######## design 1 ########
### Close-up of the layout, design 1

Region (32, 14) to (57, 39) um. Cells in grey, sequential cells in the stronger grey; small squares are vias.
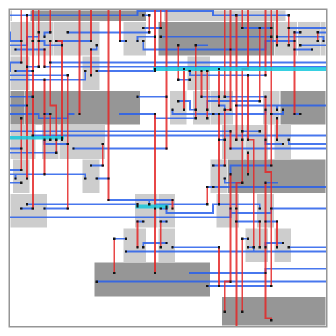

--- src/rtl/lab3_pkg.sv ---
// Shared types and sizing helpers for the programmable truth-table block.
package lab3_pkg;

  typedef enum logic [1:0] {
    EMPTY = 2'd0,
    LOAD  = 2'd1,
    RUN   = 2'd2
  } state_e;

  function automatic int tbl_bits(input int n_in, input int n_out);
    return n_out * (1 << n_in);
  endfunction

  // Width of the serial-load bit index; TBL is at least 2, so this is at least 1.
  function automatic int cnt_bits(input int n_in, input int n_out);
    return $clog2(tbl_bits(n_in, n_out));
  endfunction

endpackage

--- src/rtl/lab3_lut_pipe.sv ---
// Two-stage valid/ready pipeline: stage 1 holds the operand, stage 2 the looked-up result.
module lab3_lut_pipe
  import lab3_pkg::*;
#(
  parameter int N_IN  = 4,
  parameter int N_OUT = 2
) (
  input  logic                               clk,
  input  logic                               rst_n,
  input  logic                               i_flush,
  input  logic                               i_run,
  input  logic [tbl_bits(N_IN, N_OUT)-1:0]   i_tbl,
  input  logic                               i_in_valid,
  output logic                               o_in_ready,
  input  logic [N_IN-1:0]                    i_in_data,
  output logic                               o_out_valid,
  input  logic                               i_out_ready,
  output logic [N_OUT-1:0]                   o_out_data
);

  localparam int DEPTH = 1 << N_IN;

  logic              r_s1_valid;
  logic [N_IN-1:0]   r_s1_data;
  logic              r_out_valid;
  logic [N_OUT-1:0]  r_out_data;
  logic              w_adv1;
  logic              w_adv2;
  logic [N_OUT-1:0]  w_lookup;
  logic [DEPTH-1:0]  w_rows [N_OUT];

  for (genvar j = 0; j < N_OUT; j++) begin : g_rows
    assign w_rows[j] = i_tbl[j*DEPTH +: DEPTH];
  end

  always_comb begin
    w_lookup = '0;
    for (int j = 0; j < N_OUT; j++) w_lookup[j] = w_rows[j][r_s1_data];
  end

  assign w_adv2      = !r_out_valid || i_out_ready;
  assign w_adv1      = !r_s1_valid || w_adv2;
  assign o_in_ready  = i_run && w_adv1;
  assign o_out_valid = r_out_valid;
  assign o_out_data  = r_out_data;

  // A flush drops both stages; out_data keeps its stale value.
  always_ff @(posedge clk or negedge rst_n) begin
    if (!rst_n) begin
      r_s1_valid  <= 1'b0;
      r_s1_data   <= '0;
      r_out_valid <= 1'b0;
      r_out_data  <= '0;
    end else if (i_flush) begin
      r_s1_valid  <= 1'b0;
      r_out_valid <= 1'b0;
    end else begin
      if (w_adv2) begin
        r_out_valid <= r_s1_valid;
        if (r_s1_valid) r_out_data <= w_lookup;
      end
      if (w_adv1) begin
        r_s1_valid <= i_in_valid && o_in_ready;
        if (i_in_valid && o_in_ready) r_s1_data <= i_in_data;
      end
    end
  end

endmodule

--- src/rtl/lab3_lut.sv ---
// Programmable truth-table function block: serial table load FSM plus lookup pipeline.
module lab3_lut
  import lab3_pkg::*;
#(
  parameter int N_IN  = 4,
  parameter int N_OUT = 2
) (
  input  logic             clk,
  input  logic             rst_n,
  input  logic             cfg_start,
  input  logic             cfg_valid,
  output logic             cfg_ready,
  input  logic             cfg_bit,
  output logic             cfg_done,
  input  logic             in_valid,
  output logic             in_ready,
  input  logic [N_IN-1:0]  in_data,
  output logic             out_valid,
  input  logic             out_ready,
  output logic [N_OUT-1:0] out_data
);

  localparam int TBL = tbl_bits(N_IN, N_OUT);
  localparam int KW  = cnt_bits(N_IN, N_OUT);

  state_e          r_state;
  logic [KW-1:0]   r_k;
  logic [TBL-1:0]  r_tbl;
  logic            w_run;

  assign w_run     = (r_state == RUN);
  assign cfg_ready = (r_state == LOAD);
  assign cfg_done  = w_run;

  // cfg_start wins over everything, including a bit offered in the same cycle.
  always_ff @(posedge clk or negedge rst_n) begin
    if (!rst_n) begin
      r_state <= EMPTY;
      r_k     <= '0;
      r_tbl   <= '0;
    end else if (cfg_start) begin
      r_state <= LOAD;
      r_k     <= '0;
      r_tbl   <= '0;
    end else begin
      case (r_state)
        LOAD: begin
          if (cfg_valid) begin
            r_tbl[r_k] <= cfg_bit;
            if (r_k == KW'(TBL - 1)) r_state <= RUN;
            else                     r_k     <= r_k + 1'b1;
          end
        end
        default: ;
      endcase
    end
  end

  lab3_lut_pipe #(
    .N_IN  (N_IN),
    .N_OUT (N_OUT)
  ) u_pipe (
    .clk         (clk),
    .rst_n       (rst_n),
    .i_flush     (cfg_start),
    .i_run       (w_run),
    .i_tbl       (r_tbl),
    .i_in_valid  (in_valid),
    .o_in_ready  (in_ready),
    .i_in_data   (in_data),
    .o_out_valid (out_valid),
    .i_out_ready (out_ready),
    .o_out_data  (out_data)
  );

endmodule

--- config.mk ---
export PLATFORM = sky130hd
export DESIGN_NAME = lab3_lut
export DESIGN_NICKNAME = d
export VERILOG_FILES = /design/src/rtl/lab3_pkg.sv /design/src/rtl/lab3_lut_pipe.sv /design/src/rtl/lab3_lut.sv
export SDC_FILE = /design/constraint.sdc
export NUM_CORES = 1
export LEC_CHECK = 0
export ABC_CLOCK_PERIOD_IN_PS = 2090
export CORE_UTILIZATION = 35
export CTS_BUF_LIST = sky130_fd_sc_hd__clkbuf_4 sky130_fd_sc_hd__clkbuf_8
export DETAILED_ROUTE_END_ITERATION = 8
export GPL_ROUTABILITY_DRIVEN = 0
export GPL_TIMING_DRIVEN = 0
export PLACE_DENSITY = 0.62
export SYNTH_ARGS = -nofsm -noshare
export SYNTH_HDL_FRONTEND = slang
export SYNTH_SLANG_ARGS = --single-unit
--- constraint.sdc ---
create_clock -name clk -period 2.09 [get_ports clk]
set_input_delay 0.418 -clock clk [delete_from_list [all_inputs] [get_ports clk]]
set_output_delay 0.418 -clock clk [all_outputs]
set_load 0.01 [all_outputs]
######## design 2 ########
$ cat src/rtl/io_buffer_controller_pkg.sv
// Shared widths, default FIFO depths and the TX sequencer state encoding
// used by the I/O buffer controller and its FIFOs.
package io_params;
  localparam int BYTE_W              = 8;
  localparam int WORD_W              = 32;
  localparam int IN_DEPTH_LOG2_DEF   = 4;
  localparam int OUT_DEPTH_LOG2_DEF  = 4;

  typedef enum logic [1:0] {
    TX_IDLE   = 2'd0,
    TX_LAUNCH = 2'd1,
    TX_GUARD  = 2'd2,
    TX_DRAIN  = 2'd3
  } tx_state_e;
endpackage

$ cat src/rtl/io_buffer_controller_sync_fifo.sv
// Single-clock FIFO with extra-MSB pointers; a pop on empty is ignored and a
// push on full is accepted only when a pop frees a slot in the same edge.
module sync_fifo #(
  parameter int WIDTH      = 8,
  parameter int DEPTH_LOG2 = 4
) (
  input  logic             clk,
  input  logic             rstn,
  input  logic             push,
  input  logic [WIDTH-1:0] push_data,
  input  logic             pop,
  output logic [WIDTH-1:0] head,
  output logic             empty,
  output logic             full
);
  localparam int DEPTH = 1 << DEPTH_LOG2;

  logic [WIDTH-1:0]    r_mem [DEPTH];
  logic [DEPTH_LOG2:0] r_wr_ptr;
  logic [DEPTH_LOG2:0] r_rd_ptr;
  logic                w_do_push;
  logic                w_do_pop;

  assign empty = (r_wr_ptr == r_rd_ptr);
  assign full  = (r_wr_ptr[DEPTH_LOG2] != r_rd_ptr[DEPTH_LOG2]) &&
                 (r_wr_ptr[DEPTH_LOG2-1:0] == r_rd_ptr[DEPTH_LOG2-1:0]);

  assign w_do_pop  = pop & ~empty;
  assign w_do_push = push & (~full | w_do_pop);
  assign head      = r_mem[r_rd_ptr[DEPTH_LOG2-1:0]];

  always_ff @(posedge clk or negedge rstn) begin
    if (!rstn) begin
      r_wr_ptr <= '0;
      r_rd_ptr <= '0;
    end else begin
      if (w_do_push) r_wr_ptr <= r_wr_ptr + 1'b1;
      if (w_do_pop)  r_rd_ptr <= r_rd_ptr + 1'b1;
    end
  end

  // Storage needs no reset: nothing is read from a slot before it is written.
  always_ff @(posedge clk) begin
    if (w_do_push) r_mem[r_wr_ptr[DEPTH_LOG2-1:0]] <= push_data;
  end
endmodule

$ cat src/rtl/io_buffer_controller.sv
// UART-side buffering for the ININT/INFLT/OUT instructions: RX bytes are packed
// big-endian into words, OUT bytes are queued and launched one at a time.
module io_buffer_controller
  import io_params::*;
#(
  parameter int IN_DEPTH_LOG2  = IN_DEPTH_LOG2_DEF,
  parameter int OUT_DEPTH_LOG2 = OUT_DEPTH_LOG2_DEF
) (
  input  logic              clk,
  input  logic              rstn,
  input  logic [BYTE_W-1:0] rx_data,
  input  logic              rx_valid,
  input  logic              in_req,
  output logic [WORD_W-1:0] in_data,
  output logic              in_busy,
  input  logic              out_req,
  input  logic [BYTE_W-1:0] out_data,
  output logic              out_busy,
  output logic [BYTE_W-1:0] tx_data,
  output logic              tx_start,
  input  logic              tx_busy,
  output logic              rx_overrun,
  output tx_state_e         dbg_tx_state
);
  logic [1:0]            r_byte_cnt;
  logic [WORD_W-9:0]     r_shift;
  logic                  r_overrun;
  tx_state_e             r_state;
  logic                  r_tx_start;
  logic [BYTE_W-1:0]     r_tx_data;

  logic                  w_rx_push;
  logic [WORD_W-1:0]     w_rx_word;
  logic [WORD_W-1:0]     w_rx_head;
  logic                  w_rx_empty;
  logic                  w_rx_full;
  logic                  w_tx_pop;
  logic [BYTE_W-1:0]     w_tx_head;
  logic                  w_tx_empty;
  logic                  w_tx_full;

  assign w_rx_push = rx_valid && (r_byte_cnt == 2'd3);
  assign w_rx_word = {r_shift, rx_data};

  sync_fifo #(.WIDTH(WORD_W), .DEPTH_LOG2(IN_DEPTH_LOG2)) u_rx_fifo (
    .clk       (clk),
    .rstn      (rstn),
    .push      (w_rx_push),
    .push_data (w_rx_word),
    .pop       (in_req),
    .head      (w_rx_head),
    .empty     (w_rx_empty),
    .full      (w_rx_full)
  );

  sync_fifo #(.WIDTH(BYTE_W), .DEPTH_LOG2(OUT_DEPTH_LOG2)) u_tx_fifo (
    .clk       (clk),
    .rstn      (rstn),
    .push      (out_req),
    .push_data (out_data),
    .pop       (w_tx_pop),
    .head      (w_tx_head),
    .empty     (w_tx_empty),
    .full      (w_tx_full)
  );

  always_ff @(posedge clk or negedge rstn) begin
    if (!rstn) begin
      r_byte_cnt <= '0;
      r_shift    <= '0;
      r_overrun  <= 1'b0;
    end else begin
      if (rx_valid) begin
        r_byte_cnt <= r_byte_cnt + 2'd1;
        r_shift    <= {r_shift[WORD_W-17:0], rx_data};
      end
      // When full the FIFO is non-empty, so in_req alone means a slot frees up.
      if (w_rx_push && w_rx_full && !in_req) r_overrun <= 1'b1;
    end
  end

  // Handshake: a byte leaves the TX FIFO only in IDLE with tx_busy low; it is
  // presented on tx_data with a one-cycle tx_start, then tx_busy is ignored for
  // one GUARD cycle and waited on in DRAIN.
  assign w_tx_pop = (r_state == TX_IDLE) && !w_tx_empty && !tx_busy;

  always_ff @(posedge clk or negedge rstn) begin
    if (!rstn) begin
      r_state    <= TX_IDLE;
      r_tx_start <= 1'b0;
      r_tx_data  <= '0;
    end else begin
      r_tx_start <= 1'b0;
      case (r_state)
        TX_IDLE: begin
          if (w_tx_pop) begin
            r_tx_data  <= w_tx_head;
            r_tx_start <= 1'b1;
            r_state    <= TX_LAUNCH;
          end
        end
        TX_LAUNCH: r_state <= TX_GUARD;
        TX_GUARD:  r_state <= TX_DRAIN;
        TX_DRAIN:  if (!tx_busy) r_state <= TX_IDLE;
        default:   r_state <= TX_IDLE;
      endcase
    end
  end

  assign in_data      = w_rx_empty ? '0 : w_rx_head;
  assign in_busy      = w_rx_empty;
  assign out_busy     = w_tx_full;
  assign tx_data      = r_tx_data;
  assign tx_start     = r_tx_start;
  assign rx_overrun   = r_overrun;
  assign dbg_tx_state = r_state;
endmodule

$ cat config.mk
export PLATFORM = sky130hd
export DESIGN_NAME = io_buffer_controller
export DESIGN_NICKNAME = d
export VERILOG_FILES = /design/src/rtl/io_buffer_controller_pkg.sv /design/src/rtl/io_buffer_controller_sync_fifo.sv /design/src/rtl/io_buffer_controller.sv
export SDC_FILE = /design/constraint.sdc
export NUM_CORES = 1
export LEC_CHECK = 0
export CAP_MARGIN = 20
export CORE_MARGIN = 5
export CORE_UTILIZATION = 64
export CTS_BUF_LIST = sky130_fd_sc_hd__clkbuf_2 sky130_fd_sc_hd__clkbuf_4 sky130_fd_sc_hd__clkbuf_8
export DETAILED_ROUTE_END_ITERATION = 6
export PLACE_DENSITY_LB_ADDON = 0.3
export SYNTH_ARGS = -nofsm -noshare
export SYNTH_HDL_FRONTEND = slang
export SYNTH_SLANG_ARGS = --single-unit
$ cat constraint.sdc
create_clock -name clk -period 4.95 [get_ports clk]
set_clock_uncertainty 0.2 [all_clocks]
set_input_delay 0.99 -clock clk [delete_from_list [all_inputs] [get_ports clk]]
set_output_delay 0.99 -clock clk [all_outputs]
set_load 0.02 [all_outputs]
######## design 3 ########
$ cat config.mk
export PLATFORM = sky130hd
export DESIGN_NAME = sync_fifo_param
export DESIGN_NICKNAME = d
export VERILOG_FILES = /design/src/rtl/fifo_pkg.sv /design/src/rtl/fifo_ram.sv /design/src/rtl/sync_fifo_param.sv
export SDC_FILE = /design/constraint.sdc
export NUM_CORES = 1
export LEC_CHECK = 0
export ABC_CLOCK_PERIOD_IN_PS = 4450
export CAP_MARGIN = 5
export CORE_MARGIN = 3
export CORE_UTILIZATION = 30
export DETAILED_ROUTE_END_ITERATION = 8
export GPL_ROUTABILITY_DRIVEN = 0
export PLACE_DENSITY = 0.55
export SLEW_MARGIN = 20
export SYNTH_ARGS = -nofsm -noshare
export SYNTH_HDL_FRONTEND = slang
export SYNTH_HIERARCHICAL = 1
export SYNTH_SLANG_ARGS = --single-unit
$ cat constraint.sdc
create_clock -name clk -period 4.45 [get_ports clk]
set_clock_uncertainty 0.2 [all_clocks]
set_input_delay 0.89 -clock clk [delete_from_list [all_inputs] [get_ports clk]]
set_output_delay 0.89 -clock clk [all_outputs]
set_load 0.01 [all_outputs]
$ cat src/rtl/fifo_pkg.sv
// rtl/fifo_pkg.sv - shared width helpers and parameter legality checks for sync_fifo_param
package fifo_pkg;

   // Memory address width: the low pointer bits.
   function automatic int unsigned addr_w(input int unsigned depth);
      return $clog2(depth);
   endfunction

   // Pointer/count width: one extra bit so count can reach DEPTH and pointers carry a wrap bit.
   function automatic int unsigned cnt_w(input int unsigned depth);
      return $clog2(depth) + 1;
   endfunction

   function automatic bit is_pow2(input int unsigned v);
      return (v != 0) && ((v & (v - 1)) == 0);
   endfunction

   function automatic bit params_ok(input int width, input int depth,
                                    input int af_thresh, input int ae_thresh,
                                    input int fwft);
      return (width >= 1) && (depth >= 2) && is_pow2(depth) &&
             (af_thresh >= 1) && (af_thresh <= depth) &&
             (ae_thresh >= 0) && (ae_thresh <= depth - 1) &&
             ((fwft == 0) || (fwft == 1));
   endfunction

endpackage

$ cat src/rtl/fifo_ram.sv
// rtl/fifo_ram.sv - DEPTH x WIDTH simple dual-port array, synchronous write, asynchronous read
// Ports: clk; we/waddr/wdata write port; raddr/rdata combinational read port.
module fifo_ram #(
   parameter int WIDTH  = 8,
   parameter int DEPTH  = 8,
   parameter int ADDR_W = 3
) (
   input  logic              clk,
   input  logic              we,
   input  logic [ADDR_W-1:0] waddr,
   input  logic [WIDTH-1:0]  wdata,
   input  logic [ADDR_W-1:0] raddr,
   output logic [WIDTH-1:0]  rdata
);

   logic [WIDTH-1:0] mem_q [DEPTH];

   // Storage is deliberately not reset; validity is tracked by the pointers.
   always_ff @(posedge clk) begin
      if (we) begin
         mem_q[waddr] <= wdata;
      end
   end

   assign rdata = mem_q[raddr];

endmodule

$ cat src/rtl/sync_fifo_param.sv
// rtl/sync_fifo_param.sv - parametrised single-clock FIFO with optional first-word-fall-through
// Ports: clk, rst_n (async active-low); wr_en/wr_data write side; rd_en/rd_data read side;
//        full/empty/almost_full/almost_empty/count status; overflow/underflow rejection pulses.
module sync_fifo_param
   import fifo_pkg::*;
#(
   parameter int WIDTH     = 8,
   parameter int DEPTH     = 8,
   parameter int AF_THRESH = DEPTH - 2,
   parameter int AE_THRESH = 1,
   parameter int FWFT      = 0
) (
   input  logic                   clk,
   input  logic                   rst_n,
   input  logic                   wr_en,
   input  logic [WIDTH-1:0]       wr_data,
   input  logic                   rd_en,
   output logic [WIDTH-1:0]       rd_data,
   output logic                   full,
   output logic                   empty,
   output logic                   almost_full,
   output logic                   almost_empty,
   output logic [$clog2(DEPTH):0] count,
   output logic                   overflow,
   output logic                   underflow
);

   localparam int ADDR_W = addr_w(DEPTH);
   localparam int CNT_W  = cnt_w(DEPTH);
   localparam logic [CNT_W-1:0] ONE     = CNT_W'(1);
   localparam logic [CNT_W-1:0] DEPTH_C = CNT_W'(DEPTH);
   localparam logic [CNT_W-1:0] AF_C    = CNT_W'(AF_THRESH);
   localparam logic [CNT_W-1:0] AE_C    = CNT_W'(AE_THRESH);

   if (!params_ok(WIDTH, DEPTH, AF_THRESH, AE_THRESH, FWFT)) begin : g_bad_params
      $error("sync_fifo_param: illegal parameter set");
   end

   logic [CNT_W-1:0] wr_ptr_q, rd_ptr_q;
   logic [CNT_W-1:0] count_q, count_d;
   logic [WIDTH-1:0] rd_data_q;
   logic [WIDTH-1:0] ram_rdata;
   logic             full_q, empty_q, af_q, ae_q, ovf_q, udf_q;
   logic             ov_q, ov_d;        // FWFT output register holds a valid word
   logic             mem_empty;
   logic             rd_acc, wr_acc, refill, empty_d;

   fifo_ram #(
      .WIDTH  (WIDTH),
      .DEPTH  (DEPTH),
      .ADDR_W (ADDR_W)
   ) u_ram (
      .clk   (clk),
      .we    (wr_acc),
      .waddr (wr_ptr_q[ADDR_W-1:0]),
      .wdata (wr_data),
      .raddr (rd_ptr_q[ADDR_W-1:0]),
      .rdata (ram_rdata)
   );

   always_comb begin
      mem_empty = (wr_ptr_q == rd_ptr_q);
      if (FWFT != 0) begin
         // A pop only needs a valid output word; memory refills it whenever it has data
         // and the output register is free or being vacated at this edge.
         rd_acc = rd_en && ov_q;
         refill = !mem_empty && (!ov_q || rd_acc);
         ov_d   = refill || (ov_q && !rd_acc);
      end else begin
         rd_acc = rd_en && !empty_q;
         refill = rd_acc;
         ov_d   = 1'b0;
      end
      // A pop in the same cycle frees the slot, so a full FIFO still takes the write.
      wr_acc  = wr_en && (!full_q || rd_acc);
      count_d = count_q + (wr_acc ? ONE : '0) - (rd_acc ? ONE : '0);
      empty_d = (FWFT != 0) ? !ov_d : (count_d == '0);
   end

   always_ff @(posedge clk or negedge rst_n) begin
      if (!rst_n) begin
         wr_ptr_q  <= '0;
         rd_ptr_q  <= '0;
         count_q   <= '0;
         rd_data_q <= '0;
         ov_q      <= 1'b0;
         full_q    <= 1'b0;
         empty_q   <= 1'b1;
         af_q      <= 1'b0;
         ae_q      <= 1'b1;
         ovf_q     <= 1'b0;
         udf_q     <= 1'b0;
      end else begin
         if (wr_acc) begin
            wr_ptr_q <= wr_ptr_q + ONE;
         end
         if (refill) begin
            rd_ptr_q  <= rd_ptr_q + ONE;
            rd_data_q <= ram_rdata;
         end
         ov_q    <= ov_d;
         count_q <= count_d;
         full_q  <= (count_d == DEPTH_C);
         empty_q <= empty_d;
         af_q    <= (count_d >= AF_C);
         ae_q    <= (count_d <= AE_C);
         ovf_q   <= wr_en && !wr_acc;
         udf_q   <= rd_en && !rd_acc;
      end
   end

   assign rd_data      = rd_data_q;
   assign full         = full_q;
   assign empty        = empty_q;
   assign almost_full  = af_q;
   assign almost_empty = ae_q;
   assign count        = count_q;
   assign overflow     = ovf_q;
   assign underflow    = udf_q;

endmodule

######## design 4 ########
**config.mk**
```make
export PLATFORM = sky130hd
export DESIGN_NAME = lac_slot_scheduler
export DESIGN_NICKNAME = d
export VERILOG_FILES = /design/src/rtl/lac_slot_scheduler.sv
export SDC_FILE = /design/constraint.sdc
export NUM_CORES = 1
export LEC_CHECK = 0
export ABC_AREA = 1
export CORE_MARGIN = 2
export CORE_UTILIZATION = 50
export DETAILED_ROUTE_END_ITERATION = 6
export GPL_TIMING_DRIVEN = 0
export HOLD_SLACK_MARGIN = 0.03
export PLACE_DENSITY_LB_ADDON = 0.12
export SLEW_MARGIN = 25
export SYNTH_ARGS = -nofsm -noshare
export SYNTH_HDL_FRONTEND = slang
export SYNTH_SLANG_ARGS = --single-unit
```
**constraint.sdc**
```tcl
create_clock -name clock -period 4 [get_ports clock]
set_clock_uncertainty 0.2 [all_clocks]
set_input_delay 0.8 -clock clock [delete_from_list [all_inputs] [get_ports clock]]
set_output_delay 0.8 -clock clock [all_outputs]
set_load 0.03 [all_outputs]
```
**src/rtl/lac_slot_scheduler.sv**
```systemverilog
// Locks a 2-bit phase counter to the per-frame strobe from LAC recovery, then
// shares one 4x-rate datapath slot among four requesters (owner phase + round-robin spill).
module lac_slot_scheduler #(
    parameter int unsigned DATA_W     = 14,
    parameter int unsigned LOCK_COUNT = 8,
    parameter int unsigned ERR_W      = 8
) (
    input  logic                  clock,
    input  logic                  reset_n,
    input  logic                  strobe,
    input  logic [3:0]            req,
    input  logic [4*DATA_W-1:0]   data_in,
    output logic [3:0]            gnt,
    output logic                  out_valid,
    output logic [DATA_W-1:0]     out_data,
    output logic [1:0]            out_src,
    output logic [1:0]            phase,
    output logic                  locked,
    output logic                  frame_start,
    output logic [ERR_W-1:0]      lock_err_cnt
);

    localparam int unsigned NREQ   = 4;
    localparam int unsigned GOOD_W = 4;

    typedef enum logic [1:0] {
        ST_UNLOCKED = 2'd0,
        ST_CHECK    = 2'd1,
        ST_LOCKED   = 2'd2
    } state_t;

    state_t              state_q, state_d;
    logic [GOOD_W-1:0]   good_q, good_d;
    logic [1:0]          phase_q, phase_d;
    logic [1:0]          rr_q, rr_d;
    logic [ERR_W-1:0]    err_q, err_d;
    logic                out_valid_q;
    logic [DATA_W-1:0]   out_data_q;
    logic [1:0]          out_src_q;

    logic [DATA_W-1:0]   words [NREQ];
    logic [3:0]          gnt_c;
    logic [1:0]          win_c;
    logic                spill_hit_c;
    logic [1:0]          spill_idx_c;
    logic [1:0]          cand_c;
    logic                early_c;
    logic                miss_c;
    logic                err_inc_c;
    logic [GOOD_W-1:0]   good_inc_c;

    for (genvar gi = 0; gi < NREQ; gi++) begin : g_words
        assign words[gi] = data_in[gi*DATA_W +: DATA_W];
    end

    // First requester at or after rr_q, modulo 4; descending loop so the nearest wins.
    always_comb begin
        spill_hit_c = 1'b0;
        spill_idx_c = rr_q;
        cand_c      = 2'd0;
        for (int k = NREQ - 1; k >= 0; k--) begin
            cand_c = rr_q + 2'(k);
            if (req[cand_c]) begin
                spill_hit_c = 1'b1;
                spill_idx_c = cand_c;
            end
        end
    end

    // Lock FSM, phase sequencing, grant generation.
    always_comb begin
        state_d    = state_q;
        good_d     = good_q;
        phase_d    = strobe ? 2'd1 : phase_q + 2'd1;
        rr_d       = rr_q;
        err_d      = err_q;
        err_inc_c  = 1'b0;
        gnt_c      = 4'b0000;
        win_c      = 2'd0;
        early_c    = strobe & (phase_q != 2'd0);
        miss_c     = ~strobe & (phase_q == 2'd0);
        good_inc_c = good_q + GOOD_W'(1);

        case (state_q)
            ST_UNLOCKED: begin
                if (strobe) begin
                    state_d = ST_CHECK;
                    good_d  = GOOD_W'(1);
                end
            end
            ST_CHECK: begin
                if (early_c) begin
                    good_d = GOOD_W'(1);
                end else if (strobe) begin
                    good_d = good_inc_c;
                    if (good_inc_c == GOOD_W'(LOCK_COUNT)) begin
                        state_d = ST_LOCKED;
                    end
                end else if (miss_c) begin
                    state_d = ST_UNLOCKED;
                    good_d  = '0;
                end
            end
            ST_LOCKED: begin
                if (early_c) begin
                    state_d   = ST_CHECK;
                    good_d    = GOOD_W'(1);
                    err_inc_c = 1'b1;
                end else if (miss_c) begin
                    state_d   = ST_UNLOCKED;
                    good_d    = '0;
                    err_inc_c = 1'b1;
                end else if (req[phase_q]) begin
                    win_c          = phase_q;
                    gnt_c[phase_q] = 1'b1;
                end else if (spill_hit_c) begin
                    win_c              = spill_idx_c;
                    gnt_c[spill_idx_c] = 1'b1;
                    rr_d               = spill_idx_c + 2'd1;
                end
            end
            default: begin
                state_d = ST_UNLOCKED;
                good_d  = '0;
            end
        endcase

        if (err_inc_c && (err_q != {ERR_W{1'b1}})) begin
            err_d = err_q + ERR_W'(1);
        end
    end

    always_ff @(posedge clock or negedge reset_n) begin
        if (!reset_n) begin
            state_q     <= ST_UNLOCKED;
            good_q      <= '0;
            phase_q     <= 2'd0;
            rr_q        <= 2'd0;
            err_q       <= '0;
            out_valid_q <= 1'b0;
            out_data_q  <= '0;
            out_src_q   <= 2'd0;
        end else begin
            state_q     <= state_d;
            good_q      <= good_d;
            phase_q     <= phase_d;
            rr_q        <= rr_d;
            err_q       <= err_d;
            out_valid_q <= |gnt_c;
            if (|gnt_c) begin
                out_data_q <= words[win_c];
                out_src_q  <= win_c;
            end
        end
    end

    assign gnt          = gnt_c;
    assign out_valid    = out_valid_q;
    assign out_data     = out_data_q;
    assign out_src      = out_src_q;
    assign phase        = phase_q;
    assign locked       = (state_q == ST_LOCKED);
    assign frame_start  = (state_q == ST_LOCKED) && (phase_q == 2'd0);
    assign lock_err_cnt = err_q;

endmodule
```
### Pin placement, design 1

(6 px per um) Pins as bars across the die edge, other pins in grey.
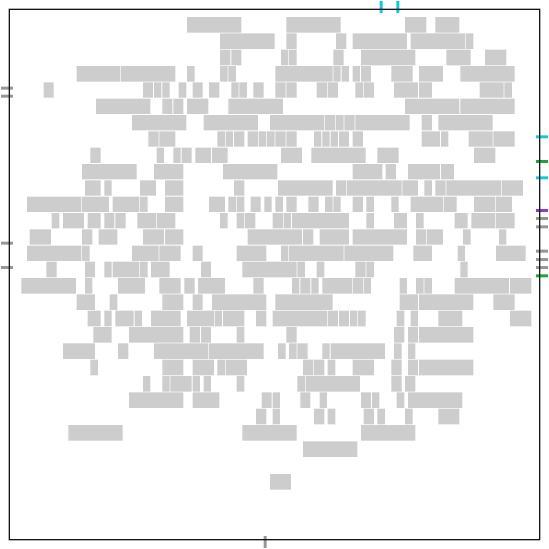
colour	port	pins	direction	edge
green	out_data	2	output	east
cyan	in_data	4	input	2 north, 2 east
purple	cfg_done	1	output	east

### Sequential cells coloured by netlist name, design 1

(3 px per um)
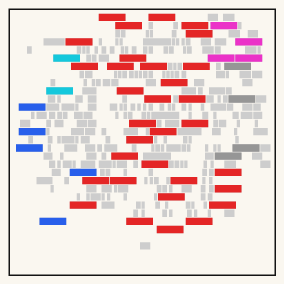
colour	netlist name	flops
magenta	u_pipe.r_s1_data	4
red	r_tbl	32
cyan	r_state	2
blue	r_k	5
not coloured	4
flop share of the area: 39.31%
Seq. pwr: 927 uW

## Picture notes: 'Close-up of the layout' of design 1
colour	layer
red	met2
cyan	met3
blue	met1
most frequent	nand2_1 (11), nand3_1 (6)
netlist names of flops here include	r_tbl (5)
sequential cells in the window	5
cells with their middle in the window	35

==> out/results.ini, design 1 <==
[outcome]
status = completed

[die]
die_w_um = 88.15
die_area_um2 = 7770

[final_timing]
fin_hold_ws_ns = 0.02719
worstMarginPinSlew_ns = 0.5478

[global_routing]
grt_max_degree = 34
first_global_vias = 2032

[finish]
buffers = 37
bufAreaShareNonClock_pct = 8.657
n_all_inverters = 5

[setup_path]
worstRegToRegCells = 8
slowest_delay_ns = 0.54

[drt]
met1_length_um = 2947

[placement]
hpwl_um = 4241

[clock_network]
cts-root-buf = clkbuf_8
insertion_delay_ns = 0.31

[synthesis]
synth_nets = 298
synth.area.mux_share_pct = 10.74

==> design 1: state kept, by name, summed over array words and instances (netlist names) <==
| name | flops |
|---|---|
| r_tbl | 32 |
| r_k | 5 |
| u_pipe.r_s1_data | 4 |
| r_state | 2 |
| u_pipe.o_out_data | 2 |
| u_pipe.o_out_valid | 1 |
| u_pipe.r_s1_valid | 1 |
==> design 1: where the power goes <==
| part | total [mW] | internal, mW | switching (mW) |
|---|---|---|---|
| Combinational | 0.153 | 0.0538 | 0.0991 |
| Sequential | 0.927 | 0.917 | 0.00915 |
| Clock | 0.598 | 0.271 | 0.327 |
| Total | 1.68 | 1.24 | 0.435 |
==> design 1: repair_timing <==
| action | in CTS | in global routing |
|---|---|---|
| hold buffers | 0 | 0 |
| setup endpoints to repair | 1 | 2 |
| gates resized | 4 | 3 |
==> design 1: per-stage QoR <==
step	cell area (um^2)	TNS, ns
6_report	2992	0
5_1_grt	2992	-0.006865
4_1_cts	2984	0
3_5_place_dp	2877	-0.3666
3_3_place_gp	2861	-39.75
2_1_floorplan	2597	0
==> design 1: critical path: cells and delay by family, from the launching register on <==
kind | cells | cell delay [ns]
simple gates | 1 | 0.17
buf+inv | 2 | 0.73
flops | 1 | 0.40
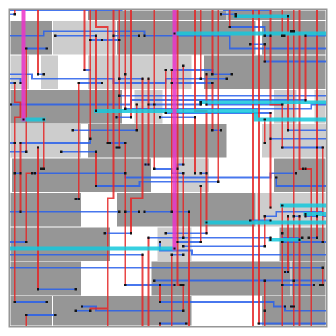
*Close-up of the layout, design 2*
Region (96, 52) to (121, 77) um. Cells in grey, sequential cells in the stronger grey; small squares are vias.
colour	layer
red	met2
blue	met1
magenta	met4
cyan	met3
most frequent	edfxtp_1 (11), mux4_2 (3)
netlist names of flops here include	u_rx_fifo.r_mem (11)
sequential cells in the window	11
cells with their middle in the window	21

==> out/results.ini, design 2 <==
[final_timing]
fmax_ghz = 0.2127
fin_hold_ws_ns = 0.2471
period_used_pct = 94.98
setup_viol = 0

[global_routing]
grt_remaining_overflow = 0
use_met1_pct = 35.79
gr-usage-all-layers_pct = 24.42

[finish]
diodes = 0
fin_nets = 1435
fin_util_pct = 73.69

[setup_path]
r2r_slack_ns = 1.58
worstSetupPathDepth = 6
cp.arrival_ns = 3.51
crit_type = reg -> out

[clock_network]
path_clk_slew_ns = 0.06

[die]
ios = 68
die_area_um2 = 46750
rows = 75

[synthesis]
synth_flop_count = 698
synthAoiAreaFrac_pct = 2.404
ys_sh_adder_pct = 0.6896
synth.area.mux_share_pct = 16.11
edf_count = 640
synth_stat.cells = 1250

[outcome]
status = completed

[pwr]
p_total_mw = 17.95

[placement]
dpl_cell_area_um2 = 28610

[drt]
drc = 0
top_layer_used = met4

-- design 2: state kept, by name, summed over array words and instances (netlist names), 2 cells and up --
name                flops
u_rx_fifo.r_mem       512
u_tx_fifo.r_wr_ptr      5
u_rx_fifo.r_wr_ptr      5
r_shift                24
u_tx_fifo.r_mem       128
u_tx_fifo.r_rd_ptr      5
r_byte_cnt              2
tx_data                 8
dbg_tx_state            2
u_rx_fifo.r_rd_ptr      5
-- design 2: power breakdown --
group / internal [mW] / switching, mW / total (mW)
clock: 2.93 / 2.18 / 5.11
combinational: 2.60 / 2.78 / 5.38
sequential: 6.98 / 0.472 / 7.45
-- design 2: logic make-up after synthesis --
logic type                 after synthesis
and+or+nand+nor                        109
AOI/OAI and AO/OA                       88
buffers and inverters                   84
adders and majority gates               15
xor gates and xnor gates                27
muxes                                  229
DFF                                    698
-- design 2: layout make-up --
class,instances,area (um^2)
clock buffer,140,1739
clock inverter,58,589.3
fill,2349,11060
inverter,9,33.78
multi-input combinational,468,6135
sequential,698,20680
tap,539,674.4
timing repair buffer,116,1126
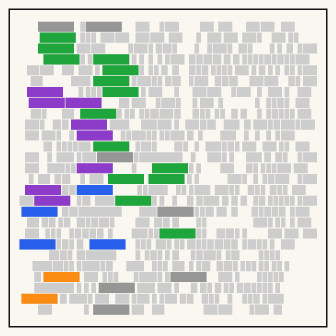
*Sequential cells coloured by netlist name, design 4*
(4 px per um)
colour	netlist name	flops
purple	lock_err_cnt	8
blue	good_q	4
orange	state_q	2
green	out_data	14
not coloured	7

==> out/results.ini, design 4 <==
[setup_path]
cp.arrival_ns = 2.83
r2r_slack_ns = 0.82
r2r-end = out_data[13]
path_cells = clkdlybuf4s50_1 -> inv_1 -> ha_1 -> nor4_4 -> nand2_1 -> inv_1 -> dlygate4sd2_1

[clock_network]
cts_tree = yes

[placement]
port_buffers = 95
dpl_cell_area_um2 = 3875

[finish]
fin_nets = 618

[global_routing]
grt_pass1_wl_um = 12210

[final_timing]
drv_slew = 0

[die]
ios = 96
die_w_um = 78.99

[outcome]
status = completed

[synthesis]
ys_sh_adder_pct = 3.560
synth.distinct_cells = 32

[pwr]
powerDensity_nw_per_um2 = 567.1

## design 4: where the power goes
group	total [mW]	leakage, nW	internal (mW)	switching, mW
Clock	0.380	0.0644	0.249	0.132
Sequential	0.587	0.443	0.483	0.103
Combinational	1.31	1.75	0.514	0.796
Total	2.28	2.25	1.25	1.03
## design 4: cell usage in the layout (no fill, tap or decap), types with 2 or more instances in the layout
master and instances:
a21oi_1 21, buf_2 5, buf_4 3, buf_6 7, bufinv_16 2, clkbuf_1 2
clkbuf_8 5, clkdlybuf4s50_1 90, dfrtp_1 35, dlygate4sd2_1 4, ha_1 8, inv_1 84
inv_2 3, nand2_1 159, nand2_2 19, nand3_1 43, nand3_2 2, nand4_1 2
nor2_1 17, nor4_1 2, o21ai_0 11, o21ai_1 2, xnor2_1 4, xor2_1 4
## design 4: area by class of cell
cell class              instances  area [um^2]  area share (%)
plain buffers                  15        121.4           3.024
clock buffers                   5        68.82           1.714
clock inverters                 3        67.56           1.683
inverters                      88        337.8           8.416
multi-input cells             305         1476           36.78
flip-flops and latches         35        875.8           21.82
well taps                      72        90.09           2.244
repair buffers                 97        975.9           24.31
### Routing congestion, design 3

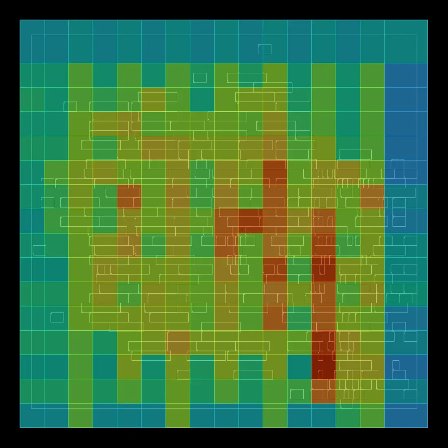
WL per Instance: 16.35 um
Post-Route Utilization: 37.63%
grt peak-use layer: met2

==> out/results.ini, design 3 <==
[synthesis]
synthTopCellsByCount = edfxtp_1 (64), nand2_1 (30), dfrtp_1 (22)
synth_nets = 223
synth.distinct_cells = 37
ys.flop_type = edfxtp_1
synth_stat.cells = 204
yosysSeqAreaShare_pct = 69.90

[outcome]
status = completed

[finish]
logic_area_um2 = 996.0
fin_nets = 262
final_area_um2 = 4370
clkCellAreaFrac_pct = 6.928
buffers = 35

[global_routing]
first_global_vias = 1902
gr-usage-all-layers_pct = 10.66
antenna_found_initial = 0

[die]
die_w_um = 115.7
core_region_area_um2 = 11610

[clock_network]
cts_setup_buffers = 0

[flow_run]
cap_violations = 0

[final_timing]
rsz0062_at_grt = false
maxSlewHeadroom_pct = 35.08
timing.setup.tns_ns = 0

[placement]
dp.cells = 375

[drt]
drtAntennaViolNets = 0

[worst_hold_path]
min_to = rd_data[1]

## design 3: registers in the layout, summed over array words and instances (netlist names)
signal	flops
count	4
almost_empty	1
u_ram/mem_q	64
rd_data	8
full	1
wr_ptr_q	3
almost_full	1
empty	1
underflow	1
rd_ptr_q	3
overflow	1
## design 3: critical path, cell delays in order
cell             delay, ns
clkdlybuf4s50_1       0.52
nand2b_4              0.14
a21boi_4              0.24
inv_1                 0.06
ha_1                  0.27
inv_1                 0.06
ha_1                  0.17
inv_1                 0.06
fa_1                  0.41
xor2_2                0.21
nand3b_1              0.11
nor3_1                0.14
## design 3: per-stage QoR
stage,util [%],hold WS (ns)
3_3_place_gp,35.07,0.2626
3_5_place_dp,35.07,0.2656
6_report,37.63,0.2731
4_1_cts,37.68,0.2810
5_1_grt,37.63,0.3205
2_1_floorplan,-,0.2430
## design 3: report_power, final
| part | switching (mW) | internal (mW) |
|---|---|---|
| registers | 0.170 | 1.07 |
| clock network | 0.311 | 0.440 |
| logic | 0.406 | 0.469 |
| total | 0.887 | 1.98 |
## design 3: cells by family after synthesis
kind of cell / after synthesis
compound gates: 9
xor+xnor: 7
fa+ha+maj: 7
buf+inv: 17
flops: 88
mux: 25
simple gates: 51

######## design 5 ########
File: src/rtl/pipeline_hazard_ctrl_pkg.sv
// Shared types and constants for the pipeline hazard controller.
package pipeline_hazard_ctrl_pkg;

  // Width of a RISC-V register index (x0..x31)
  localparam int REG_IDX_W = 5;

  // Width of the drain countdown; DRAIN_CYCLES is limited to 1..15
  localparam int DRAIN_CNT_W = 4;

  typedef enum logic [1:0] {
    ST_RUN        = 2'd0,
    ST_DRAIN      = 2'd1,
    ST_HALT_DRAIN = 2'd2,
    ST_HALTED     = 2'd3
  } hazard_state_e;

endpackage : pipeline_hazard_ctrl_pkg

File: src/rtl/pipeline_hazard_ctrl_load_use_detect.sv
// Combinational load-use hazard detector: the instruction in ID reads a
// register that a load currently in EX has not yet produced.
module load_use_detect
  import pipeline_hazard_ctrl_pkg::*;
(
  input  logic [REG_IDX_W-1:0] id_rs1,
  input  logic [REG_IDX_W-1:0] id_rs2,
  input  logic                 id_uses_rs1,
  input  logic                 id_uses_rs2,
  input  logic                 ex_mem_read,
  input  logic [REG_IDX_W-1:0] ex_rd,
  output logic                 load_use
);

  logic rs1Hit;
  logic rs2Hit;

  // x0 is hardwired to zero, so a load targeting it never creates a hazard
  always_comb begin
    rs1Hit   = id_uses_rs1 && (ex_rd == id_rs1);
    rs2Hit   = id_uses_rs2 && (ex_rd == id_rs2);
    load_use = ex_mem_read && (ex_rd != '0) && (rs1Hit || rs2Hit);
  end

endmodule : load_use_detect

File: src/rtl/pipeline_hazard_ctrl.sv
// Pipeline hazard controller for a 5-stage RISC-V core. Produces the PC and
// IF/ID enables and the IF/ID, ID/EX flushes for load-use stalls, taken
// branches, FENCE/ECALL drains and EBREAK halt, and counts stalled cycles.
module pipeline_hazard_ctrl
  import pipeline_hazard_ctrl_pkg::*;
#(
  parameter int DRAIN_CYCLES = 3,
  parameter int CNT_W        = 32
) (
  input  logic                 clk,
  input  logic                 rst,
  input  logic [REG_IDX_W-1:0] id_rs1,
  input  logic [REG_IDX_W-1:0] id_rs2,
  input  logic                 id_uses_rs1,
  input  logic                 id_uses_rs2,
  input  logic                 id_ebreak,
  input  logic                 id_fence,
  input  logic                 ex_mem_read,
  input  logic [REG_IDX_W-1:0] ex_rd,
  input  logic                 ex_pc_src,
  output logic                 pc_write,
  output logic                 ifid_write,
  output logic                 ifid_flush,
  output logic                 idex_flush,
  output logic                 halted,
  output logic [CNT_W-1:0]     stall_count
);

  localparam logic [DRAIN_CNT_W-1:0] DRAIN_LOAD = DRAIN_CNT_W'(DRAIN_CYCLES - 1);
  localparam logic [CNT_W-1:0]       CNT_MAX    = {CNT_W{1'b1}};

  hazard_state_e           state_q, state_d;
  logic [DRAIN_CNT_W-1:0]  drainCnt_q, drainCnt_d;
  logic [CNT_W-1:0]        stallCount_q;
  logic                    loadUse;

  load_use_detect u_load_use_detect (
    .id_rs1      (id_rs1),
    .id_rs2      (id_rs2),
    .id_uses_rs1 (id_uses_rs1),
    .id_uses_rs2 (id_uses_rs2),
    .ex_mem_read (ex_mem_read),
    .ex_rd       (ex_rd),
    .load_use    (loadUse)
  );

  // Next-state and pipeline-control decode; stall outputs freeze PC and IF/ID
  // and inject a bubble into ID/EX. Reset overrides everything.
  always_comb begin
    state_d    = state_q;
    drainCnt_d = drainCnt_q;
    pc_write   = 1'b1;
    ifid_write = 1'b1;
    ifid_flush = 1'b0;
    idex_flush = 1'b0;
    halted     = 1'b0;

    if (rst) begin
      pc_write   = 1'b0;
      ifid_write = 1'b0;
      ifid_flush = 1'b1;
      idex_flush = 1'b1;
      state_d    = ST_RUN;
      drainCnt_d = '0;
    end else begin
      unique case (state_q)
        ST_RUN: begin
          if (ex_pc_src) begin
            ifid_flush = 1'b1;
            idex_flush = 1'b1;
          end else if (loadUse) begin
            pc_write   = 1'b0;
            ifid_write = 1'b0;
            idex_flush = 1'b1;
          end else if (id_ebreak) begin
            pc_write   = 1'b0;
            ifid_write = 1'b0;
            idex_flush = 1'b1;
            drainCnt_d = DRAIN_LOAD;
            state_d    = ST_HALT_DRAIN;
          end else if (id_fence) begin
            pc_write   = 1'b0;
            ifid_write = 1'b0;
            idex_flush = 1'b1;
            drainCnt_d = DRAIN_LOAD;
            state_d    = ST_DRAIN;
          end
        end

        ST_DRAIN: begin
          idex_flush = 1'b1;
          if (drainCnt_q != '0) begin
            pc_write   = 1'b0;
            ifid_write = 1'b0;
            drainCnt_d = drainCnt_q - 1'b1;
          end else begin
            state_d = ST_RUN;
          end
        end

        ST_HALT_DRAIN: begin
          pc_write   = 1'b0;
          ifid_write = 1'b0;
          idex_flush = 1'b1;
          if (drainCnt_q <= DRAIN_CNT_W'(1)) begin
            drainCnt_d = '0;
            state_d    = ST_HALTED;
          end else begin
            drainCnt_d = drainCnt_q - 1'b1;
          end
        end

        ST_HALTED: begin
          pc_write   = 1'b0;
          ifid_write = 1'b0;
          idex_flush = 1'b1;
          halted     = 1'b1;
        end

        default: begin
          state_d = ST_RUN;
        end
      endcase
    end
  end

  // State, drain countdown and saturating stall counter registers
  always_ff @(posedge clk) begin
    if (rst) begin
      state_q      <= ST_RUN;
      drainCnt_q   <= '0;
      stallCount_q <= '0;
    end else begin
      state_q    <= state_d;
      drainCnt_q <= drainCnt_d;
      if (!pc_write && (stallCount_q != CNT_MAX)) begin
        stallCount_q <= stallCount_q + CNT_W'(1);
      end
    end
  end

  assign stall_count = stallCount_q;

endmodule : pipeline_hazard_ctrl

File: config.mk
export PLATFORM = sky130hd
export DESIGN_NAME = pipeline_hazard_ctrl
export DESIGN_NICKNAME = d
export VERILOG_FILES = /design/src/rtl/pipeline_hazard_ctrl_pkg.sv /design/src/rtl/pipeline_hazard_ctrl_load_use_detect.sv /design/src/rtl/pipeline_hazard_ctrl.sv
export SDC_FILE = /design/constraint.sdc
export NUM_CORES = 1
export LEC_CHECK = 0
export ABC_AREA = 0
export CORE_AREA = 10 10 66 90
export DETAILED_ROUTE_END_ITERATION = 10
export DIE_AREA = 0 0 76 100
export GPL_TIMING_DRIVEN = 0
export PLACE_DENSITY = 0.92
export SLEW_MARGIN = 20
export SYNTH_ARGS = -nofsm -noshare
export SYNTH_HDL_FRONTEND = slang
export SYNTH_HIERARCHICAL = 1
export SYNTH_SLANG_ARGS = --single-unit
File: constraint.sdc
create_clock -name clk -period 7.2 [get_ports clk]
set_input_delay 2.16 -clock clk [delete_from_list [all_inputs] [get_ports clk]]
set_output_delay 2.16 -clock clk [all_outputs]
set_load 0.02 [all_outputs]
######## design 6 ########
[config.mk]
export PLATFORM = sky130hd
export DESIGN_NAME = uart_cmd_ctrl
export DESIGN_NICKNAME = d
export VERILOG_FILES = /design/src/rtl/uart_cmd_ctrl.sv
export SDC_FILE = /design/constraint.sdc
export NUM_CORES = 1
export LEC_CHECK = 0
export ABC_AREA = 1
export ABC_CLOCK_PERIOD_IN_PS = 2400
export CAP_MARGIN = 10
export CORE_MARGIN = 5
export CORE_UTILIZATION = 52
export CTS_CLUSTER_DIAMETER = 30
export DETAILED_ROUTE_END_ITERATION = 10
export PLACE_DENSITY = 0.84
export SYNTH_ARGS = -nofsm -noshare
export SYNTH_HDL_FRONTEND = slang
export SYNTH_SLANG_ARGS = --single-unit
export TNS_END_PERCENT = 5
[constraint.sdc]
create_clock -name clk -period 2.4 [get_ports clk]
set_input_delay 0.48 -clock clk [delete_from_list [all_inputs] [get_ports clk]]
set_output_delay 0.48 -clock clk [all_outputs]
set_load 0.01 [all_outputs]
[src/rtl/uart_cmd_ctrl.sv]
`default_nettype none
// ============================================================================
// Module      : uart_cmd_ctrl
// Description : Parses UART byte frames (AA addr data / BB addr) into
//               register-file writes and reads, returns read data to the
//               UART transmitter. Optional macro UART_CMD_WR_ACK_EN sends
//               an 8'h55 ACK after every successful write.
// Revision    : 1.0 - initial release
// ============================================================================
module uart_cmd_ctrl #(
    parameter int DATA_WIDTH = 8,
    parameter int ADDR_WIDTH = 4,
    parameter int TIMEOUT    = 1000,
    parameter int TO_WIDTH   = 10
) (
    input  logic                  clk,
    input  logic                  reset,
    input  logic [DATA_WIDTH-1:0] rx_p_data,
    input  logic                  rx_data_valid,
    input  logic [DATA_WIDTH-1:0] rf_rd_data,
    input  logic                  rf_rd_valid,
    input  logic                  tx_busy,
    output logic [ADDR_WIDTH-1:0] rf_addr,
    output logic [DATA_WIDTH-1:0] rf_wr_data,
    output logic                  rf_wr_en,
    output logic                  rf_rd_en,
    output logic [DATA_WIDTH-1:0] tx_p_data,
    output logic                  tx_data_valid,
    output logic                  cmd_error,
    output logic                  busy
);

    localparam logic [3:0] S_IDLE    = 4'd0;
    localparam logic [3:0] S_WR_ADDR = 4'd1;
    localparam logic [3:0] S_WR_DATA = 4'd2;
    localparam logic [3:0] S_WR_EXEC = 4'd3;
    localparam logic [3:0] S_RD_ADDR = 4'd4;
    localparam logic [3:0] S_RD_REQ  = 4'd5;
    localparam logic [3:0] S_RD_WAIT = 4'd6;
    localparam logic [3:0] S_TX_WAIT = 4'd7;
    localparam logic [3:0] S_TX_SEND = 4'd8;

    localparam logic [DATA_WIDTH-1:0] c_op_wr   = DATA_WIDTH'(8'hAA);
    localparam logic [DATA_WIDTH-1:0] c_op_rd   = DATA_WIDTH'(8'hBB);
    localparam logic [TO_WIDTH-1:0]   c_to_last = TO_WIDTH'(TIMEOUT - 1);
`ifdef UART_CMD_WR_ACK_EN
    localparam logic [DATA_WIDTH-1:0] c_ack     = DATA_WIDTH'(8'h55);
`endif

    logic [3:0]            r_state;
    logic [3:0]            w_next;
    logic [TO_WIDTH-1:0]   r_to_cnt;
    logic [ADDR_WIDTH-1:0] r_addr;
    logic [DATA_WIDTH-1:0] r_wr_data;
    logic [DATA_WIDTH-1:0] r_tx_data;
    logic                  r_cmd_error;
    logic                  w_err;
    logic                  w_accept;
    logic                  w_timeout;
    logic                  w_addr_bad;
    logic                  w_counting;

    always_comb begin
        w_next     = r_state;
        w_err      = 1'b0;
        w_accept   = 1'b0;
        w_timeout  = (r_to_cnt == c_to_last);
        w_addr_bad = ((rx_p_data >> ADDR_WIDTH) != '0);
        case (r_state)
            S_IDLE: begin
                if (rx_data_valid) begin
                    if (rx_p_data == c_op_wr) begin
                        w_next   = S_WR_ADDR;
                        w_accept = 1'b1;
                    end else if (rx_p_data == c_op_rd) begin
                        w_next   = S_RD_ADDR;
                        w_accept = 1'b1;
                    end else begin
                        w_err = 1'b1;
                    end
                end
            end
            // An arriving byte takes priority over a same-cycle timeout.
            S_WR_ADDR, S_RD_ADDR: begin
                if (rx_data_valid) begin
                    w_accept = 1'b1;
                    if (w_addr_bad) begin
                        w_err  = 1'b1;
                        w_next = S_IDLE;
                    end else begin
                        w_next = (r_state == S_WR_ADDR) ? S_WR_DATA : S_RD_REQ;
                    end
                end else if (w_timeout) begin
                    w_err  = 1'b1;
                    w_next = S_IDLE;
                end
            end
            S_WR_DATA: begin
                if (rx_data_valid) begin
                    w_accept = 1'b1;
                    w_next   = S_WR_EXEC;
                end else if (w_timeout) begin
                    w_err  = 1'b1;
                    w_next = S_IDLE;
                end
            end
            S_WR_EXEC: begin
                w_err = rx_data_valid;
`ifdef UART_CMD_WR_ACK_EN
                w_next = S_TX_WAIT;
`else
                w_next = S_IDLE;
`endif
            end
            S_RD_REQ: begin
                w_err  = rx_data_valid;
                w_next = S_RD_WAIT;
            end
            S_RD_WAIT: begin
                w_err = rx_data_valid;
                if (rf_rd_valid) begin
                    w_next = S_TX_WAIT;
                end else if (w_timeout) begin
                    w_err  = 1'b1;
                    w_next = S_IDLE;
                end
            end
            S_TX_WAIT: begin
                w_err = rx_data_valid;
                if (!tx_busy) begin
                    w_next = S_TX_SEND;
                end
            end
            S_TX_SEND: begin
                w_err  = rx_data_valid;
                w_next = S_IDLE;
            end
            default: w_next = S_IDLE;
        endcase
    end

    assign w_counting = (r_state == S_WR_ADDR) || (r_state == S_WR_DATA) ||
                        (r_state == S_RD_ADDR) || (r_state == S_RD_WAIT);

    always_ff @(posedge clk or posedge reset) begin
        if (reset) begin
            r_state     <= S_IDLE;
            r_to_cnt    <= '0;
            r_cmd_error <= 1'b0;
        end else begin
            r_state     <= w_next;
            r_cmd_error <= w_err;
            if ((w_next != r_state) || w_accept) begin
                r_to_cnt <= '0;
            end else if (w_counting) begin
                r_to_cnt <= r_to_cnt + 1'b1;
            end
        end
    end

    always_ff @(posedge clk or posedge reset) begin
        if (reset) begin
            r_addr    <= '0;
            r_wr_data <= '0;
            r_tx_data <= '0;
        end else begin
            if (rx_data_valid && ((r_state == S_WR_ADDR) || (r_state == S_RD_ADDR))) begin
                r_addr <= rx_p_data[ADDR_WIDTH-1:0];
            end
            if (rx_data_valid && (r_state == S_WR_DATA)) begin
                r_wr_data <= rx_p_data;
            end
            if (rf_rd_valid && (r_state == S_RD_WAIT)) begin
                r_tx_data <= rf_rd_data;
            end
`ifdef UART_CMD_WR_ACK_EN
            if (r_state == S_WR_EXEC) begin
                r_tx_data <= c_ack;
            end
`endif
        end
    end

    assign rf_addr       = r_addr;
    assign rf_wr_data    = r_wr_data;
    assign tx_p_data     = r_tx_data;
    assign rf_wr_en      = (r_state == S_WR_EXEC);
    assign rf_rd_en      = (r_state == S_RD_REQ);
    assign tx_data_valid = (r_state == S_TX_SEND);
    assign cmd_error     = r_cmd_error;
    assign busy          = (r_state != S_IDLE);

endmodule
`default_nettype wire
######## design 7 ########
[src/rtl/pc_sequencer.sv]
// Program-counter sequencer: conditional relative/absolute jumps, call/return
// through a small return-address stack, stall, and sticky stack error flags.
module pc_sequencer #(
    parameter int ADDR_W      = 6,
    parameter int DATA_W      = 16,
    parameter int OFF_W       = 8,
    parameter int STACK_DEPTH = 4,
    parameter int RESET_ADDR  = 0
) (
    input  logic                               clk,
    input  logic                               reset,
    input  logic                               stall,
    input  logic [1:0]                         bc,
    input  logic [2:0]                         ps,
    input  logic [DATA_W-1:0]                  d,
    input  logic [DATA_W-1:0]                  a,
    input  logic [OFF_W-1:0]                   offset,
    output logic [ADDR_W-1:0]                  pc,
    output logic                               taken,
    output logic [$clog2(STACK_DEPTH+1)-1:0]   sp_count,
    output logic                               overflow,
    output logic                               underflow
);
    localparam int SP_W = $clog2(STACK_DEPTH + 1);

    typedef enum logic [2:0] {
        PS_HOLD = 3'd0,
        PS_INC  = 3'd1,
        PS_REL  = 3'd2,
        PS_ABS  = 3'd3,
        PS_CALL = 3'd4,
        PS_RET  = 3'd5
    } ps_e;

    typedef enum logic [1:0] {
        BC_ZERO    = 2'd0,
        BC_NONZERO = 2'd1,
        BC_NEG     = 2'd2,
        BC_ALWAYS  = 2'd3
    } bc_e;

    logic [ADDR_W-1:0] stack [STACK_DEPTH];
    logic [ADDR_W-1:0] off_ext;
    logic [ADDR_W-1:0] pc_inc;
    logic [ADDR_W-1:0] target;
    logic [ADDR_W-1:0] top;
    logic [ADDR_W-1:0] pc_d;
    logic              taken_d;
    logic              ovf_d;
    logic              unf_d;
    logic              cond;
    logic              full;
    logic              empty;
    logic              push;
    logic              pop;

    // Offset is sign-extended when narrower than the PC, truncated otherwise.
    generate
        if (OFF_W >= ADDR_W) begin : g_off_trunc
            assign off_ext = offset[ADDR_W-1:0];
            if (OFF_W > ADDR_W) begin : g_off_unused
                logic unused_off;
                assign unused_off = &{1'b0, offset[OFF_W-1:ADDR_W]};
            end
        end else begin : g_off_sext
            assign off_ext = {{(ADDR_W-OFF_W){offset[OFF_W-1]}}, offset};
        end
        if (DATA_W > ADDR_W) begin : g_a_unused
            logic unused_a;
            assign unused_a = &{1'b0, a[DATA_W-1:ADDR_W]};
        end
    endgenerate

    assign pc_inc = pc + ADDR_W'(1);
    assign target = a[ADDR_W-1:0];
    assign full   = (sp_count == SP_W'(STACK_DEPTH));
    assign empty  = (sp_count == '0);

    always_comb begin
        top = '0;
        for (int i = 0; i < STACK_DEPTH; i++) begin
            if (sp_count == SP_W'(i + 1)) top = stack[i];
        end
    end

    always_comb begin
        cond = 1'b1;
        case (bc_e'(bc))
            BC_ZERO:    cond = (d == '0);
            BC_NONZERO: cond = (d != '0);
            BC_NEG:     cond = d[DATA_W-1];
            BC_ALWAYS:  cond = 1'b1;
            default:    cond = 1'b1;
        endcase
    end

    always_comb begin
        pc_d    = pc;
        taken_d = 1'b0;
        ovf_d   = overflow;
        unf_d   = underflow;
        push    = 1'b0;
        pop     = 1'b0;
        case (ps)
            PS_INC: pc_d = pc_inc;
            PS_REL: begin
                pc_d    = cond ? (pc_inc + off_ext) : pc_inc;
                taken_d = cond;
            end
            PS_ABS: begin
                pc_d    = cond ? target : pc_inc;
                taken_d = cond;
            end
            PS_CALL: begin
                if (!cond) begin
                    pc_d = pc_inc;
                end else if (full) begin
                    ovf_d = 1'b1;
                end else begin
                    pc_d    = target;
                    taken_d = 1'b1;
                    push    = 1'b1;
                end
            end
            PS_RET: begin
                if (!cond) begin
                    pc_d = pc_inc;
                end else if (empty) begin
                    unf_d = 1'b1;
                end else begin
                    pc_d    = top;
                    taken_d = 1'b1;
                    pop     = 1'b1;
                end
            end
            default: pc_d = pc;
        endcase
    end

    always_ff @(posedge clk) begin
        if (reset) begin
            pc        <= ADDR_W'(RESET_ADDR);
            taken     <= 1'b0;
            sp_count  <= '0;
            overflow  <= 1'b0;
            underflow <= 1'b0;
        end else if (!stall) begin
            pc        <= pc_d;
            taken     <= taken_d;
            overflow  <= ovf_d;
            underflow <= unf_d;
            if (push)     sp_count <= sp_count + SP_W'(1);
            else if (pop) sp_count <= sp_count - SP_W'(1);
        end
    end

    // Entries need no reset: sp_count alone defines which are valid.
    always_ff @(posedge clk) begin
        if (!reset && !stall && push) begin
            for (int i = 0; i < STACK_DEPTH; i++) begin
                if (sp_count == SP_W'(i)) stack[i] <= pc_inc;
            end
        end
    end
endmodule

[config.mk]
export PLATFORM = sky130hd
export DESIGN_NAME = pc_sequencer
export DESIGN_NICKNAME = d
export VERILOG_FILES = /design/src/rtl/pc_sequencer.sv
export SDC_FILE = /design/constraint.sdc
export NUM_CORES = 1
export LEC_CHECK = 0
export ABC_CLOCK_PERIOD_IN_PS = 2700
export CAP_MARGIN = 20
export CORE_MARGIN = 5
export CORE_UTILIZATION = 44
export CTS_CLUSTER_SIZE = 14
export DETAILED_ROUTE_END_ITERATION = 16
export PLACE_DENSITY = 0.72
export SYNTH_ARGS = -nofsm -noshare
export SYNTH_HDL_FRONTEND = slang
export SYNTH_SLANG_ARGS = --single-unit
[constraint.sdc]
create_clock -name clk -period 2.7 [get_ports clk]
set_input_delay 0.675 -clock clk [delete_from_list [all_inputs] [get_ports clk]]
set_output_delay 0.675 -clock clk [all_outputs]
set_load 0.01 [all_outputs]
######## design 8 ########
## config.mk

```make
export PLATFORM = sky130hd
export DESIGN_NAME = traffic_phase_sequencer
export DESIGN_NICKNAME = d
export VERILOG_FILES = /design/src/rtl/traffic_pkg.sv /design/src/rtl/phase_timer.sv /design/src/rtl/traffic_phase_sequencer.sv
export SDC_FILE = /design/constraint.sdc
export NUM_CORES = 1
export LEC_CHECK = 0
export ABC_AREA = 1
export CAP_MARGIN = 30
export CORE_UTILIZATION = 55
export CTS_CLUSTER_SIZE = 40
export DETAILED_ROUTE_END_ITERATION = 12
export HOLD_SLACK_MARGIN = 0.1
export PLACE_DENSITY = 0.82
export SLEW_MARGIN = 20
export SYNTH_ARGS = -nofsm -noshare
export SYNTH_HDL_FRONTEND = slang
export SYNTH_SLANG_ARGS = --single-unit
```

## constraint.sdc

```tcl
create_clock -name clk -period 3.7 [get_ports clk]
set_clock_uncertainty 0.05 [all_clocks]
set_input_delay 0.74 -clock clk [delete_from_list [all_inputs] [get_ports clk]]
set_output_delay 0.74 -clock clk [all_outputs]
set_load 0.02 [all_outputs]
```

## src/rtl/traffic_pkg.sv

```systemverilog
// Shared encodings and default timings for the two-road intersection controller.
package traffic_pkg;

    typedef enum logic [2:0] {
        NS_GREEN  = 3'd0,
        NS_YELLOW = 3'd1,
        RED_A     = 3'd2,
        EW_GREEN  = 3'd3,
        EW_YELLOW = 3'd4,
        RED_B     = 3'd5
    } phase_t;

    localparam logic [2:0] RED    = 3'b100;
    localparam logic [2:0] YELLOW = 3'b010;
    localparam logic [2:0] GREEN  = 3'b001;

    localparam int unsigned DEF_GREEN_NS_SEC = 10;
    localparam int unsigned DEF_GREEN_EW_SEC = 8;
    localparam int unsigned DEF_YELLOW_SEC   = 3;
    localparam int unsigned DEF_ALL_RED_SEC  = 1;
    localparam int unsigned DEF_CNT_W        = 6;

    function automatic logic [2:0] ns_lamp(input phase_t p);
        case (p)
            NS_GREEN:  ns_lamp = GREEN;
            NS_YELLOW: ns_lamp = YELLOW;
            default:   ns_lamp = RED;
        endcase
    endfunction

    function automatic logic [2:0] ew_lamp(input phase_t p);
        case (p)
            EW_GREEN:  ew_lamp = GREEN;
            EW_YELLOW: ew_lamp = YELLOW;
            default:   ew_lamp = RED;
        endcase
    endfunction

endpackage

```

## src/rtl/phase_timer.sv

```systemverilog
// Per-phase seconds counter: gates ticks against the divider restart, saturates,
// and flags phase completion / minimum elapsed.
module phase_timer #(
    parameter int unsigned CNT_W = 6
) (
    input  logic             clk,
    input  logic             reset_n,
    input  logic             sec_tick,
    input  logic             restart,
    input  logic [CNT_W-1:0] dur,
    output logic             done,
    output logic             elapsed_min
);

    logic [CNT_W-1:0] sec_cnt;
    logic [CNT_W-1:0] last;
    logic             valid_tick;

    assign valid_tick  = sec_tick & ~restart;
    assign last        = dur - CNT_W'(1);
    assign done        = valid_tick && (sec_cnt == last);
    assign elapsed_min = valid_tick && (sec_cnt >= last);

    // Clearing on restart (the cycle after a phase change) is equivalent to clearing
    // on the change itself, since no tick can be counted in that cycle.
    always_ff @(posedge clk) begin
        if (!reset_n) begin
            sec_cnt <= '0;
        end else if (restart) begin
            sec_cnt <= '0;
        end else if (valid_tick && (sec_cnt != '1)) begin
            sec_cnt <= sec_cnt + CNT_W'(1);
        end
    end

endmodule

```

## src/rtl/traffic_phase_sequencer.sv

```systemverilog
// Intersection phase FSM: sequences NS/EW lights on one-second ticks, re-aligns the
// divider at every phase change and serves latched pedestrian requests on EW green.
module traffic_phase_sequencer
    import traffic_pkg::*;
#(
    parameter int unsigned GREEN_NS_SEC = DEF_GREEN_NS_SEC,
    parameter int unsigned GREEN_EW_SEC = DEF_GREEN_EW_SEC,
    parameter int unsigned YELLOW_SEC   = DEF_YELLOW_SEC,
    parameter int unsigned ALL_RED_SEC  = DEF_ALL_RED_SEC,
    parameter int unsigned CNT_W        = DEF_CNT_W
) (
    input  logic       clk,
    input  logic       reset_n,
    input  logic       sec_tick,
    input  logic       ew_sensor,
    input  logic       ped_req,
    output logic       divider_reset,
    output logic [2:0] ns_light,
    output logic [2:0] ew_light,
    output logic       walk,
    output logic [2:0] phase
);

    phase_t           state;
    phase_t           nxt;
    logic             ped_pending;
    logic             done;
    logic             elapsed_min;
    logic [CNT_W-1:0] dur;

    phase_timer #(
        .CNT_W (CNT_W)
    ) u_timer (
        .clk         (clk),
        .reset_n     (reset_n),
        .sec_tick    (sec_tick),
        .restart     (divider_reset),
        .dur         (dur),
        .done        (done),
        .elapsed_min (elapsed_min)
    );

    always_comb begin
        dur = CNT_W'(ALL_RED_SEC);
        case (state)
            NS_GREEN:             dur = CNT_W'(GREEN_NS_SEC);
            NS_YELLOW, EW_YELLOW: dur = CNT_W'(YELLOW_SEC);
            EW_GREEN:             dur = CNT_W'(GREEN_EW_SEC);
            default:              dur = CNT_W'(ALL_RED_SEC);
        endcase
    end

    always_comb begin
        nxt = state;
        case (state)
            NS_GREEN:  if (elapsed_min && (ew_sensor || ped_pending)) nxt = NS_YELLOW;
            NS_YELLOW: if (done) nxt = RED_A;
            RED_A:     if (done) nxt = EW_GREEN;
            EW_GREEN:  if (done) nxt = EW_YELLOW;
            EW_YELLOW: if (done) nxt = RED_B;
            RED_B:     if (done) nxt = NS_GREEN;
            default:   nxt = RED_B;
        endcase
    end

    always_ff @(posedge clk) begin
        if (!reset_n) begin
            state         <= RED_B;
            ped_pending   <= 1'b0;
            divider_reset <= 1'b1;
            ns_light      <= RED;
            ew_light      <= RED;
            walk          <= 1'b0;
        end else begin
            state         <= nxt;
            divider_reset <= (nxt != state);
            ns_light      <= ns_lamp(nxt);
            ew_light      <= ew_lamp(nxt);
            walk          <= (nxt == EW_GREEN);
            // A request arriving on the EW green entry cycle is kept for the next round.
            if (ped_req) begin
                ped_pending <= 1'b1;
            end else if ((nxt == EW_GREEN) && (state != EW_GREEN)) begin
                ped_pending <= 1'b0;
            end
        end
    end

    assign phase = state;

endmodule
```

### Pin placement, design 5

(4 px per um) Pins as bars across the die edge, other pins in grey.
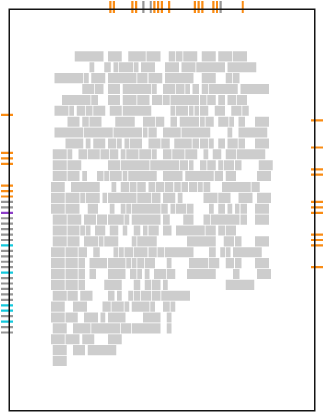
colour	port	pins	direction	edge
purple	ex_pc_src	1	input	west
cyan	ex_rd	5	input	west
orange	stall_count	32	output	14 north, 11 east, 7 west
all pins by edge	32 west, 17 north, 11 east

### Sequential cells coloured by netlist name, design 5

(3 px per um)
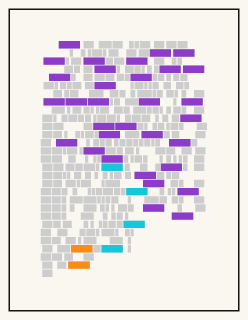
colour	netlist name	flops
purple	stall_count	32
cyan	drainCnt_q	4
orange	state_q	2
Seq. pwr: 244 uW
Post-Route Utilization: 66.29%
Reg area: 760.7 um^2
flop share of the area: 26.14%

==> out/results.ini, design 5 <==
[setup_path]
setup.worst_path.end_class = primary output
crit_type = in -> out

[finish]
fillerInstances = 350
syn_to_final_growth_pct = 34.14

[global_routing]
grtUsageMet2_pct = 26.05

[final_timing]
maxSlewHeadroom_pct = 64.01
post-route-min-period_ns = 6.965
drv_slew = 0

[pwr]
maxPowerGroup = sequential cells
p_sw_share_pct = 35.31

[synthesis]
synth.distinct_cells = 41
xor_share_pct = 10.90
synth.top_cell.area_share_pct = 35.06

[clock_network]
insertion_delay_ns = 0.29

[outcome]
status = completed

-- design 5: final timing paths --
kind / from / end / cells after the start
setup / recovery: ex_rd[0] / pc_write / 11
hold / removal: stall_count[27] / stall_count[27] / 2
setup reg to reg: stall_count[3] / stall_count[29] / 8
hold reg to reg: stall_count[27] / stall_count[27] / 2
-- design 5: cell usage in the layout, fill, tap and decap left out, drive strengths merged, types with 11 or more instances in the layout --
cell and instances:
clkdlybuf4s50 56, dfxtp 38, nor2 26, xor2 24
nand2 21, a21oi 19, nand3 13, clkbuf 13
o21ai 11, nand4 11
-- design 5: per-layer routing --
| metal | share of wire (%) | routed length (um) |
|---|---|---|
| met1 | 39 | 2206 |
| met5 | 0 | 0 |
| met3 | 10 | 586 |
| met4 | 1.6 | 89 |
| met2 | 49 | 2802 |
-- design 5: critical path: stages --
cell and delay [ns]:
clkdlybuf4s50_1 0.47, or4_1 0.53, o21ai_1 0.13, a21oi_1 0.08
nor3_1 0.19, nor3b_1 0.07, or3_4 0.40, clkbuf_2 0.23
inv_1 0.10, buf_4 0.10, dlygate4sd2_1 0.34
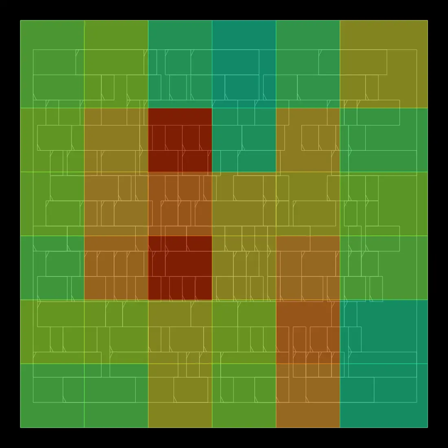
*Routing congestion, design 8*
grt peak-use layer: met2
total global-route track usage: 24.91%
WL per Instance: 12.33 um
met2 Use GR: 45.67%

==> out/results.ini, design 8 <==
[outcome]
status = completed

[worst_hold_path]
hold_depth = 2

[clock_network]
cts_setup_buffers = 0
numClockSinks = 18
numCtsBuffers = 3
cts_tree = yes

[pwr]
p_sw_share_pct = 35.55
p_int_uw = 345.4

[global_routing]
grt_pass1_wl_um = 3532

[setup_path]
cpMostUsedCell = inv_1
r2r-end = ew_light[2]
path_delay_family = simple AND/OR/NAND/NOR gates
crit_path_start = phase[1]
r2r_slack_ns = 0.96

[final_timing]
post-route-min-period_ns = 2.743
drv_slew = 0

[finish]
largest_reg_flops = 6
regMostFlops = u_timer.sec_cnt
drive_gt1_share_pct = 15.86

[synthesis]
synth.distinct_cells = 24
syn_area_per_cell_um2 = 7.686
ys.flop_type = dfxtp_1
ys_sh_adder_pct = 7.752

[drt]
drtAntennaViolNets = 0

-- design 8: how the worst max path moves through the flow --
stage / cells past startpoint / endpoint / slack (ns)
6_report: 15 / ew_light[2] / 0.96
5_1_grt: 17 / ew_light[2] / 0.67
4_1_cts: 17 / ns_light[1] / 0.95
3_5_place_dp: 15 / ew_light[2] / 0.97
3_3_place_gp: 15 / ew_light[2] / 1.11
2_1_floorplan: 16 / ns_light[1] / 1.10
-- design 8: metrics by stage --
step / instance area, um^2 / std cells / utilization [%] / worst slack, ns / hold slack (ns)
finish: 1175 / 161 / 74.52 / 0.9571 / 0.4801
global route: 1175 / 161 / 74.52 / 0.6708 / 0.5178
CTS: 1175 / 161 / 74.52 / 0.9528 / 0.4824
detailed placement: 1139 / 157 / 72.22 / 0.9670 / 0.4279
global placement: 1139 / 157 / 72.22 / 1.115 / 0.4201
floorplan: 968.4 / 126 / - / 1.105 / 0.4000
-- design 8: area by class of cell --
cell class / instances / area, um^2 / area share (%)
well taps: 16 / 20.02 / 1.704
flip-flops and latches: 18 / 360.3 / 30.67
inverters: 20 / 75.07 / 6.390
repair buffers: 15 / 150.1 / 12.78
multi-input cells: 88 / 533.0 / 45.37
clock buffers: 4 / 36.28 / 3.088
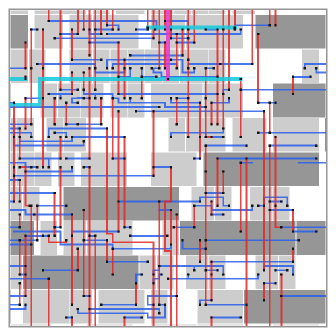
*Close-up of the layout, design 6*
Region (22, 8) to (47, 33) um. Cells in grey, sequential cells in the stronger grey; small squares are vias.
colour	layer
red	met2
cyan	met3
blue	met1
magenta	met4
most frequent	nand2_1 (17), o21ai_0 (8), clkdlybuf4s50_1 (7)
cells with their middle in the window	62
sequential cells in the window	6
netlist names of flops here include	rf_addr (4)

==> out/results.ini, design 6 <==
[finish]
bufAreaShareNonClock_pct = 19.42
lay_top_count = nand2_1
comb_cells = 156
buffers = 47

[clock_network]
cts_tree = yes
numClockSinks = 35
path_clk_slew_ns = 0.09

[setup_path]
crit_slowest_cell = clkdlybuf4s50_1

[synthesis]
synth.area.mux_share_pct = 7.377
synth_flop_count = 35
synthAoiAreaFrac_pct = 5.328

[pwr]
maxPowerGroup = combinational logic

[outcome]
status = completed

[worst_hold_path]
hp-class = reg -> reg

[final_timing]
fmax_ghz = 0.4443
fin_hold_ws_ns = 0.4935

[global_routing]
grt_remaining_overflow = 0
first_global_vias = 1597

## design 6: routing by layer
| layer | wire length, um | up-vias |
|---|---|---|
| met4 | 57 | 0 |
| li1 | - | 810 |
| met1 | 1613 | 737 |
| met5 | 0 | - |
| met3 | 415 | 7 |
| met2 | 1878 | 48 |
## design 6: cell usage after synthesis
cell type | number | area (um^2)
nand4_2 | 1 | 12.51
nand2_4 | 1 | 11.26
clkbuf_1 | 1 | 3.750
mux2_2 | 12 | 135.1
nand3_2 | 1 | 10.01
dfrtp_1 | 35 | 875.8
o21ai_0 | 13 | 65.06
buf_4 | 1 | 7.510
inv_2 | 3 | 11.26
a211oi_1 | 1 | 7.510
o211ai_1 | 1 | 7.510
nand3_1 | 13 | 65.06
ha_1 | 1 | 12.51
nor2_2 | 1 | 6.260
nand2_1 | 53 | 198.9
nor2_4 | 2 | 22.52
nand4_1 | 6 | 37.54
nor2_1 | 33 | 123.9
xnor2_1 | 2 | 17.52
inv_1 | 25 | 93.84
nand2_2 | 4 | 25.02
nor3_1 | 4 | 20.02
a22o_1 | 1 | 8.760
xor2_1 | 5 | 43.79
o221ai_1 | 1 | 8.760
### Pin placement, design 7

(6 px per um) Pins as bars across the die edge, other pins in grey.
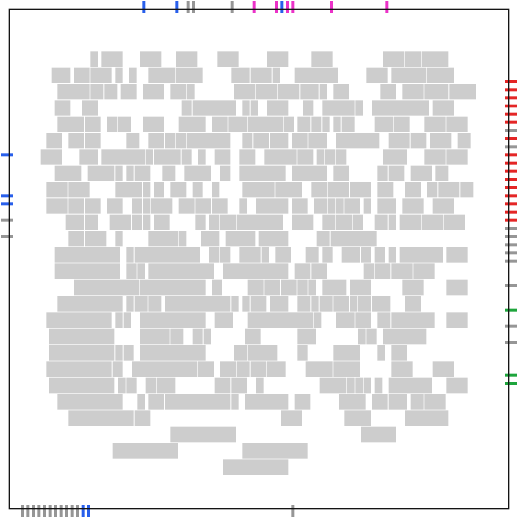
colour	port	pins	direction	edge
green	sp_count	3	output	east
magenta	pc	6	output	north
blue	offset	8	input	3 north, 3 west, 2 south
red	d	16	input	east
all pins by edge	29 east, 14 south, 12 north, 5 west
DIE WIDTH: 82.98 um
die height: 82.98 um

==> out/results.ini, design 7 <==
[setup_path]
crit_required_ns = 2.91
cp-endpoint = pc[2]
crit_slowest_cell = clkdlybuf4s50_1

[pwr]
p_sw_uw = 390.0
seq_power_uw = 609
p_leak_nw = 1.290

[final_timing]
post-route-min-period_ns = 2.611

[global_routing]
grt_remaining_overflow = 0

[synthesis]
synth_area_um2 = 2343

[finish]
sh_comb_area_pct = 41.01
n_all_inverters = 15
lay_top_count = clkdlybuf4s50_1
bufAreaShareNonClock_pct = 22.54
comb_cells = 184

[clock_network]
insertion_delay_ns = 0.29
numClockSinks = 36
hold_buffers = 0

[placement]
port_buffers = 47
hpwl_um = 4971
dp.cells = 389

[die]
taps = 70

[drt]
drt_iter0_markers = 138

[outcome]
status = completed

==> design 7: metrics by stage <==
stage               hold WS (ns)  setup TNS [ns]  setup WS (ns)  util (%)
floorplan                 0.4762               0        0.03877         -
global placement          0.4407          -8.332        -0.2724     61.27
detailed placement        0.4499          -9.138        -0.3605     61.27
CTS                       0.4617       -0.004192      -0.004192     64.00
global route              0.5240       -0.009214      -0.009214     65.24
finish                    0.4686               0        0.08901     65.24
==> design 7: critical path: cells and delay by family <==
| family | cells | cell delay, ns |
|---|---|---|
| adder cells (fa/ha/maj) | 2 | 0.63 |
| AND-OR/OR-AND | 4 | 0.83 |
| AND/OR/NAND/NOR | 1 | 0.15 |
| buffers and inverters | 2 | 0.54 |
==> design 7: what timing repair did <==
action	4_1_cts	5_1_grt
setup endpoints to repair	9	32
gates resized	5	17
setup buffers	0	1
pin swaps	0	10
cloned	0	0
==> design 7: layer usage <==
layer,up-vias,routed length (um)
li1,1095,-
met1,1058,2969
met2,89,3091
met3,8,312
met4,0,80
met5,-,0
==> design 7: state kept, by name (all words and copies together) (netlist names) <==
name / cells
underflow: 1
taken: 1
sp_count: 3
stack: 24
pc: 6
overflow: 1

######## design 9 ########
### Routing congestion, design 9

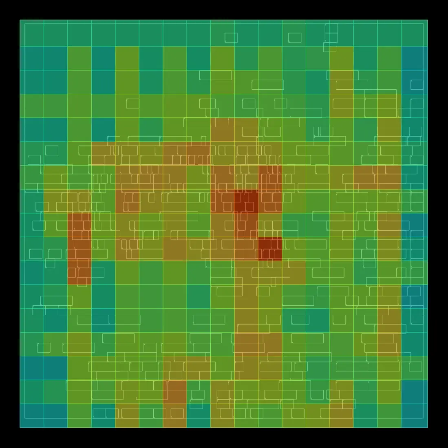

`src/rtl/yuv444to422.sv`:
```
// 4:4:4 -> 4:2:2 chroma subsampler: pairs adjacent EVEN/ODD pixels, averages Cb/Cr,
// adds the unsigned chroma offset and emits interleaved Cb/Cr on co with a fixed 2-clock latency.
`ifndef DTYPE_WIDTH
`define DTYPE_WIDTH       4
`define DTYPE_PIXEL       4'h0
`define DTYPE_FRAME_START 4'h1
`define DTYPE_FRAME_END   4'h2
`define DTYPE_ROW_START   4'h3
`define DTYPE_ROW_END     4'h4
`endif

module yuv444to422 #(
  parameter int PIXEL_WIDTH = 8
) (
  input  logic                    clk,
  input  logic                    resetb,
  input  logic                    enable,
  input  logic                    dvi,
  input  logic [`DTYPE_WIDTH-1:0] dtypei,
  input  logic [PIXEL_WIDTH-1:0]  yi,
  input  logic [PIXEL_WIDTH-1:0]  ui,
  input  logic [PIXEL_WIDTH-1:0]  vi,
  input  logic [15:0]             meta_datai,
  output logic                    dvo,
  output logic [`DTYPE_WIDTH-1:0] dtypeo,
  output logic [PIXEL_WIDTH-1:0]  yo,
  output logic [PIXEL_WIDTH-1:0]  co,
  output logic [15:0]             meta_datao
);
  localparam int W = PIXEL_WIDTH;

  logic                    phase;
  logic                    s1_dv, s1_en, s1_odd;
  logic [`DTYPE_WIDTH-1:0] s1_dtype;
  logic [W-1:0]            s1_y, s1_u, s1_v;
  logic [15:0]             s1_meta;
  logic [W-1:0]            cr_hold, cr_next, co_next;
  logic                    in_pix, s1_pix;

  // (a + b + 1) >>> 1 in W+1 bits, then the offset, which is just an MSB flip
  function automatic logic [W-1:0] avg_off(input logic [W-1:0] a, input logic [W-1:0] b);
    logic [W:0] s;
    s = {a[W-1], a} + {b[W-1], b} + {{W{1'b0}}, 1'b1};
    return {~s[W], s[W-1:1]};
  endfunction

  function automatic logic [W-1:0] off(input logic [W-1:0] a);
    return {~a[W-1], a[W-2:0]};
  endfunction

  assign in_pix = dvi && (dtypei == `DTYPE_PIXEL);
  assign s1_pix = s1_dv && (s1_dtype == `DTYPE_PIXEL);

  // Stage 1: capture the input beside the phase it arrived with. Any cycle that is not
  // a valid pixel sends phase back to EVEN, which also closes an orphan EVEN.
  always_ff @(posedge clk or posedge resetb) begin
    if (resetb) begin
      phase    <= 1'b0;
      s1_dv    <= 1'b0;
      s1_en    <= 1'b0;
      s1_odd   <= 1'b0;
      s1_dtype <= '0;
      s1_y     <= '0;
      s1_u     <= '0;
      s1_v     <= '0;
      s1_meta  <= '0;
    end else begin
      phase    <= in_pix & ~phase;
      s1_dv    <= dvi;
      s1_en    <= enable;
      s1_odd   <= phase;
      s1_dtype <= dtypei;
      s1_y     <= yi;
      s1_u     <= ui;
      s1_v     <= vi;
      s1_meta  <= meta_datai;
    end
  end

  // An EVEN pixel in stage 1 sees its ODD partner on the live input, so the pair is
  // resolved one cycle before the ODD reaches stage 1 and reads cr_hold.
  always_comb begin
    co_next = s1_u;
    cr_next = cr_hold;
    if (s1_pix && s1_en) begin
      if (s1_odd) begin
        co_next = cr_hold;
      end else if (in_pix) begin
        co_next = avg_off(s1_u, ui);
        cr_next = avg_off(s1_v, vi);
      end else begin
        co_next = off(s1_u);
        cr_next = off(s1_v);
      end
    end
  end

  always_ff @(posedge clk or posedge resetb) begin
    if (resetb) begin
      cr_hold    <= '0;
      dvo        <= 1'b0;
      dtypeo     <= '0;
      yo         <= '0;
      co         <= '0;
      meta_datao <= '0;
    end else begin
      cr_hold    <= cr_next;
      dvo        <= s1_dv;
      dtypeo     <= s1_dtype;
      yo         <= s1_y;
      co         <= co_next;
      meta_datao <= s1_meta;
    end
  end
endmodule
```
`config.mk`:
```
export PLATFORM = sky130hd
export DESIGN_NAME = yuv444to422
export DESIGN_NICKNAME = d
export VERILOG_FILES = /design/src/rtl/yuv444to422.sv
export SDC_FILE = /design/constraint.sdc
export NUM_CORES = 1
export LEC_CHECK = 0
export CAP_MARGIN = 40
export CORE_UTILIZATION = 25
export CTS_CLUSTER_SIZE = 24
export DETAILED_ROUTE_END_ITERATION = 12
export MAX_ROUTING_LAYER = met4
export PLACE_DENSITY = 0.58
export SYNTH_ARGS = -nofsm -noshare
export SYNTH_HDL_FRONTEND = slang
export SYNTH_SLANG_ARGS = --single-unit
```
`constraint.sdc`:
```
create_clock -name clk -period 3.1 [get_ports clk]
set_clock_uncertainty 0.2 [all_clocks]
set_input_delay 0.62 -clock clk [delete_from_list [all_inputs] [get_ports clk]]
set_output_delay 0.62 -clock clk [all_outputs]
set_load 0.05 [all_outputs]
```
######## design 10 ########
[config.mk]
export PLATFORM = sky130hd
export DESIGN_NAME = minibus_decoder_seq
export DESIGN_NICKNAME = d
export VERILOG_FILES = /design/src/rtl/minibus_pkg.sv /design/src/rtl/minibus_addr_match.sv /design/src/rtl/minibus_decoder_seq.sv
export SDC_FILE = /design/constraint.sdc
export NUM_CORES = 1
export LEC_CHECK = 0
export CORE_AREA = 2 2 226 228
export DETAILED_ROUTE_END_ITERATION = 10
export DIE_AREA = 0 0 228 230
export GPL_TIMING_DRIVEN = 0
export HOLD_SLACK_MARGIN = 0.1
export PLACE_DENSITY_LB_ADDON = 0.1
export SYNTH_ARGS = -nofsm -noshare
export SYNTH_HDL_FRONTEND = slang
export SYNTH_SLANG_ARGS = --single-unit
export TNS_END_PERCENT = 30
[constraint.sdc]
create_clock -name clk -period 6.21 [get_ports clk]
set_input_delay 1.242 -clock clk [delete_from_list [all_inputs] [get_ports clk]]
set_output_delay 1.242 -clock clk [all_outputs]
set_load 0.01 [all_outputs]
[src/rtl/minibus_pkg.sv]
// Shared types for the minibus address decoder: response status codes and
// the decoder's transaction-state encoding.
package minibus_pkg;

   typedef enum logic [1:0] {
      MB_OK      = 2'd0,
      MB_DECERR  = 2'd1,
      MB_TIMEOUT = 2'd2
   } minibus_res_code_t;

   typedef enum logic [1:0] {
      IDLE   = 2'd0,
      ACCESS = 2'd1,
      RESP   = 2'd2
   } minibus_dec_state_t;

endpackage

[src/rtl/minibus_addr_match.sv]
// Combinational address-map lookup: flags every slave whose [start, end) region
// holds the address, then keeps only the lowest-index hit.
module minibus_addr_match
   import minibus_pkg::*;
#(
   parameter int NUM_SLAVES = 4,
   parameter int ADDR_W     = 32
) (
   input  logic [ADDR_W-1:0]            addr,
   input  logic [NUM_SLAVES*ADDR_W-1:0] map_start,
   input  logic [NUM_SLAVES*ADDR_W-1:0] map_end,
   output logic [NUM_SLAVES-1:0]        hit,
   output logic                         any_hit
);

   logic [NUM_SLAVES-1:0] w_raw_hit;
   logic                  w_found;

   // Raw region compare; a region with start >= end can never satisfy both bounds
   always_comb begin
      w_raw_hit = '0;
      for (int i = 0; i < NUM_SLAVES; i++) begin
         w_raw_hit[i] = (map_start[i*ADDR_W +: ADDR_W] <= addr) &&
                        (addr < map_end[i*ADDR_W +: ADDR_W]);
      end
   end

   // Priority resolution toward the lowest index
   always_comb begin
      hit     = '0;
      w_found = 1'b0;
      for (int i = 0; i < NUM_SLAVES; i++) begin
         if (w_raw_hit[i] && !w_found) begin
            hit[i]  = 1'b1;
            w_found = 1'b1;
         end else begin
            hit[i]  = 1'b0;
         end
      end
   end

   assign any_hit = |w_raw_hit;

endmodule

[src/rtl/minibus_decoder_seq.sv]
// Registered minibus decoder: one master, NUM_SLAVES slaves, runtime address map,
// with DECERR/TIMEOUT error responses and a saturating error counter.
module minibus_decoder_seq
   import minibus_pkg::*;
#(
   parameter int NUM_SLAVES     = 4,
   parameter int ADDR_W         = 32,
   parameter int DATA_W         = 32,
   parameter int TIMEOUT_CYCLES = 256,
   parameter int ERRCNT_W       = 16
) (
   input  logic                         clk,
   input  logic                         rst,
   input  logic [NUM_SLAVES*ADDR_W-1:0] map_start,
   input  logic [NUM_SLAVES*ADDR_W-1:0] map_end,
   input  logic                         m_req_valid,
   output logic                         m_req_ready,
   input  logic [ADDR_W-1:0]            m_req_addr,
   input  logic                         m_req_wen,
   input  logic [DATA_W-1:0]            m_req_wdata,
   output logic                         m_res_valid,
   output logic [DATA_W-1:0]            m_res_rdata,
   output logic [1:0]                   m_res_code,
   output logic [NUM_SLAVES-1:0]        s_sel,
   output logic [ADDR_W-1:0]            s_req_addr,
   output logic                         s_req_wen,
   output logic [DATA_W-1:0]            s_req_wdata,
   input  logic [NUM_SLAVES-1:0]        s_res_ready,
   input  logic [NUM_SLAVES*DATA_W-1:0] s_res_rdata,
   output logic [ERRCNT_W-1:0]          err_count
);

   localparam int TO_W = (TIMEOUT_CYCLES > 2) ? $clog2(TIMEOUT_CYCLES) : 1;
   localparam logic [TO_W-1:0] TO_LAST =
      TO_W'((TIMEOUT_CYCLES > 0) ? (TIMEOUT_CYCLES - 1) : 0);
   localparam bit TO_EN = (TIMEOUT_CYCLES != 0);

   minibus_dec_state_t r_state;
   minibus_dec_state_t w_state_nxt;
   minibus_res_code_t  r_res_code;

   logic [NUM_SLAVES-1:0] r_sel;
   logic [ADDR_W-1:0]     r_req_addr;
   logic                  r_req_wen;
   logic [DATA_W-1:0]     r_req_wdata;
   logic [TO_W-1:0]       r_cnt;
   logic                  r_res_valid;
   logic [DATA_W-1:0]     r_res_rdata;
   logic [ERRCNT_W-1:0]   r_err_count;

   logic [NUM_SLAVES-1:0] w_hit;
   logic                  w_any_hit;
   logic                  w_sel_ready;
   logic                  w_expire;
   logic [DATA_W-1:0]     w_sel_rdata;
   logic [ERRCNT_W-1:0]   w_err_inc;

   minibus_addr_match #(
      .NUM_SLAVES (NUM_SLAVES),
      .ADDR_W     (ADDR_W)
   ) u_match (
      .addr      (m_req_addr),
      .map_start (map_start),
      .map_end   (map_end),
      .hit       (w_hit),
      .any_hit   (w_any_hit)
   );

   assign w_sel_ready = |(s_res_ready & r_sel);
   assign w_expire    = TO_EN && (r_cnt == TO_LAST);
   assign w_err_inc   = (r_err_count == '1) ? r_err_count : r_err_count + ERRCNT_W'(1);

   // Read data of the latched slave; r_sel is one-hot or zero, so an OR-mux suffices
   always_comb begin
      w_sel_rdata = '0;
      for (int i = 0; i < NUM_SLAVES; i++) begin
         if (r_sel[i]) begin
            w_sel_rdata = w_sel_rdata | s_res_rdata[i*DATA_W +: DATA_W];
         end else begin
            w_sel_rdata = w_sel_rdata;
         end
      end
   end

   // Transaction state register
   always_ff @(posedge clk) begin
      if (rst) begin
         r_state <= IDLE;
      end else begin
         r_state <= w_state_nxt;
      end
   end

   // Next-state logic; a slave's ready beats a timeout expiring in the same cycle
   always_comb begin
      w_state_nxt = r_state;
      case (r_state)
         IDLE: begin
            if (m_req_valid) begin
               w_state_nxt = w_any_hit ? ACCESS : RESP;
            end else begin
               w_state_nxt = IDLE;
            end
         end
         ACCESS: begin
            if (w_sel_ready || w_expire) begin
               w_state_nxt = RESP;
            end else begin
               w_state_nxt = ACCESS;
            end
         end
         RESP:    w_state_nxt = IDLE;
         default: w_state_nxt = IDLE;
      endcase
   end

   // Request capture, slave select, timeout counter and response registers
   always_ff @(posedge clk) begin
      if (rst) begin
         r_sel       <= '0;
         r_req_addr  <= '0;
         r_req_wen   <= 1'b0;
         r_req_wdata <= '0;
         r_cnt       <= '0;
         r_res_valid <= 1'b0;
         r_res_rdata <= '0;
         r_res_code  <= MB_OK;
         r_err_count <= '0;
      end else begin
         r_res_valid <= 1'b0;
         case (r_state)
            IDLE: begin
               if (m_req_valid) begin
                  r_req_addr  <= m_req_addr;
                  r_req_wen   <= m_req_wen;
                  r_req_wdata <= m_req_wdata;
                  r_cnt       <= '0;
                  if (w_any_hit) begin
                     r_sel <= w_hit;
                  end else begin
                     r_sel       <= '0;
                     r_res_valid <= 1'b1;
                     r_res_code  <= MB_DECERR;
                     r_res_rdata <= '0;
                     r_err_count <= w_err_inc;
                  end
               end
            end
            ACCESS: begin
               if (w_sel_ready) begin
                  r_sel       <= '0;
                  r_res_valid <= 1'b1;
                  r_res_code  <= MB_OK;
                  r_res_rdata <= w_sel_rdata;
               end else if (w_expire) begin
                  r_sel       <= '0;
                  r_res_valid <= 1'b1;
                  r_res_code  <= MB_TIMEOUT;
                  r_res_rdata <= '0;
                  r_err_count <= w_err_inc;
               end else if (TO_EN) begin
                  r_cnt <= r_cnt + TO_W'(1);
               end
            end
            default: begin
               r_sel <= '0;
            end
         endcase
      end
   end

   assign m_req_ready = (r_state == IDLE);
   assign m_res_valid = r_res_valid;
   assign m_res_rdata = r_res_rdata;
   assign m_res_code  = r_res_code;
   assign s_sel       = r_sel;
   assign s_req_addr  = r_req_addr;
   assign s_req_wen   = r_req_wen;
   assign s_req_wdata = r_req_wdata;
   assign err_count   = r_err_count;

endmodule

### Sequential cells coloured by netlist name, design 9

(2 px per um)
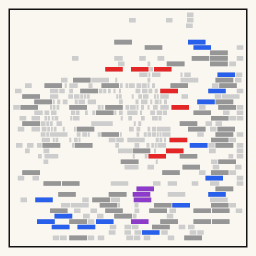
colour	netlist name	flops
red	s1_u	8
purple	s1_dtype	4
blue	s1_meta	16

### Gate families picked out, design 9

(2 px per um)
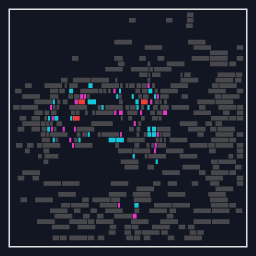
colour	family	cells	most used
red	multiplexers	3	mux2i_1
magenta	NAND gates	25	nand2_1
cyan	NOR gates	29	nor2_1
Cell Count, Final, Fillers Out: 532
combinational share of cell area: 20.41%

About 'Routing congestion' of design 9:
met2 Use GR: 17.54%
grt peak-use layer: met2
Post-Route Utilization: 36.48%

==> out/results.ini, design 9 <==
[synthesis]
synth_flop_count = 93
synth_area_um2 = 3366
async_flop_share_pct = 100.0
ys_sh_adder_pct = 6.394
synth.distinct_cells = 43
syn_area_per_cell_um2 = 13.30
yosysSeqAreaShare_pct = 69.14

[clock_network]
cts_resized = 0
insertion_delay_ns = 0.35

[finish]
fillerInstances = 1266

[die]
die_w_um = 118.0

[drt]
via_count = 2274

[outcome]
status = completed

[worst_hold_path]
hp-start = s1_y[6]

[final_timing]
fmax_ghz = 0.3428
rsz0062_at_grt = false

[setup_path]
cp.arrival_ns = 2.94
r2r_slack_ns = 0.45

[design 9: metrics by stage]
stage               cell area [um^2]  TNS [ns]  setup WS, ns  util, %
finish                          4812         0        0.1826    36.48
global route                    4812         0       0.02813    36.48
CTS                             4811         0        0.1445    36.47
detailed placement              4488   -0.2275       -0.2275    34.03
global placement                4488   -0.1010       -0.1010    34.03
floorplan                       3369         0        0.4433        -
[design 9: sequential cells by signal, indices dropped and copies added, names as in the netlist]
signal and count:
s1_meta 16, s1_v 8, phase 1, dtypeo 4
co 8, s1_dtype 4, s1_en 1, cr_hold 8
meta_datao 16, s1_dv 1, dvo 1, s1_u 8
s1_odd 1, s1_y 8, yo 8
[design 9: layout make-up]
| class | count | share of cell area, % |
|---|---|---|
| multi-input combinational | 147 | 20.41 |
| timing repair buffer | 92 | 19.24 |
| clock inverter | 2 | 0.8060 |
| tap | 176 | 4.576 |
| sequential | 93 | 48.36 |
| inverter | 8 | 0.7020 |
| clock buffer | 14 | 5.902 |
[design 9: power breakdown]
group | switching, mW | internal, mW
clock network | 0.447 | 0.715
logic | 0.222 | 0.169
registers | 0.0379 | 1.29
### Sequential cells coloured by netlist name, design 10

(1 px per um)
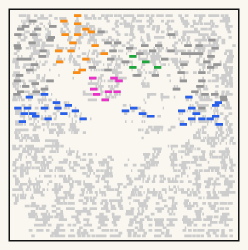
colour	netlist name	flops
green	s_sel	4
magenta	r_cnt	8
blue	s_req_addr	32
orange	err_count	16
Post-Route Utilization: 37.42%
Reg area: 2582 um^2
flop share of the area: 13.84%
Seq. pwr: 910 uW

==> out/results.ini, design 10 <==
[global_routing]
grt_pass1_wl_um = 80540
first_global_vias = 13030

[finish]
layoutNonFillerInstCount = 2746
lay_top_count = clkdlybuf4s50_1
bufAreaShareNonClock_pct = 32.15

[flow_run]
cap_violations = 0
warnings = 26

[setup_path]
cp_num_buf_inv = 3

[synthesis]
synth_nets = 2171
synthAoiAreaFrac_pct = 22.04

[outcome]
status = completed

[final_timing]
maxSlewHeadroom_pct = 33.22
period_used_pct = 84.56
fin_hold_ws_ns = 0.4488

[pwr]
clockPowerShare_pct = 34.4

[die]
ios = 577

## design 10: cell families (layout without fill, tap and decap cells)
logic type      count (synthesis)  in the layout
simple gates                  446            446
compound gates                390            390
fa+ha+maj                     254            254
buf+inv                       226            834
flops                         129            129
mux                            11             11
xor+xnor                        5              5
other cells                     0              5
## design 10: flip-flops by register name, summed over array words and instances, names as in the netlist
signal	cells
s_req_wen	1
s_req_addr	32
m_res_code	2
r_state	2
m_res_rdata	32
s_sel	4
err_count	16
s_req_wdata	32
r_cnt	8
## design 10: metal layers
metal	routed length, um	up-vias	share of wire (%)	track usage, %
li1	-	6486	-	-
met1	24660	5930	45	25.81
met2	25400	351	47	34.03
met3	3229	46	5.9	4.911
met4	943	6	1.7	5.127
met5	41	-	0.076	0
## design 10: power by group through the flow
stage,clock (mW),combinational [mW],sequential (mW)
after floorplan,0,0.488,0.947
after global placement,0,1.12,0.926
after detailed placement,0,1.14,0.927
after CTS,1.10,1.15,0.910
after global routing,1.14,1.26,0.916
final,1.07,1.13,0.910
## design 10: worst min-delay path, stage by stage (launching register included)
cell and delay [ns]:
dfxtp_1 0.31, nand2_1 0.05, o21ai_1 0.05

######## design 11 ########
### Routing congestion, design 11

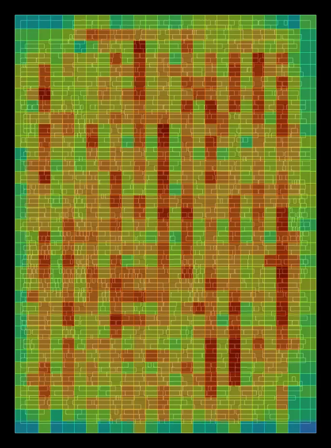

[src/rtl/cpu_pkg.sv]
// Shared constants and types for the instruction-fetch slice.
package cpu_pkg;

  localparam int WORD_W         = 16;
  localparam int LINE_WORDS_DEF = 4;
  localparam int NUM_LINES_DEF  = 8;

  typedef enum logic {
    IDLE = 1'b0,
    FILL = 1'b1
  } icache_state_t;

endpackage

[src/rtl/icache_array.sv]
// Data, tag and valid storage for icache_fetch: one combinational read port,
// one word write port, per-line tag set / valid clear, and a global valid clear.
module icache_array
  import cpu_pkg::*;
#(
  parameter  int LINE_WORDS = LINE_WORDS_DEF,
  parameter  int NUM_LINES  = NUM_LINES_DEF,
  localparam int OFF_W      = $clog2(LINE_WORDS),
  localparam int IDX_W      = $clog2(NUM_LINES),
  localparam int TAG_W      = WORD_W - IDX_W - OFF_W
) (
  input  logic              clk,
  input  logic              rst,
  input  logic [IDX_W-1:0]  rd_idx_i,
  input  logic [OFF_W-1:0]  rd_off_i,
  output logic [WORD_W-1:0] rd_data_o,
  output logic [TAG_W-1:0]  rd_tag_o,
  output logic              rd_valid_o,
  input  logic              wr_en_i,
  input  logic [IDX_W-1:0]  wr_idx_i,
  input  logic [OFF_W-1:0]  wr_off_i,
  input  logic [WORD_W-1:0] wr_data_i,
  input  logic              line_set_i,
  input  logic              line_clr_i,
  input  logic [IDX_W-1:0]  line_idx_i,
  input  logic [TAG_W-1:0]  line_tag_i,
  input  logic              clr_all_i
);

  logic [WORD_W-1:0]    data_q [NUM_LINES][LINE_WORDS];
  logic [TAG_W-1:0]     tag_q  [NUM_LINES];
  logic [NUM_LINES-1:0] valid_q;

  // Data and tags carry no reset; the valid bits alone gate every hit.
  always_ff @(posedge clk) begin
    if (wr_en_i)    data_q[wr_idx_i][wr_off_i] <= wr_data_i;
    if (line_set_i) tag_q[line_idx_i]          <= line_tag_i;
  end

  // A global clear wins over setting the line, so an invalidate that lands
  // during a fill also drops the freshly filled line.
  always_ff @(posedge clk) begin
    if (rst || clr_all_i)  valid_q             <= '0;
    else if (line_set_i)   valid_q[line_idx_i] <= 1'b1;
    else if (line_clr_i)   valid_q[line_idx_i] <= 1'b0;
  end

  assign rd_data_o  = data_q[rd_idx_i][rd_off_i];
  assign rd_tag_o   = tag_q[rd_idx_i];
  assign rd_valid_o = valid_q[rd_idx_i];

endmodule

[src/rtl/icache_fetch.sv]
// Direct-mapped read-only instruction cache: combinational hits, blocking line
// fills from main memory. Optional hit/miss counters under `ICACHE_STATS_EN.
//
// state | meaning
// IDLE  | lookup; hit returns instr same cycle, miss starts a fill
// FILL  | fetch the whole line word by word; cannot be aborted
module icache_fetch
  import cpu_pkg::*;
#(
  parameter int LINE_WORDS = LINE_WORDS_DEF,
  parameter int NUM_LINES  = NUM_LINES_DEF
) (
  input  logic              clk,
  input  logic              rst,
  input  logic              re,
  input  logic [WORD_W-1:0] addr,
  input  logic              inv,
  output logic [WORD_W-1:0] instr,
  output logic              stall,
  output logic              mem_re,
  output logic [WORD_W-1:0] mem_addr,
  input  logic [WORD_W-1:0] mem_rdata,
  input  logic              mem_rdy
`ifdef ICACHE_STATS_EN
  ,
  output logic [15:0]       hit_cnt,
  output logic [15:0]       miss_cnt
`endif
);

  localparam int OFF_W = $clog2(LINE_WORDS);
  localparam int IDX_W = $clog2(NUM_LINES);
  localparam int TAG_W = WORD_W - IDX_W - OFF_W;
  localparam logic [OFF_W-1:0] LAST_OFF = OFF_W'(LINE_WORDS - 1);

  icache_state_t    state_q, state_d;
  logic [TAG_W-1:0] fill_tag_q, fill_tag_d;
  logic [IDX_W-1:0] fill_idx_q, fill_idx_d;
  logic [OFF_W-1:0] wcnt_q, wcnt_d;
  logic             inv_pend_q, inv_pend_d;

  logic [TAG_W-1:0]  a_tag;
  logic [IDX_W-1:0]  a_idx;
  logic [OFF_W-1:0]  a_off;
  logic [WORD_W-1:0] rd_data;
  logic [TAG_W-1:0]  rd_tag;
  logic              rd_valid;
  logic              hit;

  logic              wr_en;
  logic              line_set;
  logic              line_clr;
  logic [IDX_W-1:0]  line_idx;
  logic              clr_all;
  logic              miss_start;

  assign a_tag = addr[WORD_W-1:IDX_W+OFF_W];
  assign a_idx = addr[IDX_W+OFF_W-1:OFF_W];
  assign a_off = addr[OFF_W-1:0];
  assign hit   = re & rd_valid & (rd_tag == a_tag);

  icache_array #(
    .LINE_WORDS (LINE_WORDS),
    .NUM_LINES  (NUM_LINES)
  ) u_array (
    .clk        (clk),
    .rst        (rst),
    .rd_idx_i   (a_idx),
    .rd_off_i   (a_off),
    .rd_data_o  (rd_data),
    .rd_tag_o   (rd_tag),
    .rd_valid_o (rd_valid),
    .wr_en_i    (wr_en),
    .wr_idx_i   (fill_idx_q),
    .wr_off_i   (wcnt_q),
    .wr_data_i  (mem_rdata),
    .line_set_i (line_set),
    .line_clr_i (line_clr),
    .line_idx_i (line_idx),
    .line_tag_i (fill_tag_q),
    .clr_all_i  (clr_all)
  );

  always_comb begin
    state_d    = state_q;
    fill_tag_d = fill_tag_q;
    fill_idx_d = fill_idx_q;
    wcnt_d     = wcnt_q;
    inv_pend_d = inv_pend_q;
    instr      = '0;
    stall      = 1'b0;
    mem_re     = 1'b0;
    mem_addr   = '0;
    wr_en      = 1'b0;
    line_set   = 1'b0;
    line_clr   = 1'b0;
    line_idx   = fill_idx_q;
    clr_all    = 1'b0;
    miss_start = 1'b0;

    unique case (state_q)
      IDLE: begin
        clr_all  = inv;
        line_idx = a_idx;
        if (hit) begin
          instr = rd_data;
        end else if (re) begin
          stall      = 1'b1;
          miss_start = 1'b1;
          line_clr   = 1'b1;
          fill_tag_d = a_tag;
          fill_idx_d = a_idx;
          wcnt_d     = '0;
          state_d    = FILL;
        end
      end
      FILL: begin
        stall    = 1'b1;
        mem_re   = 1'b1;
        mem_addr = {fill_tag_q, fill_idx_q, wcnt_q};
        if (inv) inv_pend_d = 1'b1;
        if (mem_rdy) begin
          wr_en  = 1'b1;
          wcnt_d = wcnt_q + 1'b1;
          if (wcnt_q == LAST_OFF) begin
            line_set   = 1'b1;
            clr_all    = inv_pend_q | inv;
            inv_pend_d = 1'b0;
            state_d    = IDLE;
          end
        end
      end
      default: state_d = IDLE;
    endcase

    // Reset forces quiet outputs and blocks any array update.
    if (rst) begin
      instr      = '0;
      stall      = 1'b0;
      mem_re     = 1'b0;
      mem_addr   = '0;
      wr_en      = 1'b0;
      line_set   = 1'b0;
      line_clr   = 1'b0;
      clr_all    = 1'b0;
      miss_start = 1'b0;
    end
  end

  always_ff @(posedge clk) begin
    if (rst) begin
      state_q    <= IDLE;
      wcnt_q     <= '0;
      inv_pend_q <= 1'b0;
    end else begin
      state_q    <= state_d;
      wcnt_q     <= wcnt_d;
      inv_pend_q <= inv_pend_d;
      fill_tag_q <= fill_tag_d;
      fill_idx_q <= fill_idx_d;
    end
  end

`ifdef ICACHE_STATS_EN
  logic [15:0] hit_cnt_q, miss_cnt_q;

  always_ff @(posedge clk) begin
    if (rst) begin
      hit_cnt_q  <= '0;
      miss_cnt_q <= '0;
    end else begin
      if (state_q == IDLE && hit && hit_cnt_q != 16'hFFFF)
        hit_cnt_q <= hit_cnt_q + 16'd1;
      if (miss_start && miss_cnt_q != 16'hFFFF)
        miss_cnt_q <= miss_cnt_q + 16'd1;
    end
  end

  assign hit_cnt  = hit_cnt_q;
  assign miss_cnt = miss_cnt_q;
`endif

endmodule

[config.mk]
export PLATFORM = sky130hd
export DESIGN_NAME = icache_fetch
export DESIGN_NICKNAME = d
export VERILOG_FILES = /design/src/rtl/cpu_pkg.sv /design/src/rtl/icache_array.sv /design/src/rtl/icache_fetch.sv
export SDC_FILE = /design/constraint.sdc
export NUM_CORES = 1
export LEC_CHECK = 0
export CORE_ASPECT_RATIO = 1.4
export CORE_MARGIN = 3
export CORE_UTILIZATION = 61
export DETAILED_ROUTE_END_ITERATION = 8
export MAX_ROUTING_LAYER = met4
export PLACE_DENSITY_LB_ADDON = 0.05
export SLEW_MARGIN = 25
export SYNTH_ARGS = -nofsm -noshare
export SYNTH_HDL_FRONTEND = slang
export SYNTH_SLANG_ARGS = --single-unit
[constraint.sdc]
create_clock -name clk -period 5.1 [get_ports clk]
set_input_delay 1.275 -clock clk [delete_from_list [all_inputs] [get_ports clk]]
set_output_delay 1.275 -clock clk [all_outputs]
set_load 0.01 [all_outputs]
######## design 12 ########
<file path="config.mk">
export PLATFORM = sky130hd
export DESIGN_NAME = bus_scenario_sequencer_flat
export DESIGN_NICKNAME = d
export VERILOG_FILES = /design/src/rtl/bus_seq_pkg.sv /design/src/rtl/bus_scenario_sequencer_if.sv /design/src/rtl/bus_seq_table.sv /design/src/rtl/bus_scenario_sequencer.sv /design/src/flat_wrapper.sv
export SDC_FILE = /design/constraint.sdc
export NUM_CORES = 2
export LEC_CHECK = 0
export CAP_MARGIN = 20
export CORE_UTILIZATION = 30
export CTS_BUF_LIST = sky130_fd_sc_hd__clkbuf_4 sky130_fd_sc_hd__clkbuf_8
export DETAILED_ROUTE_END_ITERATION = 8
export PLACE_DENSITY = 0.47
export SLEW_MARGIN = 20
export SYNTH_ARGS = -nofsm -noshare
export SYNTH_HDL_FRONTEND = slang
export SYNTH_SLANG_ARGS = --single-unit
export TNS_END_PERCENT = 5
</file>
<file path="constraint.sdc">
create_clock -name clk -period 8.6 [get_ports clk]
set_clock_uncertainty 0.1 [all_clocks]
set_input_delay 1.72 -clock clk [delete_from_list [all_inputs] [get_ports clk]]
set_output_delay 1.72 -clock clk [all_outputs]
set_load 0.03 [all_outputs]
</file>
<file path="src/rtl/bus_seq_pkg.sv">
// Shared types and helpers for the bus scenario sequencer: FSM state encoding,
// step-entry field layout and a ceil-log2 helper.
package bus_seq_pkg;

  typedef enum logic [2:0] {
    ST_IDLE  = 3'd0,
    ST_LOAD  = 3'd1,
    ST_ISSUE = 3'd2,
    ST_WAIT  = 3'd3,
    ST_NEXT  = 3'd4,
    ST_DONE  = 3'd5
  } seq_state_e;

  // Ceil log2, never below 1 so single-entry fields still get a bit.
  function automatic int unsigned seq_log2(input int unsigned v);
    int unsigned r;
    r = 1;
    while ((64'd1 << r) < 64'(v)) r++;
    return r;
  endfunction

  // Entry layout, LSB first: data, addr, burst, read_en, mask, last.
  function automatic int unsigned seq_off_addr(input int unsigned dw);
    return dw;
  endfunction

  function automatic int unsigned seq_off_burst(input int unsigned aw, input int unsigned dw);
    return aw + dw;
  endfunction

  function automatic int unsigned seq_off_rd(input int unsigned bw, input int unsigned aw,
                                             input int unsigned dw);
    return bw + aw + dw;
  endfunction

  function automatic int unsigned seq_off_mask(input int unsigned bw, input int unsigned aw,
                                               input int unsigned dw);
    return bw + aw + dw + 1;
  endfunction

  function automatic int unsigned seq_off_last(input int unsigned nm, input int unsigned bw,
                                               input int unsigned aw, input int unsigned dw);
    return nm + bw + aw + dw + 1;
  endfunction

  function automatic int unsigned seq_entry_w(input int unsigned nm, input int unsigned bw,
                                              input int unsigned aw, input int unsigned dw);
    return nm + bw + aw + dw + 2;
  endfunction

endpackage

</file>
<file path="src/rtl/bus_scenario_sequencer_if.sv">
// Master-port bundle between the scenario sequencer (master modport) and the
// bus masters it drives (slave modport).
interface bus_scenario_sequencer_if #(
  parameter int unsigned NUM_MASTERS = 2,
  parameter int unsigned ADDR_W      = 14,
  parameter int unsigned DATA_W      = 8,
  parameter int unsigned BURST_W     = 3
);
  logic [NUM_MASTERS-1:0]         m_request;
  logic [NUM_MASTERS-1:0]         m_enable;
  logic [NUM_MASTERS-1:0]         m_read_en;
  logic [NUM_MASTERS*BURST_W-1:0] m_burst_mode;
  logic [NUM_MASTERS*ADDR_W-1:0]  m_addr;
  logic [NUM_MASTERS*DATA_W-1:0]  m_data;

  modport master (
    input  m_request,
    output m_enable, m_read_en, m_burst_mode, m_addr, m_data
  );

  modport slave (
    output m_request,
    input  m_enable, m_read_en, m_burst_mode, m_addr, m_data
  );
endinterface

</file>
<file path="src/rtl/bus_seq_table.sv">
// Step table: one write port, one synchronous read port; a same-cycle read of
// the entry being written returns the previous contents. Not reset.
module bus_seq_table #(
  parameter int unsigned DEPTH = 64,
  parameter int unsigned AW    = 6,
  parameter int unsigned W     = 29
) (
  input  logic          clk_i,
  input  logic          we_i,
  input  logic [AW-1:0] waddr_i,
  input  logic [W-1:0]  wdata_i,
  input  logic [AW-1:0] raddr_i,
  output logic [W-1:0]  rdata_o
);
  logic [W-1:0] mem_q [DEPTH];
  logic [W-1:0] rdata_q;

  always_ff @(posedge clk_i) begin
    rdata_q <= mem_q[raddr_i];
    if (we_i) mem_q[waddr_i] <= wdata_i;
  end

  assign rdata_o = rdata_q;
endmodule

</file>
<file path="src/rtl/bus_scenario_sequencer.sv">
// Table-driven multi-step traffic generator for the bus masters.
// Optional WAIT-state abort: define BUS_SEQ_TIMEOUT_EN.
module bus_scenario_sequencer
  import bus_seq_pkg::*;
#(
  parameter  int unsigned NUM_MASTERS = 2,
  parameter  int unsigned ADDR_W      = 14,
  parameter  int unsigned DATA_W      = 8,
  parameter  int unsigned BURST_W     = 3,
  parameter  int unsigned NUM_SCEN    = 16,
  parameter  int unsigned STEPS       = 4,
  parameter  int unsigned EN_CYCLES   = 3,
  parameter  int unsigned TIMEOUT     = 255,
  localparam int unsigned SCEN_W      = seq_log2(NUM_SCEN),
  localparam int unsigned STEP_W      = seq_log2(STEPS),
  localparam int unsigned TBL_AW      = SCEN_W + STEP_W,
  localparam int unsigned ENTRY_W     = seq_entry_w(NUM_MASTERS, BURST_W, ADDR_W, DATA_W)
) (
  input  logic                     clk,
  input  logic                     reset,
  input  logic                     start,
  input  logic [SCEN_W-1:0]        scen_sel,
  input  logic                     tbl_we,
  input  logic [TBL_AW-1:0]        tbl_addr,
  input  logic [ENTRY_W-1:0]       tbl_wdata,
  bus_scenario_sequencer_if.master bus_if,
  output logic                     busy,
  output logic                     done,
  output logic                     timeout_err,
  output logic [2:0]               state_out
);
  localparam int unsigned DEPTH     = NUM_SCEN * STEPS;
  localparam int unsigned OFF_ADDR  = seq_off_addr(DATA_W);
  localparam int unsigned OFF_BURST = seq_off_burst(ADDR_W, DATA_W);
  localparam int unsigned OFF_RD    = seq_off_rd(BURST_W, ADDR_W, DATA_W);
  localparam int unsigned OFF_MASK  = seq_off_mask(BURST_W, ADDR_W, DATA_W);
  localparam int unsigned OFF_LAST  = seq_off_last(NUM_MASTERS, BURST_W, ADDR_W, DATA_W);
  localparam int unsigned EN_W      = seq_log2(EN_CYCLES);

  seq_state_e                     state_q;
  logic [SCEN_W-1:0]              scen_q;
  logic [STEP_W-1:0]              step_q;
  logic                           last_q;
  logic [EN_W-1:0]                en_cnt_q;
  logic                           busy_q;
  logic                           done_q;
  logic [NUM_MASTERS-1:0]         m_enable_q;
  logic [NUM_MASTERS-1:0]         m_read_en_q;
  logic [NUM_MASTERS*BURST_W-1:0] m_burst_q;
  logic [NUM_MASTERS*ADDR_W-1:0]  m_addr_q;
  logic [NUM_MASTERS*DATA_W-1:0]  m_data_q;

  logic [TBL_AW-1:0]      rd_addr_d;
  logic [ENTRY_W-1:0]     rd_data;
  logic                   ld_last;
  logic [NUM_MASTERS-1:0] ld_mask;
  logic                   ld_rd;
  logic [BURST_W-1:0]     ld_burst;
  logic [ADDR_W-1:0]      ld_addr;
  logic [DATA_W-1:0]      ld_data;

  // The read address runs one state ahead so the entry sits on the RAM output during LOAD.
  always_comb begin
    if (state_q == ST_IDLE) rd_addr_d = {scen_sel, STEP_W'(0)};
    else                    rd_addr_d = {scen_q, STEP_W'(step_q + 1'b1)};
  end

  bus_seq_table #(
    .DEPTH(DEPTH),
    .AW   (TBL_AW),
    .W    (ENTRY_W)
  ) u_table (
    .clk_i  (clk),
    .we_i   (tbl_we & ~busy_q),
    .waddr_i(tbl_addr),
    .wdata_i(tbl_wdata),
    .raddr_i(rd_addr_d),
    .rdata_o(rd_data)
  );

  assign ld_last  = rd_data[OFF_LAST];
  assign ld_mask  = rd_data[OFF_MASK +: NUM_MASTERS];
  assign ld_rd    = rd_data[OFF_RD];
  assign ld_burst = rd_data[OFF_BURST +: BURST_W];
  assign ld_addr  = rd_data[OFF_ADDR +: ADDR_W];
  assign ld_data  = rd_data[0 +: DATA_W];

`ifdef BUS_SEQ_TIMEOUT_EN
  localparam int unsigned WAIT_W = seq_log2(TIMEOUT);
  logic [WAIT_W-1:0] wait_cnt_q;
  logic              terr_q;
`endif

  always_ff @(posedge clk or negedge reset) begin
    if (!reset) begin
      state_q     <= ST_IDLE;
      scen_q      <= '0;
      step_q      <= '0;
      last_q      <= 1'b0;
      en_cnt_q    <= '0;
      busy_q      <= 1'b0;
      done_q      <= 1'b0;
      m_enable_q  <= '0;
      m_read_en_q <= '0;
      m_burst_q   <= '0;
      m_addr_q    <= '0;
      m_data_q    <= '0;
`ifdef BUS_SEQ_TIMEOUT_EN
      wait_cnt_q  <= '0;
      terr_q      <= 1'b0;
`endif
    end else begin
      unique case (state_q)
        ST_IDLE: begin
          if (start) begin
            scen_q  <= scen_sel;
            step_q  <= '0;
            busy_q  <= 1'b1;
            state_q <= ST_LOAD;
`ifdef BUS_SEQ_TIMEOUT_EN
            terr_q  <= 1'b0;
`endif
          end
        end
        ST_LOAD: begin
          last_q <= ld_last;
          if (ld_mask == '0) begin
            state_q <= ST_NEXT;
          end else begin
            m_enable_q <= ld_mask;
            en_cnt_q   <= '0;
            state_q    <= ST_ISSUE;
            for (int unsigned i = 0; i < NUM_MASTERS; i++) begin
              if (ld_mask[i]) begin
                m_read_en_q[i]                    <= ld_rd;
                m_burst_q[i*BURST_W +: BURST_W]   <= ld_burst;
                m_addr_q[i*ADDR_W +: ADDR_W]      <= ld_addr + ADDR_W'(i);
                m_data_q[i*DATA_W +: DATA_W]      <= ld_data + DATA_W'(i);
              end else begin
                m_read_en_q[i]                    <= 1'b0;
                m_burst_q[i*BURST_W +: BURST_W]   <= '0;
                m_addr_q[i*ADDR_W +: ADDR_W]      <= '0;
                m_data_q[i*DATA_W +: DATA_W]      <= '0;
              end
            end
          end
        end
        ST_ISSUE: begin
          if (en_cnt_q == EN_W'(EN_CYCLES - 1)) begin
            m_enable_q <= '0;
            state_q    <= ST_WAIT;
`ifdef BUS_SEQ_TIMEOUT_EN
            wait_cnt_q <= '0;
`endif
          end else begin
            en_cnt_q <= en_cnt_q + 1'b1;
          end
        end
        ST_WAIT: begin
          if (bus_if.m_request == '0) begin
            state_q <= ST_NEXT;
          end
`ifdef BUS_SEQ_TIMEOUT_EN
          else if (wait_cnt_q == WAIT_W'(TIMEOUT - 1)) begin
            terr_q      <= 1'b1;
            done_q      <= 1'b1;
            busy_q      <= 1'b0;
            m_read_en_q <= '0;
            m_burst_q   <= '0;
            m_addr_q    <= '0;
            m_data_q    <= '0;
            state_q     <= ST_DONE;
          end else begin
            wait_cnt_q <= wait_cnt_q + 1'b1;
          end
`endif
        end
        ST_NEXT: begin
          if (last_q || step_q == STEP_W'(STEPS - 1)) begin
            done_q      <= 1'b1;
            busy_q      <= 1'b0;
            m_read_en_q <= '0;
            m_burst_q   <= '0;
            m_addr_q    <= '0;
            m_data_q    <= '0;
            state_q     <= ST_DONE;
          end else begin
            step_q  <= step_q + 1'b1;
            state_q <= ST_LOAD;
          end
        end
        ST_DONE: begin
          done_q  <= 1'b0;
          state_q <= ST_IDLE;
        end
        default: state_q <= ST_IDLE;
      endcase
    end
  end

`ifdef BUS_SEQ_TIMEOUT_EN
  assign timeout_err = terr_q;
`else
  logic unused_timeout_cfg;
  assign unused_timeout_cfg = |32'(TIMEOUT);
  assign timeout_err        = 1'b0;
`endif

  assign bus_if.m_enable     = m_enable_q;
  assign bus_if.m_read_en    = m_read_en_q;
  assign bus_if.m_burst_mode = m_burst_q;
  assign bus_if.m_addr       = m_addr_q;
  assign bus_if.m_data       = m_data_q;
  assign busy                = busy_q;
  assign done                = done_q;
  assign state_out           = state_q;
endmodule
</file>
<file path="src/flat_wrapper.sv">
// flat-port wrapper written by rule: the top's interface ports become plain ports
module bus_scenario_sequencer_flat import bus_seq_pkg::*;
#(
  parameter  int unsigned NUM_MASTERS = 2,
  parameter  int unsigned ADDR_W      = 14,
  parameter  int unsigned DATA_W      = 8,
  parameter  int unsigned BURST_W     = 3,
  parameter  int unsigned NUM_SCEN    = 16,
  parameter  int unsigned STEPS       = 4,
  parameter  int unsigned EN_CYCLES   = 3,
  parameter  int unsigned TIMEOUT     = 255,
  localparam int unsigned SCEN_W      = seq_log2(NUM_SCEN),
  localparam int unsigned STEP_W      = seq_log2(STEPS),
  localparam int unsigned TBL_AW      = SCEN_W + STEP_W,
  localparam int unsigned ENTRY_W     = seq_entry_w(NUM_MASTERS, BURST_W, ADDR_W, DATA_W)
)
  (clk, reset, start, scen_sel, tbl_we, tbl_addr, tbl_wdata, busy, done, timeout_err, state_out, bus_if_m_request, bus_if_m_enable, bus_if_m_read_en, bus_if_m_burst_mode, bus_if_m_addr, bus_if_m_data);
  bus_scenario_sequencer_if #(.NUM_MASTERS(NUM_MASTERS), .ADDR_W(ADDR_W), .DATA_W(DATA_W), .BURST_W(BURST_W)) bus_if_i ();
  input  logic clk;
  input  logic reset;
  input  logic start;
  input  logic [SCEN_W-1:0] scen_sel;
  input  logic tbl_we;
  input  logic [TBL_AW-1:0] tbl_addr;
  input  logic [ENTRY_W-1:0] tbl_wdata;
  output logic busy;
  output logic done;
  output logic timeout_err;
  output logic [2:0] state_out;
  input wire logic [$bits(bus_if_i.m_request)-1:0] bus_if_m_request;
  output wire logic [$bits(bus_if_i.m_enable)-1:0] bus_if_m_enable;
  output wire logic [$bits(bus_if_i.m_read_en)-1:0] bus_if_m_read_en;
  output wire logic [$bits(bus_if_i.m_burst_mode)-1:0] bus_if_m_burst_mode;
  output wire logic [$bits(bus_if_i.m_addr)-1:0] bus_if_m_addr;
  output wire logic [$bits(bus_if_i.m_data)-1:0] bus_if_m_data;
  assign bus_if_i.m_request = bus_if_m_request;
  assign bus_if_m_enable = bus_if_i.m_enable;
  assign bus_if_m_read_en = bus_if_i.m_read_en;
  assign bus_if_m_burst_mode = bus_if_i.m_burst_mode;
  assign bus_if_m_addr = bus_if_i.m_addr;
  assign bus_if_m_data = bus_if_i.m_data;
  bus_scenario_sequencer #(.NUM_MASTERS(NUM_MASTERS), .ADDR_W(ADDR_W), .DATA_W(DATA_W), .BURST_W(BURST_W), .NUM_SCEN(NUM_SCEN), .STEPS(STEPS), .EN_CYCLES(EN_CYCLES), .TIMEOUT(TIMEOUT)) u_core (.clk(clk), .reset(reset), .start(start), .scen_sel(scen_sel), .tbl_we(tbl_we), .tbl_addr(tbl_addr), .tbl_wdata(tbl_wdata), .bus_if(bus_if_i), .busy(busy), .done(done), .timeout_err(timeout_err), .state_out(state_out));
endmodule
</file>
### Sequential cells coloured by netlist name, design 11

(1 px per um)
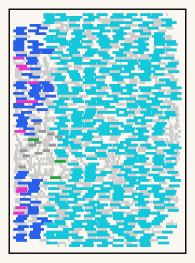
colour	netlist name	flops
magenta	fill_tag_q	11
blue	u_array.tag_q	88
green	fill_idx_q	3
cyan	u_array.data_q	512
not coloured	12
Seq. pwr: 5.68 mW
flop share of the area: 66.21%
Reg area: 18,680 um^2
Post-Route Utilization: 71.63%

Notes on 'Routing congestion' of design 11 above:
grt peak-use layer: met2
total global-route track usage: 26.55%
WL per Instance: 28.90 um

==> out/results.ini, design 11 <==
[setup_path]
slowest_delay_ns = 0.53
r2r-end = u_array.data_q[2][15]
worstSetupPathDepth = 9
crit_path_max_fanout = 14
worstRegToRegCells = 7

[pwr]
clockPowerShare_pct = 40.0
p_comb_uw = 544

[clock_network]
numCtsBuffers = 56
insertion_delay_ns = 0.59

[final_timing]
maxSlewHeadroom_pct = 32.18

[drt]
via_per_inst = 6.261

[synthesis]
synth_area_um2 = 24380
synth_stat.cells = 1073
synth.distinct_cells = 45

[outcome]
status = completed

[global_routing]
first_global_vias = 11990

[die]
fp_util_pct = 61.89

[flow_run]
cap_violations = 0

[placement]
gp_congestion = 0.8248
dp.cells = 1710

[finish]
syn_to_final_growth_pct = 15.73

[worst_hold_path]
min_to = inv_pend_q

==> design 11: layer usage <==
| metal | global-route usage, % | vias up | share of wire (%) |
|---|---|---|---|
| li1 | - | 4850 | - |
| met1 | 35.43 | 6065 | 39 |
| met2 | 44.49 | 380 | 53 |
| met3 | 3.528 | 82 | 5.2 |
| met4 | 6.670 | 0 | 2.4 |
| met5 | - | - | 0 |
==> design 11: per-stage QoR <==
stage                     power, mW  area, um^2  TNS [ns]  hold slack (ns)
after floorplan               6.082       24380         0           0.4935
after global placement        6.327       26420    -1.669           0.5062
after detailed placement      6.337       26420    -2.276           0.5142
after CTS                     10.45       28280         0           0.5207
after global routing          10.68       28210         0           0.5516
final                         10.36       28210         0           0.5225
==> design 11: timing repair <==
action,in CTS,in global routing
gates cloned,1,0
endpoints found under the setup margin,17,1
buffers inserted,1,0
pin swaps,5,1
gates resized,24,0
==> design 11: cell type report <==
type,count,share of cell area [%]
Clock buffer,78,5.478
Multi-Input combinational cell,383,19.44
Timing Repair Buffer,166,5.478
Clock inverter,27,0.9314
Sequential cell,626,66.21
Inverter,9,0.1198
Tap cell,528,2.342
### Sequential cells coloured by netlist name, design 12

(1 px per um)
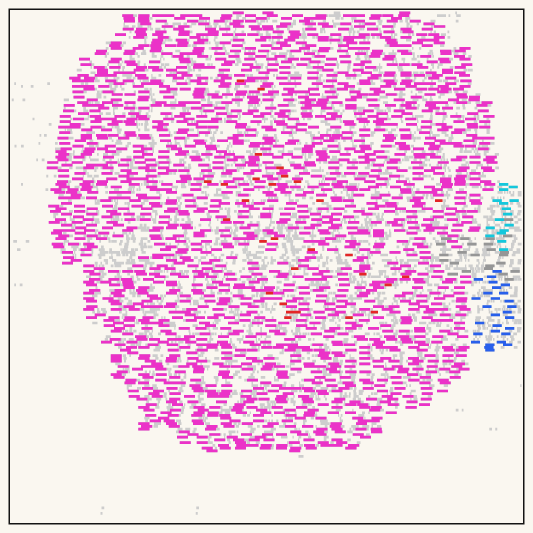
colour	netlist name	flops	where
red	u_core.u_table.rdata_o	29	centre
magenta	u_core.u_table.mem_q	1,856	widely spread
cyan	u_core.bus_if.m_data	16	east
blue	u_core.bus_if.m_addr	28	east
not coloured	24

### Routing congestion, design 12

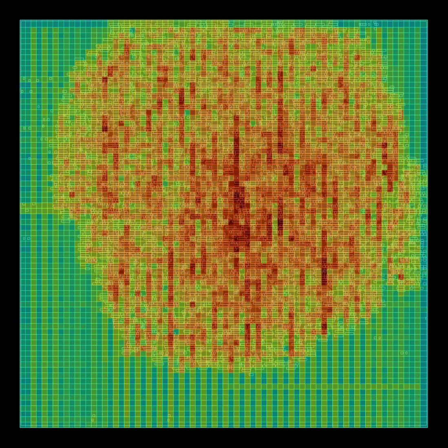
WL per Instance: 33.54 um
grt peak-use layer: met2
GR Util met3: 4.952%

==> out/results.ini, design 12 <==
[drt]
via_count = 52410
via_per_inst = 5.728

[synthesis]
ys_area_um2 = 78310
top_area_cell = edfxtp_1
ys_sh_adder_pct = 0.06391
synth_stat.cells = 5231
yosysSeqAreaShare_pct = 74.09
synthTopCellsByCount = edfxtp_1 (1,856), nand2_1 (391), o21ai_0 (309)

[die]
chipHeight_um = 512.9
rows = 187

[placement]
port_buffers = 103

[pwr]
clockPowerShare_pct = 24.7
p_seq_share_pct = 33.2
ir_drop_mv = 0.3164
maxPowerGroup = combinational logic

[setup_path]
worstRegToRegCells = 9
worstSetupPathDepth = 7

[finish]
final_area_um2 = 90440
comb_cells = 2832
bufAreaShareNonClock_pct = 3.093
clkCellAreaFrac_pct = 7.105

[outcome]
status = completed

[clock_network]
cts_tree = yes

-- design 12: flip-flops by register name, summed over array words and instances, names as in the netlist, 2 cells and up --
signal                      cells
u_core.state_out                3
u_core.u_table.rdata_o         29
u_core.bus_if.m_enable          2
u_core.scen_q                   4
u_core.bus_if.m_read_en         2
u_core.step_q                   2
u_core.bus_if.m_data           16
u_core.u_table.mem_q         1856
u_core.en_cnt_q                 2
u_core.bus_if.m_addr           28
u_core.bus_if.m_burst_mode      6
-- design 12: layer usage --
| metal | track usage (%) | vias to the layer above | wire (um) |
|---|---|---|---|
| met3 | 4.952 | 525 | 30520 |
| met1 | 32.21 | 27390 | 130000 |
| met2 | 34.07 | 3032 | 135400 |
| met5 | 0 | - | 113 |
| li1 | - | 21450 | - |
| met4 | 8.211 | 18 | 10840 |
-- design 12: metrics by stage --
stage	hold slack (ns)	power (mW)	std cells	utilization, %
3_3_place_gp	0.3616	25.20	8530	32.29
4_1_cts	0.3835	33.45	9134	34.84
3_5_place_dp	0.3707	25.19	8538	32.36
6_report	0.3749	33.55	9150	34.85
2_1_floorplan	0.3318	18.49	5231	-
5_1_grt	0.4122	34.52	9140	34.85

## Gallery

Pin placement.
shot_01.png
(2 px per um) Pins as bars across the die edge, other pins in grey.
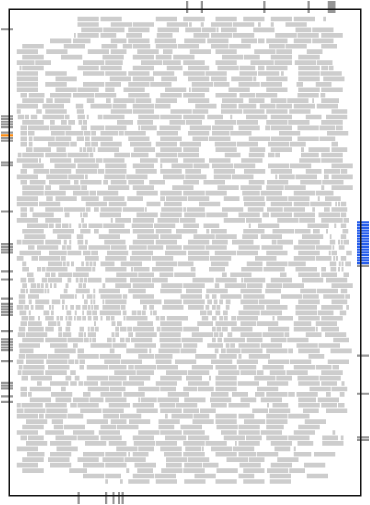
shot_02.png
(1 px per um) Pins as bars across the die edge, other pins in grey.
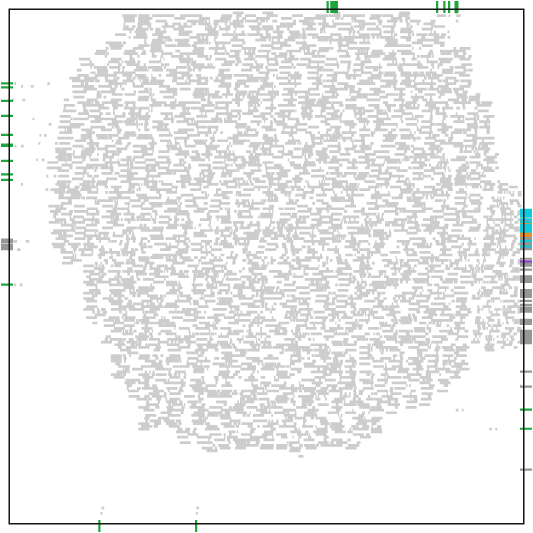
For design 11, see shot_01.png.
For design 12, see shot_02.png.
- most pins: shot_02.png

Key to shot_02.png:
colour	port	pins	direction	edge
orange	state_out	3	output	east
purple	done	1	output	east
green	tbl_wdata	29	input	14 north, 11 west, 2 east, 2 south
cyan	bus_if_m_data	16	output	east


######## design 13 ########
### Close-up of the layout, design 13

Region (88, 42) to (113, 67) um. Cells in grey, sequential cells in the stronger grey; small squares are vias.
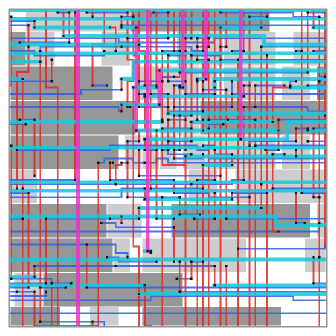

File: config.mk
export PLATFORM = sky130hd
export DESIGN_NAME = fetch_unit_flat
export DESIGN_NICKNAME = d
export VERILOG_FILES = /design/src/rtl/fetch_unit_if.sv /design/src/rtl/fetch_unit.sv /design/src/flat_wrapper.sv
export SDC_FILE = /design/constraint.sdc
export NUM_CORES = 1
export LEC_CHECK = 0
export CORE_ASPECT_RATIO = 0.9
export CORE_MARGIN = 1
export CORE_UTILIZATION = 45
export CTS_BUF_LIST = sky130_fd_sc_hd__clkbuf_8
export DETAILED_ROUTE_END_ITERATION = 16
export GPL_TIMING_DRIVEN = 0
export MAX_ROUTING_LAYER = met4
export PLACE_DENSITY = 0.72
export SYNTH_ARGS = -nofsm -noshare
export SYNTH_HDL_FRONTEND = slang
export SYNTH_SLANG_ARGS = --single-unit
File: constraint.sdc
create_clock -name clk -period 3.6 [get_ports clk]
set_input_delay 1.08 -clock clk [delete_from_list [all_inputs] [get_ports clk]]
set_output_delay 1.08 -clock clk [all_outputs]
set_load 0.01 [all_outputs]
File: src/rtl/fetch_unit_if.sv
// Fetch unit bus: decoder/control inputs, LUT write port, and PC/status outputs.
interface fetch_unit_if #(
  parameter int unsigned PC_W   = 10,
  parameter int unsigned LUT_AW = 5
);
  logic              start;
  logic              halt;
  logic              stall;
  logic              branch_en;
  logic              branch_abs;
  logic [LUT_AW-1:0] target;
  logic              lut_wr_en;
  logic [LUT_AW-1:0] lut_wr_addr;
  logic [PC_W-1:0]   lut_wr_data;
  logic [PC_W-1:0]   pc;
  logic              fetch_valid;
  logic              done;

  modport master (
    output start, halt, stall, branch_en, branch_abs, target,
    output lut_wr_en, lut_wr_addr, lut_wr_data,
    input  pc, fetch_valid, done
  );

  modport slave (
    input  start, halt, stall, branch_en, branch_abs, target,
    input  lut_wr_en, lut_wr_addr, lut_wr_data,
    output pc, fetch_valid, done
  );
endinterface

File: src/rtl/fetch_unit.sv
// Program counter and fetch sequencer: +1, relative (kBRR) and LUT-absolute (kBRC) branches,
// with an idle/run/done FSM controlling start, halt and completion.
module fetch_unit #(
  parameter int unsigned PC_W       = 10,
  parameter int unsigned LUT_AW     = 5,
  parameter int unsigned START_ADDR = 0
) (
  input logic         clk,
  input logic         reset_n,
  fetch_unit_if.slave bus
);
   localparam int unsigned LutDepth = 2 ** LUT_AW;

   typedef enum logic [1:0] {StIdle, StRun, StDone} state_e;

   state_e            state_q, state_d;
   logic [PC_W-1:0]   pc_q, pc_d;
   logic [PC_W-1:0]   lut_q [LutDepth];
   logic [PC_W-1:0]   rel_off;

   // Target doubles as a signed 5-bit offset for relative branches.
   assign rel_off = {{(PC_W - LUT_AW){bus.target[LUT_AW-1]}}, bus.target};

   always_ff @(posedge clk) begin
      if (!reset_n) begin
         state_q <= StIdle;
         pc_q    <= PC_W'(START_ADDR);
      end else begin
         state_q <= state_d;
         pc_q    <= pc_d;
      end
   end

   // Registered LUT: a same-cycle write and read of one entry returns the old value.
   always_ff @(posedge clk) begin
      if (!reset_n) begin
         for (int i = 0; i < int'(LutDepth); i++) begin
            lut_q[i] <= '0;
         end
      end else if (bus.lut_wr_en) begin
         lut_q[bus.lut_wr_addr] <= bus.lut_wr_data;
      end
   end

   always_comb begin
      state_d = state_q;
      pc_d    = pc_q;
      unique case (state_q)
         StIdle, StDone: begin
            if (bus.start) begin
               state_d = StRun;
               pc_d    = PC_W'(START_ADDR);
            end
         end
         StRun: begin
            if (!bus.stall) begin
               if (bus.halt) begin
                  state_d = StDone;
               end else if (bus.branch_en) begin
                  if (bus.branch_abs) pc_d = lut_q[bus.target];
                  else                pc_d = pc_q + rel_off;
               end else begin
                  pc_d = pc_q + PC_W'(1);
               end
            end
         end
         default: begin
            state_d = StIdle;
         end
      endcase
   end

   assign bus.pc          = pc_q;
   assign bus.fetch_valid = (state_q == StRun) && !bus.stall;
   assign bus.done        = (state_q == StDone);

endmodule

File: src/flat_wrapper.sv
// flat-port wrapper written by rule: the top's interface ports become plain ports
module fetch_unit_flat 
#(
  parameter int unsigned PC_W       = 10,
  parameter int unsigned LUT_AW     = 5,
  parameter int unsigned START_ADDR = 0
)
  (clk, reset_n, bus_start, bus_halt, bus_stall, bus_branch_en, bus_branch_abs, bus_target, bus_lut_wr_en, bus_lut_wr_addr, bus_lut_wr_data, bus_pc, bus_fetch_valid, bus_done);
  fetch_unit_if #(.PC_W(PC_W), .LUT_AW(LUT_AW)) bus_i ();
  input logic clk;
  input logic reset_n;
  input wire logic [$bits(bus_i.start)-1:0] bus_start;
  input wire logic [$bits(bus_i.halt)-1:0] bus_halt;
  input wire logic [$bits(bus_i.stall)-1:0] bus_stall;
  input wire logic [$bits(bus_i.branch_en)-1:0] bus_branch_en;
  input wire logic [$bits(bus_i.branch_abs)-1:0] bus_branch_abs;
  input wire logic [$bits(bus_i.target)-1:0] bus_target;
  input wire logic [$bits(bus_i.lut_wr_en)-1:0] bus_lut_wr_en;
  input wire logic [$bits(bus_i.lut_wr_addr)-1:0] bus_lut_wr_addr;
  input wire logic [$bits(bus_i.lut_wr_data)-1:0] bus_lut_wr_data;
  output wire logic [$bits(bus_i.pc)-1:0] bus_pc;
  output wire logic [$bits(bus_i.fetch_valid)-1:0] bus_fetch_valid;
  output wire logic [$bits(bus_i.done)-1:0] bus_done;
  assign bus_i.start = bus_start;
  assign bus_i.halt = bus_halt;
  assign bus_i.stall = bus_stall;
  assign bus_i.branch_en = bus_branch_en;
  assign bus_i.branch_abs = bus_branch_abs;
  assign bus_i.target = bus_target;
  assign bus_i.lut_wr_en = bus_lut_wr_en;
  assign bus_i.lut_wr_addr = bus_lut_wr_addr;
  assign bus_i.lut_wr_data = bus_lut_wr_data;
  assign bus_pc = bus_i.pc;
  assign bus_fetch_valid = bus_i.fetch_valid;
  assign bus_done = bus_i.done;
  fetch_unit #(.PC_W(PC_W), .LUT_AW(LUT_AW), .START_ADDR(START_ADDR)) u_core (.clk(clk), .reset_n(reset_n), .bus(bus_i));
endmodule
######## design 14 ########
--- src/rtl/seq_bin2bcd_pkg.sv ---
// Shared definitions for the sequential binary-to-BCD converter:
// FSM state encoding, BCD digit width and a counter-width helper.
package bcd_pkg;

  localparam int unsigned BCD_DIGIT_W = 4;

  typedef enum logic [1:0] {
    IDLE   = 2'd0,
    SHIFT  = 2'd1,
    FINISH = 2'd2
  } state_e;

  // Ceiling log2, never less than 1 so a counter always has at least one bit.
  function automatic int unsigned clog2(input int unsigned v);
    int unsigned r;
    r = 0;
    while ((32'd1 << r) < v) r++;
    return (r == 0) ? 1 : r;
  endfunction

endpackage

--- src/rtl/seq_bin2bcd_add3.sv ---
// Double-dabble digit correction: adds 3 to a BCD digit that is 5 or more.
module bcd_add3
  import bcd_pkg::*;
(
  input  logic [BCD_DIGIT_W-1:0] d_i,
  output logic [BCD_DIGIT_W-1:0] d_o
);

  always_comb begin
    d_o = (d_i >= BCD_DIGIT_W'(5)) ? d_i + BCD_DIGIT_W'(3) : d_i;
  end

endmodule

--- src/rtl/seq_bin2bcd.sv ---
// Iterative shift-and-add-3 binary-to-BCD converter with start/busy/done handshake.
// Optional leading-zero blank mask enabled by SEQ_BIN2BCD_LZ_BLANK_EN.
module seq_bin2bcd
  import bcd_pkg::*;
#(
  parameter int unsigned IN_W    = 7,
  parameter int unsigned DIGITS  = 2,
  parameter int unsigned MAX_VAL = 59
) (
  input  logic                  CLK,
  input  logic                  RST_N,
  input  logic                  START,
  input  logic [IN_W-1:0]       NUM,
  output logic                  BUSY,
  output logic                  DONE,
  output logic [4*DIGITS-1:0]   BCD,
  output logic                  ERR,
  output logic [DIGITS-1:0]     BLANK
);

  localparam int unsigned SW    = BCD_DIGIT_W * DIGITS;
  localparam int unsigned CNT_W = clog2(IN_W);
  localparam logic [IN_W-1:0] MAX_V = IN_W'(MAX_VAL);

  state_e            state_q, state_d;
  logic [IN_W-1:0]   shreg_q, shreg_d;
  logic [SW-1:0]     scratch_q, scratch_d, scratch_adj;
  logic [CNT_W-1:0]  cnt_q, cnt_d;
  logic [SW-1:0]     bcd_q, bcd_d;
  logic              err_q, err_d;
  logic              done_q, done_d;
  logic [SW+IN_W-1:0] shl;

  for (genvar g = 0; g < DIGITS; g++) begin : g_add3
    bcd_add3 u_add3 (
      .d_i (scratch_q[BCD_DIGIT_W*g +: BCD_DIGIT_W]),
      .d_o (scratch_adj[BCD_DIGIT_W*g +: BCD_DIGIT_W])
    );
  end

  always_comb begin
    state_d   = state_q;
    shreg_d   = shreg_q;
    scratch_d = scratch_q;
    cnt_d     = cnt_q;
    bcd_d     = bcd_q;
    err_d     = err_q;
    done_d    = 1'b0;
    shl       = {scratch_adj, shreg_q} << 1;
    case (state_q)
      IDLE, FINISH: begin
        if (START) begin
          if (NUM > MAX_V) begin
            bcd_d   = '0;
            err_d   = 1'b1;
            done_d  = 1'b1;
            state_d = FINISH;
          end else begin
            shreg_d   = NUM;
            scratch_d = '0;
            cnt_d     = CNT_W'(IN_W - 1);
            state_d   = SHIFT;
          end
        end else begin
          state_d = IDLE;
        end
      end
      SHIFT: begin
        scratch_d = shl[SW+IN_W-1:IN_W];
        shreg_d   = shl[IN_W-1:0];
        cnt_d     = cnt_q - CNT_W'(1);
        if (cnt_q == '0) begin
          bcd_d   = scratch_d;
          err_d   = 1'b0;
          done_d  = 1'b1;
          state_d = FINISH;
        end
      end
      default: state_d = IDLE;
    endcase
  end

  always_ff @(posedge CLK or negedge RST_N) begin
    if (!RST_N) begin
      state_q   <= IDLE;
      shreg_q   <= '0;
      scratch_q <= '0;
      cnt_q     <= '0;
      bcd_q     <= '0;
      err_q     <= 1'b0;
      done_q    <= 1'b0;
    end else begin
      state_q   <= state_d;
      shreg_q   <= shreg_d;
      scratch_q <= scratch_d;
      cnt_q     <= cnt_d;
      bcd_q     <= bcd_d;
      err_q     <= err_d;
      done_q    <= done_d;
    end
  end

  assign BUSY = (state_q == SHIFT);
  assign DONE = done_q;
  assign BCD  = bcd_q;
  assign ERR  = err_q;

`ifdef SEQ_BIN2BCD_LZ_BLANK_EN
  localparam logic [DIGITS-1:0] BLANK_RST = ~DIGITS'(1);

  // lz[i]: digits i..DIGITS-1 of the next result are zero; an error result is
  // all-zero, so it yields the same {ones, 0} pattern as reset.
  logic [DIGITS-1:0] lz;
  logic [DIGITS-1:0] blank_q;

  assign lz[0] = 1'b0;
  for (genvar g = 1; g < DIGITS; g++) begin : g_lz
    if (g == DIGITS - 1) begin : g_top
      assign lz[g] = (bcd_d[BCD_DIGIT_W*g +: BCD_DIGIT_W] == '0);
    end else begin : g_mid
      assign lz[g] = (bcd_d[BCD_DIGIT_W*g +: BCD_DIGIT_W] == '0) & lz[g+1];
    end
  end

  always_ff @(posedge CLK or negedge RST_N) begin
    if (!RST_N)      blank_q <= BLANK_RST;
    else if (done_d) blank_q <= lz;
  end

  assign BLANK = blank_q;
`else
  assign BLANK = '0;
`endif

endmodule

--- config.mk ---
export PLATFORM = sky130hd
export DESIGN_NAME = seq_bin2bcd
export DESIGN_NICKNAME = d
export VERILOG_FILES = /design/src/rtl/seq_bin2bcd_pkg.sv /design/src/rtl/seq_bin2bcd_add3.sv /design/src/rtl/seq_bin2bcd.sv
export SDC_FILE = /design/constraint.sdc
export NUM_CORES = 1
export LEC_CHECK = 0
export ABC_AREA = 0
export CAP_MARGIN = 20
export CORE_UTILIZATION = 49
export CTS_BUF_LIST = sky130_fd_sc_hd__clkbuf_8
export CTS_CLUSTER_SIZE = 28
export DETAILED_ROUTE_END_ITERATION = 8
export GPL_TIMING_DRIVEN = 0
export PLACE_DENSITY = 0.85
export SLEW_MARGIN = 15
export SYNTH_ARGS = -nofsm -noshare
export SYNTH_HDL_FRONTEND = slang
export SYNTH_SLANG_ARGS = --single-unit
--- constraint.sdc ---
create_clock -name CLK -period 1.5 [get_ports CLK]
set_clock_uncertainty 0.05 [all_clocks]
set_input_delay 0.225 -clock CLK [delete_from_list [all_inputs] [get_ports CLK]]
set_output_delay 0.225 -clock CLK [all_outputs]
set_load 0.01 [all_outputs]
######## design 15 ########
## config.mk

```make
export PLATFORM = sky130hd
export DESIGN_NAME = mul_wb_arbiter
export DESIGN_NICKNAME = d
export VERILOG_FILES = /design/src/rtl/mul_wb_arbiter_pkg.sv /design/src/rtl/mul_wb_arbiter_fifo.sv /design/src/rtl/mul_wb_arbiter.sv
export SDC_FILE = /design/constraint.sdc
export NUM_CORES = 1
export LEC_CHECK = 0
export CORE_MARGIN = 3
export CORE_UTILIZATION = 40
export DETAILED_ROUTE_END_ITERATION = 8
export SLEW_MARGIN = 20
export SYNTH_ARGS = -nofsm -noshare
export SYNTH_HDL_FRONTEND = slang
export SYNTH_SLANG_ARGS = --single-unit
```

## constraint.sdc

```tcl
create_clock -name clk -period 8.95 [get_ports clk]
set_clock_uncertainty 0.15 [all_clocks]
set_input_delay 1.79 -clock clk [delete_from_list [all_inputs] [get_ports clk]]
set_output_delay 1.79 -clock clk [all_outputs]
set_load 0.1 [all_outputs]
```

## src/rtl/mul_wb_arbiter_pkg.sv

```systemverilog
// Shared types and default sizing for the writeback arbiter and its result FIFO.
package mul_wb_arbiter_pkg;

  localparam int MUL_BUF_DEPTH_DEFAULT = 4;
  localparam int STARVE_LIMIT_DEFAULT  = 3;
  localparam int REG_ADDR_W            = 5;

  // Decoded instruction as it travels toward the register-file write port.
  typedef struct packed {
    logic                  valid;
    logic                  rf_we;
    logic [REG_ADDR_W-1:0] rd;
    logic [31:0]           data;
  } inst_decoded_t;

endpackage

```

## src/rtl/mul_wb_arbiter_fifo.sv

```systemverilog
// mul_result_fifo: circular buffer of multiplier results that lost arbitration.
// Exposes per-slot occupancy and rd so the arbiter can detect write-after-write
// ordering hazards against the ALU stream.
module mul_result_fifo
  import mul_wb_arbiter_pkg::*;
#(
  parameter int DEPTH = MUL_BUF_DEPTH_DEFAULT
) (
  input  logic                                clk,
  input  logic                                rst,
  input  logic                                push_i,
  input  logic                                pop_i,
  input  logic                                flush_i,
  input  inst_decoded_t                       din_i,
  output inst_decoded_t                       head_o,
  output logic [$clog2(DEPTH):0]              count_o,
  output logic                                full_o,
  output logic                                empty_o,
  output logic [DEPTH-1:0]                    ent_valid_o,
  output logic [DEPTH-1:0][REG_ADDR_W-1:0]    ent_rd_o
);

  localparam int PW = $clog2(DEPTH);
  localparam int CW = PW + 1;

  inst_decoded_t   mem_q [DEPTH];
  logic [PW-1:0]   rd_ptr_q;
  logic [PW-1:0]   wr_ptr_q;
  logic [CW-1:0]   count_q;

  // Pointer and occupancy bookkeeping; flush and reset both empty the buffer.
  always_ff @(posedge clk) begin
    // NOTE: sequential state uses non-blocking assignments so every register
    // samples the pre-edge value of its inputs, independent of statement order.
    if (rst || flush_i) begin
      rd_ptr_q <= '0;
      wr_ptr_q <= '0;
      count_q  <= '0;
    end else begin
      if (push_i) wr_ptr_q <= wr_ptr_q + PW'(1);
      if (pop_i)  rd_ptr_q <= rd_ptr_q + PW'(1);
      count_q <= count_q + CW'(push_i) - CW'(pop_i);
    end
  end

  // Entry storage.
  always_ff @(posedge clk) begin
    // NOTE: the payload array is deliberately not reset; occupancy is tracked
    // by the pointers and count alone, so stale slots are never observed.
    if (push_i) mem_q[wr_ptr_q] <= din_i;
  end

  assign head_o  = mem_q[rd_ptr_q];
  assign count_o = count_q;
  assign full_o  = (count_q == CW'(DEPTH));
  assign empty_o = (count_q == '0);

  // A slot is live when its distance from the read pointer is below count.
  for (genvar i = 0; i < DEPTH; i++) begin : g_ent
    logic [PW-1:0] off;
    assign off            = PW'(i) - rd_ptr_q;
    assign ent_valid_o[i] = ({1'b0, off} < count_q);
    assign ent_rd_o[i]    = mem_q[i].rd;
  end

endmodule

```

## src/rtl/mul_wb_arbiter.sv

```systemverilog
// mul_wb_arbiter: merges the in-order ALU/MEM writeback stream and the
// multiplier result stream onto the single register-file write port.
// Optional build macro WB_PERF_CNT_EN adds saturating event counters.
module mul_wb_arbiter
  import mul_wb_arbiter_pkg::*;
#(
  parameter int MUL_BUF_DEPTH = MUL_BUF_DEPTH_DEFAULT,
  parameter int STARVE_LIMIT  = STARVE_LIMIT_DEFAULT
) (
  input  logic          clk,
  input  logic          rst,
  input  inst_decoded_t inst_alu_in,
  input  inst_decoded_t inst_mul_in,
  input  logic          kill_wb,
  output inst_decoded_t inst_wb_out,
  output logic          stall_mul_out,
  output logic          stall_alu_out
`ifdef WB_PERF_CNT_EN
  ,
  output logic [31:0]   conflict_cnt,
  output logic [31:0]   mul_stall_cnt,
  output logic [31:0]   alu_stall_cnt
`endif
);

  localparam int CW = $clog2(MUL_BUF_DEPTH) + 1;
  localparam int SW = $clog2(STARVE_LIMIT + 1);

  inst_decoded_t                          fifo_head;
  logic [CW-1:0]                          fifo_count;
  logic                                   fifo_full;
  logic                                   fifo_empty;
  logic                                   fifo_push;
  logic                                   fifo_pop;
  logic [MUL_BUF_DEPTH-1:0]               ent_valid;
  logic [MUL_BUF_DEPTH-1:0][REG_ADDR_W-1:0] ent_rd;

  inst_decoded_t wb_q, wb_d;
  logic [SW-1:0] starve_q, starve_d;
  logic          mul_v, fifo_hit, hazard, bypass, alu_win;

  mul_result_fifo #(.DEPTH(MUL_BUF_DEPTH)) u_fifo (
    .clk         (clk),
    .rst         (rst),
    .push_i      (fifo_push),
    .pop_i       (fifo_pop),
    .flush_i     (kill_wb),
    .din_i       (inst_mul_in),
    .head_o      (fifo_head),
    .count_o     (fifo_count),
    .full_o      (fifo_full),
    .empty_o     (fifo_empty),
    .ent_valid_o (ent_valid),
    .ent_rd_o    (ent_rd)
  );

  // Per-cycle winner selection, FIFO control and back-pressure.
  always_comb begin
    // NOTE: every output of this block gets a default first so no path can
    // leave a value unassigned and infer a latch.
    wb_d          = '0;
    fifo_pop      = 1'b0;
    bypass        = 1'b0;
    alu_win       = 1'b0;
    stall_alu_out = 1'b0;
    fifo_hit      = 1'b0;

    // A killed multiplier result is never buffered, bypassed or matched.
    mul_v = inst_mul_in.valid && !kill_wb;

    for (int i = 0; i < MUL_BUF_DEPTH; i++) begin
      if (ent_valid[i] && (ent_rd[i] == inst_alu_in.rd)) fifo_hit = 1'b1;
    end

    // An older multiplier write to the same rd must land before the ALU write.
    hazard = !kill_wb && inst_alu_in.valid && inst_alu_in.rf_we &&
             (fifo_hit || (mul_v && (inst_mul_in.rd == inst_alu_in.rd)));

    if (kill_wb) begin
      // The ALU instruction is older than the kill point and still retires.
      if (inst_alu_in.valid) begin
        wb_d    = inst_alu_in;
        alu_win = 1'b1;
      end
    end else if (hazard) begin
      stall_alu_out = 1'b1;
      if (!fifo_empty) begin
        fifo_pop = 1'b1;
        wb_d     = fifo_head;
      end else begin
        bypass = 1'b1;
        wb_d   = inst_mul_in;
      end
    end else if (starve_q == SW'(STARVE_LIMIT)) begin
      stall_alu_out = 1'b1;
      if (!fifo_empty) begin
        fifo_pop = 1'b1;
        wb_d     = fifo_head;
      end
    end else if (inst_alu_in.valid) begin
      wb_d    = inst_alu_in;
      alu_win = 1'b1;
    end else if (!fifo_empty) begin
      fifo_pop = 1'b1;
      wb_d     = fifo_head;
    end else if (mul_v) begin
      bypass = 1'b1;
      wb_d   = inst_mul_in;
    end

    // A full buffer only accepts a new result when a slot frees this cycle.
    stall_mul_out = fifo_full && !fifo_pop && !kill_wb;
    fifo_push     = mul_v && !bypass && !stall_mul_out;

    starve_d = starve_q;
    if (kill_wb || fifo_pop) begin
      starve_d = '0;
    end else if ((fifo_count == CW'(MUL_BUF_DEPTH)) && alu_win &&
                 (starve_q != SW'(STARVE_LIMIT))) begin
      starve_d = starve_q + SW'(1);
    end
  end

  // Registered write-port winner and starvation counter.
  always_ff @(posedge clk) begin
    if (rst) begin
      wb_q     <= '0;
      starve_q <= '0;
    end else begin
      wb_q     <= wb_d;
      starve_q <= starve_d;
    end
  end

  assign inst_wb_out = wb_q;

`ifdef WB_PERF_CNT_EN
  // Saturating event counters for arbitration conflicts and stalls.
  always_ff @(posedge clk) begin
    if (rst) begin
      conflict_cnt  <= '0;
      mul_stall_cnt <= '0;
      alu_stall_cnt <= '0;
    end else begin
      if (inst_alu_in.valid && inst_mul_in.valid && (conflict_cnt != '1))
        conflict_cnt <= conflict_cnt + 32'd1;
      if (stall_mul_out && (mul_stall_cnt != '1))
        mul_stall_cnt <= mul_stall_cnt + 32'd1;
      if (stall_alu_out && (alu_stall_cnt != '1))
        alu_stall_cnt <= alu_stall_cnt + 32'd1;
    end
  end
`endif

endmodule

```

######## design 16 ########
File: config.mk
export PLATFORM = sky130hd
export DESIGN_NAME = load_store_unit
export DESIGN_NICKNAME = d
export VERILOG_FILES = /design/src/rtl/load_store_unit.sv
export SDC_FILE = /design/constraint.sdc
export NUM_CORES = 1
export LEC_CHECK = 0
export CORE_MARGIN = 4
export CORE_UTILIZATION = 46
export CTS_CLUSTER_SIZE = 10
export DETAILED_ROUTE_END_ITERATION = 16
export PLACE_DENSITY_LB_ADDON = 0.12
export SYNTH_ARGS = -nofsm -noshare
export SYNTH_HDL_FRONTEND = slang
export SYNTH_SLANG_ARGS = --single-unit
File: constraint.sdc
create_clock -name clk -period 4.87 [get_ports clk]
set_clock_uncertainty 0.05 [all_clocks]
set_input_delay 0.974 -clock clk [delete_from_list [all_inputs] [get_ports clk]]
set_output_delay 0.974 -clock clk [all_outputs]
set_load 0.02 [all_outputs]
File: src/rtl/load_store_unit.sv
// MEM-stage load/store unit: one request per transaction over a req/ack data bus,
// with lane formatting of load/store data and fault reporting.
module load_store_unit #(
  parameter int unsigned TIMEOUT = 255
) (
  input  logic        clk,
  input  logic        rst,
  input  logic        start,
  input  logic        is_store,
  input  logic [2:0]  funct3,
  input  logic [31:0] addr,
  input  logic [31:0] wdata_in,
  output logic        busy,
  output logic        done,
  output logic [31:0] rdata_out,
  output logic        fault,
  output logic [1:0]  fault_code,
  output logic        mem_req,
  output logic        mem_we,
  output logic [31:0] mem_addr,
  output logic [31:0] mem_wdata,
  output logic [3:0]  mem_be,
  input  logic        mem_ack,
  input  logic [31:0] mem_rdata
);

  typedef enum logic [1:0] {
    IDLE = 2'd0,
    BUS  = 2'd1,
    DONE = 2'd2
  } state_t;

  localparam int CW = (TIMEOUT > 1) ? $clog2(TIMEOUT + 1) : 1;

  localparam logic [1:0] CODE_NONE    = 2'b00;
  localparam logic [1:0] CODE_MISALGN = 2'b01;
  localparam logic [1:0] CODE_ILLEGAL = 2'b10;
  localparam logic [1:0] CODE_TIMEOUT = 2'b11;

  state_t        state, next_state;
  logic [1:0]    code_r, next_code;
  logic [CW-1:0] cnt;
  logic [2:0]    f3_r;
  logic [1:0]    lane_r;

  logic          illegal, misaligned, accept, timeout_hit, ack_seen;
  logic [31:0]   st_wdata, load_fmt;
  logic [3:0]    st_be;
  logic [7:0]    byte_lane;
  logic [15:0]   half_lane;

  // Request decode on the raw inputs; only meaningful while IDLE.
  always_comb begin
    illegal    = 1'b0;
    misaligned = 1'b0;
    if (is_store)
      illegal = funct3[2] | (funct3[1:0] == 2'b11);
    else
      illegal = (funct3 == 3'b011) | (funct3 == 3'b110) | (funct3 == 3'b111);
    case (funct3[1:0])
      2'b01:   misaligned = addr[0];
      2'b10:   misaligned = (addr[1:0] != 2'b00);
      default: misaligned = 1'b0;
    endcase
  end

  assign accept      = start & ~illegal & ~misaligned;
  assign ack_seen    = mem_ack & mem_req;
  assign timeout_hit = (TIMEOUT != 0) && (cnt == CW'(TIMEOUT - 1));

  always_comb begin
    st_wdata = wdata_in;
    st_be    = 4'b1111;
    case (funct3[1:0])
      2'b00: begin
        st_wdata = {4{wdata_in[7:0]}};
        st_be    = 4'b0001 << addr[1:0];
      end
      2'b01: begin
        st_wdata = {2{wdata_in[15:0]}};
        st_be    = 4'b0011 << addr[1:0];
      end
      default: begin
        st_wdata = wdata_in;
        st_be    = 4'b1111;
      end
    endcase
  end

  // Load lane select and extension use the request latched at accept time.
  always_comb begin
    byte_lane = mem_rdata[{lane_r, 3'b000} +: 8];
    half_lane = mem_rdata[{lane_r[1], 4'b0000} +: 16];
    load_fmt  = mem_rdata;
    case (f3_r[1:0])
      2'b00:   load_fmt = {{24{~f3_r[2] & byte_lane[7]}}, byte_lane};
      2'b01:   load_fmt = {{16{~f3_r[2] & half_lane[15]}}, half_lane};
      default: load_fmt = mem_rdata;
    endcase
  end

  always_ff @(posedge clk or posedge rst) begin
    if (rst) begin
      state  <= IDLE;
      code_r <= CODE_NONE;
    end else begin
      state  <= next_state;
      code_r <= next_code;
    end
  end

  // Timeout wins over an ack arriving in the same cycle.
  always_comb begin
    next_state = state;
    next_code  = code_r;
    case (state)
      IDLE: begin
        if (start) begin
          if (illegal) begin
            next_code  = CODE_ILLEGAL;
            next_state = DONE;
          end else if (misaligned) begin
            next_code  = CODE_MISALGN;
            next_state = DONE;
          end else begin
            next_code  = CODE_NONE;
            next_state = BUS;
          end
        end
      end
      BUS: begin
        if (timeout_hit) begin
          next_code  = CODE_TIMEOUT;
          next_state = DONE;
        end else if (ack_seen) begin
          next_state = DONE;
        end
      end
      DONE:    next_state = IDLE;
      default: next_state = IDLE;
    endcase
  end

  always_ff @(posedge clk or posedge rst) begin
    if (rst) begin
      cnt       <= '0;
      f3_r      <= 3'b000;
      lane_r    <= 2'b00;
      mem_req   <= 1'b0;
      mem_we    <= 1'b0;
      mem_addr  <= 32'h0;
      mem_wdata <= 32'h0;
      mem_be    <= 4'h0;
      rdata_out <= 32'h0;
    end else begin
      case (state)
        IDLE: begin
          cnt <= '0;
          if (accept) begin
            mem_req   <= 1'b1;
            mem_we    <= is_store;
            mem_addr  <= {addr[31:2], 2'b00};
            mem_wdata <= is_store ? st_wdata : 32'h0;
            mem_be    <= is_store ? st_be : 4'b1111;
            f3_r      <= funct3;
            lane_r    <= addr[1:0];
          end
        end
        BUS: begin
          if (timeout_hit) begin
            mem_req <= 1'b0;
          end else if (ack_seen) begin
            mem_req <= 1'b0;
            if (!mem_we)
              rdata_out <= load_fmt;
          end else begin
            cnt <= cnt + 1'b1;
          end
        end
        default: cnt <= '0;
      endcase
    end
  end

  assign busy       = (state != IDLE);
  assign done       = (state == DONE);
  assign fault_code = done ? code_r : CODE_NONE;
  assign fault      = done & (code_r != CODE_NONE);

endmodule


==> notes/layouts.md <==
Pictures saved along the way, in no particular order.

Routing congestion.
picture 1
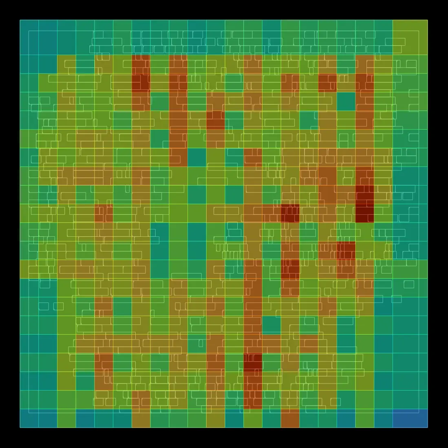
picture 2
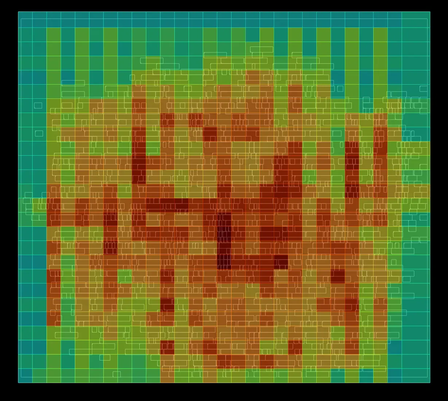
picture 3
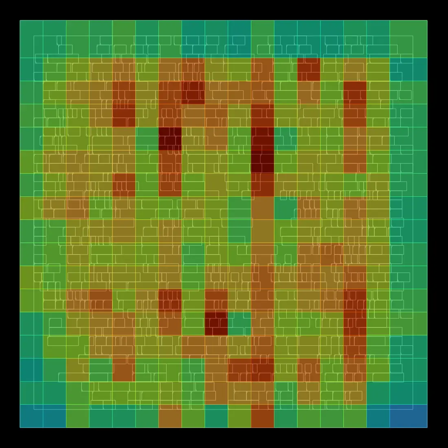
picture 4
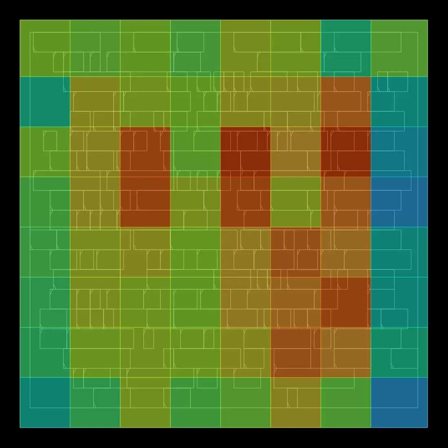
| from | picture |
|---|---|
| design 13 | picture 2 |
| design 15 | picture 1 |
| design 14 | picture 4 |
| design 16 | picture 3 |

### Pin placement, design 13

(2 px per um) Pins as bars across the die edge, other pins in grey.
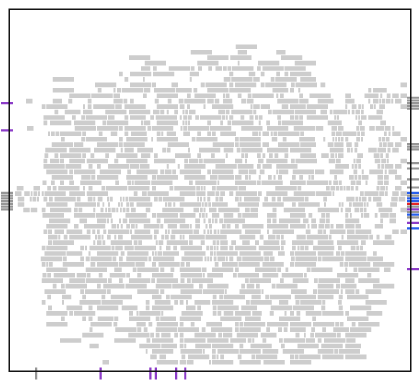
colour	port	pins	direction	edge
blue	bus_target	5	input	east
purple	bus_lut_wr_data	10	input	5 south, 3 east, 2 west
red	bus_branch_en	1	input	east
all pins by edge	25 east, 9 west, 6 south
DIE WIDTH: 200.0 um
input/output buffers: 39
die height: 180.2 um

## Picture notes: 'Close-up of the layout' of design 13
colour	layer
blue	met1
magenta	met4
cyan	met3
red	met2
cells with their middle in the window	41
most frequent	edfxtp_1 (10), and2_1 (9), o21ai_1 (6)
netlist names of flops here include	u_core.lut_q (10)
sequential cells in the window	10

==> out/results.ini, design 13 <==
[outcome]
status = completed

[final_timing]
period_used_pct = 98.97
worstMarginPinSlew_ns = 1.033
timing.setup.tns_ns = 0

[synthesis]
yosysWarningCount = 0
synthAoiAreaFrac_pct = 4.680
synth.distinct_cells = 53
synth_nets = 1150
top_logic_kind = simple AND/OR/NAND/NOR gates
synth_stat.cells = 1111

[worst_hold_path]
min_to = u_core.bus.pc[8]

[setup_path]
cp.arrival_ns = 4.01
worstSetupStartpointType = input pin

[drt]
via_per_inst = 5.959

[pwr]
p_comb_share_pct = 9.9

[placement]
gp_congestion = 0.9169

[global_routing]
grt_pass1_wl_um = 66180

[finish]
fin_util_pct = 52.70
sh_seq_area_pct = 54.40

design 13: placed cells by master, fill, tap and decap left out, types with 12 or more instances in the layout:
| master | Yosys | layout |
|---|---|---|
| clkdlybuf4s50_1 | 0 | 39 |
| mux2i_1 | 25 | 25 |
| buf_4 | 5 | 24 |
| clkbuf_1 | 53 | 49 |
| edfxtp_1 | 320 | 320 |
| mux4_2 | 79 | 79 |
| o21ai_1 | 0 | 32 |
| inv_1 | 5 | 33 |
| and2_1 | 322 | 322 |
| nand2_1 | 26 | 26 |
| clkbuf_8 | 0 | 55 |
| o21ai_0 | 50 | 18 |
| a21oi_1 | 17 | 17 |
| buf_6 | 0 | 16 |
| dfxtp_1 | 12 | 12 |
| nand3_1 | 16 | 16 |
| nor2_1 | 48 | 48 |
design 13: power by group through the flow:
stage          sequential (mW)  combinational, mW  clock, mW
3_5_place_dp              4.57              0.790          0
2_1_floorplan             4.54              0.444          0
4_1_cts                   4.49              0.793       2.96
6_report                  4.49              0.816       2.96
3_3_place_gp              4.57              0.745          0
5_1_grt                   4.51              0.846       3.12
design 13: sequential cells by signal, summed over array words and instances (netlist names):
register,count
u_core.bus.pc,10
u_core.state_q,2
u_core.lut_q,320
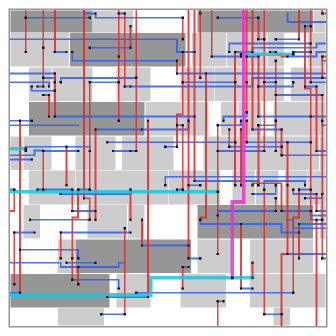
*Close-up of the layout, design 14*
Region (16, 4) to (41, 29) um. Cells in grey, sequential cells in the stronger grey; small squares are vias.
colour	layer
cyan	met3
magenta	met4
blue	met1
red	met2
netlist names of flops here include	scratch_q (2), state_q (2)
most frequent	dfrtp_1 (7), buf_4 (6), o21ai_0 (4)
sequential cells in the window	7
cells with their middle in the window	43

==> out/results.ini, design 14 <==
[pwr]
powerDensity_nw_per_um2 = 2105

[flow_run]
warnings = 30

[drt]
dr_wl_met2_um = 1466
top_layer_used = met4
met1_length_um = 1297

[global_routing]
use_met1_pct = 27.18
grtUsageMet2_pct = 34.69

[setup_path]
slowest_delay_ns = 0.38
cp.arrival_ns = 1.67

[placement]
gp_congestion = 0.7611
hpwl_um = 1946

[synthesis]
synth.top_cell.area_share_pct = 52.36
ys_sh_adder_pct = 5.236

[final_timing]
finalHoldViolations = 0
finalWorstSetupSlack_ns = 0.008818
period_used_pct = 99.41

[clock_network]
insertion_delay_ns = 0.28

[finish]
logic_area_um2 = 698.2

[outcome]
status = completed

-- design 14: layout by cell type, fill, tap and decap left out, types with 2 or more instances in the layout --
cell type,count
a21oi_1,8
a21oi_4,2
a22o_1,11
buf_2,2
buf_4,14
buf_6,2
clkbuf_8,6
clkdlybuf4s50_1,17
conb_1,2
dfrtp_1,29
ha_2,2
ha_4,3
inv_1,4
inv_2,6
mux2i_1,3
mux2i_2,2
nand2_1,8
nand2b_4,3
nand3_1,2
nor2_1,6
nor3_1,2
o21ai_0,6
o21ai_1,5
o22ai_1,2
xnor2_1,2
-- design 14: worst paths after layout --
| kind | start | endpoint | slack [ns] | depth (start not counted) |
|---|---|---|---|---|
| worst max-delay path | scratch_q[1] | scratch_q[2] | 0.009 | 6 |
| worst max register to register | scratch_q[1] | scratch_q[2] | 0.009 | 6 |
| worst min-delay path | BCD[3] | BCD[3] | 0.43 | 1 |
| max in group asynchronous | RST_N | scratch_q[0] | 0.48 | 2 |
| min in group asynchronous | RST_N | scratch_q[6] | 0.46 | 2 |
| worst min register to register | BCD[3] | BCD[3] | 0.43 | 1 |
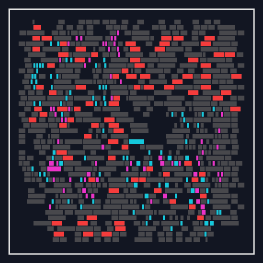
*Gate families picked out, design 16*
(2 px per um)
colour	family	cells	most used	where
red	multiplexers	85	mux2_4	widely spread
magenta	NAND gates	65	nand2_1	widely spread
cyan	NOR gates	90	nor2_1	widely spread

==> out/results.ini, design 16 <==
[setup_path]
slowest_delay_ns = 0.69

[final_timing]
finalWorstSetupSlack_ns = 1.252
worstMarginPinSlew_ns = 1.178
timing.setup.tns_ns = 0

[outcome]
status = completed

[drt]
met1_length_um = 7060
drtAntennaViolNets = 0

[synthesis]
async_flop_share_pct = 100.0
synth_stat.cells = 551
ys_sh_adder_pct = 1.265
synth.top_cell.area_share_pct = 49.34
edf_count = 0
synth.area.mux_share_pct = 18.83
synth.distinct_cells = 51
simple_gate_share_pct = 13.70

[finish]
regArea_um2 = 2928
drive_gt1_share_pct = 14.53

[global_routing]
use_met3_pct = 7.428
busiest_layer = met2

[pwr]
p_clk_mw = 1.33
p_comb_share_pct = 46.7

[clock_network]
numCtsBuffers = 17

[die]
fp_util_pct = 47.03

## design 16: sequential cells by signal, summed over array words and instances, names as in the netlist
register / count
cnt: 8
code_r: 2
f3_r: 3
lane_r: 2
mem_addr: 30
mem_be: 4
mem_req: 1
mem_wdata: 32
mem_we: 1
rdata_out: 32
state: 2
## design 16: worst min-delay path by stage
stage | start | endpoint | slack (ns) | cells after the start
CTS | rdata_out[5] | rdata_out[5] | 0.43 | 2
floorplan | code_r[1] | code_r[1] | 0.45 | 1
detailed placement | rdata_out[5] | rdata_out[5] | 0.42 | 2
global route | rdata_out[3] | rdata_out[3] | 0.46 | 2
global placement | rdata_out[1] | rdata_out[1] | 0.41 | 2
finish | rdata_out[6] | rdata_out[6] | 0.43 | 2
## design 16: placed cells by master, fill, tap and decap left out, types with 8 or more instances in the layout
master	instances
inv_1	14
mux2i_1	19
a22o_1	8
o21ai_0	25
nor2b_1	12
mux2_4	49
a21boi_0	9
a21oi_1	41
buf_4	8
o211ai_1	8
a221oi_1	9
mux2_2	17
nor2_1	74
clkdlybuf4s50_1	208
clkbuf_16	17
dfrtp_1	117
nand2b_1	8
nand2_1	49
### Close-up of the layout, design 15

Region (63, 33) to (88, 58) um. Cells in grey, sequential cells in the stronger grey; small squares are vias.
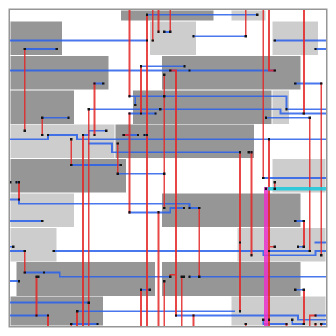
colour	layer
red	met2
cyan	met3
magenta	met4
blue	met1
cells with their middle in the window	17
most frequent	edfxtp_1 (9), mux4_2 (3), clkdlybuf4s50_1 (2)
sequential cells in the window	9
netlist names of flops here include	u_fifo.mem_q (9)

### Gate families picked out, design 15

(2 px per um)
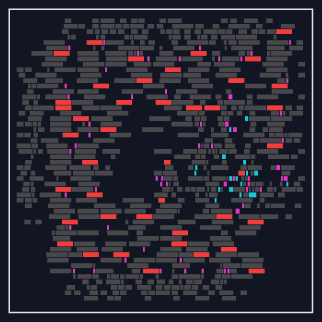
colour	family	cells	most used	where
red	multiplexers	42	mux4_2	widely spread
magenta	NAND gates	57	nand2_1	widely spread
cyan	NOR gates	17	nor2_1	east
Cell Count, Final, Fillers Out: 924
most instantiated logic cell after routing: edfxtp_1
combinational share of cell area: 23.66%

==> out/results.ini, design 15 <==
[outcome]
status = completed

[setup_path]
cp.arrival_ns = 4.92
reg2reg_from = u_fifo.count_o[1]
crit_path_start = inst_alu_in[33]

[die]
rows = 52

[placement]
place_ws_ns = 2.121

[worst_hold_path]
hp-start = starve_q[1]

[final_timing]
fmax_ghz = 0.1458

[finish]
diodes = 0
bufAreaShareNonClock_pct = 12.01
sh_seq_area_pct = 54.10
fin_nets = 732
comb_cells = 265
final_area_um2 = 10520

[synthesis]
synthTopCellsByCount = edfxtp_1 (156), dfxtp_1 (50), nand2_1 (50)
yosysWarningCount = 0
synth_area_um2 = 8399
edf_count = 156
synth.area.mux_share_pct = 10.81

[global_routing]
antenna_found_initial = 0

[clock_network]
insertion_delay_ns = 0.49

-- design 15: worst max-delay path, stage by stage --
cell and delay, ns:
clkdlybuf4s50_1 0.68, xor2_1 0.27, a221oi_1 0.10, a41o_2 0.27
o31ai_4 0.39, o21ai_2 0.15, nor2_1 0.12, clkdlybuf4s50_1 1.14
-- design 15: cell usage in the layout (no fill, tap or decap), types with 5 or more instances in the layout --
master           Yosys  layout
a22oi_2             19      19
o21ai_0             16      16
clkbuf_1            11       5
nor2_1              11      10
xor2_1              12      12
clkdlybuf4s50_1      0     121
ha_1                11      11
dfxtp_1             50      48
inv_1               15      15
a22oi_1             18      18
a21oi_1              6       6
xnor2_1             17      17
nand2_1             50      50
edfxtp_1           156     156
buf_4                1       7
mux4_2              39      39
clkbuf_16            0      23
nand4_1              5       5
clkinv_2             0       6
o21ai_1             24      24
-- design 15: metrics by stage --
step	util, %	total power [mW]
floorplan	-	1.244
global placement	48.13	1.330
detailed placement	48.14	1.335
CTS	51.48	2.193
global route	51.49	2.239
finish	51.49	2.163


==> notes/layouts.md <==
Pictures saved along the way, in no particular order.

Sequential cells coloured by netlist name.
(a)
(4 px per um)
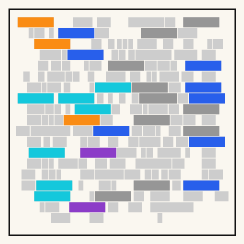
(b)
(1 px per um)
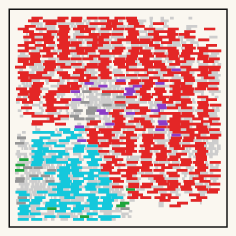
(c)
(3 px per um)
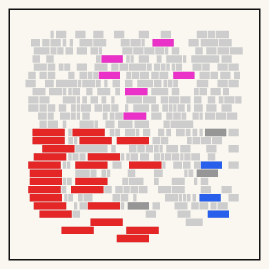
(d)
(6 px per um)
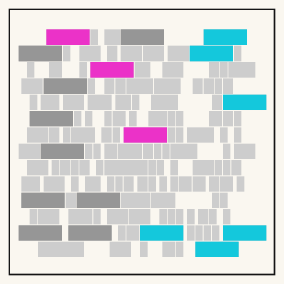
(e)
(4 px per um)
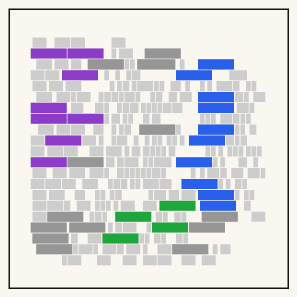
(f)
(2 px per um)
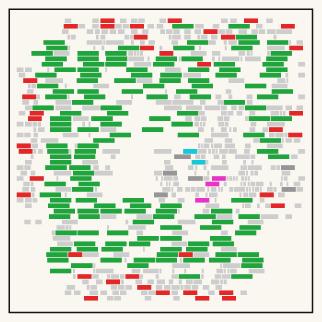
- fewest cells: (d)
(b) comes from design 2.
(c) comes from design 7.
(d) comes from design 8.
(f) comes from design 15.
(a) comes from design 14.
(e) comes from design 6.


==> notes/layouts.md <==
Pictures saved along the way, in no particular order.

Routing congestion.
Plate I
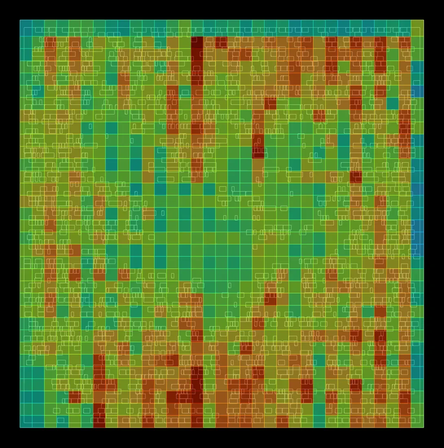
Plate II
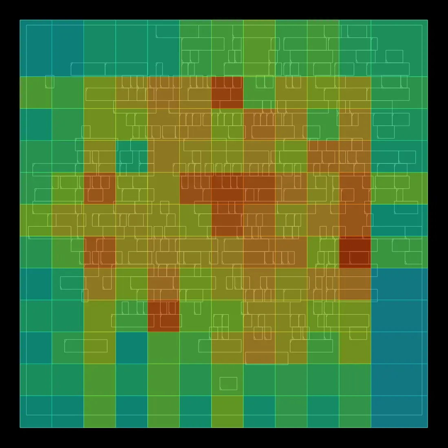
Plate III
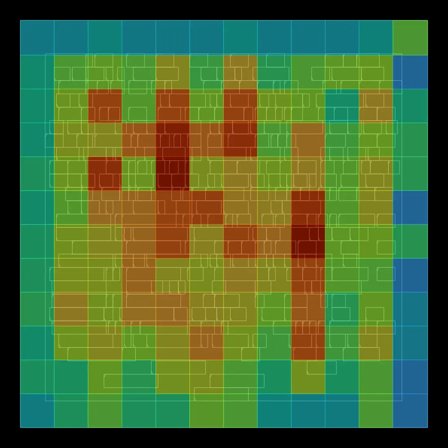
Plate IV
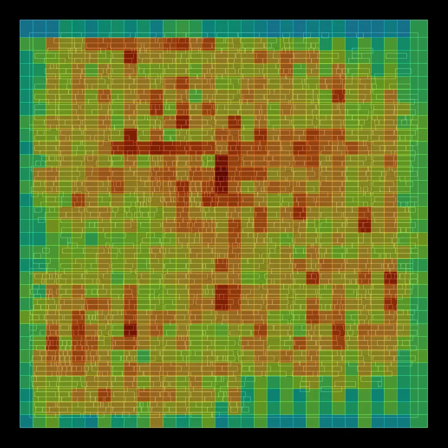
Plate V
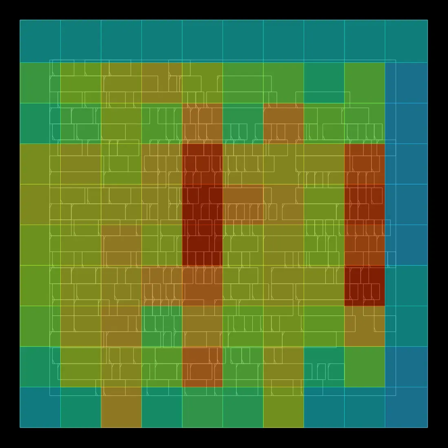
Plate VI
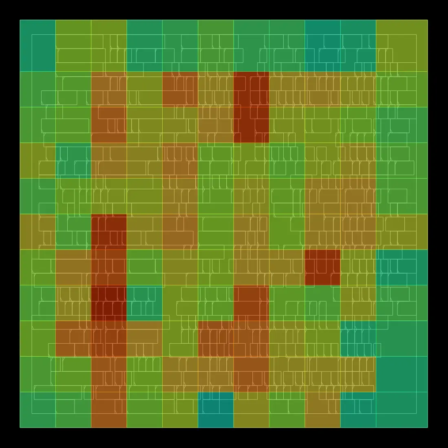
The one with the most wire per cell is Plate IV.
| from | picture |
|---|---|
| design 7 | Plate III |
| design 1 | Plate II |
| design 4 | Plate VI |
| design 6 | Plate V |
| design 10 | Plate I |
| design 2 | Plate IV |

No activity file was given, so power comes from the tool's default toggle rates.
